=== line_sequencer ===
**line_sequencer: routing congestion**

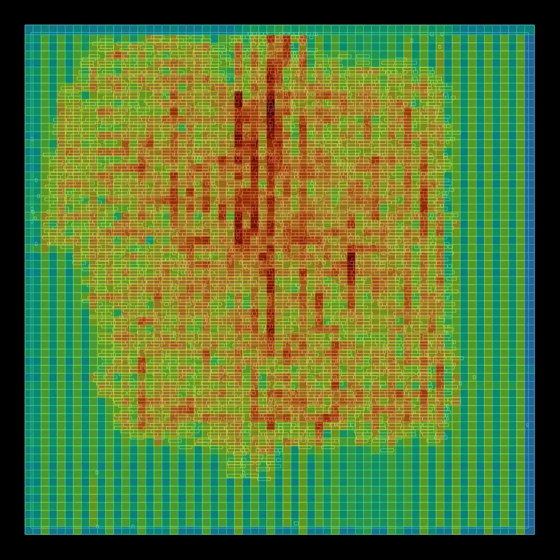

===== src/rtl/line_sequencer.sv =====
// rtl/line_sequencer.sv - line store that presents words one at a time on a line_done handshake
// Optional per-line WAIT timeout is built only when LINE_SEQ_TIMEOUT_EN is defined.
module line_sequencer #(
    parameter int WIDTH   = 25,
    parameter int DEPTH   = 64,
    parameter int AW      = $clog2(DEPTH),
    parameter int TIMEOUT = 255
) (
    input  logic             clk_i,
    input  logic             rst_ni,
    input  logic             wr_en_i,
    input  logic [AW-1:0]    wr_addr_i,
    input  logic [WIDTH-1:0] wr_data_i,
    input  logic             start_i,
    input  logic             line_done_i,
    output logic [WIDTH-1:0] line_o,
    output logic             line_valid_o,
    output logic [AW-1:0]    line_idx_o,
    output logic             busy_o,
    output logic             finished_o,
    output logic             err_timeout_o
);

    typedef enum logic [2:0] {IDLE, FETCH, CHECK, WAIT, FINISH} state_t;

    localparam logic [AW-1:0]    LAST_IDX = AW'(DEPTH - 1);
    localparam logic [WIDTH-1:0] EOF_WORD = {WIDTH{1'b1}};

    state_t           state_q, state_d;
    logic [WIDTH-1:0] mem [DEPTH];
    logic [WIDTH-1:0] rd_q;
    logic [WIDTH-1:0] line_q, line_d;
    logic             valid_q, valid_d;
    logic [AW-1:0]    idx_q, idx_d;
    logic             err_q, err_d;
    logic             tmo;
    logic             advance;
    logic             is_eof;

    // Storage is deliberately outside the reset domain so contents survive rst_ni.
    always_ff @(posedge clk_i) begin
        if (state_q == IDLE && wr_en_i) begin
            mem[wr_addr_i] <= wr_data_i;
        end
        rd_q <= mem[idx_q];
    end

`ifdef LINE_SEQ_TIMEOUT_EN
    localparam int CW = $clog2(TIMEOUT + 1);
    logic [CW-1:0] cnt_q, cnt_d;

    always_comb begin
        cnt_d = cnt_q;
        if (state_q == CHECK) begin
            cnt_d = '0;
        end else if (state_q == WAIT) begin
            cnt_d = cnt_q + 1'b1;
        end
    end

    always_ff @(posedge clk_i or negedge rst_ni) begin
        if (!rst_ni) cnt_q <= '0;
        else         cnt_q <= cnt_d;
    end

    assign tmo = (state_q == WAIT) && !line_done_i && (cnt_q == CW'(TIMEOUT - 1));
`else
    logic unused_timeout_cfg;
    assign unused_timeout_cfg = |TIMEOUT;
    assign tmo = 1'b0;
`endif

    assign is_eof  = (rd_q == EOF_WORD);
    assign advance = (state_q == WAIT) && (line_done_i || tmo);

    always_ff @(posedge clk_i or negedge rst_ni) begin
        if (!rst_ni) state_q <= IDLE;
        else         state_q <= state_d;
    end

    always_comb begin
        state_d = state_q;
        case (state_q)
            IDLE:    if (start_i) state_d = FETCH;
            FETCH:   state_d = CHECK;
            CHECK:   state_d = is_eof ? FINISH : WAIT;
            WAIT:    if (advance) state_d = (idx_q == LAST_IDX) ? FINISH : FETCH;
            FINISH:  state_d = IDLE;
            default: state_d = IDLE;
        endcase
    end

    always_comb begin
        line_d  = line_q;
        valid_d = valid_q;
        idx_d   = idx_q;
        err_d   = err_q;
        case (state_q)
            IDLE: begin
                if (start_i) begin
                    idx_d = '0;
                    err_d = 1'b0;
                end
            end
            CHECK: begin
                if (!is_eof) begin
                    line_d  = rd_q;
                    valid_d = 1'b1;
                end
            end
            WAIT: begin
                if (tmo) err_d = 1'b1;
                if (advance) begin
                    valid_d = 1'b0;
                    if (idx_q != LAST_IDX) idx_d = idx_q + 1'b1;
                end
            end
            default: ;
        endcase
    end

    always_ff @(posedge clk_i or negedge rst_ni) begin
        if (!rst_ni) begin
            line_q  <= '0;
            valid_q <= 1'b0;
            idx_q   <= '0;
            err_q   <= 1'b0;
        end else begin
            line_q  <= line_d;
            valid_q <= valid_d;
            idx_q   <= idx_d;
            err_q   <= err_d;
        end
    end

    assign line_o        = line_q;
    assign line_valid_o  = valid_q;
    assign line_idx_o    = idx_q;
    assign busy_o        = (state_q != IDLE);
    assign finished_o    = (state_q == FINISH);
    assign err_timeout_o = err_q;

endmodule


===== config.mk =====
export PLATFORM = sky130hd
export DESIGN_NAME = line_sequencer
export DESIGN_NICKNAME = d
export VERILOG_FILES = /design/src/rtl/line_sequencer.sv
export SDC_FILE = /design/constraint.sdc
export NUM_CORES = 1
export LEC_CHECK = 0
export ABC_CLOCK_PERIOD_IN_PS = 4650
export CAP_MARGIN = 20
export CORE_MARGIN = 5
export CORE_UTILIZATION = 35
export CTS_CLUSTER_DIAMETER = 200
export CTS_CLUSTER_SIZE = 20
export DETAILED_ROUTE_END_ITERATION = 12
export MAX_ROUTING_LAYER = met4
export SYNTH_ARGS = -nofsm -noshare
export SYNTH_HDL_FRONTEND = slang
export SYNTH_SLANG_ARGS = --single-unit

===== constraint.sdc =====
create_clock -name clk_i -period 4.65 [get_ports clk_i]
set_input_delay 0.93 -clock clk_i [delete_from_list [all_inputs] [get_ports clk_i]]
set_output_delay 0.93 -clock clk_i [all_outputs]
set_load 0.02 [all_outputs]

=== count_dir_ctrl ===
File: src/rtl/count_dir_pkg.sv
// Shared definitions for the direction controller: FSM encodings and
// the debounce counter width (wide enough for DB_CYCLES up to 255).
package count_dir_pkg;

    typedef enum logic [1:0] {
        MANUAL = 2'd0,
        BNC_UP = 2'd1,
        BNC_DN = 2'd2
    } mode_t;

    localparam int DB_CNT_W = 8;

endpackage

File: src/rtl/btn_debounce.sv
// Raw pushbutton conditioning: 2-flop synchronizer, counting debouncer
// and registered rising-edge detector producing a one-cycle press pulse.
module btn_debounce
    import count_dir_pkg::*;
#(
    parameter int DB_CYCLES = 4
) (
    input  logic clk,
    input  logic rst,
    input  logic btn,
    output logic press
);

    localparam logic [DB_CNT_W-1:0] DB_LAST = DB_CNT_W'(DB_CYCLES - 1);

    logic                sync_1;
    logic                sync_2;
    logic                db_level;
    logic                db_level_d;
    logic [DB_CNT_W-1:0] db_cnt;

    // Bring the asynchronous button into the clock domain.
    always_ff @(posedge clk or negedge rst) begin
        if (!rst) begin
            sync_1 <= 1'b0;
            sync_2 <= 1'b0;
        end else begin
            sync_1 <= btn;
            sync_2 <= sync_1;
        end
    end

    // Accept a new level after DB_CYCLES consecutive differing samples;
    // a sample equal to the current level restarts the count.
    always_ff @(posedge clk or negedge rst) begin
        if (!rst) begin
            db_level <= 1'b0;
            db_cnt   <= '0;
        end else if (sync_2 != db_level) begin
            if (db_cnt == DB_LAST) begin
                db_level <= sync_2;
                db_cnt   <= '0;
            end else begin
                db_cnt <= db_cnt + 1'b1;
            end
        end else begin
            db_cnt <= '0;
        end
    end

    // Registered one-cycle pulse on a debounced 0->1 transition only.
    always_ff @(posedge clk or negedge rst) begin
        if (!rst) begin
            db_level_d <= 1'b0;
            press      <= 1'b0;
        end else begin
            db_level_d <= db_level;
            press      <= db_level & ~db_level_d;
        end
    end

endmodule

File: src/rtl/count_dir_ctrl.sv
// Direction controller for a 3-bit up/down counter: manual toggling by a
// debounced button, or automatic bouncing between LO_LIM and HI_LIM.
// sel changes on the edge where the counter reaches a limit, so each
// limit value is seen for exactly one cycle.
module count_dir_ctrl
    import count_dir_pkg::*;
#(
    parameter int         DB_CYCLES = 4,
    parameter logic [2:0] LO_LIM    = 3'd0,
    parameter logic [2:0] HI_LIM    = 3'd7
) (
    input  logic       clk,
    input  logic       rst,
    input  logic       btn,
    input  logic       bounce_en,
    input  logic [2:0] q_in,
    output logic       sel,
    output logic       turn,
    output logic [1:0] mode
);

    // Turn one value early because the counter steps on the same edge.
    localparam logic [2:0] HI_TURN = HI_LIM - 3'd1;
    localparam logic [2:0] LO_TURN = LO_LIM + 3'd1;

    logic  press;
    logic  sel_q;
    logic  sel_next;
    logic  sel_tog;
    logic  turn_q;
    mode_t state_q;
    mode_t state_next;

    btn_debounce #(
        .DB_CYCLES (DB_CYCLES)
    ) u_btn_debounce (
        .clk   (clk),
        .rst   (rst),
        .btn   (btn),
        .press (press)
    );

    // State, direction and turn-pulse registers.
    always_ff @(posedge clk or negedge rst) begin
        if (!rst) begin
            state_q <= MANUAL;
            sel_q   <= 1'b0;
            turn_q  <= 1'b0;
        end else begin
            state_q <= state_next;
            sel_q   <= sel_next;
            turn_q  <= (sel_next != sel_q);
        end
    end

    // Next state and next direction; leaving bounce mode has priority
    // over limit detection so sel is held on exit.
    always_comb begin
        state_next = state_q;
        sel_next   = sel_q;
        sel_tog    = sel_q ^ press;
        case (state_q)
            MANUAL: begin
                sel_next = sel_tog;
                if (bounce_en) begin
                    state_next = sel_tog ? BNC_DN : BNC_UP;
                end
            end
            BNC_UP: begin
                if (!bounce_en) begin
                    state_next = MANUAL;
                end else if ((q_in == HI_TURN) || (q_in >= HI_LIM)) begin
                    state_next = BNC_DN;
                    sel_next   = 1'b1;
                end else begin
                    sel_next = 1'b0;
                end
            end
            BNC_DN: begin
                if (!bounce_en) begin
                    state_next = MANUAL;
                end else if ((q_in == LO_TURN) || (q_in <= LO_LIM)) begin
                    state_next = BNC_UP;
                    sel_next   = 1'b0;
                end else begin
                    sel_next = 1'b1;
                end
            end
            default: begin
                state_next = MANUAL;
            end
        endcase
    end

    assign sel  = sel_q;
    assign turn = turn_q;
    assign mode = state_q;

endmodule

File: config.mk
export PLATFORM = sky130hd
export DESIGN_NAME = count_dir_ctrl
export DESIGN_NICKNAME = d
export VERILOG_FILES = /design/src/rtl/count_dir_pkg.sv /design/src/rtl/btn_debounce.sv /design/src/rtl/count_dir_ctrl.sv
export SDC_FILE = /design/constraint.sdc
export NUM_CORES = 1
export LEC_CHECK = 0
export CORE_MARGIN = 2
export CORE_UTILIZATION = 59
export DETAILED_ROUTE_END_ITERATION = 7
export DONT_BUFFER_PORTS = 1
export GPL_TIMING_DRIVEN = 0
export PLACE_DENSITY = 0.86
export SLEW_MARGIN = 20
export SYNTH_ARGS = -nofsm -noshare
export SYNTH_HDL_FRONTEND = slang
export SYNTH_SLANG_ARGS = --single-unit
File: constraint.sdc
create_clock -name clk -period 1.8 [get_ports clk]
set_clock_uncertainty 0.15 [all_clocks]
set_input_delay 0.18 -clock clk [delete_from_list [all_inputs] [get_ports clk]]
set_output_delay 0.18 -clock clk [all_outputs]
set_load 0.02 [all_outputs]
=== im_arb_ctrl ===
[src/rtl/im_arb_ctrl_pkg.sv]
// Shared definitions for the instruction-memory port controller: state encoding,
// default sizing and the debug starvation-counter update rule.
package im_arb_ctrl_pkg;

  localparam int IM_AW       = 10;
  localparam int IM_MAX_WAIT = 4;
  localparam int IM_WAIT_W   = 4;

  typedef enum logic {
    ST_LOAD = 1'b0,
    ST_RUN  = 1'b1
  } im_state_e;

  // Next value of the debug wait counter: clears unless debug was denied, saturates at lim.
  function automatic logic [IM_WAIT_W-1:0] wait_next(
    input logic [IM_WAIT_W-1:0] cnt,
    input logic [IM_WAIT_W-1:0] lim,
    input logic                 denied
  );
    if (!denied) begin
      return '0;
    end else if (cnt >= lim) begin
      return lim;
    end else begin
      return cnt + 1'b1;
    end
  endfunction

endpackage

[src/rtl/im_arb_ctrl_rr_guard.sv]
// im_rr_guard: fetch-priority grant select with a bounded-wait guard for the debug port.
// Debug requester and wait counter exist only when IM_DBG_PORT_EN is defined.
module im_rr_guard
  import im_arb_ctrl_pkg::*;
#(
  parameter int MAX_WAIT = IM_MAX_WAIT
) (
  input  logic clk,
  input  logic rst,
  input  logic en,
  input  logic if_req,
  input  logic dbg_req,
  output logic if_gnt,
  output logic dbg_gnt
);

`ifdef IM_DBG_PORT_EN
  localparam logic [IM_WAIT_W-1:0] WAIT_LIM = IM_WAIT_W'(MAX_WAIT);

  logic [IM_WAIT_W-1:0] wait_cnt;

  // A debug requester denied WAIT_LIM times in a row overrides fetch priority once.
  always_comb begin
    if_gnt  = 1'b0;
    dbg_gnt = 1'b0;
    if (en) begin
      if (dbg_req && (wait_cnt == WAIT_LIM)) begin
        dbg_gnt = 1'b1;
      end else if (if_req) begin
        if_gnt = 1'b1;
      end else if (dbg_req) begin
        dbg_gnt = 1'b1;
      end
    end
  end

  always_ff @(posedge clk) begin
    if (rst) begin
      wait_cnt <= '0;
    end else if (en) begin
      wait_cnt <= wait_next(wait_cnt, WAIT_LIM, dbg_req && !dbg_gnt);
    end
  end
`else
  logic unused_guard;

  assign if_gnt       = en & if_req;
  assign dbg_gnt      = 1'b0;
  assign unused_guard = ^{clk, rst, dbg_req};
`endif

endmodule

[src/rtl/im_arb_ctrl.sv]
// im_arb_ctrl: owns the single instruction-memory port; boot-loads it, then arbitrates
// fetch and debug reads with registered read data. Debug port enabled by IM_DBG_PORT_EN.
module im_arb_ctrl
  import im_arb_ctrl_pkg::*;
#(
  parameter int AW       = IM_AW,
  parameter int MAX_WAIT = IM_MAX_WAIT
) (
  input  logic          clk,
  input  logic          rst,
  output logic [AW-1:0] im_addr,
  output logic          im_we,
  output logic [31:0]   im_wdata,
  input  logic [31:0]   im_rdata,
  input  logic          ld_valid,
  input  logic [31:0]   ld_data,
  input  logic          ld_last,
  output logic          ld_ready,
  output logic          boot_done,
  input  logic          if_req,
  input  logic [AW-1:0] if_addr,
  output logic          if_gnt,
  output logic          if_rvalid,
  output logic [31:0]   if_rdata,
  input  logic          dbg_req,
  input  logic [AW-1:0] dbg_addr,
  output logic          dbg_gnt,
  output logic          dbg_rvalid,
  output logic [31:0]   dbg_rdata,
  output im_state_e     fsm_state
);

  // Handshakes: a loader word transfers on a cycle with ld_valid && ld_ready; a read
  // request transfers on a cycle with req && gnt, and its data arrives with rvalid on
  // the following cycle. Requesters hold req (and addr) until granted.

  im_state_e     state;
  logic [AW-1:0] ld_ptr;
  logic          run;
  logic          ld_acc;
  logic          ld_end;
  logic          if_gnt_c;
  logic          dbg_gnt_c;

  assign run       = (state == ST_RUN);
  assign boot_done = run;
  assign fsm_state = state;
  assign ld_ready  = (state == ST_LOAD) && !rst;
  assign ld_acc    = ld_ready && ld_valid;
  assign ld_end    = ld_last || (ld_ptr == {AW{1'b1}});

  im_rr_guard #(
    .MAX_WAIT (MAX_WAIT)
  ) u_guard (
    .clk     (clk),
    .rst     (rst),
    .en      (run && !rst),
    .if_req  (if_req),
    .dbg_req (dbg_req),
    .if_gnt  (if_gnt_c),
    .dbg_gnt (dbg_gnt_c)
  );

  assign if_gnt  = if_gnt_c;
  assign dbg_gnt = dbg_gnt_c;

  assign im_we    = ld_acc;
  assign im_wdata = ld_acc ? ld_data : 32'h0;

  always_comb begin
    im_addr = '0;
    if (!run) begin
      im_addr = ld_ptr;
    end else if (if_gnt_c) begin
      im_addr = if_addr;
    end else if (dbg_gnt_c) begin
      im_addr = dbg_addr;
    end
  end

  // The load pointer stops at the last word instead of wrapping to 0.
  always_ff @(posedge clk) begin
    if (rst) begin
      state  <= ST_LOAD;
      ld_ptr <= '0;
    end else begin
      case (state)
        ST_LOAD: begin
          if (ld_valid) begin
            if (ld_end) begin
              state <= ST_RUN;
            end else begin
              ld_ptr <= ld_ptr + 1'b1;
            end
          end
        end
        ST_RUN:  state <= ST_RUN;
        default: state <= ST_LOAD;
      endcase
    end
  end

  always_ff @(posedge clk) begin
    if (rst) begin
      if_rvalid <= 1'b0;
      if_rdata  <= 32'h0;
    end else begin
      if_rvalid <= if_gnt_c;
      if (if_gnt_c) begin
        if_rdata <= im_rdata;
      end
    end
  end

`ifdef IM_DBG_PORT_EN
  always_ff @(posedge clk) begin
    if (rst) begin
      dbg_rvalid <= 1'b0;
      dbg_rdata  <= 32'h0;
    end else begin
      dbg_rvalid <= dbg_gnt_c;
      if (dbg_gnt_c) begin
        dbg_rdata <= im_rdata;
      end
    end
  end
`else
  assign dbg_rvalid = 1'b0;
  assign dbg_rdata  = 32'h0;
`endif

endmodule

[config.mk]
export PLATFORM = sky130hd
export DESIGN_NAME = im_arb_ctrl
export DESIGN_NICKNAME = d
export VERILOG_FILES = /design/src/rtl/im_arb_ctrl_pkg.sv /design/src/rtl/im_arb_ctrl_rr_guard.sv /design/src/rtl/im_arb_ctrl.sv
export SDC_FILE = /design/constraint.sdc
export NUM_CORES = 1
export LEC_CHECK = 0
export CAP_MARGIN = 30
export CORE_MARGIN = 4
export CORE_UTILIZATION = 28
export DETAILED_ROUTE_END_ITERATION = 12
export PLACE_DENSITY = 0.82
export SYNTH_ARGS = -nofsm -noshare
export SYNTH_HDL_FRONTEND = slang
export SYNTH_SLANG_ARGS = --single-unit
[constraint.sdc]
create_clock -name clk -period 1.8 [get_ports clk]
set_input_delay 0.54 -clock clk [delete_from_list [all_inputs] [get_ports clk]]
set_output_delay 0.54 -clock clk [all_outputs]
set_load 0.02 [all_outputs]
=== tff_bank ===
===== config.mk =====
export PLATFORM = sky130hd
export DESIGN_NAME = tff_bank
export DESIGN_NICKNAME = d
export VERILOG_FILES = /design/src/rtl/tff_pkg.sv /design/src/rtl/tff_cell.sv /design/src/rtl/tff_bank.sv
export SDC_FILE = /design/constraint.sdc
export NUM_CORES = 1
export LEC_CHECK = 0
export ABC_AREA = 1
export ABC_CLOCK_PERIOD_IN_PS = 1100
export CORE_MARGIN = 4
export CORE_UTILIZATION = 39
export DETAILED_ROUTE_END_ITERATION = 12
export GPL_TIMING_DRIVEN = 0
export PLACE_DENSITY_LB_ADDON = 0.25
export SLEW_MARGIN = 20
export SYNTH_ARGS = -nofsm -noshare
export SYNTH_HDL_FRONTEND = slang
export SYNTH_SLANG_ARGS = --single-unit

===== constraint.sdc =====
create_clock -name clk -period 1.1 [get_ports clk]
set_input_delay 0.22 -clock clk [delete_from_list [all_inputs] [get_ports clk]]
set_output_delay 0.22 -clock clk [all_outputs]
set_load 0.05 [all_outputs]

===== src/rtl/tff_pkg.sv =====
// Shared mode encoding for the T flip-flop bank.
package tff_pkg;

  typedef logic [1:0] tff_mode_t;

  localparam tff_mode_t TFF_MODE_TOGGLE = 2'd0;
  localparam tff_mode_t TFF_MODE_UP     = 2'd1;
  localparam tff_mode_t TFF_MODE_DOWN   = 2'd2;
  localparam tff_mode_t TFF_MODE_LOAD   = 2'd3;

endpackage


===== src/rtl/tff_cell.sv =====
// Single T flip-flop with synchronous reset value and synchronous load path.
module tff_cell (
  input  logic clk,
  input  logic rst,
  input  logic rst_val,
  input  logic en,
  input  logic t,
  input  logic ld,
  input  logic d,
  output logic q
);

  logic q_q;
  logic q_d;

  // Load takes priority over toggle; both are gated by enable.
  always_comb begin
    q_d = q_q;
    if (en && ld) begin
      q_d = d;
    end else if (en && t) begin
      q_d = ~q_q;
    end
  end

  always_ff @(posedge clk) begin
    if (rst) begin
      q_q <= rst_val;
    end else begin
      q_q <= q_d;
    end
  end

  assign q = q_q;

endmodule


===== src/rtl/tff_bank.sv =====
// Bank of WIDTH T flops whose toggle network is reconfigured by mode.
// Optional build macro TFF_BANK_SAT_EN: UP/DOWN saturate at the boundary.
module tff_bank
  import tff_pkg::*;
#(
  parameter int          WIDTH   = 8,
  parameter logic [31:0] RST_VAL = 32'd0
) (
  input  logic             clk,
  input  logic             rst,
  input  logic             en,
  input  tff_mode_t        mode,
  input  logic [WIDTH-1:0] t,
  input  logic [WIDTH-1:0] load_val,
  output logic [WIDTH-1:0] q,
  output logic             tc,
  output logic             wrap
);

  localparam logic [WIDTH-1:0] RstValW = RST_VAL[WIDTH-1:0];

  logic [WIDTH-1:0] up_pfx;
  logic [WIDTH-1:0] dn_pfx;
  logic [WIDTH-1:0] tog;
  logic             ld;
  logic             wrap_q;
  logic             wrap_d;

  // Bit i toggles when all lower bits are ones (up) or all zeros (down).
  always_comb begin
    up_pfx = '0;
    dn_pfx = '0;
    for (int i = 0; i < WIDTH; i++) begin
      logic up_acc;
      logic dn_acc;
      up_acc = 1'b1;
      dn_acc = 1'b1;
      for (int j = 0; j < i; j++) begin
        up_acc = up_acc & q[j];
        dn_acc = dn_acc & ~q[j];
      end
      up_pfx[i] = up_acc;
      dn_pfx[i] = dn_acc;
    end
  end

  assign tc = ((mode == TFF_MODE_UP)   && (&q)) ||
              ((mode == TFF_MODE_DOWN) && !(|q));

  always_comb begin
    tog = '0;
    ld  = 1'b0;
    case (mode)
      TFF_MODE_TOGGLE: tog = t;
      TFF_MODE_UP:     tog = up_pfx;
      TFF_MODE_DOWN:   tog = dn_pfx;
      default:         ld  = 1'b1;
    endcase
`ifdef TFF_BANK_SAT_EN
    // At the boundary the count request is dropped rather than wrapping.
    if (tc) begin
      tog = '0;
    end
`else
`endif
  end

  assign wrap_d = en & tc;

  always_ff @(posedge clk) begin
    if (rst) begin
      wrap_q <= 1'b0;
    end else begin
      wrap_q <= wrap_d;
    end
  end

  assign wrap = wrap_q;

  for (genvar i = 0; i < WIDTH; i++) begin : g_cell
    tff_cell u_cell (
      .clk     (clk),
      .rst     (rst),
      .rst_val (RstValW[i]),
      .en      (en),
      .t       (tog[i]),
      .ld      (ld),
      .d       (load_val[i]),
      .q       (q[i])
    );
  end

endmodule

=== acumulador_somatorio ===
File: config.mk
export PLATFORM = sky130hd
export DESIGN_NAME = acumulador_somatorio
export DESIGN_NICKNAME = d
export VERILOG_FILES = /design/src/rtl/acumulador_somatorio.sv
export SDC_FILE = /design/constraint.sdc
export NUM_CORES = 1
export LEC_CHECK = 0
export CORE_MARGIN = 2
export CORE_UTILIZATION = 44
export DETAILED_ROUTE_END_ITERATION = 10
export GPL_ROUTABILITY_DRIVEN = 0
export PLACE_DENSITY_LB_ADDON = 0.15
export SETUP_SLACK_MARGIN = 0.05
export SLEW_MARGIN = 20
export SYNTH_ARGS = -nofsm -noshare
export SYNTH_HDL_FRONTEND = slang
export SYNTH_SLANG_ARGS = --single-unit
File: constraint.sdc
create_clock -name clk -period 1.9 [get_ports clk]
set_clock_uncertainty 0.05 [all_clocks]
set_input_delay 0.19 -clock clk [delete_from_list [all_inputs] [get_ports clk]]
set_output_delay 0.19 -clock clk [all_outputs]
set_load 0.1 [all_outputs]
File: src/rtl/acumulador_somatorio.sv
// Saturating running-sum accumulator: adds `valor` on each rising edge of `somar`,
// counts accepted parcels and closes the session at the parcel limit or on saturation.
module acumulador_somatorio #(
    parameter int LARGURA_VALOR = 8,
    parameter int LARGURA_SOMA  = 8,
    parameter int MAX_PARCELAS  = 10
) (
    input  logic                     clk,
    input  logic                     rst_n,
    input  logic [LARGURA_VALOR-1:0] valor,
    input  logic                     somar,
    input  logic                     zerar,
    output logic [LARGURA_SOMA-1:0]  somatorio,
    output logic [3:0]               num_parcelas,
    output logic                     saturado,
    output logic                     encerrado,
    output logic                     ocioso
);

    typedef enum logic [1:0] {
        OCIOSO     = 2'd0,
        ACUMULANDO = 2'd1,
        ENCERRADO  = 2'd2
    } estado_t;

    localparam int LARGURA_CALC =
        ((LARGURA_VALOR > LARGURA_SOMA) ? LARGURA_VALOR : LARGURA_SOMA) + 1;
    localparam logic [LARGURA_CALC-1:0] SOMA_MAX =
        LARGURA_CALC'({LARGURA_SOMA{1'b1}});
    localparam logic [3:0] LIMITE = 4'(MAX_PARCELAS);

    // Returns {clipped, sum}; the sum pins at all-ones instead of wrapping.
    function automatic logic [LARGURA_SOMA:0] soma_saturada(
        input logic [LARGURA_SOMA-1:0]  acc,
        input logic [LARGURA_VALOR-1:0] v
    );
        logic [LARGURA_CALC-1:0] bruto;
        bruto = LARGURA_CALC'(acc) + LARGURA_CALC'(v);
        if (bruto > SOMA_MAX)
            return {1'b1, {LARGURA_SOMA{1'b1}}};
        return {1'b0, bruto[LARGURA_SOMA-1:0]};
    endfunction

    estado_t                 estado;
    logic                    somar_q;
    logic                    pedido;
    logic                    aceita;
    logic [LARGURA_SOMA:0]   resultado;
    logic                    clipou;
    logic [LARGURA_SOMA-1:0] soma_nova;
    logic [3:0]              parcelas_nova;
    logic                    fim;

    always_comb begin
        pedido        = somar & ~somar_q;
        aceita        = pedido && !zerar && (estado != ENCERRADO);
        resultado     = soma_saturada(somatorio, valor);
        clipou        = resultado[LARGURA_SOMA];
        soma_nova     = resultado[LARGURA_SOMA-1:0];
        parcelas_nova = num_parcelas + 4'd1;
        fim           = clipou || (parcelas_nova == LIMITE);
    end

    // somar_q resets high so a button held through reset release does not add.
    always_ff @(posedge clk or negedge rst_n) begin
        if (!rst_n) begin
            estado       <= OCIOSO;
            somar_q      <= 1'b1;
            somatorio    <= '0;
            num_parcelas <= '0;
            saturado     <= 1'b0;
            encerrado    <= 1'b0;
            ocioso       <= 1'b1;
        end else begin
            somar_q <= somar;
            if (zerar) begin
                estado       <= OCIOSO;
                somatorio    <= '0;
                num_parcelas <= '0;
                saturado     <= 1'b0;
                encerrado    <= 1'b0;
                ocioso       <= 1'b1;
            end else if (aceita) begin
                somatorio    <= soma_nova;
                num_parcelas <= parcelas_nova;
                saturado     <= saturado | clipou;
                ocioso       <= 1'b0;
                if (fim) begin
                    estado    <= ENCERRADO;
                    encerrado <= 1'b1;
                end else begin
                    estado    <= ACUMULANDO;
                    encerrado <= 1'b0;
                end
            end
        end
    end

endmodule


==> notes/layouts.md <==
Pictures saved along the way, in no particular order.

Sequential cells coloured by netlist name.
panel A
Drawn at 1 px/µm. Other sequential cells in the stronger grey, the rest of the logic in the fainter grey.
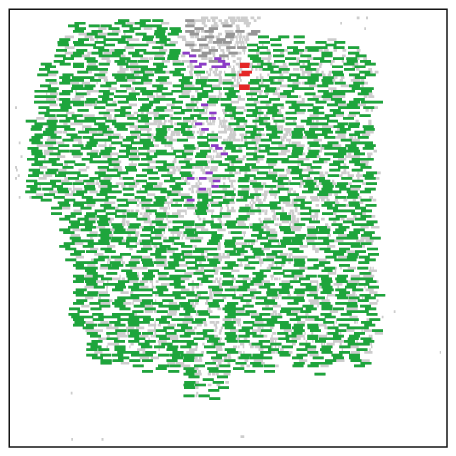
panel B
Drawn at 3 px/µm. Other sequential cells in the stronger grey, the rest of the logic in the fainter grey.
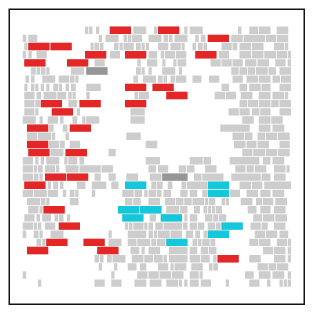
panel C
Drawn at 4 px/µm. Other sequential cells in the stronger grey, the rest of the logic in the fainter grey.
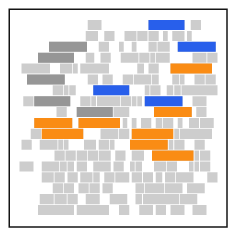
panel D
Drawn at 6 px/µm. Other sequential cells in the stronger grey, the rest of the logic in the fainter grey.
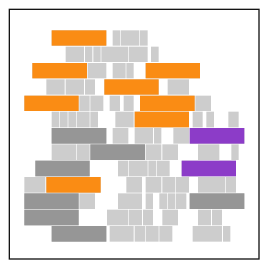
panel A: line_sequencer
panel D: count_dir_ctrl
panel C: acumulador_somatorio
panel B: im_arb_ctrl
The one with the smallest die is panel D.
The one with the largest die is panel A.

Key to panel C:
Key: num_parcelas = blue [placed flops 4]; somatorio = orange [placed flops 8]
Another 5 sequential cells are not coloured.

**tff_bank: routed metal, one colour a layer**

Drawn at 4 px/µm.
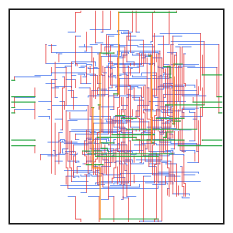
Key: met1 = blue [wire length 1130 µm]; met2 = red [wire length 1550 µm]; met3 = green [wire length 232 µm]; met4 = orange [wire length 109 µm]
combined global-route utilization of all metal layers: 20.34%
average routed wire per standard cell: 14.98 µm
overall routed net length: 3026 µm

==> git commit body, tff_bank <==
Update PnR metrics after Yosys + OpenROAD run

- Per the timing report, the most critical flop-to-flop path finishes at g_cell[6].u_cell.q.
- Per the placement report, the placed cell count is between 150 and 200.
- Count of final max-slew check failures: 0
- DRC errors left: 0
- The startpoint identified for the worst register-to-register timing path is g_cell[2].u_cell.q.
- Clock tree synthesis inserted a total of 3 buffers.
* Nets in the synthesized netlist: between 150 and 200
* Biggest consumer: combinational logic
- Chip area line of the yosys report: between 700 and 800 µm²
- Setup-violating endpoint count in the final report: 17
- Min-Delay Path Class: in -> reg
- Worst min-delay path endpoint: wrap
- Per the OpenROAD power report, leakage power amounts to about 0.68 nW.
- PnR worst setup slack: -0.5680 ns
- Number of instances on the worst hold path: 2
- # clock sinks: 9
- Data arrives at the worst endpoint at roughly 1.5 ns.
- Simple logic cell fraction of the synthesized area: 34.74%
* Number of hold-repair buffers added at the cts stage: 0
- The analysis reports a worst IR drop on VDD of around 0.00051 V.
- After floorplanning, the core was divided into 16 placement rows.
- Status: finished with violations
* Power dissipated in sequential cells: 0.395 mW
- Worst path buffer plus inverter count: 1
- Per STA, the library cell used most along the worst path is sky130_fd_sc_hd__nor2_4.
- Post-synthesis compound-gate area fraction: ~17%
- Pwr dens: a little under 900 mW/mm²
- Once layout is complete, the utilization of the core stands at 77.23%.
- Synthesized registers: 9
- Once the floorplan was initialized, standard cells occupied between 40 and 50% of the core.
* Violated checks: negative setup slack
[tff_bank: worst max path at each step]
| stage | slack [ns] | depth (start not counted) | endpoint | start |
|---|---|---|---|---|
| final | -0.57 | 7 | tc | g_cell[2].u_cell.q |
| after global routing | -0.62 | 6 | tc | g_cell[0].u_cell.q |
| after CTS | -0.56 | 7 | tc | g_cell[0].u_cell.q |
| after detailed placement | -1.53 | 7 | tc | mode[1] |
| after global placement | -1.49 | 7 | tc | mode[1] |
| after floorplan | -0.24 | 6 | wrap | g_cell[0].u_cell.q |
[tff_bank: cell type report]
class | count | area, µm² | share of cell area (%)
clock buffers | 4 | 26.28 | 1.734
repair buffers | 44 | 437.9 | 28.90
plain buffers | 11 | 117.6 | 7.762
inverters | 17 | 71.32 | 4.707
well taps | 27 | 33.78 | 2.230
multi-input cells | 90 | 624.3 | 41.21
flip-flops and latches | 9 | 203.9 | 13.46
[tff_bank: stage by stage]
step / worst slack (ns) / total power [mW]
5_1_grt: -0.6248 / 1.383
3_3_place_gp: -1.487 / 0.8709
4_1_cts: -0.5577 / 1.250
2_1_floorplan: -0.2427 / 0.7074
3_5_place_dp: -1.529 / 0.8832
6_report: -0.5680 / 1.323
**line_sequencer: routed clock nets over the placement**

Drawn at 1 px/µm.
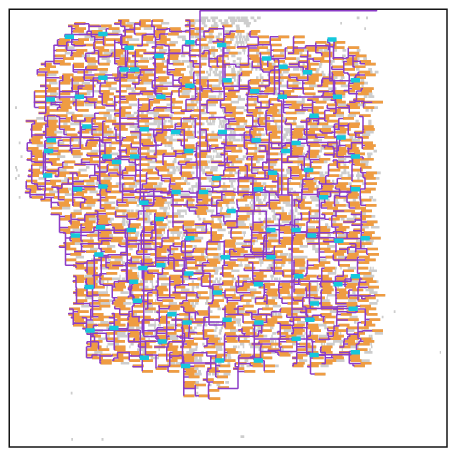
Key: flip-flops = orange [count 1660]; cells driving clock nets = cyan [count 92]; clock wires = purple [length 17200 µm]
There are 93 routed clock nets.
Max Clock Skew: 0.03189 ns
Clk network pwr share: 24.9%
clock latency at the later pin of the worst-skew pair: 0.73 ns
Clock net power: 8.35 mW

About 'routing congestion' of line_sequencer:
most crowded layer after global routing: met2
met3 routing resource usage after global routing: 1.901%

==> git commit body, line_sequencer <==
Update PnR metrics after Yosys + OpenROAD run

* Status: completed
- Dominant non-sequential cell family after synthesis: multiplexers
- Measured along the y axis, the die boundary spans 436.2 µm.
* Mux share: ~15%
- The synthesized design contains 1600 enable-type register cells.
- Most flop-heavy register: mem
* Total iterations of the first detailed-routing run: 6
* Number of hold violations in the final report: 0
- Register-to-register path setup slack: roughly 1.4 ns
* Synthesized registers: about 1.7k
- Setup TNS: 0 ns
* Flop count: between 1.5k and 2k
* Number of hold-repair buffers added at the cts stage: 0
- Total via count after detailed routing: 30.73k
* PnR worst setup slack: ~1.1 ns
- The number of clock buffers added by TritonCTS is approximately 90.
- Kind of capture point of the worst setup path: output port
* Max VDD drop: approximately 0.00028 V
* Routability congestion estimate from global placement: just over 0.9
- Sorting the Yosys area breakdown by cell type puts at the top sky130_fd_sc_hd__edfxtp_1.
* Critical path class: reg -> out
* Startpoint of the worst hold path: line_o[10]
* Combinational fraction of the cell area: between 10% and 20%
* Total Nets Final: 3205
* Maximum achievable frequency: ~280 MHz
- The number of nets in the synthesized netlist is between 3k and 4k.
* Count of final max-slew check failures: 0
* Logic area: ~0.013 mm²
-- line_sequencer: placed cells by master (no fill, tap or decap), types with 44 or more instances in the layout --
cell type	synthesis	routed
sky130_fd_sc_hd__a21oi_1	46	46
sky130_fd_sc_hd__buf_4	23	149
sky130_fd_sc_hd__clkbuf_16	0	93
sky130_fd_sc_hd__clkdlybuf4s50_1	0	44
sky130_fd_sc_hd__edfxtp_1	1600	1600
sky130_fd_sc_hd__mux2_2	58	58
sky130_fd_sc_hd__mux2i_1	220	220
sky130_fd_sc_hd__mux4_2	301	301
sky130_fd_sc_hd__nand2_1	122	122
sky130_fd_sc_hd__nor2_1	115	51
sky130_fd_sc_hd__nor2_2	0	54
sky130_fd_sc_hd__o22ai_1	84	84
-- line_sequencer: power breakdown --
| group | total (mW) | internal, mW | switching [mW] |
|---|---|---|---|
| Combinational | 8.05 | 3.47 | 4.58 |
| Sequential | 17.1 | 16.7 | 0.440 |
| Clock | 8.35 | 3.71 | 4.64 |
-- line_sequencer: per-layer routing --
metal	track usage (%)	part of all wire, %	vias up
li1	-	-	12741
met1	24.68	44	16667
met2	25.36	46	1155
met3	1.901	6.7	164
met4	4.860	2.9	0
met5	-	0	-
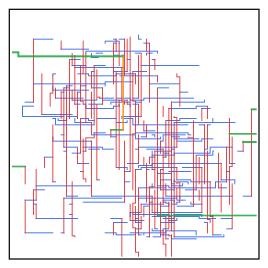
**Above:** count_dir_ctrl (routed metal, one colour a layer).
Drawn at 6 px/µm.
Key: met3 = green [wire length 46.7 µm]; met1 = blue [wire length 626 µm]; met4 = orange [wire length 12.2 µm]; met2 = red [wire length 737 µm]

==> git commit body, count_dir_ctrl <==
Update PnR metrics after Yosys + OpenROAD run

- Instance count of the mapped netlist: 79
* Critical path class: reg -> reg
- The flow ran to the end, and the final reports show no timing, DRC or antenna violations.
- TritonRoute reported its final design rule violation total as 0.
* Maximum achievable frequency: around 590 MHz
* Root buffer cell: sky130_fd_sc_hd__clkbuf_4
- In this run the cell area measured after placement is between 800 and 900 µm².
- Share of layout cells above drive strength 1: around a tenth
- Async set-or-reset flop fraction in the synthesized netlist: 100.0%
* Core Util at FP: a little under two thirds
- Power spread over the standard cell area amounts to approximately 1500 mW/mm².
- Half-perimeter wire length of the detailed placement result: ~1000 µm
* Synthesized registers: 17
- The clock net in this run drives a total of 17 sinks.
* Nets in the synthesized netlist: slightly below 90
* R2r startpoint: sel
- After detailed placement, the design holds a cell count of about 94.
* Number of clock buffers in the layout: 4
- Biggest consumer: sequential cells
- On the reported timing paths, the clock transition at the registers reads 0.10 ns.
- Adding up every negative setup slack in the final design gives 0 ns.
- For reference, the post-synthesis area per instance comes to 10.44 µm².
- At the later pin of the worst-skew pair, clock insertion delay measures between 0.2 and 0.3 ns.
* Non-clock buffering overhead in the final layout: about 5.6%
- The layout has approximately 95 filler cells.
count_dir_ctrl: how the worst max path moves through the flow:
| stage | from | end | slack, ns | cells after the start |
|---|---|---|---|---|
| after CTS | sel | turn | 0.09 | 4 |
| after floorplan | sel | turn | 0.21 | 4 |
| after global routing | sel | turn | 0.05 | 4 |
| final | sel | turn | 0.1 | 4 |
| after detailed placement | sel | turn | 0.11 | 4 |
| after global placement | sel | turn | 0.13 | 4 |
count_dir_ctrl: routing by layer:
metal  wire (µm)  share of wire [%]
met5           0                  0
met4          12               0.84
met3          46                3.2
met2         736                 52
met1         626                 44
count_dir_ctrl: kinds of logic (layout without fill, tap and decap cells):
logic type	Yosys count	count (layout)
fa+ha+maj	1	1
buf+inv	5	12
flops	17	17
simple gates	32	32
xor+xnor	8	8
mux	2	2
compound gates	14	14
count_dir_ctrl: flip-flops by register name (all words and copies together), names as in the netlist:
name                       flops
u_btn_debounce.db_cnt          8
mode                           2
sel                            1
turn                           1
u_btn_debounce.db_level        1
u_btn_debounce.db_level_d      1
u_btn_debounce.press           1
u_btn_debounce.sync_1          1
u_btn_debounce.sync_2          1
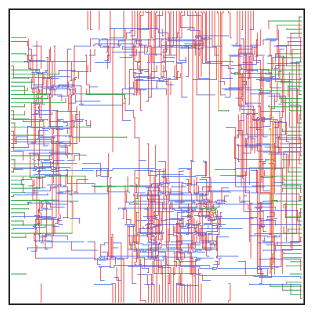
**Above:** im_arb_ctrl (routed metal, one colour a layer).
Drawn at 3 px/µm.
Key: met4 = orange [wire length 190 µm]; met1 = blue [wire length 3150 µm]; met2 = red [wire length 4710 µm]; met3 = green [wire length 798 µm]

**im_arb_ctrl: M3 wires**

Drawn at 3 px/µm. Cells faint in the background.
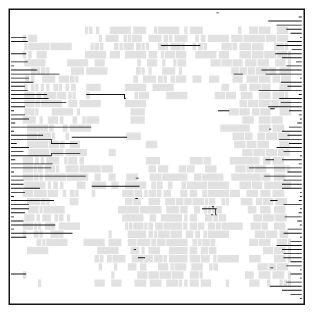
The layer carries 798 µm of wire. 128 nets have wire on it. The wires run mostly horizontal. The longest straight run is 26.4 µm.

==> git commit body, im_arb_ctrl <==
Update PnR metrics after Yosys + OpenROAD run

- Peak per-stage delay on the critical path: approximately 0.17 ns
- Per the post-CTS timing run, clock transition at the registers of the reported paths is around 0.080 ns.
- Top cell by count, worst path: sky130_fd_sc_hd__buf_6
- Status: finished with violations
- For this run, the final setup violation count is recorded as roughly 44.
- Counting pins that exceed their max-slew limit in the final report gives 0.
- Counting the warning lines in the Yosys log gives 0.
- Wire length of the first global-routing pass: approximately 13000 µm
- Yosys mapped a number of flops with a built-in enable equal to 0.
* Register-to-register path setup slack: approximately 0.15 ns
* TritonCTS buffer count: 5
- The final timing report gives a worst setup slack of -0.1499 ns.
- After Yosys synthesis, full adders, half adders and majority gates account for 0.5534% of the synthesized area.
* Instance count of the mapped netlist: 301
* Violated checks: negative setup slack
==> im_arb_ctrl: power breakdown <==
part           switching, mW  leakage, nW  internal [mW]
clock                  0.325       0.0455          0.314
sequential            0.0168        0.357           1.00
combinational          0.346         1.88          0.392
==> im_arb_ctrl: per-layer routing <==
layer | GRT usage, % | part of all wire, % | vias up
met5 | 0 | 0 | -
met4 | 4.579 | 2.1 | 0
met3 | 5.929 | 9.0 | 15
met2 | 32.93 | 53 | 142
met1 | 16.81 | 36 | 1207
li1 | - | - | 1305
==> im_arb_ctrl: layout make-up <==
type	instances	area [µm²]	area share [%]
repair buffers	195	2077	45.64
clock buffers	8	90.09	1.980
multi-input cells	228	1345	29.56
flip-flops and latches	44	884.6	19.44
well taps	102	127.6	2.805
inverters	7	26.28	0.5774
==> im_arb_ctrl: worst max-delay path by stage <==
| stage | from | end | slack, ns | cells after the start |
|---|---|---|---|---|
| floorplan | rst | im_wdata[23] | 0.001 | 4 |
| global placement | if_req | im_addr[0] | -0.88 | 7 |
| detailed placement | if_req | im_addr[0] | -0.89 | 7 |
| CTS | boot_done | im_wdata[9] | -0.19 | 6 |
| global route | boot_done | im_wdata[22] | -0.19 | 6 |
| finish | rst | im_wdata[31] | -0.15 | 7 |
**acumulador_somatorio: M3 wires**

Drawn at 4 px/µm. Cells faint in the background.
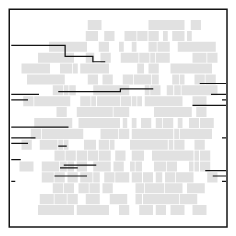
21 nets have wire on it. The wires run mostly horizontal. The layer carries 138 µm of wire. The longest straight run is 15.4 µm.
overall routed net length: 2661 µm
total via count after detailed routing: 991
met3 routing resource usage after global routing: 6.667%

==> git commit body, acumulador_somatorio <==
Update PnR metrics after Yosys + OpenROAD run

- After global routing, the most crowded layer is met2.
- PnR worst setup slack: -0.08635 ns
- The first global-routing pass estimated approximately 4300 µm of wire.
- The region available for standard cell placement spans roughly 0.0024 mm².
* Total iterations of the first detailed-routing run: 4
* Adder share: a little over an eighth
- In the final layout, the registers with the most flip-flops are somatorio (8), num_parcelas (4).
- After synthesis, the chip area reported by Yosys is roughly 0.0011 mm².
- Final core area utilization: around two thirds
* Library cells used by synthesis: 34
- Walking the critical path from launch to capture passes 8 cell instances.
- For this run, the script counts the antenna cells in the layout as 0.
* Post-synthesis compound-gate area fraction: around 21%
- In this run the post-CTS setup repair buffer count came out at 2.
- The worst-case reg-to-reg setup slack stands at -0.09 ns.
- Number of cells upsized or downsized after cts: 6
- In this run the worst setup path begins at somatorio[0].
- Walking the worst path, the cells encountered are ha_4 > inv_2 > fa_2 > nand2b_4 > a21oi_4 > o32a_4 > nor2_4 > a211oi_1.
* Worst path buffer plus inverter count: 1
* Internal power summed over all cells: about 0.67 mW
* Mux share: 0%
- The layout report lists the non-clock buffer share of cell area as about a quarter.
- Worst-path cell with the longest stage delay: sky130_fd_sc_hd__dfrtp_4
- Row generation in the floorplan step produced 18 rows.
- At the floorplan stage, the core utilization is reported as a little under half.
- OpenROAD warning count: 30
- End of the worst register-to-register path: somatorio[5]
- Violated checks: negative setup slack
- Per the log, the first TritonRoute iteration ended with a DRC count of 32.
- Status: finished with violations
- Per the finish-stage timing summary, setup violations number 9.
- Cells with a size suffix above 1 make up around 43% of the layout.
- The worst register-to-register path depth is 8.
- Per the post-place timing report, worst setup slack is -0.3754 ns.
- TritonCTS buffer count: 3
- The flow measured a signed area growth from synthesis to layout of 48.75%.
## acumulador_somatorio: layout by cell type (no fill, tap or decap), types with 2 or more instances in the layout
master	count
sky130_fd_sc_hd__nor3_1	5
sky130_fd_sc_hd__a211oi_2	3
sky130_fd_sc_hd__a21oi_1	5
sky130_fd_sc_hd__nor2_1	15
sky130_fd_sc_hd__nand3b_1	2
sky130_fd_sc_hd__buf_4	35
sky130_fd_sc_hd__o21ai_0	2
sky130_fd_sc_hd__dfstp_2	2
sky130_fd_sc_hd__dfrtp_1	5
sky130_fd_sc_hd__inv_2	2
sky130_fd_sc_hd__clkdlybuf4s50_1	11
sky130_fd_sc_hd__inv_1	2
sky130_fd_sc_hd__a21o_1	4
sky130_fd_sc_hd__ha_4	3
sky130_fd_sc_hd__nand2_1	4
sky130_fd_sc_hd__a211oi_1	7
sky130_fd_sc_hd__ha_1	7
sky130_fd_sc_hd__nand2b_1	2
sky130_fd_sc_hd__dfrtp_4	5
sky130_fd_sc_hd__clkbuf_4	3
sky130_fd_sc_hd__dfrtp_2	5
sky130_fd_sc_hd__xor2_1	7
sky130_fd_sc_hd__xnor2_1	2

=== instr_fetch_unit ===
**instr_fetch_unit: routed metal, one colour a layer**

Drawn at 2 px/µm.
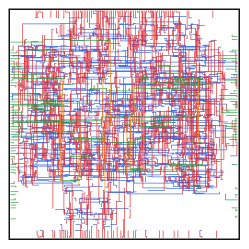

**src/rtl/instr_fetch_unit.sv**
```systemverilog
// rtl/instr_fetch_unit.sv - MIPS instruction fetch front end with PC, IR and next-PC selection (optional IFETCH_PERF_CNT_EN counters)
module instr_fetch_unit #(
    parameter logic [31:0] PC_RESET = 32'h0000_0000
) (
    input  logic        clk,
    input  logic        rst,
    output logic        imem_req,
    output logic [31:0] imem_addr,
    input  logic        imem_ack,
    input  logic [31:0] imem_rdata,
    output logic [31:0] instruction,
    output logic [5:0]  op_instruction,
    output logic        instr_valid,
    input  logic        stall,
    input  logic        branch,
    input  logic        jump,
    input  logic        zero,
    output logic [31:0] pc,
    output logic [31:0] retired_cnt,
    output logic [31:0] stall_cnt
);

    typedef enum logic {
        FETCH = 1'b0,
        VALID = 1'b1
    } state_t;

    state_t      state;
    state_t      state_next;
    logic [31:0] pc_q;
    logic [31:0] ir_q;
    logic [31:0] pc4;
    logic [31:0] br_off;
    logic [31:0] pc_next;
    logic        load_ir;
    logic        consume;

    assign pc             = pc_q;
    assign imem_addr      = pc_q;
    assign instruction    = ir_q;
    assign op_instruction = ir_q[31:26];

    // Next-PC selection: jump beats taken branch, otherwise sequential.
    always_comb begin
        pc4    = pc_q + 32'd4;
        br_off = {{14{ir_q[15]}}, ir_q[15:0], 2'b00};
        if (jump) begin
            pc_next = {pc4[31:28], ir_q[25:0], 2'b00};
        end else if (branch && zero) begin
            pc_next = pc4 + br_off;
        end else begin
            pc_next = pc4;
        end
    end

    // FSM next state and handshake outputs; request is masked while in reset.
    always_comb begin
        state_next  = state;
        imem_req    = 1'b0;
        instr_valid = 1'b0;
        load_ir     = 1'b0;
        consume     = 1'b0;
        case (state)
            FETCH: begin
                imem_req = !rst;
                if (imem_ack) begin
                    load_ir    = 1'b1;
                    state_next = VALID;
                end
            end
            VALID: begin
                instr_valid = 1'b1;
                if (!stall) begin
                    consume    = 1'b1;
                    state_next = FETCH;
                end
            end
            default: state_next = FETCH;
        endcase
    end

    // State register.
    always_ff @(posedge clk) begin
        if (rst) begin
            state <= FETCH;
        end else begin
            state <= state_next;
        end
    end

    // PC and instruction register; reset wins over a same-cycle ack.
    always_ff @(posedge clk) begin
        if (rst) begin
            pc_q <= PC_RESET;
            ir_q <= 32'h0;
        end else begin
            if (load_ir) begin
                ir_q <= imem_rdata;
            end
            if (consume) begin
                pc_q <= pc_next;
            end
        end
    end

`ifdef IFETCH_PERF_CNT_EN
    logic [31:0] retired_q;
    logic [31:0] stall_q;

    assign retired_cnt = retired_q;
    assign stall_cnt   = stall_q;

    // Retired and stalled-cycle counters, free-running with natural wrap.
    always_ff @(posedge clk) begin
        if (rst) begin
            retired_q <= 32'h0;
            stall_q   <= 32'h0;
        end else begin
            if (consume) begin
                retired_q <= retired_q + 32'd1;
            end
            if ((state == VALID) && stall) begin
                stall_q <= stall_q + 32'd1;
            end
        end
    end
`else
    assign retired_cnt = 32'h0;
    assign stall_cnt   = 32'h0;
`endif

endmodule
```
**config.mk**
```make
export PLATFORM = sky130hd
export DESIGN_NAME = instr_fetch_unit
export DESIGN_NICKNAME = d
export VERILOG_FILES = /design/src/rtl/instr_fetch_unit.sv
export SDC_FILE = /design/constraint.sdc
export NUM_CORES = 1
export LEC_CHECK = 0
export CAP_MARGIN = 30
export CORE_UTILIZATION = 46
export DETAILED_ROUTE_END_ITERATION = 6
export GPL_TIMING_DRIVEN = 1
export PLACE_DENSITY = 0.78
export SLEW_MARGIN = 5
export SYNTH_ARGS = -nofsm -noshare
export SYNTH_HDL_FRONTEND = slang
export SYNTH_SLANG_ARGS = --single-unit
export TNS_END_PERCENT = 20
```
**constraint.sdc**
```tcl
create_clock -name clk -period 4.05 [get_ports clk]
set_input_delay 0.405 -clock clk [delete_from_list [all_inputs] [get_ports clk]]
set_output_delay 0.405 -clock clk [all_outputs]
set_load 0.01 [all_outputs]
```
=== button_event_decoder ===
`src/rtl/button_event_decoder.sv`:
```
// Turns the debounced button level into registered one-cycle press/release/short/long/repeat events.
// Define DOUBLE_CLICK_EN to add double-click detection (WAIT_SECOND / SECOND_PRESSED states).
module button_event_decoder #(
    parameter int unsigned TICK_DIV  = 27000,
    parameter int unsigned LONG_MS   = 600,
    parameter int unsigned REPEAT_MS = 150,
    parameter int unsigned DOUBLE_MS = 250
) (
    input  logic clk,
    input  logic rst,
    input  logic btn_level,
    output logic held,
    output logic press_pulse,
    output logic release_pulse,
    output logic short_pulse,
    output logic long_pulse,
    output logic repeat_pulse,
    output logic double_pulse
);

    localparam logic [15:0] DIV_LAST  = 16'(TICK_DIV - 1);
    localparam logic [15:0] LONG_LAST = 16'(LONG_MS - 1);
    localparam logic [15:0] DBL_LAST  = 16'(DOUBLE_MS - 1);
    localparam logic [15:0] REP_THR   = 16'(REPEAT_MS);

    typedef enum logic [2:0] {
        S_INIT,
        S_IDLE,
        S_PRESSED,
        S_LONG_HELD,
        S_WAIT_SECOND,
        S_SECOND_PRESSED
    } state_t;

    state_t      state_q, state_d;
    logic [15:0] presc_q;
    logic [15:0] tick_q;
    logic [15:0] thr_last;
    logic        thr_hit, rep_hit, tmr_clr;
    logic        held_d, press_d, rel_d, short_d, long_d, rep_d, dbl_d;

    // One shared threshold comparator: the double-click window only matters in WAIT_SECOND.
    always_comb thr_last = (state_q == S_WAIT_SECOND) ? DBL_LAST : LONG_LAST;

    assign thr_hit = (presc_q == DIV_LAST) && (tick_q == thr_last);
    // Repeat fires one edge after tick_cnt lands on REPEAT_MS, giving a REPEAT_MS*TICK_DIV+1 period.
    assign rep_hit = (tick_q == REP_THR);

    always_comb begin
        state_d = state_q;
        press_d = 1'b0;
        rel_d   = 1'b0;
        short_d = 1'b0;
        long_d  = 1'b0;
        rep_d   = 1'b0;
        dbl_d   = 1'b0;
        case (state_q)
            S_INIT: begin
                if (!btn_level) state_d = S_IDLE;
            end
            S_IDLE: begin
                if (btn_level) begin
                    state_d = S_PRESSED;
                    press_d = 1'b1;
                end
            end
            S_PRESSED: begin
                if (!btn_level) begin
                    rel_d = 1'b1;
`ifdef DOUBLE_CLICK_EN
                    state_d = S_WAIT_SECOND;
`else
                    state_d = S_IDLE;
                    short_d = 1'b1;
`endif
                end else if (thr_hit) begin
                    state_d = S_LONG_HELD;
                    long_d  = 1'b1;
                end
            end
            S_LONG_HELD: begin
                if (!btn_level) begin
                    state_d = S_IDLE;
                    rel_d   = 1'b1;
                end else if (rep_hit) begin
                    rep_d = 1'b1;
                end
            end
`ifdef DOUBLE_CLICK_EN
            S_WAIT_SECOND: begin
                if (btn_level) begin
                    state_d = S_SECOND_PRESSED;
                    press_d = 1'b1;
                end else if (thr_hit) begin
                    state_d = S_IDLE;
                    short_d = 1'b1;
                end
            end
            S_SECOND_PRESSED: begin
                if (!btn_level) begin
                    state_d = S_IDLE;
                    rel_d   = 1'b1;
                    dbl_d   = 1'b1;
                end else if (thr_hit) begin
                    state_d = S_LONG_HELD;
                    long_d  = 1'b1;
                end
            end
`endif
            default: state_d = S_INIT;
        endcase
    end

    assign tmr_clr = (state_d != state_q) || rep_d;
    assign held_d  = (state_d == S_PRESSED) || (state_d == S_LONG_HELD) ||
                     (state_d == S_SECOND_PRESSED);

    always_ff @(posedge clk or posedge rst) begin
        if (rst) begin
            state_q       <= S_INIT;
            presc_q       <= '0;
            tick_q        <= '0;
            held          <= 1'b0;
            press_pulse   <= 1'b0;
            release_pulse <= 1'b0;
            short_pulse   <= 1'b0;
            long_pulse    <= 1'b0;
            repeat_pulse  <= 1'b0;
            double_pulse  <= 1'b0;
        end else begin
            state_q <= state_d;
            if (tmr_clr) begin
                presc_q <= '0;
                tick_q  <= '0;
            end else if (presc_q == DIV_LAST) begin
                presc_q <= '0;
                // Saturate so a button left idle for a long time never aliases a threshold.
                if (tick_q != 16'hFFFF) tick_q <= tick_q + 16'd1;
            end else begin
                presc_q <= presc_q + 16'd1;
            end
            held          <= held_d;
            press_pulse   <= press_d;
            release_pulse <= rel_d;
            short_pulse   <= short_d;
            long_pulse    <= long_d;
            repeat_pulse  <= rep_d;
            double_pulse  <= dbl_d;
        end
    end

endmodule

```
`config.mk`:
```
export PLATFORM = sky130hd
export DESIGN_NAME = button_event_decoder
export DESIGN_NICKNAME = d
export VERILOG_FILES = /design/src/rtl/button_event_decoder.sv
export SDC_FILE = /design/constraint.sdc
export NUM_CORES = 1
export LEC_CHECK = 0
export CORE_MARGIN = 3
export CORE_UTILIZATION = 50
export CTS_CLUSTER_DIAMETER = 120
export CTS_CLUSTER_SIZE = 8
export DETAILED_ROUTE_END_ITERATION = 6
export GPL_ROUTABILITY_DRIVEN = 0
export PLACE_DENSITY = 0.7
export SLEW_MARGIN = 10
export SYNTH_ARGS = -nofsm -noshare
export SYNTH_HDL_FRONTEND = slang
export SYNTH_SLANG_ARGS = --single-unit
```
`constraint.sdc`:
```
create_clock -name clk -period 2.21 [get_ports clk]
set_input_delay 0.5525 -clock clk [delete_from_list [all_inputs] [get_ports clk]]
set_output_delay 0.5525 -clock clk [all_outputs]
set_load 0.02 [all_outputs]
```
=== microcode_sequencer ===
$ cat config.mk
export PLATFORM = sky130hd
export DESIGN_NAME = microcode_sequencer
export DESIGN_NICKNAME = d
export VERILOG_FILES = /design/src/rtl/microcode_sequencer.sv
export SDC_FILE = /design/constraint.sdc
export NUM_CORES = 2
export LEC_CHECK = 0
export CORE_MARGIN = 5
export CORE_UTILIZATION = 26
export DETAILED_ROUTE_END_ITERATION = 12
export PLACE_DENSITY = 0.46
export SETUP_SLACK_MARGIN = 0.15
export SLEW_MARGIN = 30
export SYNTH_ARGS = -nofsm -noshare
export SYNTH_HDL_FRONTEND = slang
export SYNTH_SLANG_ARGS = --single-unit
$ cat constraint.sdc
create_clock -name clk -period 6.2 [get_ports clk]
set_clock_uncertainty 0.05 [all_clocks]
set_input_delay 0.62 -clock clk [delete_from_list [all_inputs] [get_ports clk]]
set_output_delay 0.62 -clock clk [all_outputs]
set_load 0.01 [all_outputs]
$ cat src/rtl/microcode_sequencer.sv
// Writable-microcode control sequencer: steps T-states and emits the datapath control word,
// with variable-length instructions, flag-conditional steps, HALT and run/stall.
module microcode_sequencer #(
    parameter int              OPCODE_W  = 4,
    parameter int              CTRL_W    = 15,
    parameter int              NUM_T     = 6,
    parameter int              FETCH_T   = 3,
    parameter logic [CTRL_W-1:0] IDLE_WORD = 15'h0FE3,
    localparam int             DEPTH     = FETCH_T + (2**OPCODE_W) * (NUM_T - FETCH_T),
    localparam int             AW        = $clog2(DEPTH),
    localparam int             WORD_W    = CTRL_W + 4,
    localparam int             TW        = $clog2(NUM_T)
) (
    input  logic                clk,
    input  logic                rst,
    input  logic [OPCODE_W-1:0] opcode,
    input  logic                cf,
    input  logic                zf,
    input  logic                run,
    input  logic                uc_we,
    input  logic [AW-1:0]       uc_addr,
    input  logic [WORD_W-1:0]   uc_wdata,
    output logic [CTRL_W-1:0]   ctrl_out,
    output logic [TW-1:0]       t_state,
    output logic                halted,
    output logic                instr_done
);

    typedef enum logic {ST_RUN, ST_HALT} state_t;

    localparam logic [WORD_W-1:0] IDLE_ROW = {4'b0000, IDLE_WORD};

    state_t            state;
    logic [WORD_W-1:0] mem [DEPTH];
    logic [AW-1:0]     row;
    logic [WORD_W-1:0] word;
    logic              end_bit;
    logic              hlt_bit;
    logic [1:0]        cond;
    logic              pass;
    logic              last;

    // Fetch steps share rows 0..FETCH_T-1; execute steps index a per-opcode block.
    always_comb begin
        if (t_state < TW'(FETCH_T))
            row = AW'(t_state);
        else
            row = AW'(FETCH_T) + AW'(opcode) * AW'(NUM_T - FETCH_T)
                + AW'(t_state) - AW'(FETCH_T);
    end

    assign word    = mem[row];
    assign end_bit = word[CTRL_W];
    assign hlt_bit = word[CTRL_W+1];
    assign cond    = word[CTRL_W+3:CTRL_W+2];
    assign halted  = (state == ST_HALT);

    always_comb begin
        pass = 1'b1;
        case (cond)
            2'b00: pass = 1'b1;
            2'b01: pass = cf;
            2'b10: pass = zf;
            2'b11: pass = ~zf;
        endcase
    end

    // A failed condition both idles the step and terminates the instruction.
    assign last       = ~pass | end_bit | (t_state == TW'(NUM_T - 1));
    assign instr_done = run & ~halted & ~(pass & hlt_bit) & last;

    always_comb begin
        ctrl_out = IDLE_WORD;
        if (!halted && run && pass)
            ctrl_out = word[CTRL_W-1:0];
    end

    always_ff @(posedge clk) begin
        if (rst) begin
            state   <= ST_RUN;
            t_state <= '0;
            for (int i = 0; i < DEPTH; i++)
                mem[i] <= IDLE_ROW;
        end else begin
            if (uc_we && (int'(uc_addr) < DEPTH))
                mem[uc_addr] <= uc_wdata;
            // HLT wins over END; once halted only reset restarts the sequencer.
            if (state == ST_RUN && run) begin
                if (pass && hlt_bit)
                    state <= ST_HALT;
                else if (last)
                    t_state <= '0;
                else
                    t_state <= t_state + TW'(1);
            end
        end
    end

endmodule

**instr_fetch_unit: routed clock nets over the placement**

Drawn at 3 px/µm.
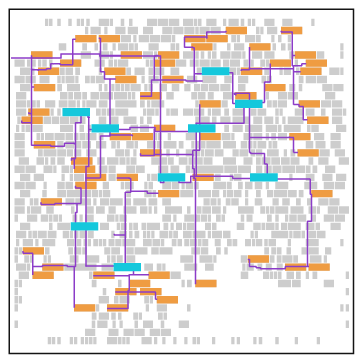
Key: cells driving clock nets = cyan [count 9]; flip-flops = orange [count 63]; clock wires = purple [length 1070 µm]
There are 10 routed clock nets.
clock latency at the later pin of the worst-skew pair: 0.34 ns
Max Clock Skew: 0.007133 ns
Clock net power: 0.844 mW
Clk network pwr share: 42.5%

Notes on 'routed metal, one colour a layer' of instr_fetch_unit above:
Key: met4 = orange [wire length 485 µm]; met1 = blue [wire length 7010 µm]; met3 = green [wire length 1320 µm]; met2 = red [wire length 8000 µm]

==> git commit body, instr_fetch_unit <==
Update PnR metrics after Yosys + OpenROAD run

- Sorting the synthesized cells by area gives the leading types as sky130_fd_sc_hd__dfxtp_1 22%, sky130_fd_sc_hd__buf_4 13%, sky130_fd_sc_hd__nand2_1 8.1%.
- The layout report lists the multi-input gate area as around 0.0038 mm².
* Clock transition at path regs: around 0.060 ns
* Adder share: between 8 and 9%
* Post-synth EDFFs: 0
- Number of global-route vias before repair: 5382
- Once layout is complete, the cells apart from fillers number roughly 1.0k.
* Synth-to-Final Area Change: 24.17%
- Entering global routing, the biggest net connects 33 pins.
* Status: completed
* Dominant non-sequential cell family after synthesis: AND-OR/OR-AND gates
- Per the slew report, the remaining headroom to the max-slew limit stands at a little under half.
- Total via count after detailed routing: ~5.7k
- The core region is around 0.012 mm².
* Count of standard-cell rows: 40
* Tot Pwr: between 1.5 and 2 mW
- Share of power burned in combinational logic: between 20% and 30%
- In this run the critical path is formed by and3_1 > and4_1 > nand3_1 > nor4_2 > xor2_1 > ha_1 > a21o_1 > o41ai_2 > nand4_1 > a21o_1 > nand3_1 > mux2i_1 > mux2_1.
- Across the whole layout, storage elements account for approximately 0.0013 mm².
- Avg Synthesized Cell Area: around 7.5 µm²
* Count of final max-slew check failures: 0
- The cell area that synthesis handed to floorplanning was around 0.0058 mm².
## instr_fetch_unit: flip-flops by register name, summed over array words and instances, names as in the netlist
signal	flops
imem_addr	30
instruction	32
state	1
## instr_fetch_unit: tightest hold or removal path, stage by stage, from the launching register on
cell and delay (ns):
sky130_fd_sc_hd__dfxtp_1 0.31, sky130_fd_sc_hd__nand2_1 0.05, sky130_fd_sc_hd__a21oi_1 0.05
## instr_fetch_unit: per-layer routing
metal / routed length, µm / up-vias
met5: 0 / -
met4: 485 / 0
met3: 1319 / 33
met2: 7997 / 243
met1: 7006 / 2646
li1: - / 2749
## instr_fetch_unit: path summary, 6_finish.rpt
check	to	slack (ns)	cells after the start
worst max register to register	imem_addr[31]	0.23	13
worst min register to register	instruction[27]	0.47	2
worst max-delay path	imem_addr[31]	0.23	13
worst min-delay path	instruction[27]	0.47	2
## instr_fetch_unit: cell type report
cell class	instances	area share [%]
multi-input combinational	624	53.01
clock inverter	4	0.9732
inverter	15	0.7994
tap	168	2.920
clock buffer	11	3.372
sequential	63	17.52
timing repair buffer	160	21.41
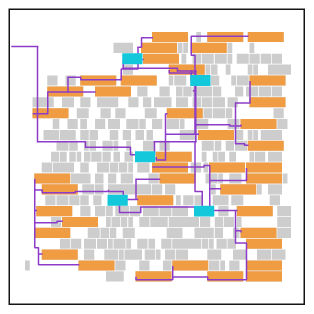
**Above:** button_event_decoder (routed clock nets over the placement).
Drawn at 4 px/µm.
Key: cells driving clock nets = cyan [count 5]; flip-flops = orange [count 41]; clock wires = purple [length 512 µm]
There are 6 routed clock nets. Position of the flops: spread over the die.
Clk network pwr share: 42.2%
clock latency at the later pin of the worst-skew pair: 0.30 ns
Max Clock Skew: 0.01158 ns

==> git commit body, button_event_decoder <==
Update PnR metrics after Yosys + OpenROAD run

- Per the synthesis report, the simple-gate share of the synthesized area is 29.09%.
- Number of cells upsized or downsized after cts: 1
- Relative to the synthesized area, the layout overhead comes to 22.87%.
- Number of warnings reported in the yosys synthesis log: 0
- Summing the areas of all fa, ha and maj instances in the mapped netlist gives approximately 1.7% of the synthesized area.
* Cells traversed along the worst timing path: or4b_4 > or4_4 > a211oi_2 > or3_4 > buf_12 > a211oi_1
- Arrival time at the worst endpoint: between 2 and 2.5 ns
- Core Util at FP: a little over half
* Count of standard-cell rows: 23
- Status: completed
* Tot Pwr: roughly 1.5 mW
- For reference, the top logic cell family by area is simple AND/OR/NAND/NOR gates.
* Commonest register cell after synthesis: sky130_fd_sc_hd__dfrtp_1
- Grt ovf: 0
- Count of antenna-violating nets left after detailed routing: 0
- The launch point of the critical path was reported as tick_q[8].
- Counting flops with an async set or reset pin after synthesis yields a share of 100.0%.
* Min-Delay Path Class: reg -> reg
- Pin count of the biggest net entering global routing: between 40 and 50
- Wire length of the first global-routing pass: just over 8000 µm
- The global routing report lists combined usage of all routing layers as approximately 20%.
- Setup TNS: 0 ns
- Per the cell usage report, the commonest logic cell in the layout is sky130_fd_sc_hd__dfrtp_1.
- According to the report, the first pass of detailed routing completed in 4 iterations.
- Worst min-delay path endpoint: presc_q[0]
- Crit path max-delay family: simple AND/OR/NAND/NOR gates
- Sequential cells were found to cover between 40% and 50% of the synthesized design area.
- Share of the clock period used by the worst path after layout: between 90 and 100%
- At the pin with the least slew margin, the transition time is ~0.52 ns.
-- button_event_decoder: per-layer routing --
layer	routed length (µm)	up-vias	global-route usage, %
met3	186	4	4.378
met2	2277	38	31.78
li1	-	895	-
met1	2264	868	26.02
met5	0	-	0
met4	41	0	5.835
-- button_event_decoder: where the power goes --
| group | switching, mW | total, mW | internal, mW |
|---|---|---|---|
| Combinational | 0.0618 | 0.0988 | 0.0370 |
| Clock | 0.264 | 0.631 | 0.367 |
| Sequential | 0.00722 | 0.764 | 0.757 |
-- button_event_decoder: cell type report --
cell class	count	area (µm²)
Clock buffer	6	82.58
Clock inverter	2	37.54
Fill cell	349	1411
Inverter	5	18.77
Multi-Input combinational cell	168	1200
Sequential cell	41	1026
Tap cell	50	62.56
Timing Repair Buffer	43	362.8
-- button_event_decoder: state kept, by name, summed over array words and instances (netlist names) --
name,cells
presc_q,16
tick_q,16
state_q,3
held,1
long_pulse,1
press_pulse,1
release_pulse,1
repeat_pulse,1
short_pulse,1
-- button_event_decoder: cell families after synthesis --
family	Yosys count
and+or+nand+nor	112
muxes	1
DFF	41
other	1
buffers and inverters	19
xor gates and xnor gates	27
AOI/OAI and AO/OA	23
adders and majority gates	3
**microcode_sequencer: M3 wires**

Drawn at 1 px/µm. Cells faint in the background.
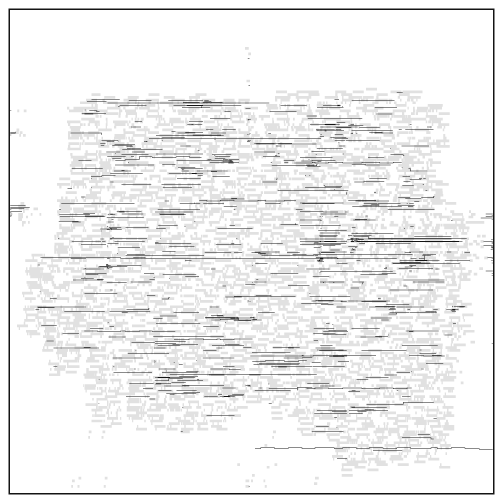
The wires run mostly horizontal. The layer holds 6.2% of the routed length. The layer carries 12500 µm of wire. The longest straight run is 276 µm. 365 nets have wire on it.
total via count after detailed routing: 42.34k
overall routed net length: 202200 µm
met3 routing resource usage after global routing: 2.446%

**microcode_sequencer: routed clock nets over the placement**

Drawn at 1 px/µm.
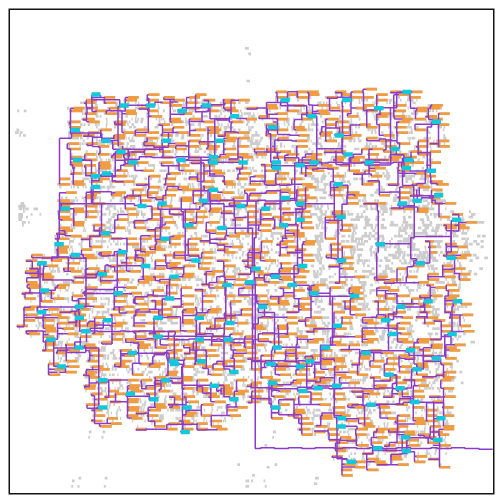
Key: flip-flops = orange [count 1220]; clock wires = purple [length 17900 µm]; cells driving clock nets = cyan [count 144]
There are 145 routed clock nets.

==> git commit body, microcode_sequencer <==
Update PnR metrics after Yosys + OpenROAD run

- Status: completed
- Post-CTS Setup Bufs: 1
- The layout has around 23k filler cells.
- Clock transition at path regs: 0.05 ns
- Looking at the hold checks, the worst path lands on mem[63][15].
- The launch point of the worst min-delay path is recorded as uc_wdata[15].
* Worst-case reg-to-reg path depth: 20
- Total iterations of the first detailed-routing run: 6
* Tap cell count: 2975
- Minimum clock period: 5.915 ns
* XOR/XNOR Area Share: less than 1%
* Placed cell areas: roughly 0.064 mm²
- The total overflow left after global routing is 0.
- Maximum achievable frequency: 169.1 MHz
- Uppermost layer routed: met4
* Tot Pwr: around 25 mW
* Logic area: between 0.02 and 0.025 mm²
- The repair_antennas step left the layout with diodes totalling 3.
- The post-route netlist has a little over a tenth of its cells at a drive strength greater than 1.
* Switching power of the nets: 8.380 mW
- Number of levels the H-tree was split into: 4
- Placed cell count: roughly 8.4k
- Share of the clock period used by the worst path after layout: between 90 and 100%
-- microcode_sequencer: per-stage QoR --
step,setup TNS [ns],hold WS (ns),utilization (%)
floorplan,0,0.4519,-
global placement,-1.687,0.4797,28.59
detailed placement,-1.532,0.5087,28.60
CTS,0,0.4300,30.59
global route,0,0.4377,30.67
finish,0,0.4702,30.67
-- microcode_sequencer: placed cells by master (no fill, tap or decap), types with 35 or more instances in the layout --
| master | instances |
|---|---|
| sky130_fd_sc_hd__edfxtp_1 | 1216 |
| sky130_fd_sc_hd__buf_4 | 236 |
| sky130_fd_sc_hd__buf_12 | 35 |
| sky130_fd_sc_hd__nand2_1 | 1051 |
| sky130_fd_sc_hd__o21ai_0 | 107 |
| sky130_fd_sc_hd__a21oi_1 | 88 |
| sky130_fd_sc_hd__conb_1 | 247 |
| sky130_fd_sc_hd__nand3_1 | 813 |
| sky130_fd_sc_hd__or2_2 | 52 |
| sky130_fd_sc_hd__clkbuf_16 | 152 |
| sky130_fd_sc_hd__o211ai_1 | 45 |
| sky130_fd_sc_hd__or3_1 | 461 |
| sky130_fd_sc_hd__and2_1 | 511 |
| sky130_fd_sc_hd__nor2_1 | 101 |

=== f11_wbm_engine ===
**config.mk**
```make
export PLATFORM = sky130hd
export DESIGN_NAME = f11_wbm_engine
export DESIGN_NICKNAME = d
export VERILOG_FILES = /design/src/rtl/f11_wbm_engine.sv
export SDC_FILE = /design/constraint.sdc
export NUM_CORES = 1
export LEC_CHECK = 0
export CORE_MARGIN = 3
export CORE_UTILIZATION = 44
export DETAILED_ROUTE_END_ITERATION = 10
export PLACE_DENSITY = 0.9
export SETUP_SLACK_MARGIN = 0.4
export SLEW_MARGIN = 30
export SYNTH_ARGS = -nofsm -noshare
export SYNTH_HDL_FRONTEND = slang
export SYNTH_SLANG_ARGS = --single-unit
```
**constraint.sdc**
```tcl
create_clock -name vm_clk_p -period 2.7 [get_ports vm_clk_p]
set_input_delay 0.27 -clock vm_clk_p [delete_from_list [all_inputs] [get_ports vm_clk_p]]
set_output_delay 0.27 -clock vm_clk_p [all_outputs]
set_load 0.05 [all_outputs]
```
**src/rtl/f11_wbm_engine.sv**
```systemverilog
// Single-transfer Wishbone master engine with slow-clock moderation,
// bus timeout with bounded retries, and abort.
module f11_wbm_engine #(
    parameter int AW     = 22,
    parameter int TMO_W  = 6,
    parameter int WCNT_W = 6,
    parameter int RETRY  = 0
) (
    input  logic          vm_clk_p,
    input  logic          vm_rst_n,
    input  logic          vm_clk_ena,
    input  logic          vm_clk_slow,
    input  logic          req_i,
    input  logic          req_we_i,
    input  logic          req_byte_i,
    input  logic          req_ios_i,
    input  logic [AW-1:0] req_adr_i,
    input  logic [15:0]   req_dat_i,
    input  logic          abort_i,
    output logic          busy_o,
    output logic          rsp_ack_o,
    output logic          rsp_err_o,
    output logic [15:0]   rsp_dat_o,
    input  logic          wbm_gnt_i,
    input  logic          wbm_ack_i,
    input  logic [15:0]   wbm_dat_i,
    output logic          wbm_cyc_o,
    output logic          wbm_stb_o,
    output logic          wbm_we_o,
    output logic          wbm_ios_o,
    output logic [1:0]    wbm_sel_o,
    output logic [AW-1:0] wbm_adr_o,
    output logic [15:0]   wbm_dat_o
);

    typedef enum logic [1:0] {IDLE, WAIT, STB, GAP} state_t;

    localparam logic [2:0] RETRY_MAX = 3'(RETRY);

    state_t            state;
    state_t            state_next;
    logic [WCNT_W-1:0] wcnt;
    logic [TMO_W-1:0]  tcnt;
    logic [2:0]        retries;
    logic              we_q;
    logic [1:0]        sel_q;
    logic              accept;
    logic              ack_done;
    logic              timeout;
    logic              tmo_retry;
    logic              tmo_fail;
    logic [1:0]        sel_in;

    always_ff @(posedge vm_clk_p or negedge vm_rst_n) begin
        if (!vm_rst_n)
            state <= IDLE;
        else
            state <= state_next;
    end

    always_comb begin
        state_next = state;
        accept     = 1'b0;
        ack_done   = 1'b0;
        timeout    = 1'b0;
        tmo_retry  = 1'b0;
        tmo_fail   = 1'b0;
        case (state)
            IDLE: begin
                if (req_i) begin
                    accept     = 1'b1;
                    state_next = (vm_clk_slow && wcnt != '0) ? WAIT : STB;
                end
            end
            WAIT: begin
                if (wcnt == '0)
                    state_next = STB;
            end
            STB: begin
                timeout = (tcnt == '1) && !wbm_ack_i;
                if (wbm_ack_i) begin
                    ack_done   = !abort_i;
                    state_next = IDLE;
                end else if (timeout) begin
                    if (retries < RETRY_MAX) begin
                        tmo_retry  = !abort_i;
                        state_next = GAP;
                    end else begin
                        tmo_fail   = !abort_i;
                        state_next = IDLE;
                    end
                end
            end
            GAP: state_next = STB;
            default: state_next = IDLE;
        endcase
        // Abort overrides every other transition out of a busy state
        if (abort_i && state != IDLE)
            state_next = IDLE;
    end

    assign sel_in = (req_we_i && req_byte_i) ? {req_adr_i[0], ~req_adr_i[0]} : 2'b11;

    always_ff @(posedge vm_clk_p or negedge vm_rst_n) begin
        if (!vm_rst_n) begin
            wcnt      <= '0;
            tcnt      <= '0;
            retries   <= '0;
            we_q      <= 1'b0;
            sel_q     <= 2'b00;
            wbm_ios_o <= 1'b0;
            wbm_adr_o <= '0;
            wbm_dat_o <= '0;
            rsp_ack_o <= 1'b0;
            rsp_err_o <= 1'b0;
            rsp_dat_o <= '0;
        end else begin
            rsp_ack_o <= ack_done || tmo_fail;
            rsp_err_o <= tmo_fail;
            if (ack_done && !we_q)
                rsp_dat_o <= wbm_dat_i;

            if (accept) begin
                we_q      <= req_we_i;
                sel_q     <= sel_in;
                wbm_ios_o <= req_ios_i;
                wbm_adr_o <= req_adr_i;
                wbm_dat_o <= req_dat_i;
            end

            if (!vm_clk_slow)
                wcnt <= '0;
            else if (state == IDLE && !vm_clk_ena && wcnt != '1)
                wcnt <= wcnt + 1'b1;
            else if (state == WAIT && vm_clk_ena && wcnt != '0)
                wcnt <= wcnt - 1'b1;

            if (state_next == STB && state != STB)
                tcnt <= '0;
            else if (state == STB && wbm_gnt_i)
                tcnt <= tcnt + 1'b1;

            if (tmo_retry)
                retries <= retries + 1'b1;
            else if (state_next == IDLE || accept)
                retries <= '0;
        end
    end

    assign busy_o    = (state != IDLE);
    assign wbm_cyc_o = (state == STB);
    assign wbm_stb_o = (state == STB);
    assign wbm_we_o  = (state == STB) && we_q;
    assign wbm_sel_o = (state == STB) ? sel_q : 2'b00;

endmodule

```
=== branch_condition_unit ===
**src/rtl/branch_condition_unit.sv**
```systemverilog
// LEGv8 branch condition evaluator with NZCV flag-hazard stall and a registered taken decision.
// Optional statistics counters are enabled with the BRANCH_COND_STATS_EN macro.
module branch_condition_unit #(
  parameter int WAIT_LIMIT = 15
`ifdef BRANCH_COND_STATS_EN
  , parameter int STAT_W = 32
`endif
) (
  input  logic       clk,
  input  logic       reset,
  input  logic       eval_req,
  output logic       req_ready,
  input  logic [1:0] br_type,
  input  logic [3:0] cond,
  input  logic       reg_zero,
  input  logic       n_in,
  input  logic       z_in,
  input  logic       c_in,
  input  logic       v_in,
  input  logic       flag_pending,
  input  logic       fwd_valid,
  input  logic       fwd_n,
  input  logic       fwd_z,
  input  logic       fwd_c,
  input  logic       fwd_v,
  output logic       taken,
  output logic       result_valid,
  input  logic       result_ack,
  output logic       wait_err
`ifdef BRANCH_COND_STATS_EN
  ,
  output logic [STAT_W-1:0] eval_count,
  output logic [STAT_W-1:0] taken_count,
  output logic [STAT_W-1:0] stall_cycles
`endif
);

  typedef enum logic [1:0] {IDLE, WAIT, DONE} state_e;

  localparam int CNT_W = $clog2(WAIT_LIMIT + 1);
  localparam logic [1:0] BR_BCOND = 2'b00;
  localparam logic [1:0] BR_CBZ   = 2'b01;
  localparam logic [1:0] BR_CBNZ  = 2'b10;

  state_e           state_q;
  logic             taken_q, result_valid_q, wait_err_q;
  logic [CNT_W-1:0] wait_cnt_q;
  logic [1:0]       br_type_q;
  logic [3:0]       cond_q;
  logic             reg_zero_q;

  logic [1:0]       sel_br;
  logic [3:0]       sel_cond;
  logic             sel_rz;
  logic             flag_n, flag_z, flag_c, flag_v;
  logic             taken_d;
  logic [CNT_W:0]   wait_cnt_d;
  logic             timeout, needs_wait, go_wait, eval_fire;

  function automatic logic cond_holds(input logic [3:0] c, input logic n, input logic z,
                                      input logic cf, input logic v);
    logic r;
    case (c)
      4'b0000: r = z;
      4'b0001: r = !z;
      4'b0010: r = cf;
      4'b0011: r = !cf;
      4'b0100: r = n;
      4'b0101: r = !n;
      4'b0110: r = v;
      4'b0111: r = !v;
      4'b1000: r = cf & !z;
      4'b1001: r = !(cf & !z);
      4'b1010: r = (n == v);
      4'b1011: r = (n != v);
      4'b1100: r = !z & (n == v);
      4'b1101: r = !(!z & (n == v));
      default: r = 1'b1;
    endcase
    return r;
  endfunction

  function automatic logic branch_taken(input logic [1:0] bt, input logic [3:0] c, input logic rz,
                                        input logic n, input logic z, input logic cf, input logic v);
    logic r;
    case (bt)
      BR_BCOND: r = cond_holds(c, n, z, cf, v);
      BR_CBZ:   r = rz;
      BR_CBNZ:  r = !rz;
      default:  r = 1'b1;
    endcase
    return r;
  endfunction

  // In IDLE the live request fields are evaluated; afterwards only the latched copy counts.
  always_comb begin
    sel_br     = br_type_q;
    sel_cond   = cond_q;
    sel_rz     = reg_zero_q;
    if (state_q == IDLE) begin
      sel_br   = br_type;
      sel_cond = cond;
      sel_rz   = reg_zero;
    end
    flag_n     = fwd_valid ? fwd_n : n_in;
    flag_z     = fwd_valid ? fwd_z : z_in;
    flag_c     = fwd_valid ? fwd_c : c_in;
    flag_v     = fwd_valid ? fwd_v : v_in;
    taken_d    = branch_taken(sel_br, sel_cond, sel_rz, flag_n, flag_z, flag_c, flag_v);
    wait_cnt_d = {1'b0, wait_cnt_q} + (CNT_W + 1)'(1);
    timeout    = (wait_cnt_d >= (CNT_W + 1)'(WAIT_LIMIT));
    needs_wait = (sel_br == BR_BCOND) && !fwd_valid && flag_pending;
    go_wait    = 1'b0;
    eval_fire  = 1'b0;
    case (state_q)
      IDLE: begin
        go_wait   = eval_req && needs_wait;
        eval_fire = eval_req && !needs_wait;
      end
      WAIT:    eval_fire = fwd_valid || !flag_pending || timeout;
      default: ;
    endcase
  end

  always_ff @(posedge clk) begin
    if (reset) begin
      state_q        <= IDLE;
      taken_q        <= 1'b0;
      result_valid_q <= 1'b0;
      wait_err_q     <= 1'b0;
      wait_cnt_q     <= '0;
      br_type_q      <= '0;
      cond_q         <= '0;
      reg_zero_q     <= 1'b0;
    end else begin
      case (state_q)
        IDLE: begin
          if (eval_req) begin
            br_type_q  <= br_type;
            cond_q     <= cond;
            reg_zero_q <= reg_zero;
            if (go_wait) begin
              state_q    <= WAIT;
              wait_cnt_q <= '0;
            end else begin
              taken_q        <= taken_d;
              result_valid_q <= 1'b1;
              state_q        <= DONE;
            end
          end
        end
        WAIT: begin
          if (eval_fire) begin
            taken_q        <= taken_d;
            result_valid_q <= 1'b1;
            state_q        <= DONE;
            wait_cnt_q     <= '0;
            if (!fwd_valid && flag_pending) wait_err_q <= 1'b1;
          end else begin
            wait_cnt_q <= wait_cnt_d[CNT_W-1:0];
          end
        end
        DONE: begin
          if (result_ack) begin
            result_valid_q <= 1'b0;
            state_q        <= IDLE;
          end
        end
        default: state_q <= IDLE;
      endcase
    end
  end

  assign req_ready    = (state_q == IDLE);
  assign taken        = taken_q;
  assign result_valid = result_valid_q;
  assign wait_err     = wait_err_q;

`ifdef BRANCH_COND_STATS_EN
  // Saturating counters: eval/taken count DONE entries, stall counts cycles spent in WAIT.
  always_ff @(posedge clk) begin
    if (reset) begin
      eval_count   <= '0;
      taken_count  <= '0;
      stall_cycles <= '0;
    end else begin
      if (eval_fire && (eval_count != '1)) eval_count <= eval_count + 1'b1;
      if (eval_fire && taken_d && (taken_count != '1)) taken_count <= taken_count + 1'b1;
      if ((state_q == WAIT) && (stall_cycles != '1)) stall_cycles <= stall_cycles + 1'b1;
    end
  end
`endif

endmodule

```
**config.mk**
```make
export PLATFORM = sky130hd
export DESIGN_NAME = branch_condition_unit
export DESIGN_NICKNAME = d
export VERILOG_FILES = /design/src/rtl/branch_condition_unit.sv
export SDC_FILE = /design/constraint.sdc
export NUM_CORES = 1
export LEC_CHECK = 0
export CORE_ASPECT_RATIO = 0.5
export CORE_UTILIZATION = 25
export DETAILED_ROUTE_END_ITERATION = 7
export PLACE_DENSITY_LB_ADDON = 0.08
export SYNTH_ARGS = -nofsm -noshare
export SYNTH_HDL_FRONTEND = slang
export SYNTH_SLANG_ARGS = --single-unit
```
**constraint.sdc**
```tcl
create_clock -name clk -period 2.7 [get_ports clk]
set_input_delay 0.54 -clock clk [delete_from_list [all_inputs] [get_ports clk]]
set_output_delay 0.54 -clock clk [all_outputs]
set_load 0.02 [all_outputs]
```
**f11_wbm_engine: routed metal, one colour a layer**

Drawn at 3 px/µm.
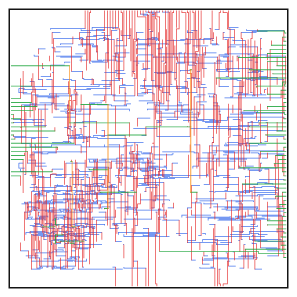
Key: met4 = orange [wire length 116 µm]; met3 = green [wire length 593 µm]; met2 = red [wire length 4330 µm]; met1 = blue [wire length 3210 µm]
total via count after detailed routing: 2475
combined global-route utilization of all metal layers: 19.19%
average routed wire per standard cell: 16.82 µm
overall routed net length: 8257 µm

==> git commit body, f11_wbm_engine <==
Update PnR metrics after Yosys + OpenROAD run

- Status: completed
- The flow inserted ~96 tap cells.
- Most frequent cells after synthesis: 74 x sky130_fd_sc_hd__dfrtp_1, 50 x sky130_fd_sc_hd__mux2_2, 22 x sky130_fd_sc_hd__nor2_1
- Worst Setup EP: wcnt[5]
- Placed cell count: roughly 470
* Fraction of area in clock buffers and inverters: about 4.4%
- Checking max transition, the worst relative margin is approximately 55%.
- In the final layout, flip-flops and latches take up 37.56% of the cell area.
- The area taken by sequential standard cells is reported as 0.001853 mm².
* Chip area line of the yosys report: 0.003281 mm²
- The OpenROAD report gives the critical path a required time of 2.96 ns.
- The top cell type in the final layout, fill and taps aside, is sky130_fd_sc_hd__clkdlybuf4s50_1.
* Synthesized registers: around 74
* Logic area: 0.001331 mm²
- The startpoint identified for the worst register-to-register timing path is wcnt[2].
* Min-Delay Path Class: reg -> reg
- Leaving out fill and tap cells, the most frequent cells in the layout are 121 x sky130_fd_sc_hd__clkdlybuf4s50_1, 73 x sky130_fd_sc_hd__dfrtp_1, 50 x sky130_fd_sc_hd__mux2_2.
- Final hold analysis gives a worst-case slack of a little under 0.5 ns.
- Worst-case reg-to-reg path depth: 9
* Nets in the synthesized netlist: 321
* Combinational fraction of the cell area: approximately 27%
- The number of cells on the worst hold path is listed as 1.
- Post-CTS repair changed the size of 7 cells.
* Grt ovf: 0
- Setup crit start: wcnt[2]
* End of the worst register-to-register path: wcnt[5]
- Maximum achievable frequency: roughly 440 MHz
* Final core area utilization: 70.29%
- Largest area class, layout: sequential cells
- Per the repair_timing log after CTS, setup buffers inserted total 1.
- TritonCTS buffer count: 9
- Critical path class: reg -> reg
- For the completed layout, the total cell area is recorded as just under 0.005 mm².
- After filler insertion, the fill cell instance count of the layout stands at 504.
* Chip Footprint: between 0.008 and 0.009 mm²
==> f11_wbm_engine: layer usage <==
metal,routed length [µm],vias to the layer above
li1,-,1163
met1,3214,1202
met2,4333,99
met3,592,11
met4,116,0
met5,0,-
==> f11_wbm_engine: power breakdown <==
group | switching, mW | internal (mW)
Clock | 0.403 | 0.522
Sequential | 0.283 | 1.61
Combinational | 2.62 | 1.59
==> f11_wbm_engine: registers in the layout, indices dropped and copies added (netlist names) <==
| signal | cells |
|---|---|
| we_q | 1 |
| wbm_dat_o | 16 |
| sel_q | 2 |
| wcnt | 6 |
| wbm_ios_o | 1 |
| rsp_dat_o | 16 |
| state | 2 |
| wbm_adr_o | 22 |
| rsp_err_o | 1 |
| tcnt | 6 |
| rsp_ack_o | 1 |
==> f11_wbm_engine: cells by family (layout without fill, tap and decap cells) <==
group / Yosys count / after routing / synth area share (%)
compound gates: 32 / 32 / 7.857
buf+inv: 23 / 168 / 4.119
fa+ha+maj: 6 / 6 / 2.517
xor+xnor: 5 / 5 / 1.335
simple gates: 55 / 55 / 8.849
flops: 74 / 74 / 56.45
mux: 55 / 55 / 18.88
**branch_condition_unit: routed metal, one colour a layer**

Drawn at 4 px/µm.
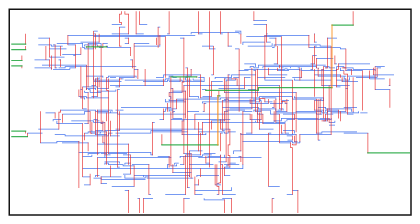
Key: met2 = red [wire length 1200 µm]; met3 = green [wire length 92.9 µm]; met4 = orange [wire length 27.9 µm]; met1 = blue [wire length 1590 µm]
total via count after detailed routing: 1080
combined global-route utilization of all metal layers: 12.92%
overall routed net length: 2909 µm

**branch_condition_unit: routing congestion**

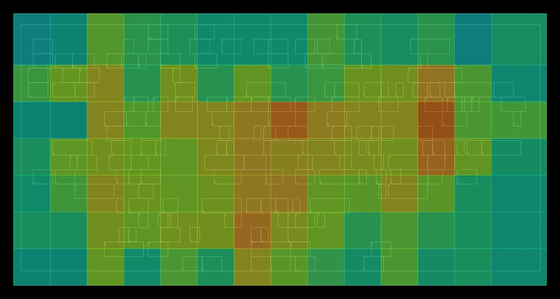
final core area utilization: 34.88%
met1 Use GR: 17.79%
global-route met2 utilization: 19.89%
most crowded layer after global routing: met2
met3 routing resource usage after global routing: 3.830%

==> git commit body, branch_condition_unit <==
Update PnR metrics after Yosys + OpenROAD run

- The total overflow left after global routing is 0.
- The cell count after synthesis came out at 137.
* Nets in the synthesized netlist: 160
- TritonCTS buffer count: 3
- Share of layout cells above drive strength 1: ~15%
* Status: completed
- Arrival time at the worst endpoint: 1.80 ns
- Synthesis inferred 16 register bits.
- The cell sequence reported for the critical path is nor2_4 > clkdlybuf4s50_1.
- Detailed-route iteration 0 reported a violation count of 36.
* Number of clock buffers in the layout: 3
* Minimum clock period: 2.340 ns
* Chip Footprint: between 0.005 and 0.006 mm²
* Core footprint: between 0.004 and 0.005 mm²
* Half-perimeter wire length of the detailed placement result: between 2000 and 2500 µm
* Combinational fraction of the cell area: just over 50%
- Number of hold violations in the final report: 0
- Each instance of the synthesized netlist takes up on average about 9 µm².
* Root buffer cell: sky130_fd_sc_hd__clkbuf_8
* Max-cap violation count: 0
* Critical path class: reg -> out
-- branch_condition_unit: power by group through the flow --
stage	clock, mW	combinational, mW	sequential [mW]
after floorplan	0	0.111	0.264
after global placement	0	0.180	0.264
after detailed placement	0	0.180	0.264
after CTS	0.195	0.181	0.259
after global routing	0.203	0.199	0.262
final	0.186	0.180	0.259
-- branch_condition_unit: sequential cells by signal, summed over array words and instances, names as in the netlist --
name,flops
cond_q,4
wait_cnt_q,4
br_type_q,2
state_q,2
reg_zero_q,1
result_valid,1
taken,1
wait_err,1
-- branch_condition_unit: layer usage --
layer | track usage, % | up-vias
met4 | 2.899 | 0
met3 | 3.830 | 4
li1 | - | 553
met1 | 17.79 | 508
met5 | 0 | -
met2 | 19.89 | 15
-- branch_condition_unit: cell families after synthesis --
kind of cell | Yosys count | share of synthesized area (%)
mux | 19 | 16.44
xor+xnor | 5 | 5.204
fa+ha+maj | 2 | 2.081
buf+inv | 15 | 6.035
simple gates | 42 | 19.98
flops | 16 | 26.64
compound gates | 38 | 23.62

=== pulse_catch ===
`src/rtl/pulse_catch.sv`:
```
// Captures one-clock nonzero data pulses into a small circular buffer.
// Each falling edge of the rd level signal consumes the oldest word.
module pulse_catch #(
    parameter int unsigned N     = 8,
    parameter int unsigned DEPTH = 4
) (
    input  logic                       clk,
    input  logic                       reset_n,
    input  logic [N-1:0]               pulse,
    input  logic                       rd,
    output logic [N-1:0]               out,
    output logic                       valid,
    output logic [$clog2(DEPTH+1)-1:0] count,
    output logic                       ovf
);

    localparam int unsigned PW = $clog2(DEPTH);
    localparam int unsigned CW = $clog2(DEPTH + 1);
    localparam logic [CW-1:0] FULL_CNT = CW'(DEPTH);
    localparam logic [PW-1:0] LAST_PTR = PW'(DEPTH - 1);

    logic [N-1:0]  mem [DEPTH];
    logic [PW-1:0] wr_ptr;
    logic [PW-1:0] rd_ptr;
    logic          rd_q;

    logic          push_req;
    logic          pop_req;
    logic          do_push;
    logic          do_pop;
    logic [PW-1:0] wr_ptr_nxt;
    logic [PW-1:0] rd_ptr_nxt;
    logic [CW-1:0] count_nxt;
    logic          ovf_nxt;
    logic [N-1:0]  out_nxt;

    // Request decode: a pop on an empty buffer is ignored, a push on a full
    // buffer only survives when a pop frees a slot at the same edge.
    always_comb begin
        push_req = |pulse;
        pop_req  = rd_q & ~rd;
        do_pop   = pop_req && (count != '0);
        do_push  = push_req && ((count != FULL_CNT) || do_pop);
    end

    // Next-state for pointers, occupancy and the sticky overflow flag.
    always_comb begin
        wr_ptr_nxt = wr_ptr;
        rd_ptr_nxt = rd_ptr;
        count_nxt  = count;
        ovf_nxt    = ovf | (push_req & ~do_push);

        if (do_push) begin
            wr_ptr_nxt = (wr_ptr == LAST_PTR) ? '0 : wr_ptr + PW'(1);
        end
        if (do_pop) begin
            rd_ptr_nxt = (rd_ptr == LAST_PTR) ? '0 : rd_ptr + PW'(1);
        end

        case ({do_push, do_pop})
            2'b10:   count_nxt = count + CW'(1);
            2'b01:   count_nxt = count - CW'(1);
            default: count_nxt = count;
        endcase
    end

    // Head word after this edge; the only way the head slot is being written
    // right now is when the incoming word lands in an otherwise empty buffer.
    always_comb begin
        out_nxt = '0;
        if (count_nxt != '0) begin
            if (do_push && (wr_ptr == rd_ptr_nxt)) begin
                out_nxt = pulse;
            end else begin
                out_nxt = mem[rd_ptr_nxt];
            end
        end
    end

    always_ff @(posedge clk or negedge reset_n) begin
        if (!reset_n) begin
            wr_ptr <= '0;
            rd_ptr <= '0;
            rd_q   <= 1'b0;
            count  <= '0;
            valid  <= 1'b0;
            ovf    <= 1'b0;
            out    <= '0;
        end else begin
            wr_ptr <= wr_ptr_nxt;
            rd_ptr <= rd_ptr_nxt;
            rd_q   <= rd;
            count  <= count_nxt;
            valid  <= (count_nxt != '0);
            ovf    <= ovf_nxt;
            out    <= out_nxt;
        end
    end

    // Storage is never reset; stale words are masked by count.
    always_ff @(posedge clk) begin
        if (do_push) begin
            mem[wr_ptr] <= pulse;
        end
    end

endmodule

```
`config.mk`:
```
export PLATFORM = sky130hd
export DESIGN_NAME = pulse_catch
export DESIGN_NICKNAME = d
export VERILOG_FILES = /design/src/rtl/pulse_catch.sv
export SDC_FILE = /design/constraint.sdc
export NUM_CORES = 1
export LEC_CHECK = 0
export CAP_MARGIN = 20
export CORE_AREA = 2 2 63 76
export DETAILED_ROUTE_END_ITERATION = 10
export DIE_AREA = 0 0 65 78
export DONT_BUFFER_PORTS = 1
export MAX_ROUTING_LAYER = met4
export PLACE_DENSITY = 0.78
export SLEW_MARGIN = 20
export SYNTH_ARGS = -nofsm -noshare
export SYNTH_HDL_FRONTEND = slang
export SYNTH_SLANG_ARGS = --single-unit
export TNS_END_PERCENT = 1
```
`constraint.sdc`:
```
create_clock -name clk -period 5.2 [get_ports clk]
set_clock_uncertainty 0.05 [all_clocks]
set_input_delay 1.04 -clock clk [delete_from_list [all_inputs] [get_ports clk]]
set_output_delay 1.04 -clock clk [all_outputs]
set_load 0.02 [all_outputs]
```
=== julia_pixel_scheduler ===
## src/rtl/julia_pixel_scheduler.sv

```systemverilog
// Raster scheduler feeding Julia engine start points and writing results to the framebuffer.
// Optional palette: define JULIA_COLOR_MAP_EN to map counts to RGB444.
module julia_pixel_scheduler #(
  parameter int          H_RES   = 320,
  parameter int          V_RES   = 240,
  parameter logic [31:0] X_MIN   = 32'hFFFE_0000,
  parameter logic [31:0] Y_MAX   = 32'h0001_8000,
  parameter logic [31:0] STEP    = 32'h0000_0333,
  parameter int          TIMEOUT = 1023,
  parameter int          AW      = 17
) (
  input  logic          clk,
  input  logic          rst,
  input  logic          run,
  input  logic          restart,
  output logic          eng_start,
  output logic [31:0]   eng_x,
  output logic [31:0]   eng_y,
  input  logic          eng_done,
  input  logic [8:0]    eng_iter,
  output logic          fb_we,
  output logic [AW-1:0] fb_addr,
  output logic [11:0]   fb_wdata,
  output logic          busy,
  output logic          frame_done
);

  localparam int PXW = $clog2(H_RES + 1);
  localparam int PYW = $clog2(V_RES + 1);
  localparam int TW  = $clog2(TIMEOUT + 1);

  typedef enum logic [2:0] {
    S_IDLE, S_ISSUE, S_WAIT, S_WRITE, S_NEXT, S_DONE
  } state_t;

  state_t          state, state_n;
  logic [PXW-1:0]  px, px_n;
  logic [PYW-1:0]  py, py_n;
  logic [31:0]     x_acc, x_n;
  logic [31:0]     y_acc, y_n;
  logic [AW-1:0]   addr_n;
  logic [TW-1:0]   tcnt, tcnt_n;
  logic            latch;
  logic [8:0]      iter_l;

  function automatic logic [11:0] map_iter(input logic [8:0] it);
    logic [11:0] c;
`ifdef JULIA_COLOR_MAP_EN
    c = 12'h000;
    unique case (it[7:4])
      4'h0: c = 12'h001;
      4'h1: c = 12'h012;
      4'h2: c = 12'h024;
      4'h3: c = 12'h036;
      4'h4: c = 12'h048;
      4'h5: c = 12'h05A;
      4'h6: c = 12'h16C;
      4'h7: c = 12'h28E;
      4'h8: c = 12'h4AF;
      4'h9: c = 12'h6BF;
      4'hA: c = 12'h8CF;
      4'hB: c = 12'hADF;
      4'hC: c = 12'hCEF;
      4'hD: c = 12'hEFF;
      4'hE: c = 12'hFFA;
      4'hF: c = 12'hFF5;
    endcase
    // escape count 256 means the point never escaped: inside the set is black
    if (it[8]) c = 12'h000;
`else
    c = {3'b000, it};
`endif
    return c;
  endfunction

  // Next-state, pixel walk and result capture; restart overrides everything
  always_comb begin
    state_n = state;
    px_n    = px;
    py_n    = py;
    x_n     = x_acc;
    y_n     = y_acc;
    addr_n  = fb_addr;
    tcnt_n  = tcnt;
    latch   = 1'b0;
    iter_l  = eng_iter;
    unique case (state)
      S_IDLE: if (run) state_n = S_ISSUE;
      S_ISSUE: begin
        state_n = S_WAIT;
        tcnt_n  = '0;
      end
      S_WAIT: begin
        if (eng_done) begin
          latch   = 1'b1;
          state_n = S_WRITE;
        end else if (tcnt == TW'(TIMEOUT - 1)) begin
          latch   = 1'b1;
          iter_l  = 9'd256;
          state_n = S_WRITE;
        end else begin
          tcnt_n = tcnt + TW'(1);
        end
      end
      S_WRITE: state_n = S_NEXT;
      S_NEXT: begin
        if (px == PXW'(H_RES - 1)) begin
          px_n = '0;
          x_n  = X_MIN;
          if (py == PYW'(V_RES - 1)) begin
            py_n    = '0;
            y_n     = Y_MAX;
            addr_n  = '0;
            state_n = S_DONE;
          end else begin
            py_n    = py + PYW'(1);
            y_n     = y_acc - STEP;
            addr_n  = fb_addr + AW'(1);
            state_n = S_ISSUE;
          end
        end else begin
          px_n    = px + PXW'(1);
          x_n     = x_acc + STEP;
          addr_n  = fb_addr + AW'(1);
          state_n = S_ISSUE;
        end
      end
      S_DONE: state_n = run ? S_ISSUE : S_IDLE;
      default: state_n = S_IDLE;
    endcase
    if (restart) begin
      state_n = run ? S_ISSUE : S_IDLE;
      px_n    = '0;
      py_n    = '0;
      x_n     = X_MIN;
      y_n     = Y_MAX;
      addr_n  = '0;
      latch   = 1'b0;
    end
  end

  // State, counters, engine operands and write data registers
  always_ff @(posedge clk or posedge rst) begin
    if (rst) begin
      state    <= S_IDLE;
      px       <= '0;
      py       <= '0;
      x_acc    <= X_MIN;
      y_acc    <= Y_MAX;
      fb_addr  <= '0;
      tcnt     <= '0;
      fb_wdata <= '0;
      eng_x    <= '0;
      eng_y    <= '0;
    end else begin
      state   <= state_n;
      px      <= px_n;
      py      <= py_n;
      x_acc   <= x_n;
      y_acc   <= y_n;
      fb_addr <= addr_n;
      tcnt    <= tcnt_n;
      if (latch) fb_wdata <= map_iter(iter_l);
      if (state_n == S_ISSUE) begin
        eng_x <= x_n;
        eng_y <= y_n;
      end
    end
  end

  assign eng_start  = (state == S_ISSUE);
  assign fb_we      = (state == S_WRITE);
  assign frame_done = (state == S_DONE);
  assign busy       = (state != S_IDLE);

endmodule
```

## config.mk

```make
export PLATFORM = sky130hd
export DESIGN_NAME = julia_pixel_scheduler
export DESIGN_NICKNAME = d
export VERILOG_FILES = /design/src/rtl/julia_pixel_scheduler.sv
export SDC_FILE = /design/constraint.sdc
export NUM_CORES = 1
export LEC_CHECK = 0
export ABC_AREA = 0
export ABC_CLOCK_PERIOD_IN_PS = 11990
export CAP_MARGIN = 20
export CORE_UTILIZATION = 45
export DETAILED_ROUTE_END_ITERATION = 6
export GPL_TIMING_DRIVEN = 0
export PLACE_DENSITY_LB_ADDON = 0.3
export SETUP_SLACK_MARGIN = 0.1
export SYNTH_ARGS = -nofsm -noshare
export SYNTH_HDL_FRONTEND = slang
export SYNTH_SLANG_ARGS = --single-unit
```

## constraint.sdc

```tcl
create_clock -name clk -period 11.99 [get_ports clk]
set_clock_uncertainty 0.05 [all_clocks]
set_input_delay 2.398 -clock clk [delete_from_list [all_inputs] [get_ports clk]]
set_output_delay 2.398 -clock clk [all_outputs]
set_load 0.02 [all_outputs]
```

=== fifo_sync_flex ===
==> src/rtl/fifo_sync_flex.sv <==
// Parametrised single-clock FIFO with standard or first-word-fall-through read,
// threshold flags and flush. Define FIFO_ERR_FLAGS_EN to add sticky OVFo/UDFo.
module fifo_sync_flex #(
    parameter int unsigned DATA_WIDTH = 8,
    parameter int unsigned FIFO_DEPTH = 16,
    parameter int unsigned AF_THRESH  = FIFO_DEPTH - 2,
    parameter int unsigned AE_THRESH  = 2,
    parameter int unsigned FWFT       = 0,
    parameter int unsigned LOG2_DEPTH = $clog2(FIFO_DEPTH)
) (
    input  logic                  CLKip,
    input  logic                  RSTi,
    input  logic                  FLUSHi,
    input  logic                  WEi,
    input  logic [DATA_WIDTH-1:0] DATAi,
    input  logic                  RDi,
    output logic [DATA_WIDTH-1:0] DATAo,
    output logic                  FULLo,
    output logic                  EMPTYo,
    output logic                  AFULLo,
    output logic                  AEMPTYo,
`ifdef FIFO_ERR_FLAGS_EN
    output logic                  OVFo,
    output logic                  UDFo,
`endif
    output logic [LOG2_DEPTH:0]   LEVELo
);

    localparam int unsigned LW = LOG2_DEPTH + 1;

    logic [DATA_WIDTH-1:0] mem [FIFO_DEPTH];
    logic [LOG2_DEPTH-1:0] wr_ptr;
    logic [LOG2_DEPTH-1:0] rd_ptr;
    logic [LW-1:0]         level;
    logic                  wr_ok;
    logic                  rd_ok;

    assign wr_ok   = WEi && !FULLo;
    assign rd_ok   = RDi && !EMPTYo;

    // Status is decoded straight from the registered occupancy.
    assign FULLo   = (level == LW'(FIFO_DEPTH));
    assign EMPTYo  = (level == LW'(0));
    assign AFULLo  = (level >= LW'(AF_THRESH));
    assign AEMPTYo = (level <= LW'(AE_THRESH));
    assign LEVELo  = level;

    always_ff @(posedge CLKip or negedge RSTi) begin
        if (!RSTi) begin
            wr_ptr <= '0;
            rd_ptr <= '0;
            level  <= '0;
        end else if (FLUSHi) begin
            wr_ptr <= '0;
            rd_ptr <= '0;
            level  <= '0;
        end else begin
            if (wr_ok) wr_ptr <= wr_ptr + LOG2_DEPTH'(1);
            if (rd_ok) rd_ptr <= rd_ptr + LOG2_DEPTH'(1);
            case ({wr_ok, rd_ok})
                2'b10:   level <= level + LW'(1);
                2'b01:   level <= level - LW'(1);
                default: level <= level;
            endcase
        end
    end

    // Storage is not reset; writes are blocked during reset and flush.
    always_ff @(posedge CLKip) begin
        if (RSTi && !FLUSHi && wr_ok) mem[wr_ptr] <= DATAi;
    end

    generate
        if (FWFT != 0) begin : g_fwft
            assign DATAo = mem[rd_ptr];
        end else begin : g_std
            logic [DATA_WIDTH-1:0] dout;
            always_ff @(posedge CLKip or negedge RSTi) begin
                if (!RSTi) begin
                    dout <= '0;
                end else if (!FLUSHi && rd_ok) begin
                    dout <= mem[rd_ptr];
                end
            end
            assign DATAo = dout;
        end
    endgenerate

`ifdef FIFO_ERR_FLAGS_EN
    // Sticky illegal-request flags, cleared only by flush or reset.
    always_ff @(posedge CLKip or negedge RSTi) begin
        if (!RSTi) begin
            OVFo <= 1'b0;
            UDFo <= 1'b0;
        end else if (FLUSHi) begin
            OVFo <= 1'b0;
            UDFo <= 1'b0;
        end else begin
            if (WEi && FULLo)  OVFo <= 1'b1;
            if (RDi && EMPTYo) UDFo <= 1'b1;
        end
    end
`endif

endmodule

==> config.mk <==
export PLATFORM = sky130hd
export DESIGN_NAME = fifo_sync_flex
export DESIGN_NICKNAME = d
export VERILOG_FILES = /design/src/rtl/fifo_sync_flex.sv
export SDC_FILE = /design/constraint.sdc
export NUM_CORES = 1
export LEC_CHECK = 0
export ABC_AREA = 1
export CORE_ASPECT_RATIO = 0.9
export CORE_MARGIN = 3
export CORE_UTILIZATION = 32
export CTS_CLUSTER_SIZE = 14
export DETAILED_ROUTE_END_ITERATION = 16
export SYNTH_ARGS = -nofsm -noshare
export SYNTH_HDL_FRONTEND = slang
export SYNTH_SLANG_ARGS = --single-unit
export TNS_END_PERCENT = 10
==> constraint.sdc <==
create_clock -name CLKip -period 3.2 [get_ports CLKip]
set_clock_uncertainty 0.1 [all_clocks]
set_input_delay 0.48 -clock CLKip [delete_from_list [all_inputs] [get_ports CLKip]]
set_output_delay 0.48 -clock CLKip [all_outputs]
set_load 0.1 [all_outputs]
**pulse_catch: sequential cells coloured by netlist name**

Drawn at 4 px/µm. Other sequential cells in the stronger grey, the rest of the logic in the fainter grey.
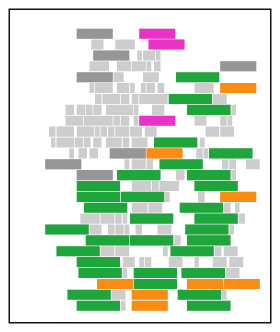
Key: mem = green [placed flops 32]; out = orange [placed flops 8]; count = magenta [placed flops 3]
final core area utilization: 54.67%
Sequential cell area: 0.001411 mm²

==> git commit body, pulse_catch <==
Update PnR metrics after Yosys + OpenROAD run

- Final worst hold slack: about 0.36 ns
- The number of antenna diodes in the final layout is 0.
* Number of hold-repair buffers added at the cts stage: 0
* Nets in the synthesized netlist: ~180
* Number of flip-flops in the largest register: 32
- Register-to-register path setup slack: 2.56 ns
* Number of levels the H-tree was split into: 2
- Global routing consumed, on the met1 layer, just over 20% of the routing resources.
- Looking at the critical path, the single cell with the biggest stage delay is sky130_fd_sc_hd__nor4_1.
- Avg Synthesized Cell Area: around 14 µm²
* Status: completed
* Headroom to the max-slew limit: between 50% and 60%
* DRC errors left: 0
- Multi-In Gates: between 90 and 100
- The count of nets left with antenna violations once routing finished came out at 0.
* Logic area: between 700 and 800 µm²
* Leakage: 0.8704 nW
- According to the floorplan log, the row count is 26.
* Minimum clock period: ~3.2 ns
-- pulse_catch: where the power goes --
group          leakage [nW]  internal [mW]  total (mW)  switching, mW
Clock                0.0502         0.0998       0.238          0.138
Combinational         0.312          0.223       0.576          0.353
Sequential            0.508          0.598       0.734          0.136
-- pulse_catch: metrics by stage --
stage	util (%)	std cells	instance area [µm²]	total power [mW]
floorplan	-	161	2223	1.216
global placement	52.38	212	2232	1.280
detailed placement	52.38	212	2232	1.321
CTS	54.67	220	2330	1.561
global route	54.67	220	2330	1.638
finish	54.67	220	2330	1.548
-- pulse_catch: final timing paths --
path	start	endpoint
max	pulse[4]	out[6]
min	reset_n	out[4]
max reg2reg	count[2]	out[6]
min reg2reg	ovf	ovf
max in group asynchronous	reset_n	wr_ptr[0]
min in group clk	ovf	ovf
-- pulse_catch: logic make-up (layout without fill, tap and decap cells) --
family | count (synthesis) | count (layout) | synth area share, %
mux | 8 | 8 | 3.602
simple gates | 42 | 42 | 10.69
buf+inv | 13 | 16 | 4.446
xor+xnor | 2 | 2 | 0.7880
flops | 50 | 50 | 63.48
compound gates | 40 | 40 | 13.28
fa+ha+maj | 6 | 6 | 3.714
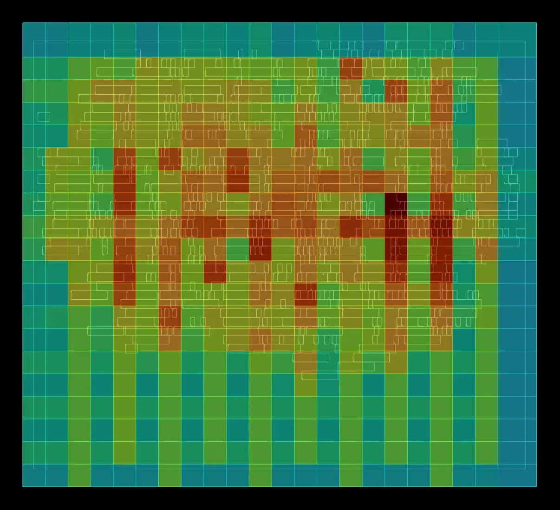
**Above:** fifo_sync_flex (routing congestion).
met3 routing resource usage after global routing: 4.300%
most crowded layer after global routing: met1
global-route met2 utilization: 20.62%
combined global-route utilization of all metal layers: 14.24%
average routed wire per standard cell: 16.44 µm

==> git commit body, fifo_sync_flex <==
Update PnR metrics after Yosys + OpenROAD run

- The most common logic cells in the final layout are 245 x sky130_fd_sc_hd__nand2_1, 128 x sky130_fd_sc_hd__edfxtp_1, 62 x sky130_fd_sc_hd__nand3_1.
- Number of hold-repair buffers added at the cts stage: 0
* Chip area line of the yosys report: around 0.0065 mm²
* Unrepaired setup endpoints after global routing: no
- When the netlist entered floorplanning its net count stood at around 650.
* Worst path buffer plus inverter count: 2
- Total Nets Final: between 600 and 700
- Largest area class, layout: sequential cells
* Worst Tran Pin Value: between 0.8 and 0.9 ns
* Top cell by count, worst path: sky130_fd_sc_hd__nand2_1
- Setup crit start kind: flip-flop
- Clock latency at the later pin of the worst-skew pair: slightly above 0.4 ns
* Count of final max-slew check failures: 0
- Buffer depth of the longest clock path: 2
- Overall routed net length: about 15000 µm
- Cells traversed along the worst timing path: buf_4 > clkinv_1 > nand2_1 > nand3_1 > nand3_1 > nand2_1 > nand2_1 > nand2_1
- The stage logs contain a warning count of 29.
* Combinational fraction of the cell area: 24.60%
- The flow ran to the end, and the final reports show no timing, DRC or antenna violations.
- STA classifies the critical path endpoint as a flip-flop.
* Number of global-route vias before repair: about 4.2k
- Critical path class: reg -> reg
- Number of clock buffers in the layout: 18
- Max-cap violation count: 0
==> fifo_sync_flex: stage by stage <==
stage / utilization, % / setup WS (ns) / instance area (µm²) / std cells
floorplan: - / 0.4068 / 6554 / 628
global placement: 36.22 / 0.5072 / 7091 / 899
detailed placement: 36.22 / 0.4382 / 7091 / 899
CTS: 39.10 / 0.8492 / 7655 / 931
global route: 39.10 / 0.6795 / 7655 / 931
finish: 39.10 / 0.8220 / 7655 / 931
==> fifo_sync_flex: metal layers <==
| metal | GRT usage, % | part of all wire, % | up-vias | routed length (µm) |
|---|---|---|---|---|
| met5 | 0 | 0.078 | - | 12 |
| met4 | 3.455 | 1.4 | 2 | 214 |
| met3 | 4.300 | 7.4 | 24 | 1125 |
| met2 | 20.62 | 43 | 143 | 6654 |
| met1 | 20.99 | 48 | 2057 | 7295 |
| li1 | - | - | 2162 | - |
==> fifo_sync_flex: registers in the layout, indices dropped and copies added (netlist names) <==
register,flops
DATAo,8
LEVELo,5
mem,128
rd_ptr,4
wr_ptr,4
==> fifo_sync_flex: cell families after synthesis <==
kind of cell	synth area share (%)
fa+ha+maj	1.838
flops	66.86
compound gates	2.374
buf+inv	4.614
xor+xnor	0.2681
simple gates	24.05
**julia_pixel_scheduler: sequential cells coloured by netlist name**

Drawn at 2 px/µm. Other sequential cells in the stronger grey, the rest of the logic in the fainter grey.
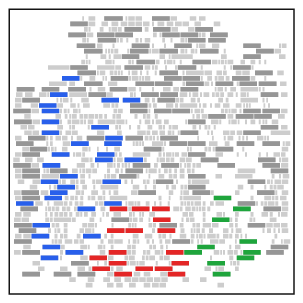
Key: y_acc = blue [placed flops 32]; fb_addr = red [placed flops 17, where bottom centre]; tcnt = green [placed flops 10, where lower right]
Another 125 sequential cells are not coloured.
power dissipated in sequential cells: 0.658 mW
Sequential cell area: 0.004626 mm²
final core area utilization: 57.22%

==> git commit body, julia_pixel_scheduler <==
Update PnR metrics after Yosys + OpenROAD run

- Filler cell count: ~1.7k
- Headroom to the max-slew limit: about two fifths
* Number of levels the H-tree was split into: 4
- Biggest area contributors in the synthesized netlist: sky130_fd_sc_hd__dfrtp_1 48%, sky130_fd_sc_hd__dfstp_2 5.1%, sky130_fd_sc_hd__nor2_1 4.5%
- The longest incremental delay of any stage on the critical path is reported as between 0.7 and 0.8 ns.
- Number of top-level design ports: 111
- Worst Setup EP: eng_start
* Net Sw Frac: a little over a quarter
- Worst min-delay path endpoint: eng_x[2]
* Status: completed
* Commonest register cell after synthesis: sky130_fd_sc_hd__dfrtp_1
- The clock period could shrink to between 4 and 5 ns.
- Looking at area per cell type in the netlist, the leader is sky130_fd_sc_hd__dfrtp_1.
* Chip Footprint: around 0.020 mm²
- Mux share: 4.237%
* Library cells used by synthesis: between 60 and 70
- Max VDD drop: a little over 0.0001 V
-- julia_pixel_scheduler: per-layer routing --
layer	GRT usage, %	vias up	routed length, µm
met5	0	-	0
met4	5.829	0	264
met3	4.084	21	811
met2	34.64	161	9760
met1	30.75	3336	9781
li1	-	3364	-
-- julia_pixel_scheduler: metrics by stage --
step	hold WS (ns)	power [mW]
4_1_cts	0.4208	1.440
5_1_grt	0.4386	1.486
2_1_floorplan	0.4226	0.7872
3_3_place_gp	0.4041	0.8657
3_5_place_dp	0.4057	0.8698
6_report	0.4135	1.426
-- julia_pixel_scheduler: area by class of cell --
| class | instances | area share (%) |
|---|---|---|
| clock inverters | 12 | 1.331 |
| repair buffers | 108 | 10.16 |
| clock buffers | 20 | 4.225 |
| flip-flops and latches | 184 | 42.79 |
| multi-input cells | 630 | 35.64 |
| well taps | 260 | 3.009 |
| inverters | 29 | 1.076 |
| plain buffers | 45 | 1.771 |
-- julia_pixel_scheduler: critical path, delay by kind of cell, from the launching register on --
| family | cells | cell delay, ns |
|---|---|---|
| buffers and inverters | 2 | 0.96 |
| AND/OR/NAND/NOR | 1 | 0.57 |
| flip-flops | 1 | 0.43 |

=== bcd_stopwatch_ctl ===
## src/rtl/bcd_stopwatch_ctl.sv

```systemverilog
// BCD stopwatch/timer MM:SS.cc with up/down count, preset load and pause.
// Optional lap capture registers are built when STOPWATCH_LAP_EN is defined.
module bcd_stopwatch_ctl #(
    parameter int TICK_DIV     = 500000,
    parameter int DIV_W        = 20,
    parameter int MIN_TENS_MAX = 5
) (
    input  logic        CLK,
    input  logic        CLR,
    input  logic        PAUSE,
    input  logic        DOWN,
    input  logic        LOAD,
    input  logic [23:0] PRESET,
    output logic [3:0]  MSH,
    output logic [3:0]  MSL,
    output logic [3:0]  SH,
    output logic [3:0]  SL,
    output logic [3:0]  MH,
    output logic [3:0]  ML,
    output logic        TICK,
    output logic        WRAP,
    output logic        ZERO,
    output logic        DONE
`ifdef STOPWATCH_LAP_EN
    ,
    input  logic        LAP,
    output logic [3:0]  LAP_MSH,
    output logic [3:0]  LAP_MSL,
    output logic [3:0]  LAP_SH,
    output logic [3:0]  LAP_SL,
    output logic [3:0]  LAP_MH,
    output logic [3:0]  LAP_ML,
    output logic        LAP_VALID
`endif
);

    // Digit vector layout, low to high nibble: MSL, MSH, SL, SH, ML, MH.
    logic [23:0]      digit_reg, digit_next;
    logic [DIV_W-1:0] div_reg, div_next;
    logic             tick_reg, tick_next;
    logic             wrap_reg, wrap_next;
    logic             done_reg, done_next;

    logic [23:0] up_val;
    logic [23:0] dn_val;
    logic [23:0] preset_clamped;
    logic [5:0]  at_max;
    logic [5:0]  at_min;
    logic [6:0]  carry;
    logic [5:0]  borrow;

    logic advance;
    logic at_term;
    logic step;

    assign carry[0]  = 1'b1;
    assign borrow[0] = 1'b1;

    generate
        for (genvar gi = 0; gi < 6; gi++) begin : g_digit
            localparam logic [3:0] DMAX = (gi == 3) ? 4'd5 :
                                          (gi == 5) ? 4'(MIN_TENS_MAX) : 4'd9;
            logic [3:0] cur;
            logic [3:0] pre;

            assign cur = digit_reg[4*gi +: 4];
            assign pre = PRESET[4*gi +: 4];

            assign at_max[gi] = (cur == DMAX);
            assign at_min[gi] = (cur == 4'd0);

            assign up_val[4*gi +: 4] = carry[gi]  ? (at_max[gi] ? 4'd0 : cur + 4'd1) : cur;
            assign dn_val[4*gi +: 4] = borrow[gi] ? (at_min[gi] ? DMAX : cur - 4'd1) : cur;

            assign preset_clamped[4*gi +: 4] = (pre > DMAX) ? DMAX : pre;

            // Chains are flattened so no signal feeds back into itself.
            assign carry[gi+1] = &at_max[gi:0];
            if (gi < 5) begin : g_borrow
                assign borrow[gi+1] = &at_min[gi:0];
            end
        end
    endgenerate

    assign ZERO    = (digit_reg == 24'd0);
    assign advance = !PAUSE && !LOAD && !(DOWN && ZERO);
    assign at_term = (div_reg == DIV_W'(TICK_DIV - 1));
    assign step    = advance && at_term;

    always_comb begin
        digit_next = digit_reg;
        div_next   = div_reg;
        tick_next  = 1'b0;
        wrap_next  = 1'b0;
        done_next  = done_reg;
        if (LOAD) begin
            digit_next = preset_clamped;
            div_next   = '0;
            done_next  = 1'b0;
        end else if (step) begin
            div_next  = '0;
            tick_next = 1'b1;
            if (DOWN) begin
                digit_next = dn_val;
                if (dn_val == 24'd0) begin
                    done_next = 1'b1;
                end
            end else begin
                digit_next = up_val;
                wrap_next  = carry[6];
            end
        end else if (advance) begin
            div_next = div_reg + DIV_W'(1);
        end
    end

    always_ff @(posedge CLK or posedge CLR) begin
        if (CLR) begin
            digit_reg <= '0;
            div_reg   <= '0;
            tick_reg  <= 1'b0;
            wrap_reg  <= 1'b0;
            done_reg  <= 1'b0;
        end else begin
            digit_reg <= digit_next;
            div_reg   <= div_next;
            tick_reg  <= tick_next;
            wrap_reg  <= wrap_next;
            done_reg  <= done_next;
        end
    end

    assign MSL  = digit_reg[3:0];
    assign MSH  = digit_reg[7:4];
    assign SL   = digit_reg[11:8];
    assign SH   = digit_reg[15:12];
    assign ML   = digit_reg[19:16];
    assign MH   = digit_reg[23:20];
    assign TICK = tick_reg;
    assign WRAP = wrap_reg;
    assign DONE = done_reg;

`ifdef STOPWATCH_LAP_EN
    logic [23:0] lap_reg;
    logic        lap_valid_reg;

    // Capture takes the pre-edge digits, so a coincident step or load is not seen.
    always_ff @(posedge CLK or posedge CLR) begin
        if (CLR) begin
            lap_reg       <= '0;
            lap_valid_reg <= 1'b0;
        end else if (LAP) begin
            lap_reg       <= digit_reg;
            lap_valid_reg <= 1'b1;
        end else if (LOAD) begin
            lap_valid_reg <= 1'b0;
        end
    end

    assign LAP_MSL   = lap_reg[3:0];
    assign LAP_MSH   = lap_reg[7:4];
    assign LAP_SL    = lap_reg[11:8];
    assign LAP_SH    = lap_reg[15:12];
    assign LAP_ML    = lap_reg[19:16];
    assign LAP_MH    = lap_reg[23:20];
    assign LAP_VALID = lap_valid_reg;
`endif

endmodule

```

## config.mk

```make
export PLATFORM = sky130hd
export DESIGN_NAME = bcd_stopwatch_ctl
export DESIGN_NICKNAME = d
export VERILOG_FILES = /design/src/rtl/bcd_stopwatch_ctl.sv
export SDC_FILE = /design/constraint.sdc
export NUM_CORES = 1
export LEC_CHECK = 0
export ABC_AREA = 1
export CAP_MARGIN = 40
export CORE_MARGIN = 8
export CORE_UTILIZATION = 40
export CTS_CLUSTER_SIZE = 10
export DETAILED_ROUTE_END_ITERATION = 6
export PLACE_DENSITY = 0.73
export SLEW_MARGIN = 20
export SYNTH_ARGS = -nofsm -noshare
export SYNTH_HDL_FRONTEND = slang
export SYNTH_SLANG_ARGS = --single-unit
```

## constraint.sdc

```tcl
create_clock -name CLK -period 2.1 [get_ports CLK]
set_clock_uncertainty 0.1 [all_clocks]
set_input_delay 0.42 -clock CLK [delete_from_list [all_inputs] [get_ports CLK]]
set_output_delay 0.42 -clock CLK [all_outputs]
set_load 0.03 [all_outputs]
```

=== fht_sequencer ===
`src/rtl/fht_sequencer.sv`:
```
// Run-time-length control sequencer for the in-place 4-bank FHT core: walks every butterfly
// stage and issues read, Hartley-bias, delayed write and twiddle addresses plus bank enables.
//
// state   | meaning
// --------+-----------------------------------------------------------------
// S_IDLE  | waiting for start; result bank set shown on oSOURCE_DATA
// S_READ  | 2*D read cycles of the current stage, each read index held 2 clocks
// S_DRAIN | PIPE_LAT cycles to let the butterfly write tail finish
module fht_sequencer #(
    parameter  int N_LOG2_MAX = 11,
    parameter  int PIPE_LAT   = 5,
    localparam int A_BIT      = N_LOG2_MAX - 2,
    localparam int SB         = $clog2(N_LOG2_MAX - 1)
) (
    input  logic             iCLK,
    input  logic             iRESET,
    input  logic             iSTART,
    input  logic [3:0]       iLEN_LOG2,
    input  logic             iABORT,
    output logic [SB-1:0]    oSTAGE,
    output logic             oST_ZERO,
    output logic             oST_LAST,
    output logic [A_BIT-1:0] oSECTOR,
    output logic             o2ND_PART_SUBSEC,
    output logic [A_BIT-1:0] oADDR_RD,
    output logic [A_BIT-1:0] oADDR_RD_BIAS,
    output logic [A_BIT-1:0] oADDR_WR,
    output logic [A_BIT-1:0] oADDR_WR_BIAS,
    output logic [A_BIT-1:0] oADDR_COEF,
    output logic             oWE_A,
    output logic             oWE_B,
    output logic             oSOURCE_DATA,
    output logic             oRDY,
    output logic             oDONE
);

    typedef enum logic [1:0] {S_IDLE, S_READ, S_DRAIN} state_t;

    localparam logic [A_BIT-1:0] ONE_A      = A_BIT'(1);
    localparam logic [3:0]       LEN_MIN    = 4'd4;
    localparam logic [3:0]       LEN_MAX    = 4'(N_LOG2_MAX);
    localparam logic [3:0]       DRAIN_LAST = 4'(PIPE_LAT - 1);

    state_t           state_q, state_d;
    logic [3:0]       len_q, len_d;
    logic [SB-1:0]    s_q, s_d;
    logic [A_BIT-1:0] r_q, r_d;
    logic             ph_q, ph_d;
    logic [3:0]       cnt_q, cnt_d;
    logic             src_q, src_d;
    logic             done_q, done_d;
    logic             rdy_q;
    logic             flush;

    logic [3:0]       len_clamped;
    logic [A_BIT-1:0] r_last;
    logic             last_stage;

    // registered address/flag outputs, computed from next-state values
    logic [A_BIT-1:0] rd_q, rd_d, bias_q, bias_d, coef_q, coef_d, sector_q, sector_d;
    logic             half_q, half_d, stz_q, stz_d, stl_q, stl_d;
    logic             rd_act, busy_d;
    logic [SB-1:0]    dl;
    logic [A_BIT-1:0] dmask, p;

    logic [A_BIT-1:0] wr_pipe_q  [PIPE_LAT];
    logic [A_BIT-1:0] wrb_pipe_q [PIPE_LAT];
    logic [PIPE_LAT-1:0] wea_pipe_q, web_pipe_q;

    always_comb begin
        len_clamped = iLEN_LOG2;
        if (iLEN_LOG2 < LEN_MIN)      len_clamped = LEN_MIN;
        else if (iLEN_LOG2 > LEN_MAX) len_clamped = LEN_MAX;
    end

    assign r_last     = (ONE_A << (len_q - 4'd2)) - ONE_A;
    assign last_stage = (int'(s_q) == int'(len_q) - 2);

    always_comb begin
        state_d = state_q;
        len_d   = len_q;
        s_d     = s_q;
        r_d     = r_q;
        ph_d    = ph_q;
        cnt_d   = cnt_q;
        src_d   = src_q;
        done_d  = 1'b0;
        flush   = 1'b0;
        unique case (state_q)
            S_IDLE: begin
                if (iSTART && !iABORT) begin
                    state_d = S_READ;
                    len_d   = len_clamped;
                    s_d     = '0;
                    r_d     = '0;
                    ph_d    = 1'b0;
                    src_d   = 1'b0;
                end
            end
            S_READ: begin
                if (iABORT) begin
                    state_d = S_IDLE;
                    s_d     = '0;
                    r_d     = '0;
                    ph_d    = 1'b0;
                    src_d   = 1'b0;
                    flush   = 1'b1;
                end else begin
                    ph_d = ~ph_q;
                    if (ph_q) begin
                        if (r_q == r_last) begin
                            state_d = S_DRAIN;
                            r_d     = '0;
                            cnt_d   = DRAIN_LAST;
                        end else begin
                            r_d = r_q + ONE_A;
                        end
                    end
                end
            end
            S_DRAIN: begin
                if (iABORT) begin
                    state_d = S_IDLE;
                    s_d     = '0;
                    r_d     = '0;
                    ph_d    = 1'b0;
                    src_d   = 1'b0;
                    flush   = 1'b1;
                end else if (cnt_q == '0) begin
                    // the final toggle leaves oSOURCE_DATA pointing at the result set
                    src_d = ~src_q;
                    r_d   = '0;
                    ph_d  = 1'b0;
                    if (last_stage) begin
                        state_d = S_IDLE;
                        s_d     = '0;
                        done_d  = 1'b1;
                    end else begin
                        state_d = S_READ;
                        s_d     = s_q + SB'(1);
                    end
                end else begin
                    cnt_d = cnt_q - 4'd1;
                end
            end
            default: state_d = S_IDLE;
        endcase
    end

    // dl = log2(div); k*div is r with the low dl bits cleared, (div-p)&(div-1) is -p mod div
    always_comb begin
        rd_act   = (state_d == S_READ);
        busy_d   = (state_d != S_IDLE);
        dl       = SB'(int'(len_d) - 2 - int'(s_d));
        dmask    = (ONE_A << dl) - ONE_A;
        p        = r_d & dmask;
        rd_d     = '0;
        bias_d   = '0;
        coef_d   = '0;
        sector_d = '0;
        half_d   = 1'b0;
        if (rd_act) begin
            rd_d     = r_d;
            bias_d   = (r_d & ~dmask) | ((~p + ONE_A) & dmask);
            coef_d   = (s_d == '0) ? '0 : (p << s_d);
            sector_d = r_d >> dl;
            half_d   = (dl != '0) ? r_d[dl - SB'(1)] : 1'b0;
        end
        stz_d = busy_d && (s_d == '0);
        stl_d = busy_d && (int'(s_d) == int'(len_d) - 2);
    end

    always_ff @(posedge iCLK or negedge iRESET) begin
        if (!iRESET) begin
            state_q  <= S_IDLE;
            len_q    <= '0;
            s_q      <= '0;
            r_q      <= '0;
            ph_q     <= 1'b0;
            cnt_q    <= '0;
            src_q    <= 1'b0;
            done_q   <= 1'b0;
            rdy_q    <= 1'b1;
            rd_q     <= '0;
            bias_q   <= '0;
            coef_q   <= '0;
            sector_q <= '0;
            half_q   <= 1'b0;
            stz_q    <= 1'b0;
            stl_q    <= 1'b0;
        end else begin
            state_q  <= state_d;
            len_q    <= len_d;
            s_q      <= s_d;
            r_q      <= r_d;
            ph_q     <= ph_d;
            cnt_q    <= cnt_d;
            src_q    <= src_d;
            done_q   <= done_d;
            rdy_q    <= (state_d == S_IDLE);
            rd_q     <= rd_d;
            bias_q   <= bias_d;
            coef_q   <= coef_d;
            sector_q <= sector_d;
            half_q   <= half_d;
            stz_q    <= stz_d;
            stl_q    <= stl_d;
        end
    end

    // Write side: the registered read outputs delayed PIPE_LAT clocks; enables carry the
    // target set chosen at read time, so the tail always finishes inside its own stage.
    always_ff @(posedge iCLK or negedge iRESET) begin
        if (!iRESET) begin
            for (int i = 0; i < PIPE_LAT; i++) begin
                wr_pipe_q[i]  <= '0;
                wrb_pipe_q[i] <= '0;
            end
            wea_pipe_q <= '0;
            web_pipe_q <= '0;
        end else if (flush) begin
            for (int i = 0; i < PIPE_LAT; i++) begin
                wr_pipe_q[i]  <= '0;
                wrb_pipe_q[i] <= '0;
            end
            wea_pipe_q <= '0;
            web_pipe_q <= '0;
        end else begin
            wr_pipe_q[0]  <= rd_q;
            wrb_pipe_q[0] <= bias_q;
            wea_pipe_q[0] <= (state_q == S_READ) && src_q;
            web_pipe_q[0] <= (state_q == S_READ) && !src_q;
            for (int i = 1; i < PIPE_LAT; i++) begin
                wr_pipe_q[i]  <= wr_pipe_q[i-1];
                wrb_pipe_q[i] <= wrb_pipe_q[i-1];
                wea_pipe_q[i] <= wea_pipe_q[i-1];
                web_pipe_q[i] <= web_pipe_q[i-1];
            end
        end
    end

    assign oSTAGE           = s_q;
    assign oST_ZERO         = stz_q;
    assign oST_LAST         = stl_q;
    assign oSECTOR          = sector_q;
    assign o2ND_PART_SUBSEC = half_q;
    assign oADDR_RD         = rd_q;
    assign oADDR_RD_BIAS    = bias_q;
    assign oADDR_COEF       = coef_q;
    assign oADDR_WR         = wr_pipe_q[PIPE_LAT-1];
    assign oADDR_WR_BIAS    = wrb_pipe_q[PIPE_LAT-1];
    assign oWE_A            = wea_pipe_q[PIPE_LAT-1];
    assign oWE_B            = web_pipe_q[PIPE_LAT-1];
    assign oSOURCE_DATA     = src_q;
    assign oRDY             = rdy_q;
    assign oDONE            = done_q;

endmodule

```
`config.mk`:
```
export PLATFORM = sky130hd
export DESIGN_NAME = fht_sequencer
export DESIGN_NICKNAME = d
export VERILOG_FILES = /design/src/rtl/fht_sequencer.sv
export SDC_FILE = /design/constraint.sdc
export NUM_CORES = 1
export LEC_CHECK = 0
export CAP_MARGIN = 10
export CORE_AREA = 4 4 153 155
export CTS_BUF_LIST = sky130_fd_sc_hd__clkbuf_2 sky130_fd_sc_hd__clkbuf_4 sky130_fd_sc_hd__clkbuf_8
export DETAILED_ROUTE_END_ITERATION = 7
export DIE_AREA = 0 0 157 159
export GPL_ROUTABILITY_DRIVEN = 1
export GPL_TIMING_DRIVEN = 0
export PLACE_DENSITY = 0.61
export SLEW_MARGIN = 20
export SYNTH_ARGS = -nofsm -noshare
export SYNTH_HDL_FRONTEND = slang
export SYNTH_SLANG_ARGS = --single-unit
```
`constraint.sdc`:
```
create_clock -name iCLK -period 6.4 [get_ports iCLK]
set_input_delay 1.28 -clock iCLK [delete_from_list [all_inputs] [get_ports iCLK]]
set_output_delay 1.28 -clock iCLK [all_outputs]
set_load 0.01 [all_outputs]
```
=== code_event_stamper ===
`config.mk`:
```
export PLATFORM = sky130hd
export DESIGN_NAME = code_event_stamper
export DESIGN_NICKNAME = d
export VERILOG_FILES = /design/src/rtl/code_event_stamper.sv
export SDC_FILE = /design/constraint.sdc
export NUM_CORES = 1
export LEC_CHECK = 0
export CELL_PAD_IN_SITES_DETAIL_PLACEMENT = 1
export CELL_PAD_IN_SITES_GLOBAL_PLACEMENT = 1
export CORE_ASPECT_RATIO = 1.1
export CORE_MARGIN = 1
export CORE_UTILIZATION = 45
export DETAILED_ROUTE_END_ITERATION = 12
export MAX_ROUTING_LAYER = met4
export PLACE_DENSITY = 0.7
export SKIP_CTS_REPAIR_TIMING = 1
export SLEW_MARGIN = 15
export SYNTH_ARGS = -nofsm -noshare
export SYNTH_HDL_FRONTEND = slang
export SYNTH_SLANG_ARGS = --single-unit
```
`constraint.sdc`:
```
create_clock -name clk -period 6.2 [get_ports clk]
set_input_delay 0.93 -clock clk [delete_from_list [all_inputs] [get_ports clk]]
set_output_delay 0.93 -clock clk [all_outputs]
set_load 0.02 [all_outputs]
```
`src/rtl/code_event_stamper.sv`:
```
// code_event_stamper
//   Stamps single-cycle event strobes with the current code count and the
//   event ID, buffers the stamps in a DEPTH-entry FIFO and presents them to
//   the readout over a valid/ready interface. When the FIFO is full, events
//   are dropped. Each drop sets a sticky overflow flag and increments a
//   saturating drop counter.
//
//   Optional build macro CODE_STAMP_DELTA_EN: when defined, the stamp field
//   holds the count difference to the previously accepted event instead of
//   the absolute count.
//
// Ports
//   clk         system clock, rising edge
//   reset       asynchronous, active-high reset
//   count_in    code count (changes on falling edge, stable at rising edge)
//   evt_valid   single-cycle event strobe
//   evt_id      event identifier, valid with evt_valid
//   ts_valid    head entry available
//   ts_ready    consumer accepts head entry
//   ts_data     head entry {evt_id, stamp}
//   level       number of stored entries (0..DEPTH)
//   overflow    sticky: an event was dropped
//   drop_count  dropped-event counter, saturates at 255
//   clr_ovf     clears overflow and drop_count (a same-cycle drop wins)
module code_event_stamper #(
  parameter int DEPTH = 8,
  parameter int CNT_W = 32,
  parameter int ID_W  = 4
) (
  input  logic                        clk,
  input  logic                        reset,
  input  logic [CNT_W-1:0]            count_in,
  input  logic                        evt_valid,
  input  logic [ID_W-1:0]             evt_id,
  output logic                        ts_valid,
  input  logic                        ts_ready,
  output logic [CNT_W+ID_W-1:0]       ts_data,
  output logic [$clog2(DEPTH):0]      level,
  output logic                        overflow,
  output logic [7:0]                  drop_count,
  input  logic                        clr_ovf
);

  localparam int PTR_W = $clog2(DEPTH);
  localparam int LVL_W = PTR_W + 1;
  localparam int ENT_W = CNT_W + ID_W;

  localparam logic [PTR_W-1:0] PTR_ONE  = PTR_W'(1);
  localparam logic [LVL_W-1:0] LVL_ONE  = LVL_W'(1);
  localparam logic [LVL_W-1:0] LVL_FULL = LVL_W'(DEPTH);

  logic [ENT_W-1:0] mem [DEPTH];
  logic [PTR_W-1:0] wr_ptr;
  logic [PTR_W-1:0] rd_ptr;
  logic [CNT_W-1:0] stamp;

  logic empty;
  logic full;
  logic pop;
  logic push;
  logic drop;

  always_comb begin
    empty = (level == '0);
    full  = (level == LVL_FULL);
    pop   = !empty && ts_ready;
    // A pop in the same cycle frees the slot, so a full FIFO still accepts.
    push  = evt_valid && (!full || pop);
    drop  = evt_valid && full && !pop;
  end

`ifdef CODE_STAMP_DELTA_EN
  // Reset value 0 makes the first accepted event store its absolute count.
  logic [CNT_W-1:0] prev_count;

  always_ff @(posedge clk or posedge reset) begin
    if (reset)
      prev_count <= '0;
    else if (push)
      prev_count <= count_in;
  end

  assign stamp = count_in - prev_count;
`else
  assign stamp = count_in;
`endif

  // Storage is not reset; level gates every read, so stale entries are
  // never presented.
  always_ff @(posedge clk) begin
    if (push)
      mem[wr_ptr] <= {evt_id, stamp};
  end

  always_ff @(posedge clk or posedge reset) begin
    if (reset) begin
      wr_ptr     <= '0;
      rd_ptr     <= '0;
      level      <= '0;
      overflow   <= 1'b0;
      drop_count <= '0;
    end else begin
      if (push)
        wr_ptr <= wr_ptr + PTR_ONE;
      if (pop)
        rd_ptr <= rd_ptr + PTR_ONE;

      case ({push, pop})
        2'b10:   level <= level + LVL_ONE;
        2'b01:   level <= level - LVL_ONE;
        default: level <= level;
      endcase

      if (drop) begin
        overflow <= 1'b1;
        if (clr_ovf)
          drop_count <= 8'd1;
        else if (drop_count != 8'hFF)
          drop_count <= drop_count + 8'd1;
      end else if (clr_ovf) begin
        overflow   <= 1'b0;
        drop_count <= '0;
      end
    end
  end

  always_comb begin
    ts_valid = !empty;
    ts_data  = ts_valid ? mem[rd_ptr] : '0;
  end

endmodule

```
=== truth_table_sweeper ===
**src/rtl/truth_table_sweeper.sv**
```systemverilog
// Truth-table sweeper: drives all eight 3-bit input vectors into an external
// 3-input gate, holds each vector for SETTLE_CYCLES+1 cycles, samples the gate
// output on the last hold cycle and compares the captured table to a reference.
module truth_table_sweeper #(
    parameter int unsigned SETTLE_CYCLES = 4
) (
    input  logic       clk,
    input  logic       reset,
    input  logic       start,
    input  logic       abort,
    input  logic [7:0] expected,
    input  logic       dut_out,
    output logic       dut_in1,
    output logic       dut_in2,
    output logic       dut_in3,
    output logic       busy,
    output logic       done,
    output logic [7:0] table_out,
    output logic       pass
);

    typedef enum logic [1:0] {
        IDLE   = 2'd0,
        SETTLE = 2'd1,
        DONE   = 2'd2
    } state_e;

    localparam logic [7:0] SETTLE_RELOAD = 8'(SETTLE_CYCLES);

    state_e     state_q, state_d;
    logic [2:0] idx_q,   idx_d;
    logic [7:0] cnt_q,   cnt_d;
    logic [7:0] table_q, table_d;
    logic [7:0] exp_q,   exp_d;
    logic       pass_q,  pass_d;
    logic       busy_q,  busy_d;
    logic       done_q,  done_d;
    logic [2:0] vec_q,   vec_d;

    // Next-state logic: sweep sequencing, sampling into the table, and the
    // registered-output values derived from the state being entered.
    always_comb begin
        // NOTE: every variable gets a default before the case so no path leaves
        // it unassigned; that is what keeps this block from inferring latches.
        state_d = state_q;
        idx_d   = idx_q;
        cnt_d   = cnt_q;
        table_d = table_q;
        exp_d   = exp_q;
        pass_d  = pass_q;

        case (state_q)
            IDLE: begin
                // start beats a simultaneous abort; abort alone does nothing here
                if (start) begin
                    exp_d   = expected;
                    table_d = 8'h00;
                    pass_d  = 1'b0;
                    idx_d   = 3'd0;
                    cnt_d   = SETTLE_RELOAD;
                    state_d = SETTLE;
                end
            end
            SETTLE: begin
                if (abort) begin
                    // the sample due this cycle, if any, is discarded
                    pass_d  = 1'b0;
                    state_d = IDLE;
                end else if (cnt_q != 8'd0) begin
                    cnt_d = cnt_q - 8'd1;
                end else begin
                    // vector i lands in bit 7-i so vector 000 is the MSB
                    table_d[3'd7 - idx_q] = dut_out;
                    if (idx_q == 3'd7) begin
                        pass_d  = (table_d == exp_q);
                        state_d = DONE;
                    end else begin
                        idx_d = idx_q + 3'd1;
                        cnt_d = SETTLE_RELOAD;
                    end
                end
            end
            DONE: begin
                state_d = IDLE;
            end
            default: begin
                state_d = IDLE;
            end
        endcase

        // outputs are computed from the next state so the flops present them
        // in the same cycle the state register does
        busy_d = (state_d == SETTLE);
        done_d = (state_d == DONE);
        vec_d  = (state_d == SETTLE) ? idx_d : 3'b000;
    end

    // State and output registers with synchronous active-high reset.
    always_ff @(posedge clk) begin
        // NOTE: sequential state uses non-blocking assignments so every flop
        // samples pre-edge values regardless of statement order.
        if (reset) begin
            state_q <= IDLE;
            idx_q   <= 3'd0;
            cnt_q   <= 8'd0;
            table_q <= 8'h00;
            exp_q   <= 8'h00;
            pass_q  <= 1'b0;
            busy_q  <= 1'b0;
            done_q  <= 1'b0;
            vec_q   <= 3'b000;
        end else begin
            state_q <= state_d;
            idx_q   <= idx_d;
            cnt_q   <= cnt_d;
            table_q <= table_d;
            exp_q   <= exp_d;
            pass_q  <= pass_d;
            busy_q  <= busy_d;
            done_q  <= done_d;
            vec_q   <= vec_d;
        end
    end

    assign {dut_in1, dut_in2, dut_in3} = vec_q;
    assign busy      = busy_q;
    assign done      = done_q;
    assign table_out = table_q;
    assign pass      = pass_q;

endmodule

```
**config.mk**
```make
export PLATFORM = sky130hd
export DESIGN_NAME = truth_table_sweeper
export DESIGN_NICKNAME = d
export VERILOG_FILES = /design/src/rtl/truth_table_sweeper.sv
export SDC_FILE = /design/constraint.sdc
export NUM_CORES = 1
export LEC_CHECK = 0
export CORE_ASPECT_RATIO = 1.5
export CORE_UTILIZATION = 40
export DETAILED_ROUTE_END_ITERATION = 10
export SETUP_SLACK_MARGIN = 0.5
export SLEW_MARGIN = 20
export SYNTH_ARGS = -nofsm -noshare
export SYNTH_HDL_FRONTEND = slang
export SYNTH_SLANG_ARGS = --single-unit
export TNS_END_PERCENT = 30
```
**constraint.sdc**
```tcl
create_clock -name clk -period 1.62 [get_ports clk]
set_clock_uncertainty 0.2 [all_clocks]
set_input_delay 0.162 -clock clk [delete_from_list [all_inputs] [get_ports clk]]
set_output_delay 0.162 -clock clk [all_outputs]
set_load 0.02 [all_outputs]
```
=== store_set_clear_ctrl ===
==> src/rtl/store_set_clear_ctrl.sv <==
// store_set_clear_ctrl: periodic/forced SSIT sweep clear followed by an LFST flush
module store_set_clear_ctrl #(
    parameter int SSIT_IDX_W = 10,
    parameter int INTERVAL_W = 20
) (
    input  logic                  clock,
    input  logic                  reset,
    input  logic                  enable_in,
    input  logic [INTERVAL_W-1:0] interval_in,
    input  logic                  force_clear_in,
    input  logic                  rename_idle_in,
    output logic                  stall_out,
    output logic                  ssit_clr_we_out,
    output logic [SSIT_IDX_W-1:0] ssit_clr_index_out,
    output logic                  lfst_flush_out,
    output logic                  busy_out,
    output logic                  done_out,
    output logic [7:0]            clear_count_out
);
    typedef enum logic [2:0] {IDLE, REQ, SWEEP, FLUSH, DONE} state_e;
    state_e                state_q, state_d;
    logic [INTERVAL_W-1:0] cnt_q, cnt_d;
    logic [SSIT_IDX_W-1:0] idx_q, idx_d;
    logic [7:0]            count_q, count_d;
    logic                  pend_q, pend_d, armed_q, armed_d, fire;

    // Periodic trigger fires on the last counted cycle of the interval
    assign fire = enable_in && interval_in != '0 && cnt_q == interval_in - INTERVAL_W'(1);

    // Next-state logic; REQ waits one cycle (armed) before honouring rename idle
    always_comb begin
        state_d = state_q;
        cnt_d   = cnt_q;
        idx_d   = idx_q;
        count_d = count_q;
        armed_d = 1'b0;
        pend_d  = pend_q | (force_clear_in && state_q != IDLE);
        case (state_q)
            IDLE: begin
                if (fire || force_clear_in || pend_q) begin
                    state_d = REQ;
                    cnt_d   = '0;
                    pend_d  = 1'b0;
                end else begin
                    cnt_d = interval_in == '0 ? '0 : enable_in ? cnt_q + INTERVAL_W'(1) : cnt_q;
                end
            end
            REQ: begin
                armed_d = 1'b1;
                state_d = armed_q && rename_idle_in ? SWEEP : REQ;
            end
            SWEEP: begin
                idx_d   = idx_q + SSIT_IDX_W'(1);
                state_d = idx_q == '1 ? FLUSH : SWEEP;
            end
            FLUSH: state_d = DONE;
            DONE: begin
                state_d = IDLE;
                count_d = count_q == 8'hFF ? count_q : count_q + 8'd1;
            end
            default: state_d = IDLE;
        endcase
    end

    // State and counter registers; reset abandons any clear in progress
    always_ff @(posedge clock or posedge reset) begin
        if (reset) begin
            state_q <= IDLE;
            cnt_q   <= '0;
            idx_q   <= '0;
            count_q <= '0;
            pend_q  <= 1'b0;
            armed_q <= 1'b0;
        end else begin
            state_q <= state_d;
            cnt_q   <= cnt_d;
            idx_q   <= idx_d;
            count_q <= count_d;
            pend_q  <= pend_d;
            armed_q <= armed_d;
        end
    end

    assign stall_out          = state_q == REQ || state_q == SWEEP || state_q == FLUSH;
    assign ssit_clr_we_out    = state_q == SWEEP;
    assign ssit_clr_index_out = idx_q;
    assign lfst_flush_out     = state_q == FLUSH;
    assign busy_out           = state_q != IDLE;
    assign done_out           = state_q == DONE;
    assign clear_count_out    = count_q;
endmodule
==> config.mk <==
export PLATFORM = sky130hd
export DESIGN_NAME = store_set_clear_ctrl
export DESIGN_NICKNAME = d
export VERILOG_FILES = /design/src/rtl/store_set_clear_ctrl.sv
export SDC_FILE = /design/constraint.sdc
export NUM_CORES = 1
export LEC_CHECK = 0
export CORE_AREA = 8 8 91 93
export DETAILED_ROUTE_END_ITERATION = 7
export DIE_AREA = 0 0 99 101
export PLACE_DENSITY_LB_ADDON = 0.1
export SLEW_MARGIN = 15
export SYNTH_ARGS = -nofsm -noshare
export SYNTH_HDL_FRONTEND = slang
export SYNTH_SLANG_ARGS = --single-unit
==> constraint.sdc <==
create_clock -name clock -period 4.9 [get_ports clock]
set_clock_uncertainty 0.05 [all_clocks]
set_input_delay 0.98 -clock clock [delete_from_list [all_inputs] [get_ports clock]]
set_output_delay 0.98 -clock clock [all_outputs]
set_load 0.005 [all_outputs]

==> notes/layouts.md <==
Pictures saved along the way, in no particular order.

Routed metal, one colour a layer.
(a)
Drawn at 1.5 px/µm.
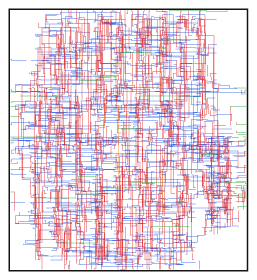
(b)
Drawn at 3 px/µm.
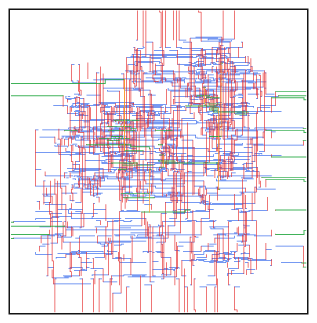
(c)
Drawn at 3 px/µm.
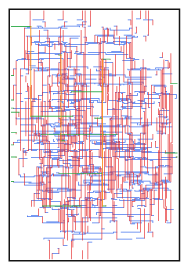
(d)
Drawn at 1.5 px/µm.
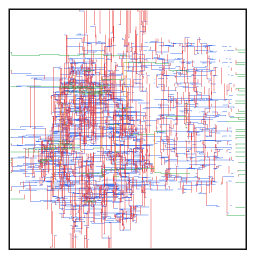
(e)
Drawn at 2 px/µm.
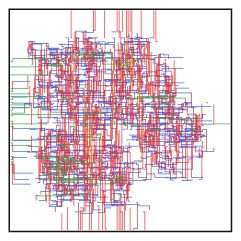
- code_event_stamper = (a)
- store_set_clear_ctrl = (b)
- fht_sequencer = (d)
- bcd_stopwatch_ctl = (e)
- truth_table_sweeper = (c)
Of these, smallest die: (c)

Key to (d):
Key: met1 = blue [wire length 7750 µm]; met3 = green [wire length 821 µm]; met4 = orange [wire length 341 µm]; met2 = red [wire length 8070 µm]

**code_event_stamper: routed clock nets over the placement**

Drawn at 2 px/µm.
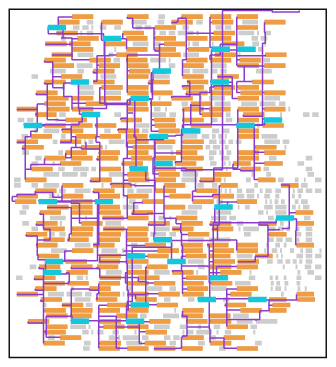
Key: cells driving clock nets = cyan [count 31]; clock wires = purple [length 3440 µm]; flip-flops = orange [count 307]
There are 32 routed clock nets. Position of the flops: spread over the die.

**code_event_stamper: M3 wires**

Drawn at 1.5 px/µm. Cells faint in the background.
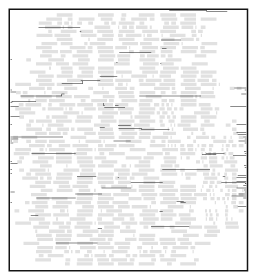
The layer holds 3.0% of the routed length. The wires run mostly horizontal.

==> git commit body, code_event_stamper <==
Update PnR metrics after Yosys + OpenROAD run

* Worst Tran Pin Value: 1.105 ns
- For this run, global-route usage on met2 was measured as roughly a third.
- Total power normalized to cell area comes to about 470 mW/mm².
* Cell count listed in synth_stat.txt: approximately 580
- Arrival time at the worst endpoint: around 3.3 ns
* Simple logic cell fraction of the synthesized area: around 3.7%
* Worst Setup EP: ts_data[1]
- Top library cells by usage in the layout, fill and taps aside: 288 x sky130_fd_sc_hd__edfxtp_1, 90 x sky130_fd_sc_hd__clkdlybuf4s50_1, 72 x sky130_fd_sc_hd__mux4_2
- Unrepaired setup endpoints after global routing: no
- # clock sinks: about 310
- By startpoint and endpoint, the worst setup path is classified as reg -> out.
- Buffers inserted during clock tree synthesis total 31.
- The initial antenna violation count is 1.
- In this build the clock could be raised as far as around 240 MHz.
- 91 I/O pins were placed.
* Highest fanout seen on the critical path: 31
- Number of hold violations in the final report: 0
- met3 track demand over resource after global routing is 2.500%.
* R2r startpoint: level[0]
* Switching power of the nets: between 2 and 2.5 mW
* Status: completed
- In the synthesized netlist, mux cells make up around 17% of the area.
## code_event_stamper: registers in the layout, indices dropped and copies added, names as in the netlist
signal,count
mem,288
level,4
rd_ptr,3
wr_ptr,3
overflow,1
drop_count,8
## code_event_stamper: metrics by stage
step / setup slack, ns / cell area [µm²] / power (mW) / std cells
final: 1.997 / 14360 / 6.778 / 1064
after global routing: 1.797 / 14360 / 7.067 / 1064
after CTS: 1.478 / 14340 / 6.860 / 1062
after detailed placement: 2.065 / 13380 / 5.099 / 1005
after global placement: 2.083 / 13380 / 5.050 / 1005
after floorplan: 1.725 / 12010 / 4.187 / 578
## code_event_stamper: final cells by class
type	instances	share of cell area, %
timing repair buffer	104	7.091
clock buffer	33	5.453
inverter	4	0.1045
sequential	307	63.58
antenna	1	0.01742
clock inverter	24	1.254
multi-input combinational	239	19.43
tap	352	3.066
## code_event_stamper: power by group through the flow
stage	clock (mW)	sequential, mW	combinational, mW
after floorplan	0	2.65	1.54
after detailed placement	0	2.90	2.19
after global placement	0	2.88	2.17
after CTS	1.79	2.86	2.20
final	1.76	2.80	2.22
after global routing	1.86	2.84	2.37
**bcd_stopwatch_ctl: routing congestion**

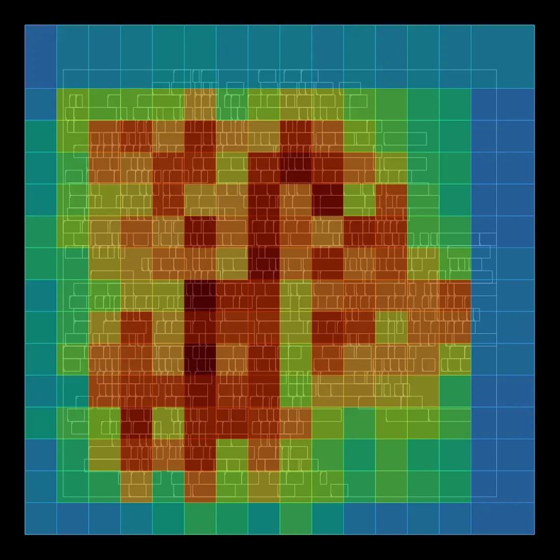
most crowded layer after global routing: met2
final core area utilization: 60.32%
met1 Use GR: 23.37%

**bcd_stopwatch_ctl: M3 wires**

Drawn at 2 px/µm. Cells faint in the background.
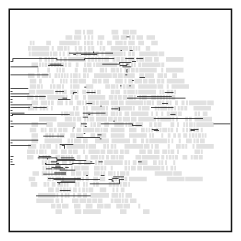
The wires run mostly horizontal. The layer carries 770 µm of wire.
total via count after detailed routing: 4305
overall routed net length: 12300 µm
met3 routing resource usage after global routing: 3.198%

==> git commit body, bcd_stopwatch_ctl <==
Update PnR metrics after Yosys + OpenROAD run

* Status: finished with violations
* Violated checks: negative setup slack
- After Yosys synthesis, full adders, half adders and majority gates account for less than 1% of the synthesized area.
- The number of nets handed over by synthesis was ~580.
- Unrepaired setup endpoints after global routing: yes
- Sequential cell area: roughly 0.0012 mm²
- Compared with the post-synthesis result, the final layout area differs by 47.07%.
- 0 antenna diodes ended up in the layout.
* Chip Footprint: 0.01217 mm²
- Worst-case reg-to-reg path depth: 13
- TritonCTS created 5 clock buffers.
* Kind of capture point of the worst setup path: flip-flop
* Min-Delay Path Class: in -> async
- Number of cells upsized or downsized after cts: 5
- Number of hold violations in the final report: 0
- The longest clock path from root to sink contains 2 buffers.
* Global-route met2 utilization: 34.64%
* PnR worst setup slack: -0.03716 ns
- Cells traversed along the worst timing path: nor2_4 > nand2_4 > nor2_4 > nand2_4 > nor2_4 > nand2_2 > nand2_4 > nor2_4 > inv_4 > nand2_8 > buf_6 > buf_4 > nor3_2
* Instance count of the mapped netlist: 546
- Grt ovf: 0
* Setup crit start kind: flip-flop
* Setup-violating endpoint count in the final report: 2
* Layout Cell Area excl Fill: roughly 0.0052 mm²
* Top cell by count, worst path: sky130_fd_sc_hd__nor2_4
- Count of antenna-violating nets left after detailed routing: 0
==> bcd_stopwatch_ctl: critical path, delay by kind of cell (launching register included) <==
family / cells / cell delay [ns]
buf+inv: 3 / 0.36
simple gates: 10 / 1.15
flops: 1 / 0.44
==> bcd_stopwatch_ctl: cell families (layout without fill, tap and decap cells) <==
| family | after synthesis | count (layout) |
|---|---|---|
| adders and majority gates | 1 | 1 |
| xor gates and xnor gates | 8 | 8 |
| and+or+nand+nor | 291 | 291 |
| buffers and inverters | 86 | 227 |
| AOI/OAI and AO/OA | 113 | 113 |
| DFF | 47 | 47 |
==> bcd_stopwatch_ctl: power breakdown <==
part           switching (mW)  internal, mW
Combinational           0.805         0.578
Sequential             0.0555         0.983
Clock                   0.360         0.362
==> bcd_stopwatch_ctl: worst min-delay path by stage <==
stage          slack, ns             to  cells after the start        start
2_1_floorplan       0.40    div_reg[12]                      1  div_reg[12]
6_report            0.29   digit_reg[5]                      2          CLR
3_5_place_dp        0.41           DONE                      2         DONE
4_1_cts             0.30  digit_reg[10]                      2          CLR
5_1_grt             0.32  digit_reg[10]                      2          CLR
3_3_place_gp        0.42           DONE                      2         DONE
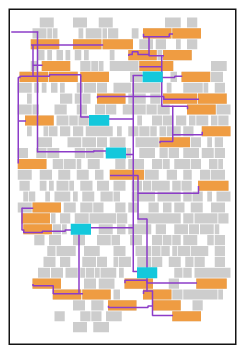
**Above:** truth_table_sweeper (routed clock nets over the placement).
Drawn at 4 px/µm.
Key: clock wires = purple [length 481 µm]; cells driving clock nets = cyan [count 5]; flip-flops = orange [count 35]
There are 6 routed clock nets. Position of the flops: spread over the die.
Clk network pwr share: 33.6%
Clock net power: 0.799 mW
clock latency at the later pin of the worst-skew pair: 0.29 ns

==> git commit body, truth_table_sweeper <==
Update PnR metrics after Yosys + OpenROAD run

- The final timing report gives a worst setup slack of -0.2445 ns.
- Library cells used by synthesis: 42
- The run finished, with violations left.
- Adder share: under 10%
- The smallest clock period supported by the final layout is computed as 1.865 ns.
* Core footprint: 0.004245 mm²
- The global route stage reports its total congestion overflow as 0.
* Max-cap violation count: 0
- On the critical path the largest part of the delay comes from simple AND/OR/NAND/NOR gates.
- The first global-routing pass estimated approximately 8300 µm of wire.
* Average routed wire per standard cell: 14.82 µm
- sky130_fd_sc_hd__dfxtp_1 takes more of the synthesized area than any other cell.
* Count of standard-cell rows: 29
* Violated checks: negative setup slack
- Detailed placement reports a standard cell area of approximately 0.0024 mm².
- In this run the remaining antenna-violating nets after routing total 0.
* Layout Cell Area excl Fill: ~0.0029 mm²
- Clock tree synthesis found a total of 35 sinks.
- Overall routed net length: roughly 5000 µm
* Startpoint of the worst hold path: expected[2]
- sky130_fd_sc_hd__dfxtp_1 is the most common cell in the netlist.
- In the finished design, the share of the clock period the worst path needs comes to 115.1%.
* Setup-violating endpoint count in the final report: 25
- Setup repair after global routing could not meet its margin everywhere.
* Max VDD drop: between 0.0006 and 0.0007 V
* Switching power of the nets: between 0.6 and 0.7 mW
- Number of hold violations in the final report: 0
- STA classifies the critical path startpoint as a flip-flop.
- Power spread over the standard cell area amounts to ~830 mW/mm².
* Number of instances on the worst hold path: 3
* Die height: ~83 µm
- Min-Delay Path Class: in -> reg
- The power report lists the combinational group at around 0.65 mW.
- Register-to-register path setup slack: -0.24 ns
- Worst Tran Pin Value: ~0.27 ns
* Share of total power in sequential cells: between 30% and 40%
* Post-CTS Setup Bufs: 6
truth_table_sweeper: cells in the final DEF (no fill, tap or decap), types with 6 or more instances in the layout:
cell type	n
sky130_fd_sc_hd__buf_4	57
sky130_fd_sc_hd__dfxtp_1	28
sky130_fd_sc_hd__nand2_1	19
sky130_fd_sc_hd__nor2_1	18
sky130_fd_sc_hd__clkdlybuf4s50_1	12
sky130_fd_sc_hd__a21oi_1	10
sky130_fd_sc_hd__xor2_1	10
sky130_fd_sc_hd__a21oi_2	8
sky130_fd_sc_hd__nor3_1	7
sky130_fd_sc_hd__o21ai_2	7
sky130_fd_sc_hd__buf_6	7
sky130_fd_sc_hd__nand4_1	6
truth_table_sweeper: final cells by class:
type	count	area share [%]
sequential	35	25.13
tap	46	2.018
clock buffer	5	2.412
clock inverter	3	1.535
inverter	3	0.3947
timing repair buffer	81	24.56
multi-input combinational	163	43.95
truth_table_sweeper: registers in the layout, indices dropped and copies added, names as in the netlist:
signal,flops
vec_q,3
cnt_q,8
pass,1
busy,1
state_q,2
idx_q,3
table_out,8
done,1
exp_q,8
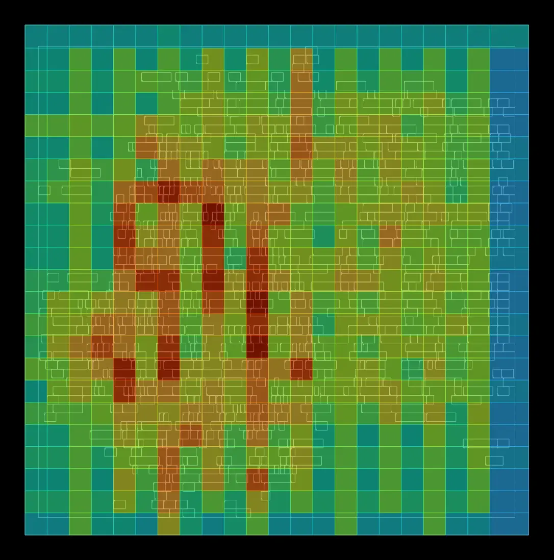
**Above:** fht_sequencer (routing congestion).
final core area utilization: 42.05%
average routed wire per standard cell: 15.25 µm

**fht_sequencer: sequential cells coloured by netlist name**

Drawn at 1.5 px/µm. Other sequential cells in the stronger grey, the rest of the logic in the fainter grey.
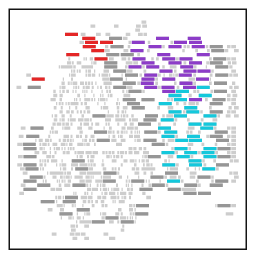
Key: oSECTOR = red [placed flops 9]; wrb_pipe_q = cyan [placed flops 33, where middle right]; wr_pipe_q = purple [placed flops 35]

==> git commit body, fht_sequencer <==
Update PnR metrics after Yosys + OpenROAD run

- Status: completed
- Routability congestion estimate from global placement: slightly above 0.9
- In this run the worst path has a maximum fanout of 10.
- Width of the die: 157 µm
- Die height: approximately 160 µm
- In this run the biggest area consumer among cell types represents 52.61% of the synthesized area.
- Unrepaired setup endpoints after global routing: no
* Grt ovf: 0
- Dividing the detail-routed via count by the number of cells gives 4.905.
- After layout, the design draws a total of about 3.2 mW.
* Max VDD drop: 0.0001334 V
- Worst Setup EP: oADDR_RD_BIAS[7]
- Routed metal-1 wirelength: ~7700 µm
- Met3 routing resource usage after global routing: between 3 and 4%
- Core Util at FP: between 30% and 40%
- Looking at the clock tree report, the maximum root-to-sink buffer count equals 2.
* Number of hold-repair buffers added at the cts stage: 0
- Counting the warning lines in the Yosys log gives 0.
- Final worst hold slack: ~0.44 ns
- Instance count of the mapped netlist: ~720
- The number of nets in the synthesized netlist is roughly 750.
* Routed wl met3: slightly above 800 µm
- Subtracting the final worst setup slack from the clock period gives just under 6 ns.
- The pre-antenna-repair detailed-routing pass consisted of 5 iterations.
- Summing all flip-flop and latch instances after layout gives about 0.004 mm².
- Min-Delay Path Class: reg -> reg
- Antenna diode instance count: 0
- The report gives the cell count of the worst hold path as 1.
* Overall routed net length: between 15000 and 20000 µm
- Iteration-0 DRC count of the detailed router: 448
- Headroom to the max-slew limit: between 50% and 60%
[fht_sequencer: timing repair]
item,CTS,global route
gates cloned,0,0
endpoints found under the setup margin,14,14
pin swaps,1,2
gates resized,4,12
setup buffers,1,3
[fht_sequencer: final cells by class]
type                    instances  area share (%)
inverters                      33           1.350
clock buffers                  17           2.549
multi-input cells             480           34.91
flip-flops and latches        160           43.64
clock inverters                15           1.990
plain buffers                  50           3.067
repair buffers                 78           8.671
well taps                     280           3.817
[fht_sequencer: kinds of logic after synthesis]
family,Yosys count,synth area share [%]
and+or+nand+nor,290,20.70
adders and majority gates,17,2.779
xor gates and xnor gates,14,1.621
AOI/OAI and AO/OA,141,13.78
buffers and inverters,84,5.376
muxes,17,2.746
DFF,160,52.95
other,1,0.04958
[fht_sequencer: report_power, final]
group	internal (mW)	switching [mW]	leakage, nW
sequential	1.09	0.0481	2.21
clock	0.303	0.456	0.200
combinational	0.486	0.829	1.88
**store_set_clear_ctrl: M3 wires**

Drawn at 3 px/µm. Cells faint in the background.
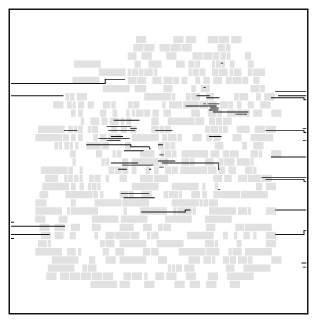
45 nets have wire on it. The layer carries 417 µm of wire. The layer holds 5.3% of the routed length. The longest straight run is 31.3 µm. The wires run mostly horizontal.

==> git commit body, store_set_clear_ctrl <==
Update PnR metrics after Yosys + OpenROAD run

- The final layout reports a setup TNS of 0 ns.
- In the finished design the tool counted flip-flops and latches totalling 43.
- Width of the die: slightly below 100 µm
- In this run the tool buffered the top-level ports with approximately 47 buffer cells.
* Per-cell via count in the routed design: a little under 6
* Arrival time at the worst endpoint: a little over 4 ns
* Synthesized registers: about 43
* Share of the clock period used by the worst path after layout: around 81%
- The first detailed-routing pass ran for 5 iterations.
- Yosys top cell by instances: sky130_fd_sc_hd__dfrtp_1
* Data required time at the worst endpoint: 5.02 ns
* Maximum achievable frequency: around 250 MHz
* Worst-path cell with the longest stage delay: sky130_fd_sc_hd__clkdlybuf4s50_1
- Adder share: 2.104%
- The run finished with clean final reports.
- Max-cap violation count: 0
* Average routed wire per standard cell: 16.89 µm
## store_set_clear_ctrl: metal layers
| layer | vias up | part of all wire, % | GRT usage [%] |
|---|---|---|---|
| met5 | - | 0 | 0 |
| met4 | 0 | 1.3 | 4.604 |
| met3 | 12 | 5.3 | 3.729 |
| met2 | 81 | 46 | 25.31 |
| met1 | 1334 | 47 | 21.01 |
| li1 | 1334 | - | - |
## store_set_clear_ctrl: worst register-to-register path: cells and delay by family, from the launching register on
family / cells / cell delay (ns)
and+or+nand+nor: 2 / 0.79
AOI/OAI and AO/OA: 3 / 0.69
DFF: 1 / 0.42
buffers and inverters: 2 / 0.36
xor gates and xnor gates: 1 / 0.14
muxes: 1 / 0.10
## store_set_clear_ctrl: power by group through the flow
stage	clock network, mW	registers, mW	logic [mW]
2_1_floorplan	0	0.457	0.231
3_3_place_gp	0	0.468	0.411
3_5_place_dp	0	0.469	0.414
4_1_cts	0.251	0.463	0.417
5_1_grt	0.265	0.471	0.461
6_report	0.242	0.462	0.416

=== reg_wrt_sched ===
**reg_wrt_sched: sequential cells coloured by netlist name**

Drawn at 4 px/µm. Other sequential cells in the stronger grey, the rest of the logic in the fainter grey.
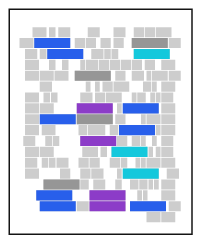

===== src/rtl/reg_wrt_sched.sv =====
// Write-port scheduler for the 8x8 register file: after reset it loads reg i = i,
// then round-robins the single write port between ALU and load writeback.
module reg_wrt_sched #(
  parameter int unsigned NUM_REGS = 8,
  parameter int unsigned ADDR_W   = 3,
  parameter int unsigned DATA_W   = 8,
  parameter bit          INIT_EN  = 1'b1
) (
  input  logic              clk,
  input  logic              rst,
  input  logic              alu_req,
  input  logic [ADDR_W-1:0] alu_dst,
  input  logic [DATA_W-1:0] alu_data,
  output logic              alu_gnt,
  input  logic              mem_req,
  input  logic [ADDR_W-1:0] mem_dst,
  input  logic [DATA_W-1:0] mem_data,
  output logic              mem_gnt,
  output logic              reg_wrt,
  output logic [ADDR_W-1:0] reg_wrt_dst,
  output logic [DATA_W-1:0] wrt_data,
  output logic              init_done
);

  typedef enum logic { S_INIT, S_RUN } state_t;
  typedef enum logic { P_ALU, P_MEM } prio_t;

  localparam logic [ADDR_W:0] CNT_LAST = (ADDR_W+1)'(NUM_REGS - 1);

  state_t            state_q;
  prio_t             prio_q;
  logic [ADDR_W:0]   cnt_q;
  logic [DATA_W-1:0] init_data;
  logic              run;

  always_comb begin
    run       = (state_q == S_RUN);
    init_data = DATA_W'(cnt_q[ADDR_W-1:0]);
    // Gated by rst so grants also drop during reset in a build without init.
    alu_gnt   = rst & run & alu_req & (~mem_req | (prio_q == P_ALU));
    mem_gnt   = rst & run & mem_req & (~alu_req | (prio_q == P_MEM));
  end

  always_ff @(posedge clk or negedge rst) begin
    if (!rst) begin
      state_q     <= INIT_EN ? S_INIT : S_RUN;
      prio_q      <= P_ALU;
      cnt_q       <= '0;
      reg_wrt     <= 1'b0;
      reg_wrt_dst <= '0;
      wrt_data    <= '0;
      init_done   <= ~INIT_EN;
    end else begin
      case (state_q)
        S_INIT: begin
          reg_wrt     <= 1'b1;
          reg_wrt_dst <= cnt_q[ADDR_W-1:0];
          wrt_data    <= init_data;
          cnt_q       <= cnt_q + 1'b1;
          if (cnt_q == CNT_LAST) begin
            state_q   <= S_RUN;
            init_done <= 1'b1;
          end
        end
        default: begin
          if (alu_gnt) begin
            reg_wrt     <= 1'b1;
            reg_wrt_dst <= alu_dst;
            wrt_data    <= alu_data;
          end else if (mem_gnt) begin
            reg_wrt     <= 1'b1;
            reg_wrt_dst <= mem_dst;
            wrt_data    <= mem_data;
          end else begin
            reg_wrt <= 1'b0;
          end
          // Only a contested cycle hands priority to the requester just passed over.
          if (alu_req && mem_req) begin
            prio_q <= (prio_q == P_ALU) ? P_MEM : P_ALU;
          end
        end
      endcase
    end
  end

endmodule


===== config.mk =====
export PLATFORM = sky130hd
export DESIGN_NAME = reg_wrt_sched
export DESIGN_NICKNAME = d
export VERILOG_FILES = /design/src/rtl/reg_wrt_sched.sv
export SDC_FILE = /design/constraint.sdc
export NUM_CORES = 1
export LEC_CHECK = 0
export CORE_ASPECT_RATIO = 1.25
export CORE_MARGIN = 1.5
export CORE_UTILIZATION = 39
export CTS_CLUSTER_DIAMETER = 50
export DETAILED_ROUTE_END_ITERATION = 10
export PLACE_DENSITY = 0.77
export SLEW_MARGIN = 20
export SYNTH_ARGS = -nofsm -noshare
export SYNTH_HDL_FRONTEND = slang
export SYNTH_SLANG_ARGS = --single-unit

===== constraint.sdc =====
create_clock -name clk -period 1.6 [get_ports clk]
set_input_delay 0.4 -clock clk [delete_from_list [all_inputs] [get_ports clk]]
set_output_delay 0.4 -clock clk [all_outputs]
set_load 0.02 [all_outputs]

=== darkfetch ===
`config.mk`:
```
export PLATFORM = sky130hd
export DESIGN_NAME = darkfetch
export DESIGN_NICKNAME = d
export VERILOG_FILES = /design/src/rtl/darkfetch.sv
export SDC_FILE = /design/constraint.sdc
export NUM_CORES = 1
export LEC_CHECK = 0
export ABC_AREA = 0
export CORE_MARGIN = 10
export CORE_UTILIZATION = 40
export CTS_BUF_LIST = sky130_fd_sc_hd__clkbuf_4 sky130_fd_sc_hd__clkbuf_8
export CTS_CLUSTER_DIAMETER = 30
export DETAILED_ROUTE_END_ITERATION = 12
export PLACE_DENSITY_LB_ADDON = 0.12
export SLEW_MARGIN = 20
export SYNTH_ARGS = -nofsm -noshare
export SYNTH_HDL_FRONTEND = slang
export SYNTH_SLANG_ARGS = --single-unit
```
`constraint.sdc`:
```
create_clock -name clk -period 3.7 [get_ports clk]
set_input_delay 0.555 -clock clk [delete_from_list [all_inputs] [get_ports clk]]
set_output_delay 0.555 -clock clk [all_outputs]
set_load 0.005 [all_outputs]
```
`src/rtl/darkfetch.sv`:
```
// darkfetch -- instruction fetch stage.
//
// Sits directly downstream of the PC sequencer. Each fetch makes one
// advance request to the sequencer and takes back the returned pc. It then
// reads that word over a req/ack instruction-memory port. The resulting
// {pc, instruction} pair is queued in a small FIFO for decode.
// A flush from execute redirects the next fetch address and empties the FIFO.
//
// Ports:
//   clk, res_n            clock, asynchronous active-low reset
//   pc_en, nxpc           advance request / load address to the sequencer
//   pc, pc_valid          sequencer's current pc and its one-cycle valid pulse
//   imem_req, imem_addr   instruction memory request and word address
//   imem_ack, imem_rdata  memory completion and data (same cycle)
//   inst_valid, inst_ready, inst, inst_pc
//                         valid/ready handshake towards decode (FIFO head)
//   flush, flush_pc       redirect from execute
module darkfetch #(
  parameter logic [31:0] RESET_PC = 32'h0000_0000,
  parameter int          DEPTH    = 2
) (
  input  logic        clk,
  input  logic        res_n,
  output logic        pc_en,
  output logic [31:0] nxpc,
  input  logic [31:0] pc,
  input  logic        pc_valid,
  output logic        imem_req,
  output logic [31:0] imem_addr,
  input  logic        imem_ack,
  input  logic [31:0] imem_rdata,
  output logic        inst_valid,
  input  logic        inst_ready,
  output logic [31:0] inst,
  output logic [31:0] inst_pc,
  input  logic        flush,
  input  logic [31:0] flush_pc
);

  localparam int            CW      = $clog2(DEPTH + 1);
  localparam logic [CW-1:0] DEPTH_C = CW'(DEPTH);

  typedef enum logic [1:0] {
    IDLE = 2'd0,
    WPC  = 2'd1,
    MEM  = 2'd2
  } state_e;

  state_e        state_q;
  logic          pc_en_q;
  logic          imem_req_q;
  logic          discard_q;
  logic [31:0]   npc_q;
  logic [31:0]   imem_addr_q;

  logic [CW-1:0] count_q;
  logic [CW-1:0] count_d;
  logic [CW-1:0] wr_idx;
  logic [31:0]   slot_pc_q   [DEPTH];
  logic [31:0]   slot_inst_q [DEPTH];
  logic [31:0]   up_pc       [DEPTH];
  logic [31:0]   up_inst     [DEPTH];

  logic          push;
  logic          pop;

  // The low two bits of pc and flush_pc are dropped; fetch is word aligned.
  logic          unused_low_bits;
  assign unused_low_bits = ^{pc[1:0], flush_pc[1:0]};

  // Flush voids any same-cycle push or pop.
  assign push = (state_q == MEM) && imem_ack && !discard_q && !flush;
  assign pop  = (count_q != '0) && inst_ready && !flush;

  // On a simultaneous pop the entries shift down by one, so the new entry
  // lands one slot lower than the current count.
  assign wr_idx = pop ? (count_q - CW'(1)) : count_q;

  always_comb begin
    count_d = count_q;
    if (flush) begin
      count_d = '0;
    end else if (push && !pop) begin
      count_d = count_q + CW'(1);
    end else if (!push && pop) begin
      count_d = count_q - CW'(1);
    end
  end

  // Shift source for each slot: the slot above it (the top slot holds,
  // its content is beyond count after a pop anyway).
  for (genvar gi = 0; gi < DEPTH; gi++) begin : g_up
    if (gi < DEPTH - 1) begin : g_mid
      assign up_pc[gi]   = slot_pc_q[gi+1];
      assign up_inst[gi] = slot_inst_q[gi+1];
    end else begin : g_top
      assign up_pc[gi]   = slot_pc_q[gi];
      assign up_inst[gi] = slot_inst_q[gi];
    end
  end

  // FIFO storage: slot 0 is always the head, so the decode outputs come
  // straight from registers.
  always_ff @(posedge clk or negedge res_n) begin
    if (!res_n) begin
      count_q <= '0;
      for (int i = 0; i < DEPTH; i++) begin
        slot_pc_q[i]   <= '0;
        slot_inst_q[i] <= '0;
      end
    end else begin
      count_q <= count_d;
      for (int i = 0; i < DEPTH; i++) begin
        if (push && (wr_idx == CW'(i))) begin
          slot_pc_q[i]   <= imem_addr_q;
          slot_inst_q[i] <= imem_rdata;
        end else if (pop) begin
          slot_pc_q[i]   <= up_pc[i];
          slot_inst_q[i] <= up_inst[i];
        end
      end
    end
  end

  // Fetch control. pc_en_q is raised one cycle ahead while still in IDLE so
  // that the request, the pc return and the memory access each take exactly
  // one cycle and a new fetch can start right after an ack.
  always_ff @(posedge clk or negedge res_n) begin
    if (!res_n) begin
      state_q     <= IDLE;
      pc_en_q     <= 1'b0;
      imem_req_q  <= 1'b0;
      imem_addr_q <= '0;
      discard_q   <= 1'b0;
      npc_q       <= RESET_PC;
    end else begin
      pc_en_q <= 1'b0;
      if (flush) begin
        npc_q <= {flush_pc[31:2], 2'b00};
      end
      unique case (state_q)
        IDLE: begin
          if (pc_en_q && !flush) begin
            state_q <= WPC;
          end else begin
            // Also re-issues after a flush, so the sequencer reloads flush_pc.
            pc_en_q <= (count_d < DEPTH_C);
          end
        end
        WPC: begin
          if (flush) begin
            discard_q <= 1'b1;
          end
          if (pc_valid) begin
            state_q     <= MEM;
            imem_req_q  <= 1'b1;
            imem_addr_q <= {pc[31:2], 2'b00};
            // A pending redirect owns npc; the stale pc must not move it.
            if (!flush && !discard_q) begin
              npc_q <= pc + 32'd4;
            end
          end
        end
        MEM: begin
          // The bus transaction always runs to completion.
          if (imem_ack) begin
            imem_req_q <= 1'b0;
            discard_q  <= 1'b0;
            state_q    <= IDLE;
            pc_en_q    <= (count_d < DEPTH_C);
          end else if (flush) begin
            discard_q <= 1'b1;
          end
        end
        default: begin
          state_q <= IDLE;
        end
      endcase
    end
  end

  assign pc_en      = pc_en_q;
  assign nxpc       = npc_q;
  assign imem_req   = imem_req_q;
  assign imem_addr  = imem_addr_q;
  assign inst_valid = (count_q != '0);
  assign inst       = slot_inst_q[0];
  assign inst_pc    = slot_pc_q[0];

endmodule
```
=== alu_control_seq ===
`config.mk`:
```
export PLATFORM = sky130hd
export DESIGN_NAME = alu_control_seq
export DESIGN_NICKNAME = d
export VERILOG_FILES = /design/src/rtl/alu_control_seq.sv
export SDC_FILE = /design/constraint.sdc
export NUM_CORES = 1
export LEC_CHECK = 0
export CAP_MARGIN = 20
export CORE_MARGIN = 8
export CORE_UTILIZATION = 30
export CTS_CLUSTER_DIAMETER = 50
export DETAILED_ROUTE_END_ITERATION = 10
export GPL_TIMING_DRIVEN = 0
export HOLD_SLACK_MARGIN = 0.05
export PLACE_DENSITY = 0.57
export SYNTH_ARGS = -nofsm -noshare
export SYNTH_HDL_FRONTEND = slang
export SYNTH_SLANG_ARGS = --single-unit
export TNS_END_PERCENT = 100
```
`constraint.sdc`:
```
create_clock -name clk -period 6.9 [get_ports clk]
set_input_delay 1.38 -clock clk [delete_from_list [all_inputs] [get_ports clk]]
set_output_delay 1.38 -clock clk [all_outputs]
set_load 0.1 [all_outputs]
```
`src/rtl/alu_control_seq.sv`:
```
// Registered ALU control stage between ID and EX: decodes one instruction per
// handshake, sequences multi-cycle MUL, owns NZCV and an illegal-decode counter.
module alu_control_seq #(
  parameter int MUL_CYCLES    = 4,
  parameter int ENABLE_MUL    = 1,
  parameter int ERR_CNT_WIDTH = 8
) (
  input  logic                     clk,
  input  logic                     rst,
  input  logic                     in_valid,
  output logic                     in_ready,
  input  logic [1:0]               aluop,
  input  logic [10:0]              opcode,
  input  logic                     flush,
  input  logic [3:0]               alu_nzcv,
  output logic                     ex_valid,
  output logic                     ex_done,
  output logic [3:0]               ex_control,
  output logic                     ex_setflags,
  output logic                     ex_illegal,
  output logic [3:0]               nzcv,
  output logic                     stall,
  output logic [ERR_CNT_WIDTH-1:0] err_count
);

  typedef enum logic [1:0] {IDLE, ONE, MULTI} state_t;

  state_t     state;
  logic [3:0] mul_cnt;
  logic [3:0] dec_control;
  logic       dec_setflags;
  logic       dec_illegal;
  logic       dec_mul;
  logic       accept;

  always_comb begin
    dec_control  = 4'b1111;
    dec_setflags = 1'b0;
    dec_illegal  = 1'b1;
    dec_mul      = 1'b0;
    case (aluop)
      2'b00: begin {dec_control, dec_setflags} = 5'b0010_0; dec_illegal = 1'b0; end
      2'b01: begin {dec_control, dec_setflags} = 5'b0111_1; dec_illegal = 1'b0; end
      2'b10: begin
        dec_illegal = 1'b0;
        case (opcode)
          11'b10001011000: {dec_control, dec_setflags} = 5'b0010_0; // ADD
          11'b10101011000: {dec_control, dec_setflags} = 5'b0010_1; // ADDS
          11'b11001011000: {dec_control, dec_setflags} = 5'b0110_0; // SUB
          11'b11101011000: {dec_control, dec_setflags} = 5'b0110_1; // SUBS
          11'b10001010000: {dec_control, dec_setflags} = 5'b0000_0; // AND
          11'b11101010000: {dec_control, dec_setflags} = 5'b0000_1; // ANDS
          11'b10101010000: {dec_control, dec_setflags} = 5'b0001_0; // ORR
          11'b11001010000: {dec_control, dec_setflags} = 5'b1000_0; // EOR
          11'b11010011010: {dec_control, dec_setflags} = 5'b1010_0; // LSR
          11'b11010011011: {dec_control, dec_setflags} = 5'b1011_0; // LSL
          11'b11111000010: {dec_control, dec_setflags} = 5'b0010_0; // LDUR
          11'b11111000000: {dec_control, dec_setflags} = 5'b0010_0; // STUR
          11'b10011011000: begin
            if (ENABLE_MUL != 0) begin
              {dec_control, dec_setflags} = 5'b0011_0;
              dec_mul = 1'b1;
            end else begin
              dec_illegal = 1'b1;
            end
          end
          default: begin
            // Immediate forms ignore the low opcode bit.
            case (opcode[10:1])
              10'b1001000100: {dec_control, dec_setflags} = 5'b0010_0; // ADDI
              10'b1001001000: {dec_control, dec_setflags} = 5'b0000_0; // ANDI
              10'b1011001000: {dec_control, dec_setflags} = 5'b0001_0; // ORRI
              10'b1101000100: {dec_control, dec_setflags} = 5'b0110_0; // SUBI
              10'b1101001000: {dec_control, dec_setflags} = 5'b1000_0; // EORI
              10'b1011000100: {dec_control, dec_setflags} = 5'b0010_1; // ADDIS
              10'b1111000100: {dec_control, dec_setflags} = 5'b0110_1; // SUBIS
              10'b1111001000: {dec_control, dec_setflags} = 5'b0000_1; // ANDIS
              default:        dec_illegal = 1'b1;
            endcase
          end
        endcase
      end
      default: ;
    endcase
  end

  assign ex_valid = (state != IDLE);
  assign ex_done  = (state == ONE) | ((state == MULTI) & (mul_cnt == 4'd0));
  assign stall    = ex_valid & ~ex_done;
  assign in_ready = ~flush & ((state == IDLE) | ex_done);
  assign accept   = in_valid & in_ready;

  always_ff @(posedge clk or posedge rst) begin
    if (rst) begin
      state       <= IDLE;
      mul_cnt     <= 4'd0;
      ex_control  <= 4'b1111;
      ex_setflags <= 1'b0;
      ex_illegal  <= 1'b0;
      nzcv        <= 4'b0000;
      err_count   <= '0;
    end else if (flush) begin
      state       <= IDLE;
      mul_cnt     <= 4'd0;
      ex_control  <= 4'b1111;
      ex_setflags <= 1'b0;
      ex_illegal  <= 1'b0;
    end else begin
      if (ex_done & ex_setflags & ~ex_illegal)
        nzcv <= alu_nzcv;
      if (accept) begin
        ex_control  <= dec_control;
        ex_setflags <= dec_setflags;
        ex_illegal  <= dec_illegal;
        state       <= dec_mul ? MULTI : ONE;
        mul_cnt     <= 4'(MUL_CYCLES - 1);
        if (dec_illegal && (err_count != '1))
          err_count <= err_count + ERR_CNT_WIDTH'(1);
      end else if (ex_done) begin
        state <= IDLE;
      end else if (state == MULTI) begin
        mul_cnt <= mul_cnt - 4'd1;
      end
    end
  end

endmodule

```
**darkfetch: routed metal, one colour a layer**

Drawn at 1.5 px/µm.
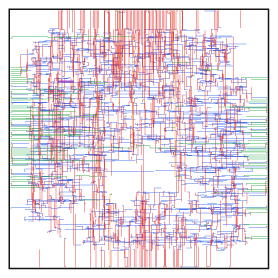
Key: met4 = orange [wire length 359 µm]; met5 = purple [wire length 9.20 µm]; met1 = blue [wire length 10200 µm]; met2 = red [wire length 11500 µm]; met3 = green [wire length 1960 µm]
average routed wire per standard cell: 19.08 µm
combined global-route utilization of all metal layers: 16.13%

**darkfetch: sequential cells coloured by netlist name**

Drawn at 1.5 px/µm. Other sequential cells in the stronger grey, the rest of the logic in the fainter grey.
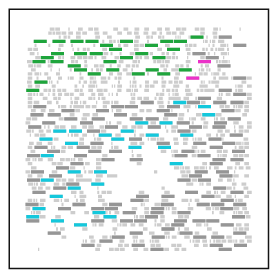
Key: nxpc = green [placed flops 32]; count_q = magenta [placed flops 2]; slot_pc_q = cyan [placed flops 30]
Another 129 sequential cells are not coloured.
final core area utilization: 51.62%
power dissipated in sequential cells: 3.08 mW
fraction of standard cell area that is sequential: 41.32%

==> git commit body, darkfetch <==
Update PnR metrics after Yosys + OpenROAD run

- Status: completed
* Clock latency at the later pin of the worst-skew pair: 0.46 ns
* Number of warnings reported in the yosys synthesis log: 0
- Width of the die: roughly 170 µm
- Crit path max-delay family: buffers and inverters
- According to the I/O placement log, the pin count is between 200 and 250.
* Finished Layout Cells: between 1k and 1.5k
- Simple logic cell fraction of the synthesized area: roughly 9.3%
- Chip area line of the yosys report: 0.009221 mm²
- The clock net in this run drives a total of 193 sinks.
- Clock tree synthesis selected as its root buffer the cell sky130_fd_sc_hd__clkbuf_8.
- Clk network pwr share: roughly 20%
* Kind of capture point of the worst setup path: flip-flop
- Core Util at FP: between 40 and 50%
- The number of global-route vias before repair is 6379.
* Worst-path cell with the longest stage delay: sky130_fd_sc_hd__buf_4
* Yosys top cell by instances: sky130_fd_sc_hd__dfrtp_1
- Setup slack on the critical path of the routed design comes to approximately 0.97 ns.
- Dividing the synthesized area by the synthesized cell count gives about 11 µm².
- Number of cells upsized or downsized after cts: 0
- Count of standard-cell rows: around 55
- For the completed layout, the total cell area is recorded as between 0.01 and 0.015 mm².
-- darkfetch: cell type report --
class,instances,area [µm²],share of cell area (%)
Sequential cell,193,4830,41.32
Clock inverter,15,151.4,1.295
Tap cell,285,356.6,3.051
Multi-Input combinational cell,499,3710,31.74
Clock buffer,17,234.0,2.002
Inverter,12,45.04,0.3854
Timing Repair Buffer,236,2361,20.20
-- darkfetch: sequential cells by signal, indices dropped and copies added (netlist names), 2 cells and up --
name / flops
inst: 32
nxpc: 32
slot_inst_q: 32
imem_addr: 30
inst_pc: 30
slot_pc_q: 30
count_q: 2
state_q: 2
-- darkfetch: worst paths after layout --
kind	end	slack, ns	depth (start not counted)
min in group clk	slot_inst_q[22]	0.51	1
worst max-delay path	inst_pc[3]	0.97	9
worst min-delay path	inst[14]	0.06	1
worst max register to register	inst_pc[3]	0.97	9
max in group asynchronous	nxpc[0]	2.74	2
worst min register to register	slot_inst_q[22]	0.51	1
-- darkfetch: metal layers --
layer | part of all wire [%] | GRT usage [%] | vias up
met3 | 8.2 | 5.936 | 20
met4 | 1.5 | 4.648 | 2
met2 | 48 | 25.69 | 145
met1 | 42 | 20.08 | 3038
li1 | - | - | 3027
met5 | 0.038 | 0 | -
**reg_wrt_sched: routed metal, one colour a layer**

Drawn at 4 px/µm.
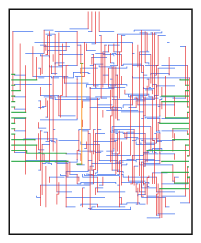
Key: met3 = green [wire length 137 µm]; met2 = red [wire length 1150 µm]; met1 = blue [wire length 892 µm]; met4 = orange [wire length 25.2 µm]

About 'sequential cells coloured by netlist name' of reg_wrt_sched:
Key: wrt_data = blue [placed flops 8]; cnt_q = purple [placed flops 4]; reg_wrt_dst = cyan [placed flops 3]
Another 4 sequential cells are not coloured.
Sequential cell area: 475.5 µm²
fraction of standard cell area that is sequential: 33.72%
power dissipated in sequential cells: 0.572 mW

==> git commit body, reg_wrt_sched <==
Update PnR metrics after Yosys + OpenROAD run

- Headroom to the max-slew limit: 78.24%
- The final reports fail on negative setup slack.
- The register with the most flip-flops in the final layout is wrt_data.
* Yosys top cell by instances: sky130_fd_sc_hd__dfrtp_1
- On the final layout, the worst hold slack is between 0.2 and 0.25 ns.
- Setup-violating endpoint count in the final report: 1
* Multi-In Gates: approximately 62
- The core region is around 0.002 mm².
- Crit path max-delay family: flip-flops
- Buffer depth of the longest clock path: 2
* Logic area: roughly 380 µm²
* Status: finished with violations
- Counting both buffers and inverters, the worst setup path holds a total of 1.
- Peak per-stage delay on the critical path: between 0.4 and 0.5 ns
- TritonCTS buffer count: 3
* Clock transition at path regs: 0.10 ns
- Library cells used by synthesis: 22
- Nonclk inv count: 1
* Core Util at FP: 42.55%
- Simple logic cell fraction of the synthesized area: between 10% and 20%
- Antenna diode instance count: 0
- met1 track demand over resource after global routing is a little over a fifth.
* Width of the die: approximately 45 µm
- Non-clock buffer count in the final layout: around 54
- STA reports a reg2reg setup slack of roughly 0.19 ns.
- According to the floorplan log, the row count is 18.
* Grt ovf: 0
- Arrival time at the worst endpoint: about 1.2 ns
- PnR worst setup slack: -0.007439 ns
- Highest fanout seen on the critical path: 2
* Met2 Wirelength: between 1000 and 1500 µm
- The tree is rooted in a sky130_fd_sc_hd__clkbuf_4.
- The die covers 0.002531 mm².
- The first global-routing pass estimated roughly 3700 µm of wire.
* Setup TNS: -0.007439 ns
- Number of top-level design ports: between 40 and 50
* Share of the clock period used by the worst path after layout: 100.5%
- Looking at the setup timing report, the critical path kind is reg -> out.
[reg_wrt_sched: power breakdown]
part           switching (mW)  leakage [nW]  total [mW]  internal (mW)
Sequential             0.0319         0.220       0.572          0.540
Combinational           0.203         0.412       0.416          0.213
Clock                   0.139        0.0150       0.236         0.0971
[reg_wrt_sched: stage by stage]
stage,std cells,util [%],cell area (µm²),setup slack (ns)
floorplan,86,-,872.1,0.09772
global placement,164,67.22,1378,-0.6358
detailed placement,164,67.22,1378,-0.6812
CTS,170,68.44,1403,0.03040
global route,170,68.80,1410,-0.06312
finish,170,68.80,1410,-0.007439
[reg_wrt_sched: worst paths after layout]
kind,from,to,cells after the start
setup / recovery,prio_q,alu_gnt,3
hold / removal,rst,prio_q,2
setup reg to reg,prio_q,wrt_data[3],6
hold reg to reg,cnt_q[3],cnt_q[3],1
max in group asynchronous,rst,init_done,2
min in group clk,cnt_q[3],cnt_q[3],1
[reg_wrt_sched: timing repair]
item / in CTS / in global routing
hold buffers: 0 / 0
resized: 28 / 2
cloned: 0 / 0
buffers inserted: 2 / 0
pin swaps: 1 / 0
setup endpoints to repair: 16 / 8
**alu_control_seq: M3 wires**

Drawn at 3 px/µm. Cells faint in the background.
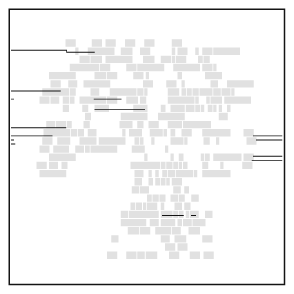
The longest straight run is 18.4 µm. The layer carries 150 µm of wire. 14 nets have wire on it.

**alu_control_seq: routed clock nets over the placement**

Drawn at 4 px/µm.
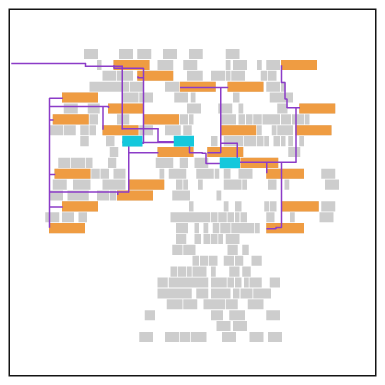
Key: cells driving clock nets = cyan [count 3]; clock wires = purple [length 331 µm]; flip-flops = orange [count 24]
There are 4 routed clock nets.

==> git commit body, alu_control_seq <==
Update PnR metrics after Yosys + OpenROAD run

- Setup repair after global routing left no endpoint under its margin.
- Looking at the reg2reg group, the worst path starts from mul_cnt[0].
- Logic area: a little over 0.001 mm²
- The final layout report lists a clock buffer count of 4.
- Measured on the final layout, the clock distribution area share stands at 2.434%.
- Total Nets Final: roughly 240
- Compared with the post-synthesis result, the final layout area differs by 33.14%.
* Highest fanout seen on the critical path: 9
- Minimum clock period: between 4 and 5 ns
- Sequential cells account for 32.8% of the total power.
* Global-route met2 utilization: 16.75%
- Max-cap violation count: 0
- TritonCTS buffer count: 3
* Number of warnings reported in the yosys synthesis log: 0
* Status: completed
* Number of hold-repair buffers added at the cts stage: 0
- Non-clock buffering takes up slightly above 20% of total cell area after layout.
- The sequential cells in the finished layout cover a total of ~600 µm².
* Count of final max-slew check failures: 0
## alu_control_seq: Yosys cell counts (5+ instances only)
cell type	count	share of area [%]
sky130_fd_sc_hd__and3_1	5	1.8
sky130_fd_sc_hd__o21ai_0	5	1.5
sky130_fd_sc_hd__ha_1	6	4.4
sky130_fd_sc_hd__nand2_1	10	2.2
sky130_fd_sc_hd__inv_1	9	2.0
sky130_fd_sc_hd__nand3_1	6	1.8
sky130_fd_sc_hd__nor2_1	15	3.3
sky130_fd_sc_hd__xnor2_1	8	4.1
sky130_fd_sc_hd__dfrtp_1	20	29
sky130_fd_sc_hd__a21oi_1	11	3.2
## alu_control_seq: per-stage QoR
| step | cells | util (%) |
|---|---|---|
| floorplan | 170 | - |
| global placement | 281 | 39.83 |
| detailed placement | 281 | 39.83 |
| CTS | 285 | 40.83 |
| global route | 286 | 41.34 |
| finish | 286 | 41.34 |
## alu_control_seq: critical path, cell delays in order
cell and delay, ns:
sky130_fd_sc_hd__clkdlybuf4s50_1 0.54, sky130_fd_sc_hd__nor2_1 0.15, sky130_fd_sc_hd__clkdlybuf4s50_1 1.14

=== uart_rx_frame_flat ===
**uart_rx_frame_flat: M3 wires**

Drawn at 3 px/µm. Cells faint in the background.
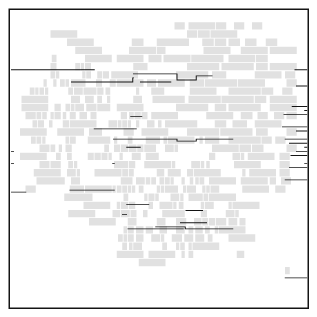

### src/rtl/uart_rx_if.sv
// uart_rx_if
//   Word-level handshake between the UART frame receiver and its consumer.
//   master : the receiver. It drives rx_data/rx_valid, the error pulses and busy,
//            and it samples rx_ack.
//   slave  : the consumer. It samples the word and the status, and it drives rx_ack.
//   Signals:
//     rx_data[15:0]  received word {byte0, byte1}
//     rx_valid       rx_data holds an unconsumed word
//     rx_ack         consumer accepts the word (only meaningful while rx_valid=1)
//     frame_err      1-cycle pulse, stop bit sampled low
//     timeout_err    1-cycle pulse, second byte did not start in time
//     overrun        1-cycle pulse, word completed while rx_valid was still set
//     busy           bit FSM active or first byte held
interface uart_rx_if;
    logic [15:0] rx_data;
    logic        rx_valid;
    logic        rx_ack;
    logic        frame_err;
    logic        timeout_err;
    logic        overrun;
    logic        busy;

    modport master (
        output rx_data, rx_valid, frame_err, timeout_err, overrun, busy,
        input  rx_ack
    );

    modport slave (
        input  rx_data, rx_valid, frame_err, timeout_err, overrun, busy,
        output rx_ack
    );
endinterface

### src/rtl/uart_rx_frame.sv
// uart_rx_frame
//   8N1 UART receiver. It pairs two consecutive bytes into one 16-bit word, with the
//   first byte as the high half, and presents the word through a valid/ack handshake.
//   It also reports framing errors, inter-byte timeouts and overruns.
//   Parameters:
//     CLKS_PER_BIT  clock cycles per bit (minimum 8)
//     TIMEOUT_BITS  bit times allowed between the byte-0 stop bit and the byte-1 start bit
//   Ports:
//     clk    system clock, rising edge
//     rst_n  asynchronous active-low reset
//     rx     serial line, idle high, asynchronous to clk
//     bus    uart_rx_if.master: rx_data, rx_valid, rx_ack, frame_err,
//            timeout_err, overrun, busy
module uart_rx_frame #(
    parameter int CLKS_PER_BIT = 5208,
    parameter int TIMEOUT_BITS = 20
) (
    input  logic      clk,
    input  logic      rst_n,
    input  logic      rx,
    uart_rx_if.master bus
);

    localparam int CNT_W     = $clog2(CLKS_PER_BIT);
    localparam int TMO_LIMIT = TIMEOUT_BITS * CLKS_PER_BIT;
    localparam int TMO_W     = $clog2(TMO_LIMIT + 1);

    localparam logic [CNT_W-1:0] HALF_CNT = CNT_W'((CLKS_PER_BIT - 1) / 2);
    localparam logic [CNT_W-1:0] FULL_CNT = CNT_W'(CLKS_PER_BIT - 1);
    localparam logic [CNT_W-1:0] CNT_ONE  = CNT_W'(1);
    localparam logic [TMO_W-1:0] TMO_MAX  = TMO_W'(TMO_LIMIT);
    localparam logic [TMO_W-1:0] TMO_ONE  = TMO_W'(1);

    typedef enum logic [1:0] {IDLE, START, DATA, STOP} state_t;

    // Synchroniser
    logic rx_meta;
    logic rx_s;

    // Bit FSM
    state_t           state_q, state_d;
    logic [CNT_W-1:0] cnt_q, cnt_d;
    logic [2:0]       idx_q, idx_d;
    logic [7:0]       shreg_q, shreg_d;
    logic             byte_good;
    logic             byte_bad;

    // Assembler and output
    logic             has_first_q;
    logic [7:0]       byte0_q;
    logic [TMO_W-1:0] tmo_q;
    logic             word_fire;
    logic [15:0]      rx_data_q;
    logic             rx_valid_q;
    logic             frame_err_q;
    logic             timeout_err_q;
    logic             overrun_q;

    // ---- stage: line synchroniser (both flops reset to the idle level) ----
    always_ff @(posedge clk or negedge rst_n) begin
        if (!rst_n) begin
            rx_meta <= 1'b1;
            rx_s    <= 1'b1;
        end else begin
            rx_meta <= rx;
            rx_s    <= rx_meta;
        end
    end

    // ---- stage: bit FSM ----
    always_ff @(posedge clk or negedge rst_n) begin
        if (!rst_n) begin
            state_q <= IDLE;
            cnt_q   <= '0;
            idx_q   <= '0;
        end else begin
            state_q <= state_d;
            cnt_q   <= cnt_d;
            idx_q   <= idx_d;
        end
    end

    // The shift register is pure data. The FSM qualifies every use of it.
    always_ff @(posedge clk) begin
        shreg_q <= shreg_d;
    end

    always_comb begin
        state_d   = state_q;
        cnt_d     = cnt_q;
        idx_d     = idx_q;
        shreg_d   = shreg_q;
        byte_good = 1'b0;
        byte_bad  = 1'b0;
        case (state_q)
            IDLE: begin
                if (!rx_s) begin
                    state_d = START;
                    cnt_d   = '0;
                end
            end
            START: begin
                if (cnt_q == HALF_CNT) begin
                    cnt_d = '0;
                    if (rx_s) begin
                        state_d = IDLE;          // glitch, not a real start bit
                    end else begin
                        state_d = DATA;
                        idx_d   = '0;
                    end
                end else begin
                    cnt_d = cnt_q + CNT_ONE;
                end
            end
            DATA: begin
                if (cnt_q == FULL_CNT) begin
                    cnt_d   = '0;
                    shreg_d = {rx_s, shreg_q[7:1]};   // LSB arrives first
                    idx_d   = idx_q + 3'd1;
                    if (idx_q == 3'd7) begin
                        state_d = STOP;
                    end
                end else begin
                    cnt_d = cnt_q + CNT_ONE;
                end
            end
            STOP: begin
                // Leaving at mid-stop leaves half a bit to catch a back-to-back start edge.
                if (cnt_q == FULL_CNT) begin
                    cnt_d     = '0;
                    state_d   = IDLE;
                    byte_good = rx_s;
                    byte_bad  = !rx_s;
                end else begin
                    cnt_d = cnt_q + CNT_ONE;
                end
            end
            default: begin
                state_d = IDLE;
                cnt_d   = '0;
            end
        endcase
    end

    assign word_fire = byte_good && has_first_q;

    // ---- stage: byte assembler and output handshake ----
    always_ff @(posedge clk) begin
        if (byte_good && !has_first_q) begin
            byte0_q <= shreg_q;
        end
    end

    always_ff @(posedge clk or negedge rst_n) begin
        if (!rst_n) begin
            has_first_q   <= 1'b0;
            tmo_q         <= '0;
            rx_data_q     <= '0;
            rx_valid_q    <= 1'b0;
            frame_err_q   <= 1'b0;
            timeout_err_q <= 1'b0;
            overrun_q     <= 1'b0;
        end else begin
            frame_err_q   <= 1'b0;
            timeout_err_q <= 1'b0;
            overrun_q     <= 1'b0;

            if (byte_bad) begin
                frame_err_q <= 1'b1;
                has_first_q <= 1'b0;
            end else if (byte_good) begin
                has_first_q <= !has_first_q;
                tmo_q       <= '0;
            end else if (has_first_q && (state_q == IDLE)) begin
                // The timeout counter only runs between bytes. It freezes while a byte is in flight.
                if (tmo_q == TMO_MAX) begin
                    timeout_err_q <= 1'b1;
                    has_first_q   <= 1'b0;
                    tmo_q         <= '0;
                end else begin
                    tmo_q <= tmo_q + TMO_ONE;
                end
            end

            // An ack in the same cycle frees the slot, so the new word loads without overrun.
            if (word_fire) begin
                if (!rx_valid_q || bus.rx_ack) begin
                    rx_data_q  <= {byte0_q, shreg_q};
                    rx_valid_q <= 1'b1;
                end else begin
                    overrun_q <= 1'b1;
                end
            end else if (rx_valid_q && bus.rx_ack) begin
                rx_valid_q <= 1'b0;
            end
        end
    end

    assign bus.rx_data     = rx_data_q;
    assign bus.rx_valid    = rx_valid_q;
    assign bus.frame_err   = frame_err_q;
    assign bus.timeout_err = timeout_err_q;
    assign bus.overrun     = overrun_q;
    assign bus.busy        = (state_q != IDLE) || has_first_q;

endmodule
### src/flat_wrapper.sv
// flat-port wrapper written by rule: the top's interface ports become plain ports
module uart_rx_frame_flat 
#(
    parameter int CLKS_PER_BIT = 5208,
    parameter int TIMEOUT_BITS = 20
)
  (clk, rst_n, rx, bus_rx_data, bus_rx_valid, bus_frame_err, bus_timeout_err, bus_overrun, bus_busy, bus_rx_ack);
  uart_rx_if bus_i ();
  input  logic clk;
  input  logic rst_n;
  input  logic rx;
  output wire logic [$bits(bus_i.rx_data)-1:0] bus_rx_data;
  output wire logic [$bits(bus_i.rx_valid)-1:0] bus_rx_valid;
  output wire logic [$bits(bus_i.frame_err)-1:0] bus_frame_err;
  output wire logic [$bits(bus_i.timeout_err)-1:0] bus_timeout_err;
  output wire logic [$bits(bus_i.overrun)-1:0] bus_overrun;
  output wire logic [$bits(bus_i.busy)-1:0] bus_busy;
  input wire logic [$bits(bus_i.rx_ack)-1:0] bus_rx_ack;
  assign bus_rx_data = bus_i.rx_data;
  assign bus_rx_valid = bus_i.rx_valid;
  assign bus_frame_err = bus_i.frame_err;
  assign bus_timeout_err = bus_i.timeout_err;
  assign bus_overrun = bus_i.overrun;
  assign bus_busy = bus_i.busy;
  assign bus_i.rx_ack = bus_rx_ack;
  uart_rx_frame #(.CLKS_PER_BIT(CLKS_PER_BIT), .TIMEOUT_BITS(TIMEOUT_BITS)) u_core (.clk(clk), .rst_n(rst_n), .rx(rx), .bus(bus_i));
endmodule
### config.mk
export PLATFORM = sky130hd
export DESIGN_NAME = uart_rx_frame_flat
export DESIGN_NICKNAME = d
export VERILOG_FILES = /design/src/rtl/uart_rx_if.sv /design/src/rtl/uart_rx_frame.sv /design/src/flat_wrapper.sv
export SDC_FILE = /design/constraint.sdc
export NUM_CORES = 1
export LEC_CHECK = 0
export ABC_AREA = 0
export CORE_MARGIN = 3
export CORE_UTILIZATION = 40
export DETAILED_ROUTE_END_ITERATION = 7
export PLACE_DENSITY = 0.68
export SKIP_LAST_GASP = 1
export SLEW_MARGIN = 5
export SYNTH_ARGS = -nofsm -noshare
export SYNTH_HDL_FRONTEND = slang
export SYNTH_SLANG_ARGS = --single-unit
### constraint.sdc
create_clock -name clk -period 3.7 [get_ports clk]
set_clock_uncertainty 0.1 [all_clocks]
set_input_delay 0.37 -clock clk [delete_from_list [all_inputs] [get_ports clk]]
set_output_delay 0.37 -clock clk [all_outputs]
set_load 0.01 [all_outputs]
=== ps2_digit_entry ===
File: config.mk
export PLATFORM = sky130hd
export DESIGN_NAME = ps2_digit_entry
export DESIGN_NICKNAME = d
export VERILOG_FILES = /design/src/rtl/ps2_pkg.sv /design/src/rtl/ps2_digit_lut.sv /design/src/rtl/ps2_digit_entry.sv
export SDC_FILE = /design/constraint.sdc
export NUM_CORES = 1
export LEC_CHECK = 0
export CORE_MARGIN = 2
export CORE_UTILIZATION = 31
export CTS_CLUSTER_DIAMETER = 100
export CTS_CLUSTER_SIZE = 8
export DETAILED_ROUTE_END_ITERATION = 8
export PLACE_DENSITY = 0.61
export SYNTH_ARGS = -nofsm -noshare
export SYNTH_HDL_FRONTEND = slang
export SYNTH_SLANG_ARGS = --single-unit
File: constraint.sdc
create_clock -name clk -period 6.1 [get_ports clk]
set_input_delay 0.915 -clock clk [delete_from_list [all_inputs] [get_ports clk]]
set_output_delay 0.915 -clock clk [all_outputs]
set_load 0.01 [all_outputs]
File: src/rtl/ps2_pkg.sv
// Shared scan-code constants and types for the PS/2 keyboard digit-entry path.
package ps2_pkg;

  // Prefix bytes of the set-2 make/break protocol
  localparam logic [7:0] SC_EXT   = 8'hE0;
  localparam logic [7:0] SC_BRK   = 8'hF0;

  // Main-row digit keys 0..9
  localparam logic [7:0] SC_D0    = 8'h45;
  localparam logic [7:0] SC_D1    = 8'h16;
  localparam logic [7:0] SC_D2    = 8'h1E;
  localparam logic [7:0] SC_D3    = 8'h26;
  localparam logic [7:0] SC_D4    = 8'h25;
  localparam logic [7:0] SC_D5    = 8'h2E;
  localparam logic [7:0] SC_D6    = 8'h36;
  localparam logic [7:0] SC_D7    = 8'h3D;
  localparam logic [7:0] SC_D8    = 8'h3E;
  localparam logic [7:0] SC_D9    = 8'h46;

  // Keypad digit keys 0..9
  localparam logic [7:0] SC_KP0   = 8'h70;
  localparam logic [7:0] SC_KP1   = 8'h69;
  localparam logic [7:0] SC_KP2   = 8'h72;
  localparam logic [7:0] SC_KP3   = 8'h7A;
  localparam logic [7:0] SC_KP4   = 8'h6B;
  localparam logic [7:0] SC_KP5   = 8'h73;
  localparam logic [7:0] SC_KP6   = 8'h74;
  localparam logic [7:0] SC_KP7   = 8'h6C;
  localparam logic [7:0] SC_KP8   = 8'h75;
  localparam logic [7:0] SC_KP9   = 8'h7D;

  // Editing keys; Enter is also the keypad Enter when E0-prefixed
  localparam logic [7:0] SC_BS    = 8'h66;
  localparam logic [7:0] SC_ESC   = 8'h76;
  localparam logic [7:0] SC_ENTER = 8'h5A;

  // Controller / keyboard response bytes that never belong to a key sequence
  localparam logic [7:0] RSP_ERR0 = 8'h00;
  localparam logic [7:0] RSP_ERR1 = 8'hFF;
  localparam logic [7:0] RSP_BAT  = 8'hAA;
  localparam logic [7:0] RSP_ACK  = 8'hFA;
  localparam logic [7:0] RSP_ECHO = 8'hEE;
  localparam logic [7:0] RSP_RSND = 8'hFE;

  // Prefix-tracking FSM states
  typedef enum logic [1:0] {
    ST_IDLE    = 2'd0,
    ST_EXT     = 2'd1,
    ST_BRK     = 2'd2,
    ST_EXT_BRK = 2'd3
  } prefix_state_t;

  // One BCD digit
  typedef logic [3:0] bcd_t;

  // True for bytes that abort any partial prefix sequence and are otherwise ignored
  function automatic logic is_response(input logic [7:0] b);
    return (b == RSP_ERR0) || (b == RSP_ERR1) || (b == RSP_BAT) ||
           (b == RSP_ACK)  || (b == RSP_ECHO) || (b == RSP_RSND);
  endfunction

endpackage

File: src/rtl/ps2_digit_lut.sv
// Combinational decode of a standard-set scan code into digit / editing-key classes.
module ps2_digit_lut
  import ps2_pkg::*;
(
  input  logic [7:0] code,
  output logic       is_digit,
  output bcd_t       digit,
  output logic       is_bs,
  output logic       is_esc,
  output logic       is_enter
);

  // Map main-row and keypad digits to their value; flag the three editing keys
  always_comb begin
    is_digit = 1'b1;
    digit    = 4'd0;
    is_bs    = 1'b0;
    is_esc   = 1'b0;
    is_enter = 1'b0;
    case (code)
      SC_D0, SC_KP0: digit = 4'd0;
      SC_D1, SC_KP1: digit = 4'd1;
      SC_D2, SC_KP2: digit = 4'd2;
      SC_D3, SC_KP3: digit = 4'd3;
      SC_D4, SC_KP4: digit = 4'd4;
      SC_D5, SC_KP5: digit = 4'd5;
      SC_D6, SC_KP6: digit = 4'd6;
      SC_D7, SC_KP7: digit = 4'd7;
      SC_D8, SC_KP8: digit = 4'd8;
      SC_D9, SC_KP9: digit = 4'd9;
      SC_BS: begin
        is_digit = 1'b0;
        is_bs    = 1'b1;
      end
      SC_ESC: begin
        is_digit = 1'b0;
        is_esc   = 1'b1;
      end
      SC_ENTER: begin
        is_digit = 1'b0;
        is_enter = 1'b1;
      end
      default: is_digit = 1'b0;
    endcase
  end

endmodule

File: src/rtl/ps2_digit_entry.sv
// PS/2 scan-code consumer: tracks E0/F0 prefixes, suppresses typematic repeats
// and edits a right-aligned BCD entry buffer that is latched into value on Enter.
//
// Input handshake: code_valid is a one-cycle strobe qualifying code; every
// strobed byte is consumed in that cycle (no ready / backpressure). All effects
// appear on the registered outputs in the following cycle.
module ps2_digit_entry
  import ps2_pkg::*;
#(
  parameter int DIGITS = 4
) (
  input  logic                  clk,
  input  logic                  reset,
  input  logic                  code_valid,
  input  logic [7:0]            code,
  output logic [4*DIGITS-1:0]   digits,
  output logic [2:0]            digit_count,
  output logic [4*DIGITS-1:0]   value,
  output logic                  key_event,
  output logic                  entry_done,
  output logic                  overflow,
  output prefix_state_t         fsm_state
);

  localparam logic [2:0] MAX_COUNT = 3'(DIGITS);

  prefix_state_t        state_q, state_n;
  logic [8:0]           held_q, held_n;
  logic [4*DIGITS-1:0]  digits_n, value_n, shifted;
  logic [2:0]           count_n;
  logic                 key_n, done_n, ovf_n;
  logic                 make_act, make_ext;

  logic                 lut_is_digit, lut_is_bs, lut_is_esc, lut_is_enter;
  bcd_t                 lut_digit;

  ps2_digit_lut u_lut (
    .code     (code),
    .is_digit (lut_is_digit),
    .digit    (lut_digit),
    .is_bs    (lut_is_bs),
    .is_esc   (lut_is_esc),
    .is_enter (lut_is_enter)
  );

  assign fsm_state = state_q;

  // Buffer with the new digit shifted in at the least-significant nibble
  always_comb begin
    shifted      = digits << 4;
    shifted[3:0] = lut_digit;
  end

  // Prefix FSM next state, and which received bytes count as a make
  always_comb begin
    state_n  = state_q;
    make_act = 1'b0;
    make_ext = 1'b0;
    held_n   = held_q;
    if (code_valid) begin
      if (is_response(code)) begin
        state_n = ST_IDLE;
      end else begin
        case (state_q)
          ST_IDLE: begin
            if (code == SC_EXT)      state_n = ST_EXT;
            else if (code == SC_BRK) state_n = ST_BRK;
            else                     make_act = 1'b1;
          end
          ST_EXT: begin
            if (code == SC_BRK) begin
              state_n = ST_EXT_BRK;
            end else begin
              make_act = 1'b1;
              make_ext = 1'b1;
              state_n  = ST_IDLE;
            end
          end
          ST_BRK: begin
            if (held_q == {1'b0, code}) held_n = 9'd0;
            state_n = ST_IDLE;
          end
          ST_EXT_BRK: begin
            if (held_q == {1'b1, code}) held_n = 9'd0;
            state_n = ST_IDLE;
          end
          default: state_n = ST_IDLE;
        endcase
      end
    end
    // A new (non-repeat) make is remembered so its typematic repeats are dropped
    if (make_act && ({make_ext, code} != held_q)) held_n = {make_ext, code};
  end

  // Buffer editing and pulse generation for accepted (non-repeat) makes
  always_comb begin
    digits_n = digits;
    count_n  = digit_count;
    value_n  = value;
    key_n    = 1'b0;
    done_n   = 1'b0;
    ovf_n    = 1'b0;
    if (make_act && ({make_ext, code} != held_q)) begin
      if (make_ext) begin
        if (code == SC_ENTER) begin
          value_n  = digits;
          digits_n = '0;
          count_n  = 3'd0;
          done_n   = 1'b1;
        end
      end else if (lut_is_digit) begin
        if (digit_count < MAX_COUNT) begin
          digits_n = shifted;
          count_n  = digit_count + 3'd1;
          key_n    = 1'b1;
        end else begin
          ovf_n    = 1'b1;
        end
      end else if (lut_is_bs) begin
        if (digit_count != 3'd0) begin
          digits_n = digits >> 4;
          count_n  = digit_count - 3'd1;
        end
      end else if (lut_is_esc) begin
        digits_n = '0;
        count_n  = 3'd0;
      end else if (lut_is_enter) begin
        value_n  = digits;
        digits_n = '0;
        count_n  = 3'd0;
        done_n   = 1'b1;
      end
    end
  end

  // State, held code, buffer, result and pulse registers
  always_ff @(posedge clk or posedge reset) begin
    if (reset) begin
      state_q     <= ST_IDLE;
      held_q      <= 9'd0;
      digits      <= '0;
      digit_count <= 3'd0;
      value       <= '0;
      key_event   <= 1'b0;
      entry_done  <= 1'b0;
      overflow    <= 1'b0;
    end else begin
      state_q     <= state_n;
      held_q      <= held_n;
      digits      <= digits_n;
      digit_count <= count_n;
      value       <= value_n;
      key_event   <= key_n;
      entry_done  <= done_n;
      overflow    <= ovf_n;
    end
  end

endmodule

**ps2_digit_entry: routed metal, one colour a layer**

Drawn at 3 px/µm.
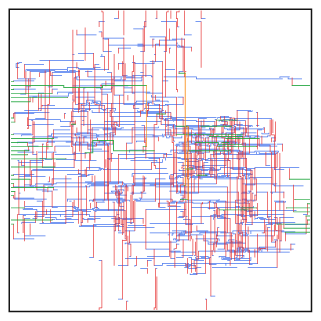
Key: met3 = green [wire length 438 µm]; met1 = blue [wire length 3410 µm]; met4 = orange [wire length 82.3 µm]; met2 = red [wire length 3030 µm]

**ps2_digit_entry: routing congestion**

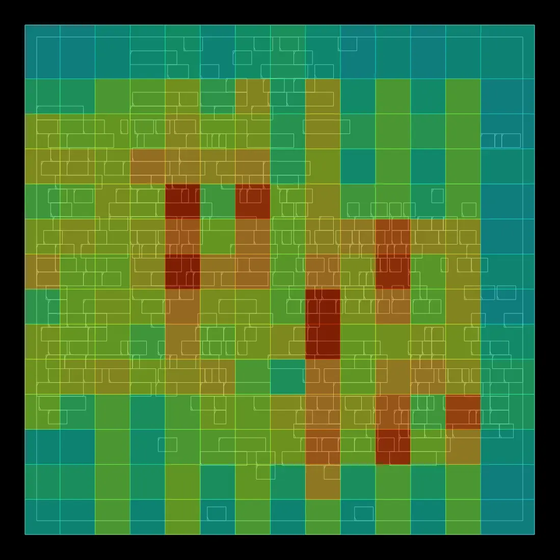
met3 routing resource usage after global routing: 3.273%
global-route met2 utilization: 21.37%

==> git commit body, ps2_digit_entry <==
Update PnR metrics after Yosys + OpenROAD run

- Status: completed
* Routability congestion estimate from global placement: 0.8263
- Grt ovf: 0
- Commonest register cell after synthesis: sky130_fd_sc_hd__dfrtp_1
- The synthesis report gives the async set-or-reset register share as 100.0%.
- Worst Setup EP: digit_count[0]
- Uppermost layer routed: met4
- Die height: 100.3 µm
- Count of antenna-violating nets left after detailed routing: 0
- Summing all multi-input logic gate instances after layout gives 0.001496 mm².
- Minimum clock period: approximately 4.5 ns
- Number of hold violations in the final report: 0
- Clock tree synthesis found a total of slightly below 50 sinks.
- In this run, distinct cell masters in the synthesized netlist total ~57.
- The script parses the final routing iteration and logs DRC violations as 0.
- Synthesized registers: 49
- Sequential cell area: about 0.0012 mm²
- Setup repair after global routing left no endpoint under its margin.
- The die is approximately 100 µm wide.
- Clk network pwr share: 32.7%
- Arrival time at the worst endpoint: between 4 and 5 ns
- The timing report gives the clock slew at the launch and capture registers of the worst setup and hold paths as about 0.10 ns.
- Number of global-route vias before repair: approximately 2.3k
* Pwr dens: about 210 mW/mm²
- Share of layout cells above drive strength 1: between 10% and 20%
- Max VDD drop: approximately 0.00013 V
- Setup crit start kind: input pin
* Post-CTS Setup Bufs: 0
* Wire length of the first global-routing pass: 11720 µm
* Crit path max-delay family: simple AND/OR/NAND/NOR gates
- After synthesis, the largest area contributor takes up between 40 and 50% of total cell area.
* Worst Tran Pin Value: 0.9860 ns
- Yosys reports the multiplexer fraction of the synthesized area as 13.50%.
- The number of buffers and inverters on the critical path is 1.
* Initial antenna violation count: 0
- The chip occupies between 0.01 and 0.015 mm².
* Placed cell count: ~430
==> ps2_digit_entry: power groups by stage <==
stage,Clock [mW],Combinational [mW],Sequential [mW]
6_report,0.245,0.139,0.367
5_1_grt,0.269,0.153,0.370
4_1_cts,0.257,0.141,0.367
3_5_place_dp,0,0.140,0.373
3_3_place_gp,0,0.138,0.372
2_1_floorplan,0,0.0764,0.375
==> ps2_digit_entry: state kept, by name, summed over array words and instances (netlist names) <==
signal       cells
value           16
entry_done       1
held_q           9
digit_count      3
overflow         1
key_event        1
fsm_state        2
digits          16
==> ps2_digit_entry: kinds of logic (layout without fill, tap and decap cells) <==
| kind of cell | Yosys count | after routing |
|---|---|---|
| multiplexers | 35 | 35 |
| AND-OR/OR-AND | 49 | 49 |
| adder cells (fa/ha/maj) | 3 | 3 |
| buffers and inverters | 34 | 79 |
| AND/OR/NAND/NOR | 96 | 96 |
| flip-flops | 49 | 49 |
| XOR/XNOR | 11 | 11 |
==> ps2_digit_entry: area by class of cell <==
class                   count  share of cell area (%)
repair buffers             60                   16.01
well taps                 111                   3.862
flip-flops and latches     49                   34.10
clock buffers               5                   1.914
clock inverters             3                   1.357
inverters                  11                   1.148
multi-input cells         194                   41.61
**uart_rx_frame_flat: routed clock nets over the placement**

Drawn at 4 px/µm.
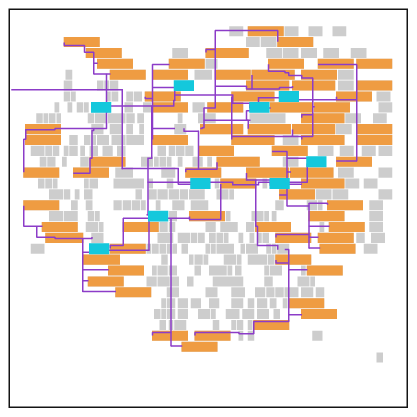
Key: flip-flops = orange [count 74]; clock wires = purple [length 903 µm]; cells driving clock nets = cyan [count 9]
There are 10 routed clock nets.
clock latency at the later pin of the worst-skew pair: 0.35 ns
Clk network pwr share: 42.6%

**uart_rx_frame_flat: routed metal, one colour a layer**

Drawn at 3 px/µm.
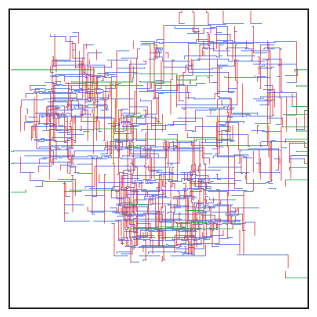
Key: met2 = red [wire length 2910 µm]; met3 = green [wire length 317 µm]; met1 = blue [wire length 3240 µm]; met4 = orange [wire length 47.8 µm]

About 'M3 wires' of uart_rx_frame_flat:
The layer holds 4.9% of the routed length. The longest straight run is 27.6 µm. The wires run mostly horizontal. 28 nets have wire on it. The layer carries 317 µm of wire.

==> git commit body, uart_rx_frame_flat <==
Update PnR metrics after Yosys + OpenROAD run

- The initial antenna violation count was 0.
* Worst-case reg-to-reg path depth: 6
- Power comes to 1.477 mW.
- Nets in the synthesized netlist: ~310
- After detailed routing, the number of remaining DRC violations is 0.
- The number of cells reported by Yosys stat comes to a little over 300.
* Routed metal-1 wirelength: ~3200 µm
- In this design, the stage delay of the slowest critical-path cell is 0.64 ns.
* Most flop-heavy register: u_core.tmo_q
* Pin count of the biggest net entering global routing: 39
* Number of top-level design ports: 25
* Die height: roughly 99 µm
* Chip Footprint: a little under 0.01 mm²
* Core footprint: roughly 0.0083 mm²
* Unrepaired setup endpoints after global routing: no
* Half-perimeter wire length of the detailed placement result: 4544 µm
* Average routed wire per standard cell: ~15 µm
* Final worst hold slack: 0.01056 ns
- The run finished with clean final reports.
* Simple logic cell fraction of the synthesized area: between 20% and 30%
* Minimum clock period: around 2.7 ns
* Uppermost layer routed: met4
- # clock sinks: about 74
- Of the synthesized area, sequential elements account for roughly 56%.
- In the setup report, the worst path falls into the class reg -> reg.
- Post-CTS Setup Bufs: 0
* Number of hold-repair buffers added at the cts stage: 0
* Share of the clock period used by the worst path after layout: approximately 70%
* Setup crit start kind: flip-flop
- The transition time recorded at the tightest slew-check pin is 0.8274 ns.
- The tree is rooted in a sky130_fd_sc_hd__clkbuf_8.
[uart_rx_frame_flat: worst max-delay path by stage]
| stage | to | from | cells past startpoint | slack (ns) |
|---|---|---|---|---|
| floorplan | u_core.byte0_q[0] | u_core.cnt_q[0] | 6 | 1.26 |
| global placement | u_core.bus.rx_data[7] | u_core.cnt_q[0] | 6 | 1.10 |
| detailed placement | u_core.bus.rx_data[15] | u_core.cnt_q[0] | 6 | 1.02 |
| CTS | u_core.bus.rx_data[8] | u_core.cnt_q[0] | 6 | 1.02 |
| global route | u_core.bus.rx_data[14] | u_core.cnt_q[0] | 6 | 0.85 |
| finish | u_core.bus.rx_data[1] | u_core.cnt_q[0] | 6 | 1.03 |
[uart_rx_frame_flat: final cells by class]
class	count	area [µm²]
Sequential cell	74	1934
Multi-Input combinational cell	211	1409
Timing Repair Buffer	26	250.2
Clock buffer	10	148.9
Inverter	7	26.28
Clock inverter	6	53.80
Tap cell	105	131.4
Fill cell	745	4345
[uart_rx_frame_flat: where the power goes]
part           switching, mW  internal [mW]  total, mW
clock                  0.331          0.297      0.628
combinational         0.0123        0.00330     0.0156
sequential           0.00123          0.831      0.833
total                  0.345           1.13       1.48

==> layout pictures side by side <==
Sequential cells coloured by netlist name.
Drawn at 3 px/µm. Other sequential cells in the stronger grey, the rest of the logic in the fainter grey.
image #1
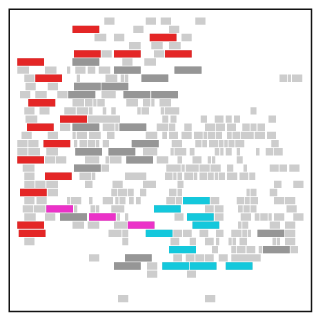
image #2
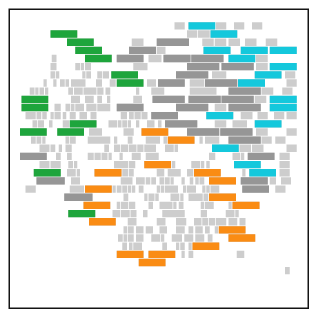
uart_rx_frame_flat: image #2
ps2_digit_entry: image #1

Key to image #2:
Key: u_core.tmo_q = orange [placed flops 17]; u_core.bus.rx_data = cyan [placed flops 16]; u_core.cnt_q = green [placed flops 13]


=== pulse_spacer_flat ===
File: src/rtl/pulse_spacer_if.sv
// pulse_spacer_if: per-channel event request / pulse response bundle.
// master = upstream event source, slave = pulse_spacer.
interface pulse_spacer_if #(
    parameter int CHANNELS = 1
);
    logic [CHANNELS-1:0] pulse_in;
    logic [CHANNELS-1:0] pulse_out;
    logic [CHANNELS-1:0] busy;
    logic [CHANNELS-1:0] overflow;
    logic [CHANNELS-1:0] overflow_clear;

    modport master (
        output pulse_in,
        output overflow_clear,
        input  pulse_out,
        input  busy,
        input  overflow
    );

    modport slave (
        input  pulse_in,
        input  overflow_clear,
        output pulse_out,
        output busy,
        output overflow
    );
endinterface

File: src/rtl/pulse_spacer.sv
// pulse_spacer: per-channel event queue replayed as spaced pulses.
// Optional sticky drop flag: define PULSE_SPACER_OVERFLOW_EN.
module pulse_spacer #(
    parameter int CHANNELS            = 1,
    parameter int PULSE_COUNTER_WIDTH = 3,
    parameter int HIGH_CYCLES         = 1,
    parameter int LOW_CYCLES          = 1
) (
    input  logic          clock,
    input  logic          resetn,
    pulse_spacer_if.slave bus
);
    localparam int W = PULSE_COUNTER_WIDTH;
    localparam int PH_MAX =
        (HIGH_CYCLES > LOW_CYCLES) ? HIGH_CYCLES : LOW_CYCLES;
    localparam int PW = $clog2(PH_MAX + 1);

    localparam logic [W-1:0]  PEND_MAX = '1;
    localparam logic [PW-1:0] HI_LAST  = PW'(HIGH_CYCLES - 1);
    localparam logic [PW-1:0] LO_LAST  = PW'(LOW_CYCLES - 1);

    typedef enum logic [1:0] {
        S_IDLE,
        S_HIGH,
        S_LOW
    } state_t;

    logic [CHANNELS-1:0] pulse_vec;
    logic [CHANNELS-1:0] busy_vec;
    logic [CHANNELS-1:0] drop_vec;

    for (genvar c = 0; c < CHANNELS; c++) begin : g_ch
        state_t         state_q;
        state_t         state_d;
        logic [W-1:0]   pend_q;
        logic [W-1:0]   pend_d;
        logic [PW-1:0]  phase_q;
        logic [PW-1:0]  phase_d;
        logic           pulse_q;
        logic           busy_q;
        logic           req;
        logic           full;
        logic           last_high;
        logic           last_low;
        logic           start;
        logic           inc;
        logic           dec;
        logic           drop;

        assign req       = bus.pulse_in[c];
        assign full      = (pend_q == PEND_MAX);
        assign last_high = (phase_q == HI_LAST);
        assign last_low  = (phase_q == LO_LAST);

        // A new pulse may begin from IDLE or in the closing LOW cycle,
        // and an arriving event can be consumed by that same start.
        always_comb begin
            start = 1'b0;
            if ((state_q == S_IDLE) ||
                (state_q == S_LOW && last_low)) begin
                start = (pend_q != '0) || req;
            end
        end

        assign inc  = req && (!full || start);
        assign dec  = start;
        assign drop = req && full && !start;

        always_comb begin
            pend_d = pend_q;
            if (inc && !dec) begin
                pend_d = pend_q + 1'b1;
            end else if (dec && !inc) begin
                pend_d = pend_q - 1'b1;
            end
        end

        always_comb begin
            state_d = state_q;
            phase_d = phase_q;
            unique case (state_q)
                S_IDLE: begin
                    if (start) begin
                        state_d = S_HIGH;
                        phase_d = '0;
                    end
                end
                S_HIGH: begin
                    if (last_high) begin
                        state_d = S_LOW;
                        phase_d = '0;
                    end else begin
                        phase_d = phase_q + 1'b1;
                    end
                end
                S_LOW: begin
                    if (last_low) begin
                        state_d = start ? S_HIGH : S_IDLE;
                        phase_d = '0;
                    end else begin
                        phase_d = phase_q + 1'b1;
                    end
                end
                default: begin
                    state_d = S_IDLE;
                    phase_d = '0;
                end
            endcase
        end

        always_ff @(posedge clock or negedge resetn) begin
            if (!resetn) begin
                state_q <= S_IDLE;
                pend_q  <= '0;
                phase_q <= '0;
                pulse_q <= 1'b0;
                busy_q  <= 1'b0;
            end else begin
                state_q <= state_d;
                pend_q  <= pend_d;
                phase_q <= phase_d;
                pulse_q <= (state_d == S_HIGH);
                busy_q  <= (pend_d == PEND_MAX);
            end
        end

        assign pulse_vec[c] = pulse_q;
        assign busy_vec[c]  = busy_q;
        assign drop_vec[c]  = drop;
    end

    assign bus.pulse_out = pulse_vec;
    assign bus.busy      = busy_vec;

`ifdef PULSE_SPACER_OVERFLOW_EN
    logic [CHANNELS-1:0] ovf_q;

    // A drop in the same cycle beats a clear request.
    always_ff @(posedge clock or negedge resetn) begin
        if (!resetn) begin
            ovf_q <= '0;
        end else begin
            ovf_q <= drop_vec | (ovf_q & ~bus.overflow_clear);
        end
    end

    assign bus.overflow = ovf_q;
`else
    logic unused_ovf;

    assign unused_ovf   = ^{bus.overflow_clear, drop_vec};
    assign bus.overflow = '0;
`endif

endmodule

File: src/flat_wrapper.sv
// flat-port wrapper written by rule: the top's interface ports become plain ports
module pulse_spacer_flat 
#(
    parameter int CHANNELS            = 1,
    parameter int PULSE_COUNTER_WIDTH = 3,
    parameter int HIGH_CYCLES         = 1,
    parameter int LOW_CYCLES          = 1
)
  (clock, resetn, bus_pulse_in, bus_overflow_clear, bus_pulse_out, bus_busy, bus_overflow);
  pulse_spacer_if #(.CHANNELS(CHANNELS)) bus_i ();
  input  logic clock;
  input  logic resetn;
  input wire logic [$bits(bus_i.pulse_in)-1:0] bus_pulse_in;
  input wire logic [$bits(bus_i.overflow_clear)-1:0] bus_overflow_clear;
  output wire logic [$bits(bus_i.pulse_out)-1:0] bus_pulse_out;
  output wire logic [$bits(bus_i.busy)-1:0] bus_busy;
  output wire logic [$bits(bus_i.overflow)-1:0] bus_overflow;
  assign bus_i.pulse_in = bus_pulse_in;
  assign bus_i.overflow_clear = bus_overflow_clear;
  assign bus_pulse_out = bus_i.pulse_out;
  assign bus_busy = bus_i.busy;
  assign bus_overflow = bus_i.overflow;
  pulse_spacer #(.CHANNELS(CHANNELS), .PULSE_COUNTER_WIDTH(PULSE_COUNTER_WIDTH), .HIGH_CYCLES(HIGH_CYCLES), .LOW_CYCLES(LOW_CYCLES)) u_core (.clock(clock), .resetn(resetn), .bus(bus_i));
endmodule
File: config.mk
export PLATFORM = sky130hd
export DESIGN_NAME = pulse_spacer_flat
export DESIGN_NICKNAME = d
export VERILOG_FILES = /design/src/rtl/pulse_spacer_if.sv /design/src/rtl/pulse_spacer.sv /design/src/flat_wrapper.sv
export SDC_FILE = /design/constraint.sdc
export NUM_CORES = 1
export LEC_CHECK = 0
export ABC_AREA = 1
export CAP_MARGIN = 15
export CORE_AREA = 4 4 41 43
export DETAILED_ROUTE_END_ITERATION = 8
export DIE_AREA = 0 0 45 47
export GPL_ROUTABILITY_DRIVEN = 0
export PLACE_DENSITY = 0.47
export SKIP_LAST_GASP = 1
export SLEW_MARGIN = 20
export SYNTH_ARGS = -nofsm -noshare
export SYNTH_HDL_FRONTEND = slang
export SYNTH_SLANG_ARGS = --single-unit
File: constraint.sdc
create_clock -name clock -period 2 [get_ports clock]
set_input_delay 0.3 -clock clock [delete_from_list [all_inputs] [get_ports clock]]
set_output_delay 0.3 -clock clock [all_outputs]
set_load 0.01 [all_outputs]
=== calc_sequencer ===
`config.mk`:
```
export PLATFORM = sky130hd
export DESIGN_NAME = calc_sequencer
export DESIGN_NICKNAME = d
export VERILOG_FILES = /design/src/rtl/calc_pkg.sv /design/src/rtl/next_edge_sync.sv /design/src/rtl/calc_sequencer.sv
export SDC_FILE = /design/constraint.sdc
export NUM_CORES = 1
export LEC_CHECK = 0
export ABC_AREA = 1
export CORE_AREA = 2 2 41 80
export DETAILED_ROUTE_END_ITERATION = 12
export DIE_AREA = 0 0 43 82
export PLACE_DENSITY = 0.52
export SLEW_MARGIN = 20
export SYNTH_ARGS = -nofsm -noshare
export SYNTH_HDL_FRONTEND = slang
export SYNTH_SLANG_ARGS = --single-unit
```
`constraint.sdc`:
```
create_clock -name CLK -period 1.24 [get_ports CLK]
set_input_delay 0.248 -clock CLK [delete_from_list [all_inputs] [get_ports CLK]]
set_output_delay 0.248 -clock CLK [all_outputs]
set_load 0.03 [all_outputs]
```
`src/rtl/calc_pkg.sv`:
```
// Shared state encoding, mode codes and mode validation for the calculator sequencer.
package calc_pkg;

  typedef enum logic [2:0] {
    IDLE1    = 3'd0,
    LOAD1    = 3'd1,
    IDLE2    = 3'd2,
    LOAD2    = 3'd3,
    IDLE3    = 3'd4,
    ISSUE    = 3'd5,
    WAIT_ALU = 3'd6,
    DONE     = 3'd7
  } calc_state_e;

  localparam logic [2:0] MS_NONE = 3'b000;
  localparam logic [2:0] MS_ADD  = 3'b001;
  localparam logic [2:0] MS_SUB  = 3'b010;
  localparam logic [2:0] MS_MUL  = 3'b011;
  localparam logic [2:0] MS_XOR  = 3'b100;

  function automatic logic ms_valid(input logic [2:0] ms);
    return (ms == MS_ADD) || (ms == MS_SUB) || (ms == MS_MUL) || (ms == MS_XOR);
  endfunction

endpackage

```
`src/rtl/next_edge_sync.sv`:
```
// Synchronizes the raw "next" button into the CLK domain and emits a single-cycle
// pulse on each rising edge; holding the button produces no repeats.
module next_edge_sync #(
  parameter int SYNC_STAGES = 2
) (
  input  logic CLK,
  input  logic clear_n,
  input  logic next,
  output logic next_pulse
);

  logic [SYNC_STAGES-1:0] sync_q;
  logic                   hist_q;

  always_ff @(posedge CLK or negedge clear_n) begin
    if (!clear_n) begin
      sync_q <= '0;
      hist_q <= 1'b0;
    end else begin
      sync_q <= {sync_q[SYNC_STAGES-2:0], next};
      hist_q <= sync_q[SYNC_STAGES-1];
    end
  end

  assign next_pulse = sync_q[SYNC_STAGES-1] & ~hist_q;

endmodule

```
`src/rtl/calc_sequencer.sv`:
```
// Calculator sequencer FSM: operand capture, mode select, ALU start/done handshake
// with timeout, result display. Optional macro CALC_CHAIN_EN chains results into RF[0].
module calc_sequencer
  import calc_pkg::*;
#(
  parameter int ALU_TIMEOUT = 15,
  parameter int SYNC_STAGES = 2
) (
  input  logic       CLK,
  input  logic       clear_n,
  input  logic       next,
  input  logic [2:0] MS,
  input  logic       alu_done,
  output logic       WE,
  output logic       W1,
  output logic       din_sel,
  output logic       alu_start,
  output logic [2:0] MS_out,
  output logic       Done_out,
  output logic       err_out,
  output logic [2:0] CS_out
);

  localparam int CW = (ALU_TIMEOUT > 1) ? $clog2(ALU_TIMEOUT) : 1;
  localparam logic [CW-1:0] CNT_LAST = CW'(ALU_TIMEOUT - 1);

  calc_state_e   state_q, state_d;
  logic [2:0]    ms_q, ms_d;
  logic [CW-1:0] cnt_q, cnt_d;
  logic          err_q, err_d;
  logic          next_pulse;

  next_edge_sync #(
    .SYNC_STAGES(SYNC_STAGES)
  ) u_next_sync (
    .CLK       (CLK),
    .clear_n   (clear_n),
    .next      (next),
    .next_pulse(next_pulse)
  );

`ifdef CALC_CHAIN_EN
  // Marks a LOAD1 entered from DONE, so the write takes the ALU result.
  logic chain_q, chain_d;
`endif

  always_ff @(posedge CLK or negedge clear_n) begin
    if (!clear_n) begin
      state_q <= IDLE1;
      ms_q    <= MS_NONE;
      cnt_q   <= '0;
      err_q   <= 1'b0;
`ifdef CALC_CHAIN_EN
      chain_q <= 1'b0;
`endif
    end else begin
      state_q <= state_d;
      ms_q    <= ms_d;
      cnt_q   <= cnt_d;
      err_q   <= err_d;
`ifdef CALC_CHAIN_EN
      chain_q <= chain_d;
`endif
    end
  end

  always_comb begin
    state_d   = state_q;
    ms_d      = ms_q;
    cnt_d     = cnt_q;
    err_d     = err_q;
    WE        = 1'b0;
    W1        = 1'b0;
    alu_start = 1'b0;
    MS_out    = MS_NONE;
    Done_out  = 1'b0;
`ifdef CALC_CHAIN_EN
    chain_d   = 1'b0;
`endif
    case (state_q)
      IDLE1: begin
        if (next_pulse) state_d = LOAD1;
      end
      LOAD1: begin
        WE      = 1'b1;
        state_d = IDLE2;
      end
      IDLE2: begin
        W1 = 1'b1;
        if (next_pulse) state_d = LOAD2;
      end
      LOAD2: begin
        WE      = 1'b1;
        W1      = 1'b1;
        state_d = IDLE3;
      end
      IDLE3: begin
        // An invalid mode keeps us here with the error flag raised.
        if (next_pulse) begin
          if (ms_valid(MS)) begin
            state_d = ISSUE;
            ms_d    = MS;
            err_d   = 1'b0;
          end else begin
            err_d   = 1'b1;
          end
        end
      end
      ISSUE: begin
        alu_start = 1'b1;
        MS_out    = ms_q;
        cnt_d     = '0;
        state_d   = WAIT_ALU;
      end
      WAIT_ALU: begin
        // Completion takes priority over timeout in the same cycle.
        MS_out = ms_q;
        cnt_d  = cnt_q + 1'b1;
        if (alu_done) begin
          state_d = DONE;
        end else if (cnt_q == CNT_LAST) begin
          state_d = DONE;
          err_d   = 1'b1;
        end
      end
      DONE: begin
        MS_out   = ms_q;
        Done_out = 1'b1;
        if (next_pulse) begin
`ifdef CALC_CHAIN_EN
          state_d = LOAD1;
          chain_d = 1'b1;
`else
          state_d = IDLE1;
`endif
        end
      end
      default: state_d = IDLE1;
    endcase
  end

`ifdef CALC_CHAIN_EN
  assign din_sel = chain_q;
`else
  assign din_sel = 1'b0;
`endif

  assign err_out = err_q;
  assign CS_out  = state_q;

endmodule

```
**pulse_spacer_flat: routed metal per tile**

Drawn at 8 px/µm. 9 x 9 tiles, from dark purple (low) to yellow (high), scaled to the fullest tile. Values are wire area over tile area, all layers added.
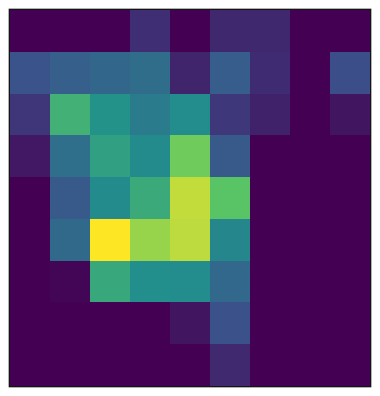
The fullest tile reaches 0.22. The densest ninth of the die: centre. The mean over all tiles is 0.044. 14% of the tiles are over half the peak. 48% of the tiles are nearly empty.

==> git commit body, pulse_spacer_flat <==
Update PnR metrics after Yosys + OpenROAD run

- The flow ran to the end, and the final reports show no timing, DRC or antenna violations.
* Share of total power in sequential cells: approximately a third
* Total iterations of the first detailed-routing run: 2
* Cell type with the highest aggregate area in the netlist: sky130_fd_sc_hd__dfrtp_1
- Max VDD drop: approximately 0.00059 V
- Number of hold-repair buffers added at the cts stage: 0
- Most frequent cells after synthesis: 10 x sky130_fd_sc_hd__nand2_1, 6 x sky130_fd_sc_hd__dfrtp_1, 4 x sky130_fd_sc_hd__ha_1, 4 x sky130_fd_sc_hd__inv_1, 4 x sky130_fd_sc_hd__inv_2
* Clock transition at path regs: 0.04 ns
- Excluding fillers, the count of instances in the completed layout stands at ~66.
- Switching power of the nets: between 0.3 and 0.4 mW
* Internal power summed over all cells: a little over 0.4 mW
- For reference, the most critical setup path is categorized as reg -> reg.
- The critical path endpoint has a required time of 2.12 ns.
* Mux share: 0%
- End of the worst register-to-register path: u_core.g_ch[0].pend_q[2]
- Dominant non-sequential cell family after synthesis: simple AND/OR/NAND/NOR gates
- Count of standard-cell rows: 13
* Placed cell count: around 63
* Chip area line of the yosys report: 377.9 µm²
- The final timing report derives a shortest allowable period of around 1.5 ns.
* Avg Synthesized Cell Area: approximately 8.4 µm²
- Average routed wire per standard cell: between 8 and 9 µm
- Summing the areas of all compound-gate instances in the mapped netlist gives under 10% of the synthesized area.
* Worst Setup EP: u_core.g_ch[0].pend_q[2]
* Clock latency at the later pin of the worst-skew pair: 0.24 ns
- XOR/XNOR Area Share: under 10%
- Warnings reported by Yosys during synthesis add up to 0.
- Final core area utilization: about a third
* Share of layout cells above drive strength 1: 25.49%
[pulse_spacer_flat: final cells by class]
class	count	area [µm²]	share of cell area, %
tap	15	18.77	4.155
timing repair buffer	4	40.04	8.864
clock buffer	3	22.52	4.986
multi-input combinational	29	186.4	41.27
inverter	9	33.78	7.479
sequential	6	150.1	33.24
[pulse_spacer_flat: sequential cells by signal (all words and copies together), names as in the netlist]
register / flops
u_core.bus.busy: 1
u_core.bus.pulse_out: 1
u_core.g_ch.pend_q: 3
u_core.g_ch.state_q: 1
[pulse_spacer_flat: layer usage]
| metal | share of wire, % | up-vias | track usage [%] | wire (µm) |
|---|---|---|---|---|
| li1 | - | 147 | - | - |
| met3 | 4.0 | 0 | 4.598 | 24 |
| met1 | 47 | 123 | 8.372 | 276 |
| met4 | 0 | 0 | 1.754 | 0 |
| met2 | 49 | 4 | 11.86 | 292 |
| met5 | 0 | - | 0 | 0 |
[pulse_spacer_flat: power by group through the flow]
stage / registers, mW / logic [mW] / clock network, mW
finish: 0.224 / 0.382 / 0.106
global placement: 0.228 / 0.390 / 0
detailed placement: 0.226 / 0.387 / 0
CTS: 0.224 / 0.391 / 0.113
floorplan: 0.226 / 0.291 / 0
global route: 0.234 / 0.441 / 0.126
**calc_sequencer: routed metal, one colour a layer**

Drawn at 4 px/µm.
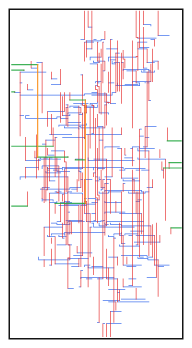
Key: met4 = orange [wire length 49.0 µm]; met1 = blue [wire length 736 µm]; met3 = green [wire length 59.3 µm]; met2 = red [wire length 1240 µm]

**calc_sequencer: sequential cells coloured by netlist name**

Drawn at 4 px/µm. Other sequential cells in the stronger grey, the rest of the logic in the fainter grey.
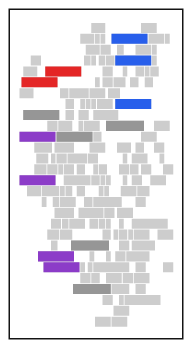
Key: u_next_sync.sync_q = red [placed flops 2]; cnt_q = purple [placed flops 4]; ms_q = blue [placed flops 3]
fraction of standard cell area that is sequential: 22.95%
Sequential cell area: 354.1 µm²

==> git commit body, calc_sequencer <==
Update PnR metrics after Yosys + OpenROAD run

* Status: finished with violations
- The checks that failed: negative setup slack.
- Unrepaired setup endpoints after global routing: yes
- The share of the Yosys chip area taken by registers is about 42%.
- Avg Synthesized Cell Area: around 7.9 µm²
- Buffer depth of the longest clock path: 2
* PnR worst setup slack: -0.3998 ns
* Filler cell count: ~290
* Leakage: 0.7741 nW
- After layout, the design draws a total of approximately 3.8 mW.
- Core Util at FP: roughly 29%
* End of the worst register-to-register path: CS_out[2]
- The launch point of the critical path was reported as CS_out[1].
- Per the finish-stage timing summary, setup violations number 19.
- Max VDD drop: roughly 0.0011 V
- Final core area utilization: between 50% and 60%
==> calc_sequencer: through the flow <==
stage | TNS (ns) | cells
2_1_floorplan | -1.315 | 107
6_report | -5.637 | 185
4_1_cts | -5.317 | 182
5_1_grt | -6.908 | 185
3_3_place_gp | -1.636 | 168
3_5_place_dp | -1.991 | 168
==> calc_sequencer: what timing repair did <==
item	in CTS	in global routing
setup endpoints to repair	21	21
pin swaps	15	14
resized	40	16
setup buffers	10	5
==> calc_sequencer: layer usage <==
metal	share of wire, %	wire length (µm)
met1	35	735
met2	60	1242
met3	2.8	59
met4	2.3	48
met5	0	0
==> calc_sequencer: kinds of logic (layout without fill, tap and decap cells) <==
group           count (synthesis)  count (layout)  synth area share (%)
compound gates                 14              14                 8.604
fa+ha+maj                       6               6                 8.902
buf+inv                        21              69                 10.68
flops                          14              14                 41.54
other cells                     1               1                0.4447
simple gates                   51              51                 29.82
==> calc_sequencer: layout make-up <==
class / count / area (µm²) / area share (%)
Sequential cell: 14 / 354.1 / 22.95
Multi-Input combinational cell: 72 / 609.3 / 39.50
Timing Repair Buffer: 46 / 412.9 / 26.76
Clock buffer: 4 / 55.05 / 3.569
Tap cell: 30 / 37.54 / 2.433
Inverter: 19 / 73.82 / 4.785

=== regfile_wb_scheduler ===
**regfile_wb_scheduler: M3 wires**

Drawn at 2 px/µm. Cells faint in the background.
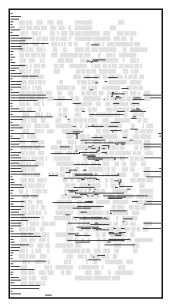

### src/rtl/regfile_wb_scheduler_pkg.sv
// Shared register-file constants and the write-port scheduler state type.
package mips_pkg;

    localparam int REG_ADDR_W = 5;
    localparam int DATA_W     = 32;
    localparam int NUM_REGS   = 32;

    typedef enum logic [0:0] {
        ARB  = 1'b0,
        HOLD = 1'b1
    } sched_state_t;

endpackage

### src/rtl/regfile_wb_scheduler_scoreboard.sv
// Reservation scoreboard for long-latency destinations: busy bits, in-flight count
// and the decode hazard compare (without the pipeline-hold term).
module regfile_scoreboard
    import mips_pkg::*;
#(
    parameter int MAX_PENDING = 4,
    localparam int CNT_W      = $clog2(MAX_PENDING + 1)
) (
    input  logic                  clk,
    input  logic                  rst,
    input  logic                  issue_valid,
    input  logic                  issue_long,
    input  logic [REG_ADDR_W-1:0] issue_rs,
    input  logic [REG_ADDR_W-1:0] issue_rt,
    input  logic [REG_ADDR_W-1:0] issue_rd,
    input  logic                  hold,
    input  logic                  release_en,
    input  logic [REG_ADDR_W-1:0] release_addr,
    output logic                  hazard,
    output logic [CNT_W-1:0]      pending_cnt
);

    logic [NUM_REGS-1:0] busy_r;
    logic [NUM_REGS-1:0] busy_nxt_s;
    logic [CNT_W-1:0]    pending_r;
    logic [CNT_W-1:0]    pending_nxt_s;
    logic                full_s;
    logic                reserve_s;

    // Hazard compare uses registered busy bits only, so a release never bypasses.
    always_comb begin
        full_s    = (pending_r == CNT_W'(MAX_PENDING));
        hazard    = issue_valid & (busy_r[issue_rs] | busy_r[issue_rt] | busy_r[issue_rd] |
                                   (issue_long & full_s));
        reserve_s = issue_valid & issue_long & ~hazard & ~hold;
    end

    // Next reservation state: release first, then reserve; r0 is never tracked.
    always_comb begin
        busy_nxt_s    = busy_r;
        pending_nxt_s = pending_r;
        if (release_en) begin
            busy_nxt_s[release_addr] = 1'b0;
        end else begin
            busy_nxt_s = busy_r;
        end
        if (reserve_s) begin
            busy_nxt_s[issue_rd] = 1'b1;
        end else begin
            busy_nxt_s[issue_rd] = busy_nxt_s[issue_rd];
        end
        busy_nxt_s[0] = 1'b0;
        case ({reserve_s, release_en})
            2'b10: pending_nxt_s = pending_r + CNT_W'(1);
            2'b01: begin
                // A stray retirement with nothing in flight leaves the count at zero.
                if (pending_r != {CNT_W{1'b0}}) begin
                    pending_nxt_s = pending_r - CNT_W'(1);
                end else begin
                    pending_nxt_s = pending_r;
                end
            end
            default: pending_nxt_s = pending_r;
        endcase
    end

    // Reservation state registers.
    always_ff @(posedge clk or negedge rst) begin
        if (!rst) begin
            busy_r    <= {NUM_REGS{1'b0}};
            pending_r <= {CNT_W{1'b0}};
        end else begin
            busy_r    <= busy_nxt_s;
            pending_r <= pending_nxt_s;
        end
    end

    assign pending_cnt = pending_r;

endmodule

### src/rtl/regfile_wb_scheduler.sv
// Shares the register-file write port between pipeline writeback and the long unit,
// with a starvation guard that freezes the pipeline for one cycle.
module regfile_wb_scheduler
    import mips_pkg::*;
#(
    parameter int STARVE_LIMIT = 4,
    parameter int MAX_PENDING  = 4
) (
    input  logic                               clk,
    input  logic                               rst,
    input  logic                               pipe_wr_en,
    input  logic [REG_ADDR_W-1:0]              pipe_wr_addr,
    input  logic [DATA_W-1:0]                  pipe_wr_data,
    input  logic                               lu_valid,
    input  logic [REG_ADDR_W-1:0]              lu_addr,
    input  logic [DATA_W-1:0]                  lu_data,
    output logic                               lu_ready,
    input  logic                               issue_valid,
    input  logic                               issue_long,
    input  logic [REG_ADDR_W-1:0]              issue_rs,
    input  logic [REG_ADDR_W-1:0]              issue_rt,
    input  logic [REG_ADDR_W-1:0]              issue_rd,
    output logic                               stall,
    output logic                               pipe_hold,
    output logic                               wr_en3,
    output logic [REG_ADDR_W-1:0]              wr_addr3,
    output logic [DATA_W-1:0]                  wr_data3,
    output logic [$clog2(MAX_PENDING+1)-1:0]   pending_cnt
);

    localparam int WAIT_W = $clog2(STARVE_LIMIT + 1);

    sched_state_t      state_r;
    sched_state_t      state_nxt_s;
    logic [WAIT_W-1:0] wait_r;
    logic [WAIT_W-1:0] wait_nxt_s;
    logic              pipe_hold_r;
    logic              lu_ready_s;
    logic              use_lu_s;
    logic              wr_en_s;
    logic              hazard_s;

    regfile_scoreboard #(
        .MAX_PENDING (MAX_PENDING)
    ) u_sb (
        .clk          (clk),
        .rst          (rst),
        .issue_valid  (issue_valid),
        .issue_long   (issue_long),
        .issue_rs     (issue_rs),
        .issue_rt     (issue_rt),
        .issue_rd     (issue_rd),
        .hold         (pipe_hold_r),
        .release_en   (lu_valid & lu_ready_s),
        .release_addr (lu_addr),
        .hazard       (hazard_s),
        .pending_cnt  (pending_cnt)
    );

    // Arbitration and starvation tracking; the pipeline wins unless we are holding it.
    always_comb begin
        state_nxt_s = state_r;
        wait_nxt_s  = wait_r;
        lu_ready_s  = 1'b0;
        use_lu_s    = 1'b0;
        wr_en_s     = 1'b0;
        case (state_r)
            ARB: begin
                lu_ready_s = ~pipe_wr_en;
                use_lu_s   = ~pipe_wr_en;
                wr_en_s    = pipe_wr_en | lu_valid;
                if (lu_valid & pipe_wr_en) begin
                    if (wait_r == WAIT_W'(STARVE_LIMIT - 1)) begin
                        state_nxt_s = HOLD;
                        wait_nxt_s  = {WAIT_W{1'b0}};
                    end else begin
                        wait_nxt_s = wait_r + WAIT_W'(1);
                    end
                end else begin
                    wait_nxt_s = {WAIT_W{1'b0}};
                end
            end
            HOLD: begin
                lu_ready_s  = 1'b1;
                use_lu_s    = 1'b1;
                wr_en_s     = lu_valid;
                state_nxt_s = ARB;
                wait_nxt_s  = {WAIT_W{1'b0}};
            end
            default: begin
                state_nxt_s = ARB;
                wait_nxt_s  = {WAIT_W{1'b0}};
            end
        endcase
    end

    // Port outputs are combinational but forced quiet while reset is asserted.
    always_comb begin
        if (rst) begin
            lu_ready = lu_ready_s;
            wr_en3   = wr_en_s;
            wr_addr3 = use_lu_s ? lu_addr : pipe_wr_addr;
            wr_data3 = use_lu_s ? lu_data : pipe_wr_data;
            stall    = hazard_s | (issue_valid & pipe_hold_r);
        end else begin
            lu_ready = 1'b0;
            wr_en3   = 1'b0;
            wr_addr3 = {REG_ADDR_W{1'b0}};
            wr_data3 = {DATA_W{1'b0}};
            stall    = 1'b0;
        end
    end

    // Scheduler state, refusal counter and the registered hold flag.
    always_ff @(posedge clk or negedge rst) begin
        if (!rst) begin
            state_r     <= ARB;
            wait_r      <= {WAIT_W{1'b0}};
            pipe_hold_r <= 1'b0;
        end else begin
            state_r     <= state_nxt_s;
            wait_r      <= wait_nxt_s;
            pipe_hold_r <= (state_nxt_s == HOLD);
        end
    end

    assign pipe_hold = pipe_hold_r;

endmodule

### config.mk
export PLATFORM = sky130hd
export DESIGN_NAME = regfile_wb_scheduler
export DESIGN_NICKNAME = d
export VERILOG_FILES = /design/src/rtl/regfile_wb_scheduler_pkg.sv /design/src/rtl/regfile_wb_scheduler_scoreboard.sv /design/src/rtl/regfile_wb_scheduler.sv
export SDC_FILE = /design/constraint.sdc
export NUM_CORES = 1
export LEC_CHECK = 0
export CORE_ASPECT_RATIO = 2
export CORE_MARGIN = 4
export CORE_UTILIZATION = 43
export CTS_CLUSTER_SIZE = 12
export DETAILED_ROUTE_END_ITERATION = 10
export PLACE_DENSITY = 0.77
export SYNTH_ARGS = -nofsm -noshare
export SYNTH_HDL_FRONTEND = slang
export SYNTH_SLANG_ARGS = --single-unit
### constraint.sdc
create_clock -name clk -period 3.71 [get_ports clk]
set_input_delay 0.742 -clock clk [delete_from_list [all_inputs] [get_ports clk]]
set_output_delay 0.742 -clock clk [all_outputs]
set_load 0.01 [all_outputs]
=== layer_sequencer_flat ===
**src/rtl/layer_seq_pkg.sv**
```systemverilog
// Shared definitions for the layer sequencer slice.
// Holds the sequencer state encoding and the default layer geometry
// (inputs per neuron, neurons per layer) used as parameter defaults.
package layer_seq_pkg;

  localparam int N_IN_DEFAULT  = 784;
  localparam int N_OUT_DEFAULT = 10;

  typedef enum logic [2:0] {
    IDLE  = 3'd0,
    CLEAR = 3'd1,
    MAC   = 3'd2,
    DRAIN = 3'd3,
    WRITE = 3'd4,
    DONE  = 3'd5
  } layer_state_t;

endpackage

```
**src/rtl/layer_sequencer_if.sv**
```systemverilog
// Control/address bundle between the layer sequencer and its environment.
// Signals:
//   start    request to run one full layer (single-cycle pulse, sampled only in IDLE)
//   busy     high from the first CLEAR cycle through the DONE cycle
//   done     one-cycle completion pulse
//   in_addr  input-vector RAM read address
//   w_addr   weight RAM read address
//   acc_clr  accumulator clear / load-select
//   acc_en   MAC accumulate enable (aligned to 1-cycle RAM read data)
//   out_wr   result RAM write strobe
//   out_addr result RAM write address (neuron index)
//   state    current sequencer state, exported for observation
// Handshake: start is a request with no ready; it is honoured only when the
// sequencer is idle (busy=0) and is ignored otherwise. done marks the end.
interface layer_sequencer_if #(
  parameter int N_IN  = layer_seq_pkg::N_IN_DEFAULT,
  parameter int N_OUT = layer_seq_pkg::N_OUT_DEFAULT
);
  import layer_seq_pkg::*;

  localparam int IW = $clog2(N_IN);
  localparam int WW = $clog2(N_IN * N_OUT);
  localparam int OW = (N_OUT > 1) ? $clog2(N_OUT) : 1;

  logic          start;
  logic          busy;
  logic          done;
  logic [IW-1:0] in_addr;
  logic [WW-1:0] w_addr;
  logic          acc_clr;
  logic          acc_en;
  logic          out_wr;
  logic [OW-1:0] out_addr;
  layer_state_t  state;

  modport master (
    input  start,
    output busy, done, in_addr, w_addr, acc_clr, acc_en, out_wr, out_addr, state
  );

  modport slave (
    output start,
    input  busy, done, in_addr, w_addr, acc_clr, acc_en, out_wr, out_addr, state
  );

endinterface

```
**src/rtl/seq_counter.sv**
```systemverilog
// Up-counter used for every address / index in the sequencer.
// Ports:
//   clk, rst  rising-edge clock, synchronous active-high reset
//   clr       synchronous clear to 0 (below rst, above en)
//   en        count enable
//   count     current value
//   tc        terminal-count flag, high while count == LAST
module seq_counter #(
  parameter int               WIDTH = 8,
  parameter logic [WIDTH-1:0] LAST  = '1
) (
  input  logic             clk,
  input  logic             rst,
  input  logic             clr,
  input  logic             en,
  output logic [WIDTH-1:0] count,
  output logic             tc
);

  always_ff @(posedge clk) begin
    if (rst || clr) begin
      count <= '0;
    end else if (en) begin
      count <= count + WIDTH'(1);
    end
  end

  assign tc = (count == LAST);

endmodule

```
**src/rtl/layer_sequencer.sv**
```systemverilog
// Sequencer for one fully-connected layer: for each neuron it clears the
// accumulator, streams N_IN input/weight address pairs, waits one cycle for
// the last RAM read to land, then writes the result.
// Ports:
//   clk  rising-edge clock
//   rst  synchronous active-high reset
//   bus  layer_sequencer_if master side (start in; strobes, addresses, state out)
module layer_sequencer #(
  parameter int N_IN  = layer_seq_pkg::N_IN_DEFAULT,
  parameter int N_OUT = layer_seq_pkg::N_OUT_DEFAULT
) (
  input  logic              clk,
  input  logic              rst,
  layer_sequencer_if.master bus
);
  import layer_seq_pkg::*;

  localparam int IW = $clog2(N_IN);
  localparam int WW = $clog2(N_IN * N_OUT);
  localparam int OW = (N_OUT > 1) ? $clog2(N_OUT) : 1;

  layer_state_t  state;
  layer_state_t  next_state;
  logic          run_start;
  logic          in_tc;
  logic          w_tc;
  logic          n_tc;
  logic          acc_en_q;
  logic [IW-1:0] in_cnt;
  logic [WW-1:0] w_cnt;
  logic [OW-1:0] n_cnt;

  assign run_start = (state == IDLE) && bus.start;

  always_ff @(posedge clk) begin
    if (rst) begin
      state <= IDLE;
    end else begin
      state <= next_state;
    end
  end

  always_comb begin
    next_state = state;
    unique case (state)
      IDLE:    if (bus.start) next_state = CLEAR;
      CLEAR:   next_state = MAC;
      MAC:     if (in_tc) next_state = DRAIN;
      DRAIN:   next_state = WRITE;
      WRITE:   next_state = n_tc ? DONE : CLEAR;
      DONE:    next_state = IDLE;
      default: next_state = IDLE;
    endcase
  end

  // Input address restarts every neuron and stops on N_IN-1 so it holds its
  // last value outside MAC. Clearing on run start as well keeps the first
  // CLEAR cycle of a run at 0.
  seq_counter #(.WIDTH(IW), .LAST(IW'(N_IN - 1))) u_in_cnt (
    .clk   (clk),
    .rst   (rst),
    .clr   (run_start || (state == CLEAR)),
    .en    ((state == MAC) && !in_tc),
    .count (in_cnt),
    .tc    (in_tc)
  );

  // Weight address runs across neurons so it sits at neuron*N_IN on entry.
  // It freezes on the final address of the layer instead of wrapping, and is
  // only returned to 0 when the next run starts.
  seq_counter #(.WIDTH(WW), .LAST(WW'(N_IN * N_OUT - 1))) u_w_cnt (
    .clk   (clk),
    .rst   (rst),
    .clr   (run_start),
    .en    ((state == MAC) && !w_tc),
    .count (w_cnt),
    .tc    (w_tc)
  );

  seq_counter #(.WIDTH(OW), .LAST(OW'(N_OUT - 1))) u_n_cnt (
    .clk   (clk),
    .rst   (rst),
    .clr   (run_start),
    .en    ((state == WRITE) && !n_tc),
    .count (n_cnt),
    .tc    (n_tc)
  );

  // Read data arrives one cycle after the address, so the accumulate enable
  // is the MAC-state qualifier delayed by one cycle (covers the DRAIN cycle).
  always_ff @(posedge clk) begin
    if (rst) begin
      acc_en_q <= 1'b0;
    end else begin
      acc_en_q <= (state == MAC);
    end
  end

  assign bus.state    = state;
  assign bus.busy     = (state != IDLE);
  assign bus.done     = (state == DONE);
  assign bus.acc_clr  = (state == CLEAR);
  assign bus.acc_en   = acc_en_q;
  assign bus.out_wr   = (state == WRITE);
  assign bus.in_addr  = in_cnt;
  assign bus.w_addr   = w_cnt;
  assign bus.out_addr = n_cnt;

endmodule

```
**src/flat_wrapper.sv**
```systemverilog
// flat-port wrapper written by rule: the top's interface ports become plain ports
module layer_sequencer_flat import layer_seq_pkg::*;
#(
  parameter int N_IN  = layer_seq_pkg::N_IN_DEFAULT,
  parameter int N_OUT = layer_seq_pkg::N_OUT_DEFAULT
)
  (clk, rst, bus_start, bus_busy, bus_done, bus_in_addr, bus_w_addr, bus_acc_clr, bus_acc_en, bus_out_wr, bus_out_addr, bus_state);
  layer_sequencer_if #(.N_IN(N_IN), .N_OUT(N_OUT)) bus_i ();
  input  logic clk;
  input  logic rst;
  input wire logic [$bits(bus_i.start)-1:0] bus_start;
  output wire logic [$bits(bus_i.busy)-1:0] bus_busy;
  output wire logic [$bits(bus_i.done)-1:0] bus_done;
  output wire logic [$bits(bus_i.in_addr)-1:0] bus_in_addr;
  output wire logic [$bits(bus_i.w_addr)-1:0] bus_w_addr;
  output wire logic [$bits(bus_i.acc_clr)-1:0] bus_acc_clr;
  output wire logic [$bits(bus_i.acc_en)-1:0] bus_acc_en;
  output wire logic [$bits(bus_i.out_wr)-1:0] bus_out_wr;
  output wire logic [$bits(bus_i.out_addr)-1:0] bus_out_addr;
  output wire logic [$bits(bus_i.state)-1:0] bus_state;
  assign bus_i.start = bus_start;
  assign bus_busy = bus_i.busy;
  assign bus_done = bus_i.done;
  assign bus_in_addr = bus_i.in_addr;
  assign bus_w_addr = bus_i.w_addr;
  assign bus_acc_clr = bus_i.acc_clr;
  assign bus_acc_en = bus_i.acc_en;
  assign bus_out_wr = bus_i.out_wr;
  assign bus_out_addr = bus_i.out_addr;
  assign bus_state = bus_i.state;
  layer_sequencer #(.N_IN(N_IN), .N_OUT(N_OUT)) u_core (.clk(clk), .rst(rst), .bus(bus_i));
endmodule
```
**config.mk**
```make
export PLATFORM = sky130hd
export DESIGN_NAME = layer_sequencer_flat
export DESIGN_NICKNAME = d
export VERILOG_FILES = /design/src/rtl/layer_seq_pkg.sv /design/src/rtl/layer_sequencer_if.sv /design/src/rtl/seq_counter.sv /design/src/rtl/layer_sequencer.sv /design/src/flat_wrapper.sv
export SDC_FILE = /design/constraint.sdc
export NUM_CORES = 1
export LEC_CHECK = 0
export CORE_MARGIN = 4
export CORE_UTILIZATION = 45
export CTS_CLUSTER_SIZE = 40
export DETAILED_ROUTE_END_ITERATION = 6
export PLACE_DENSITY = 0.69
export RECOVER_POWER = 100
export SLEW_MARGIN = 20
export SYNTH_ARGS = -nofsm -noshare
export SYNTH_HDL_FRONTEND = slang
export SYNTH_SLANG_ARGS = --single-unit
```
**constraint.sdc**
```tcl
create_clock -name clk -period 5.04 [get_ports clk]
set_input_delay 0.756 -clock clk [delete_from_list [all_inputs] [get_ports clk]]
set_output_delay 0.756 -clock clk [all_outputs]
set_load 0.005 [all_outputs]
```
**regfile_wb_scheduler: sequential cells coloured by netlist name**

Drawn at 2 px/µm. Other sequential cells in the stronger grey, the rest of the logic in the fainter grey.
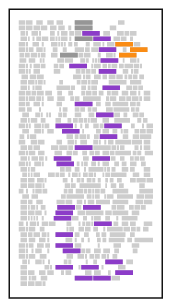
Key: u_sb.pending_cnt = orange [placed flops 3]; u_sb.busy_r = purple [placed flops 31]
Another 4 sequential cells are not coloured.

Notes on 'M3 wires' of regfile_wb_scheduler above:
194 nets have wire on it. The wires run mostly horizontal. The longest straight run is 28.5 µm.
met3 routing resource usage after global routing: 6.723%
overall routed net length: 16510 µm

==> git commit body, regfile_wb_scheduler <==
Update PnR metrics after Yosys + OpenROAD run

- The run finished with clean final reports.
- The worst register-to-register path has a depth of 13.
- Simple logic cell fraction of the synthesized area: a little over a quarter
- The data arrival time reported for the critical path is 3.74 ns.
* Filler cell count: 754
- The initial antenna violation count came to 0.
- Leaving out the clock tree, the finished layout contains a buffer count of between 150 and 200.
* Worst slack at placement: -0.3224 ns
* Mux share: between 20% and 30%
* Antenna diode instance count: 0
* Worst Setup EP: u_sb.pending_cnt[1]
- Wire length of the first global-routing pass: ~25000 µm
* Highest fanout seen on the critical path: 10
- Kind of capture point of the worst setup path: flip-flop
- Clock cells make up 2.703% of the layout cell area.
- Top cell by count, worst path: sky130_fd_sc_hd__buf_4
- Data required time at the worst endpoint: 3.88 ns
- Total stage count of the critical path: 14
* Width of the die: 75.80 µm
- Counting the warning lines in the Yosys log gives 0.
- Count of antenna-violating nets left after detailed routing: 0
* Setup-violating endpoint count in the final report: 0
- Instance count of the mapped netlist: 471
- In the final report, the number of hold violations comes to 0.
- The area growth from synthesis to layout is 52.23%.
==> regfile_wb_scheduler: through the flow <==
| step | setup TNS (ns) | instances | hold slack, ns | power (mW) |
|---|---|---|---|---|
| after global routing | 0 | 741 | 0.4741 | 2.408 |
| after global placement | -0.7075 | 730 | 0.4305 | 1.721 |
| final | 0 | 741 | 0.4778 | 2.308 |
| after floorplan | 0 | 471 | 0.4169 | 1.247 |
| after CTS | 0 | 738 | 0.4775 | 2.257 |
| after detailed placement | -0.8438 | 730 | 0.4641 | 1.764 |
==> regfile_wb_scheduler: where the power goes <==
group          total, mW  leakage [nW]  switching, mW  internal (mW)
logic               1.05          1.91          0.473          0.574
registers          0.769         0.473          0.222          0.547
clock network      0.493        0.0781          0.175          0.318
==> regfile_wb_scheduler: layer usage <==
layer	up-vias	global-route usage [%]	share of wire, %	wire length, µm
met1	2218	31.44	33	5505
met4	0	18.34	6.3	1037
li1	2093	-	-	-
met3	80	6.723	8.4	1383
met5	-	0	0	0
met2	323	54.07	52	8588
**layer_sequencer_flat: sequential cells coloured by netlist name**

Drawn at 4 px/µm. Other sequential cells in the stronger grey, the rest of the logic in the fainter grey.
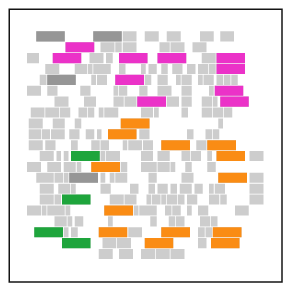
Key: u_core.u_in_cnt.count = magenta [placed flops 10]; u_core.u_w_cnt.count = orange [placed flops 13]; u_core.u_n_cnt.count = green [placed flops 4, where lower left]
power dissipated in sequential cells: 0.261 mW
final core area utilization: 57.92%
Sequential cell area: 620.6 µm²
fraction of standard cell area that is sequential: 31.61%

==> git commit body, layer_sequencer_flat <==
Update PnR metrics after Yosys + OpenROAD run

* Setup crit start: u_core.bus.state[2]
* Status: completed
- Grouping non-sequential cells by family puts the most area in simple AND/OR/NAND/NOR gates.
* DRC errors left: 0
* Worst slack at placement: between 2 and 2.5 ns
* Number of levels the H-tree was split into: 2
- Antenna diode instance count: 0
- Setup crit start kind: flip-flop
- The final critical path takes up 55.60% of the cycle.
- # clock sinks: 31
- Number of I/O port buffers: 37
- Yosys reports a chip area of about 0.0016 mm².
* Worst Tran Pin Value: approximately 1.4 ns
- Of the total synthesized cell area, the portion taken by XOR and XNOR cells is around 4.4%.
* Cell type with the highest aggregate area in the netlist: sky130_fd_sc_hd__dfxtp_1
* Tot Pwr: 0.4636 mW
* Core footprint: ~0.0034 mm²
* Regs by FF count: u_core.u_w_cnt.count (13), u_core.u_in_cnt.count (10), u_core.u_n_cnt.count (4)
- The die is between 60 and 70 µm wide.
- Uppermost layer routed: met4
- Instance count of the mapped netlist: 177
- For the worst reg-to-reg path, the endpoint reported by OpenROAD is u_core.u_in_cnt.count[3].
- In the hold report, the worst path ends at u_core.u_in_cnt.count[9].
- Leakage: around 0.76 nW
* Met1 Use GR: between 20 and 25%
- Half-perimeter wire length of the detailed placement result: approximately 2600 µm
- Per the run summary, max-cap violations total 0.
* Number of global-route vias before repair: 1338
* Maximum achievable frequency: about 360 MHz
- TritonCTS buffer count: 5
- In the CTS report, the clock slew at the register clock pins of the worst setup and hold paths is listed as around 0.090 ns.
- Nets in the synthesized netlist: between 150 and 200
* Overall routed net length: ~3600 µm
* Grt ovf: 0
- Met3 routing resource usage after global routing: 5.324%
- The share of the Yosys chip area taken by registers is between 30% and 40%.
layer_sequencer_flat: worst max-delay path, stage by stage, from the launching register on:
cell and delay (ns):
sky130_fd_sc_hd__dfxtp_1 0.52, sky130_fd_sc_hd__nor3b_1 0.54, sky130_fd_sc_hd__dlygate4sd3_1 0.66
layer_sequencer_flat: worst max-delay path by stage:
| stage | end | cells after the start |
|---|---|---|
| after floorplan | u_core.u_in_cnt.count[5] | 5 |
| after detailed placement | u_core.u_in_cnt.count[5] | 4 |
| after global placement | u_core.u_in_cnt.count[5] | 4 |
| after global routing | bus_out_wr | 2 |
| final | bus_out_wr | 2 |
| after CTS | bus_out_wr | 2 |
layer_sequencer_flat: cell type report:
cell class / instances / share of cell area [%]
multi-input cells: 133 / 43.47
flip-flops and latches: 31 / 31.61
repair buffers: 37 / 18.87
well taps: 46 / 2.932
clock buffers: 7 / 2.294
inverters: 3 / 0.5736
clock inverters: 1 / 0.2549
layer_sequencer_flat: power by group:
part           switching (mW)  internal [mW]  total (mW)
Sequential             0.0103          0.250       0.261
Clock                  0.0825         0.0543       0.137
Combinational          0.0369         0.0293      0.0662
Total                   0.130          0.334       0.464


==> screenshots <==
Routed metal, one colour a layer.
picture 1
Drawn at 2 px/µm.
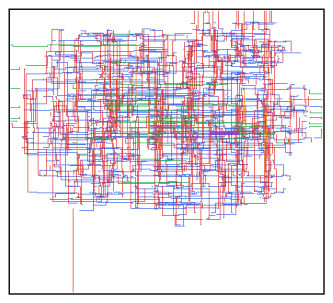
picture 2
Drawn at 3 px/µm.
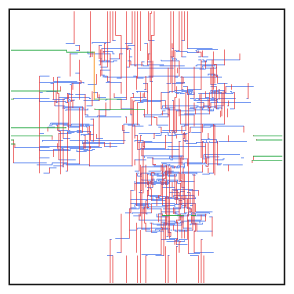
picture 3
Drawn at 4 px/µm.
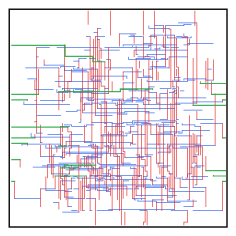
picture 4
Drawn at 4 px/µm.
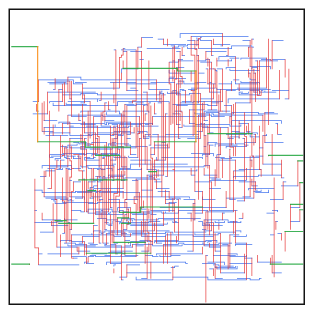
picture 5
Drawn at 6 px/µm.
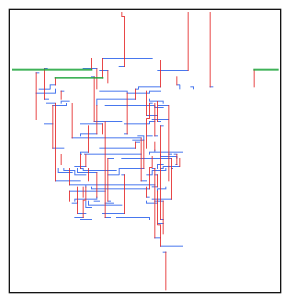
picture 6
Drawn at 2 px/µm.
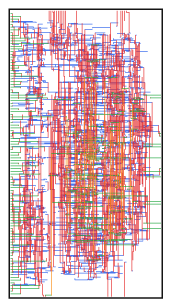
For button_event_decoder, see picture 4.
For fifo_sync_flex, see picture 1.
For acumulador_somatorio, see picture 3.
For pulse_spacer_flat, see picture 5.
For regfile_wb_scheduler, see picture 6.
For alu_control_seq, see picture 2.
Of these, least wire: picture 5

Key to picture 2:
Key: met1 = blue [wire length 1730 µm]; met4 = orange [wire length 15.6 µm]; met3 = green [wire length 150 µm]; met2 = red [wire length 1990 µm]


==> layout pictures side by side <==
Sequential cells coloured by netlist name.
Plate I
Drawn at 1.5 px/µm. Other sequential cells in the stronger grey, the rest of the logic in the fainter grey.
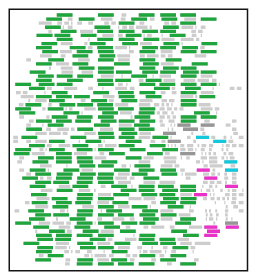
Plate II
Drawn at 2 px/µm. Other sequential cells in the stronger grey, the rest of the logic in the fainter grey.
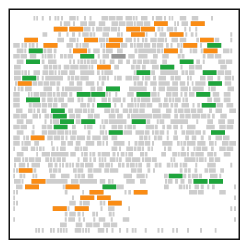
Plate III
Drawn at 2 px/µm. Other sequential cells in the stronger grey, the rest of the logic in the fainter grey.
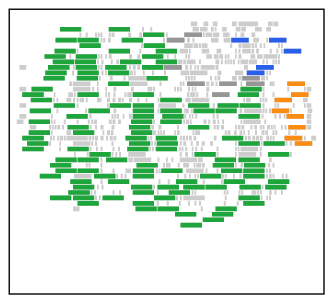
Plate IV
Drawn at 1 px/µm. Other sequential cells in the stronger grey, the rest of the logic in the fainter grey.
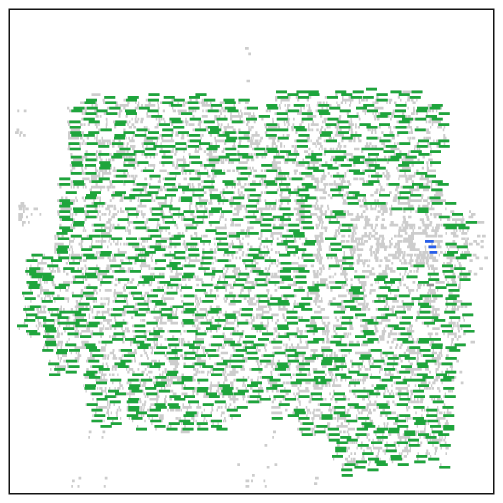
Plate V
Drawn at 4 px/µm. Other sequential cells in the stronger grey, the rest of the logic in the fainter grey.
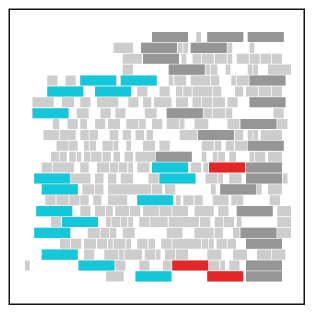
Plate VI
Drawn at 2 px/µm. Other sequential cells in the stronger grey, the rest of the logic in the fainter grey.
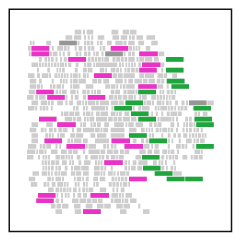
Plate II comes from instr_fetch_unit.
Plate I comes from code_event_stamper.
Plate VI comes from bcd_stopwatch_ctl.
Plate III comes from fifo_sync_flex.
Plate IV comes from microcode_sequencer.
Plate V comes from button_event_decoder.
The one with the largest die is Plate IV.

No activity file was given, so power comes from the tool's default toggle rates.
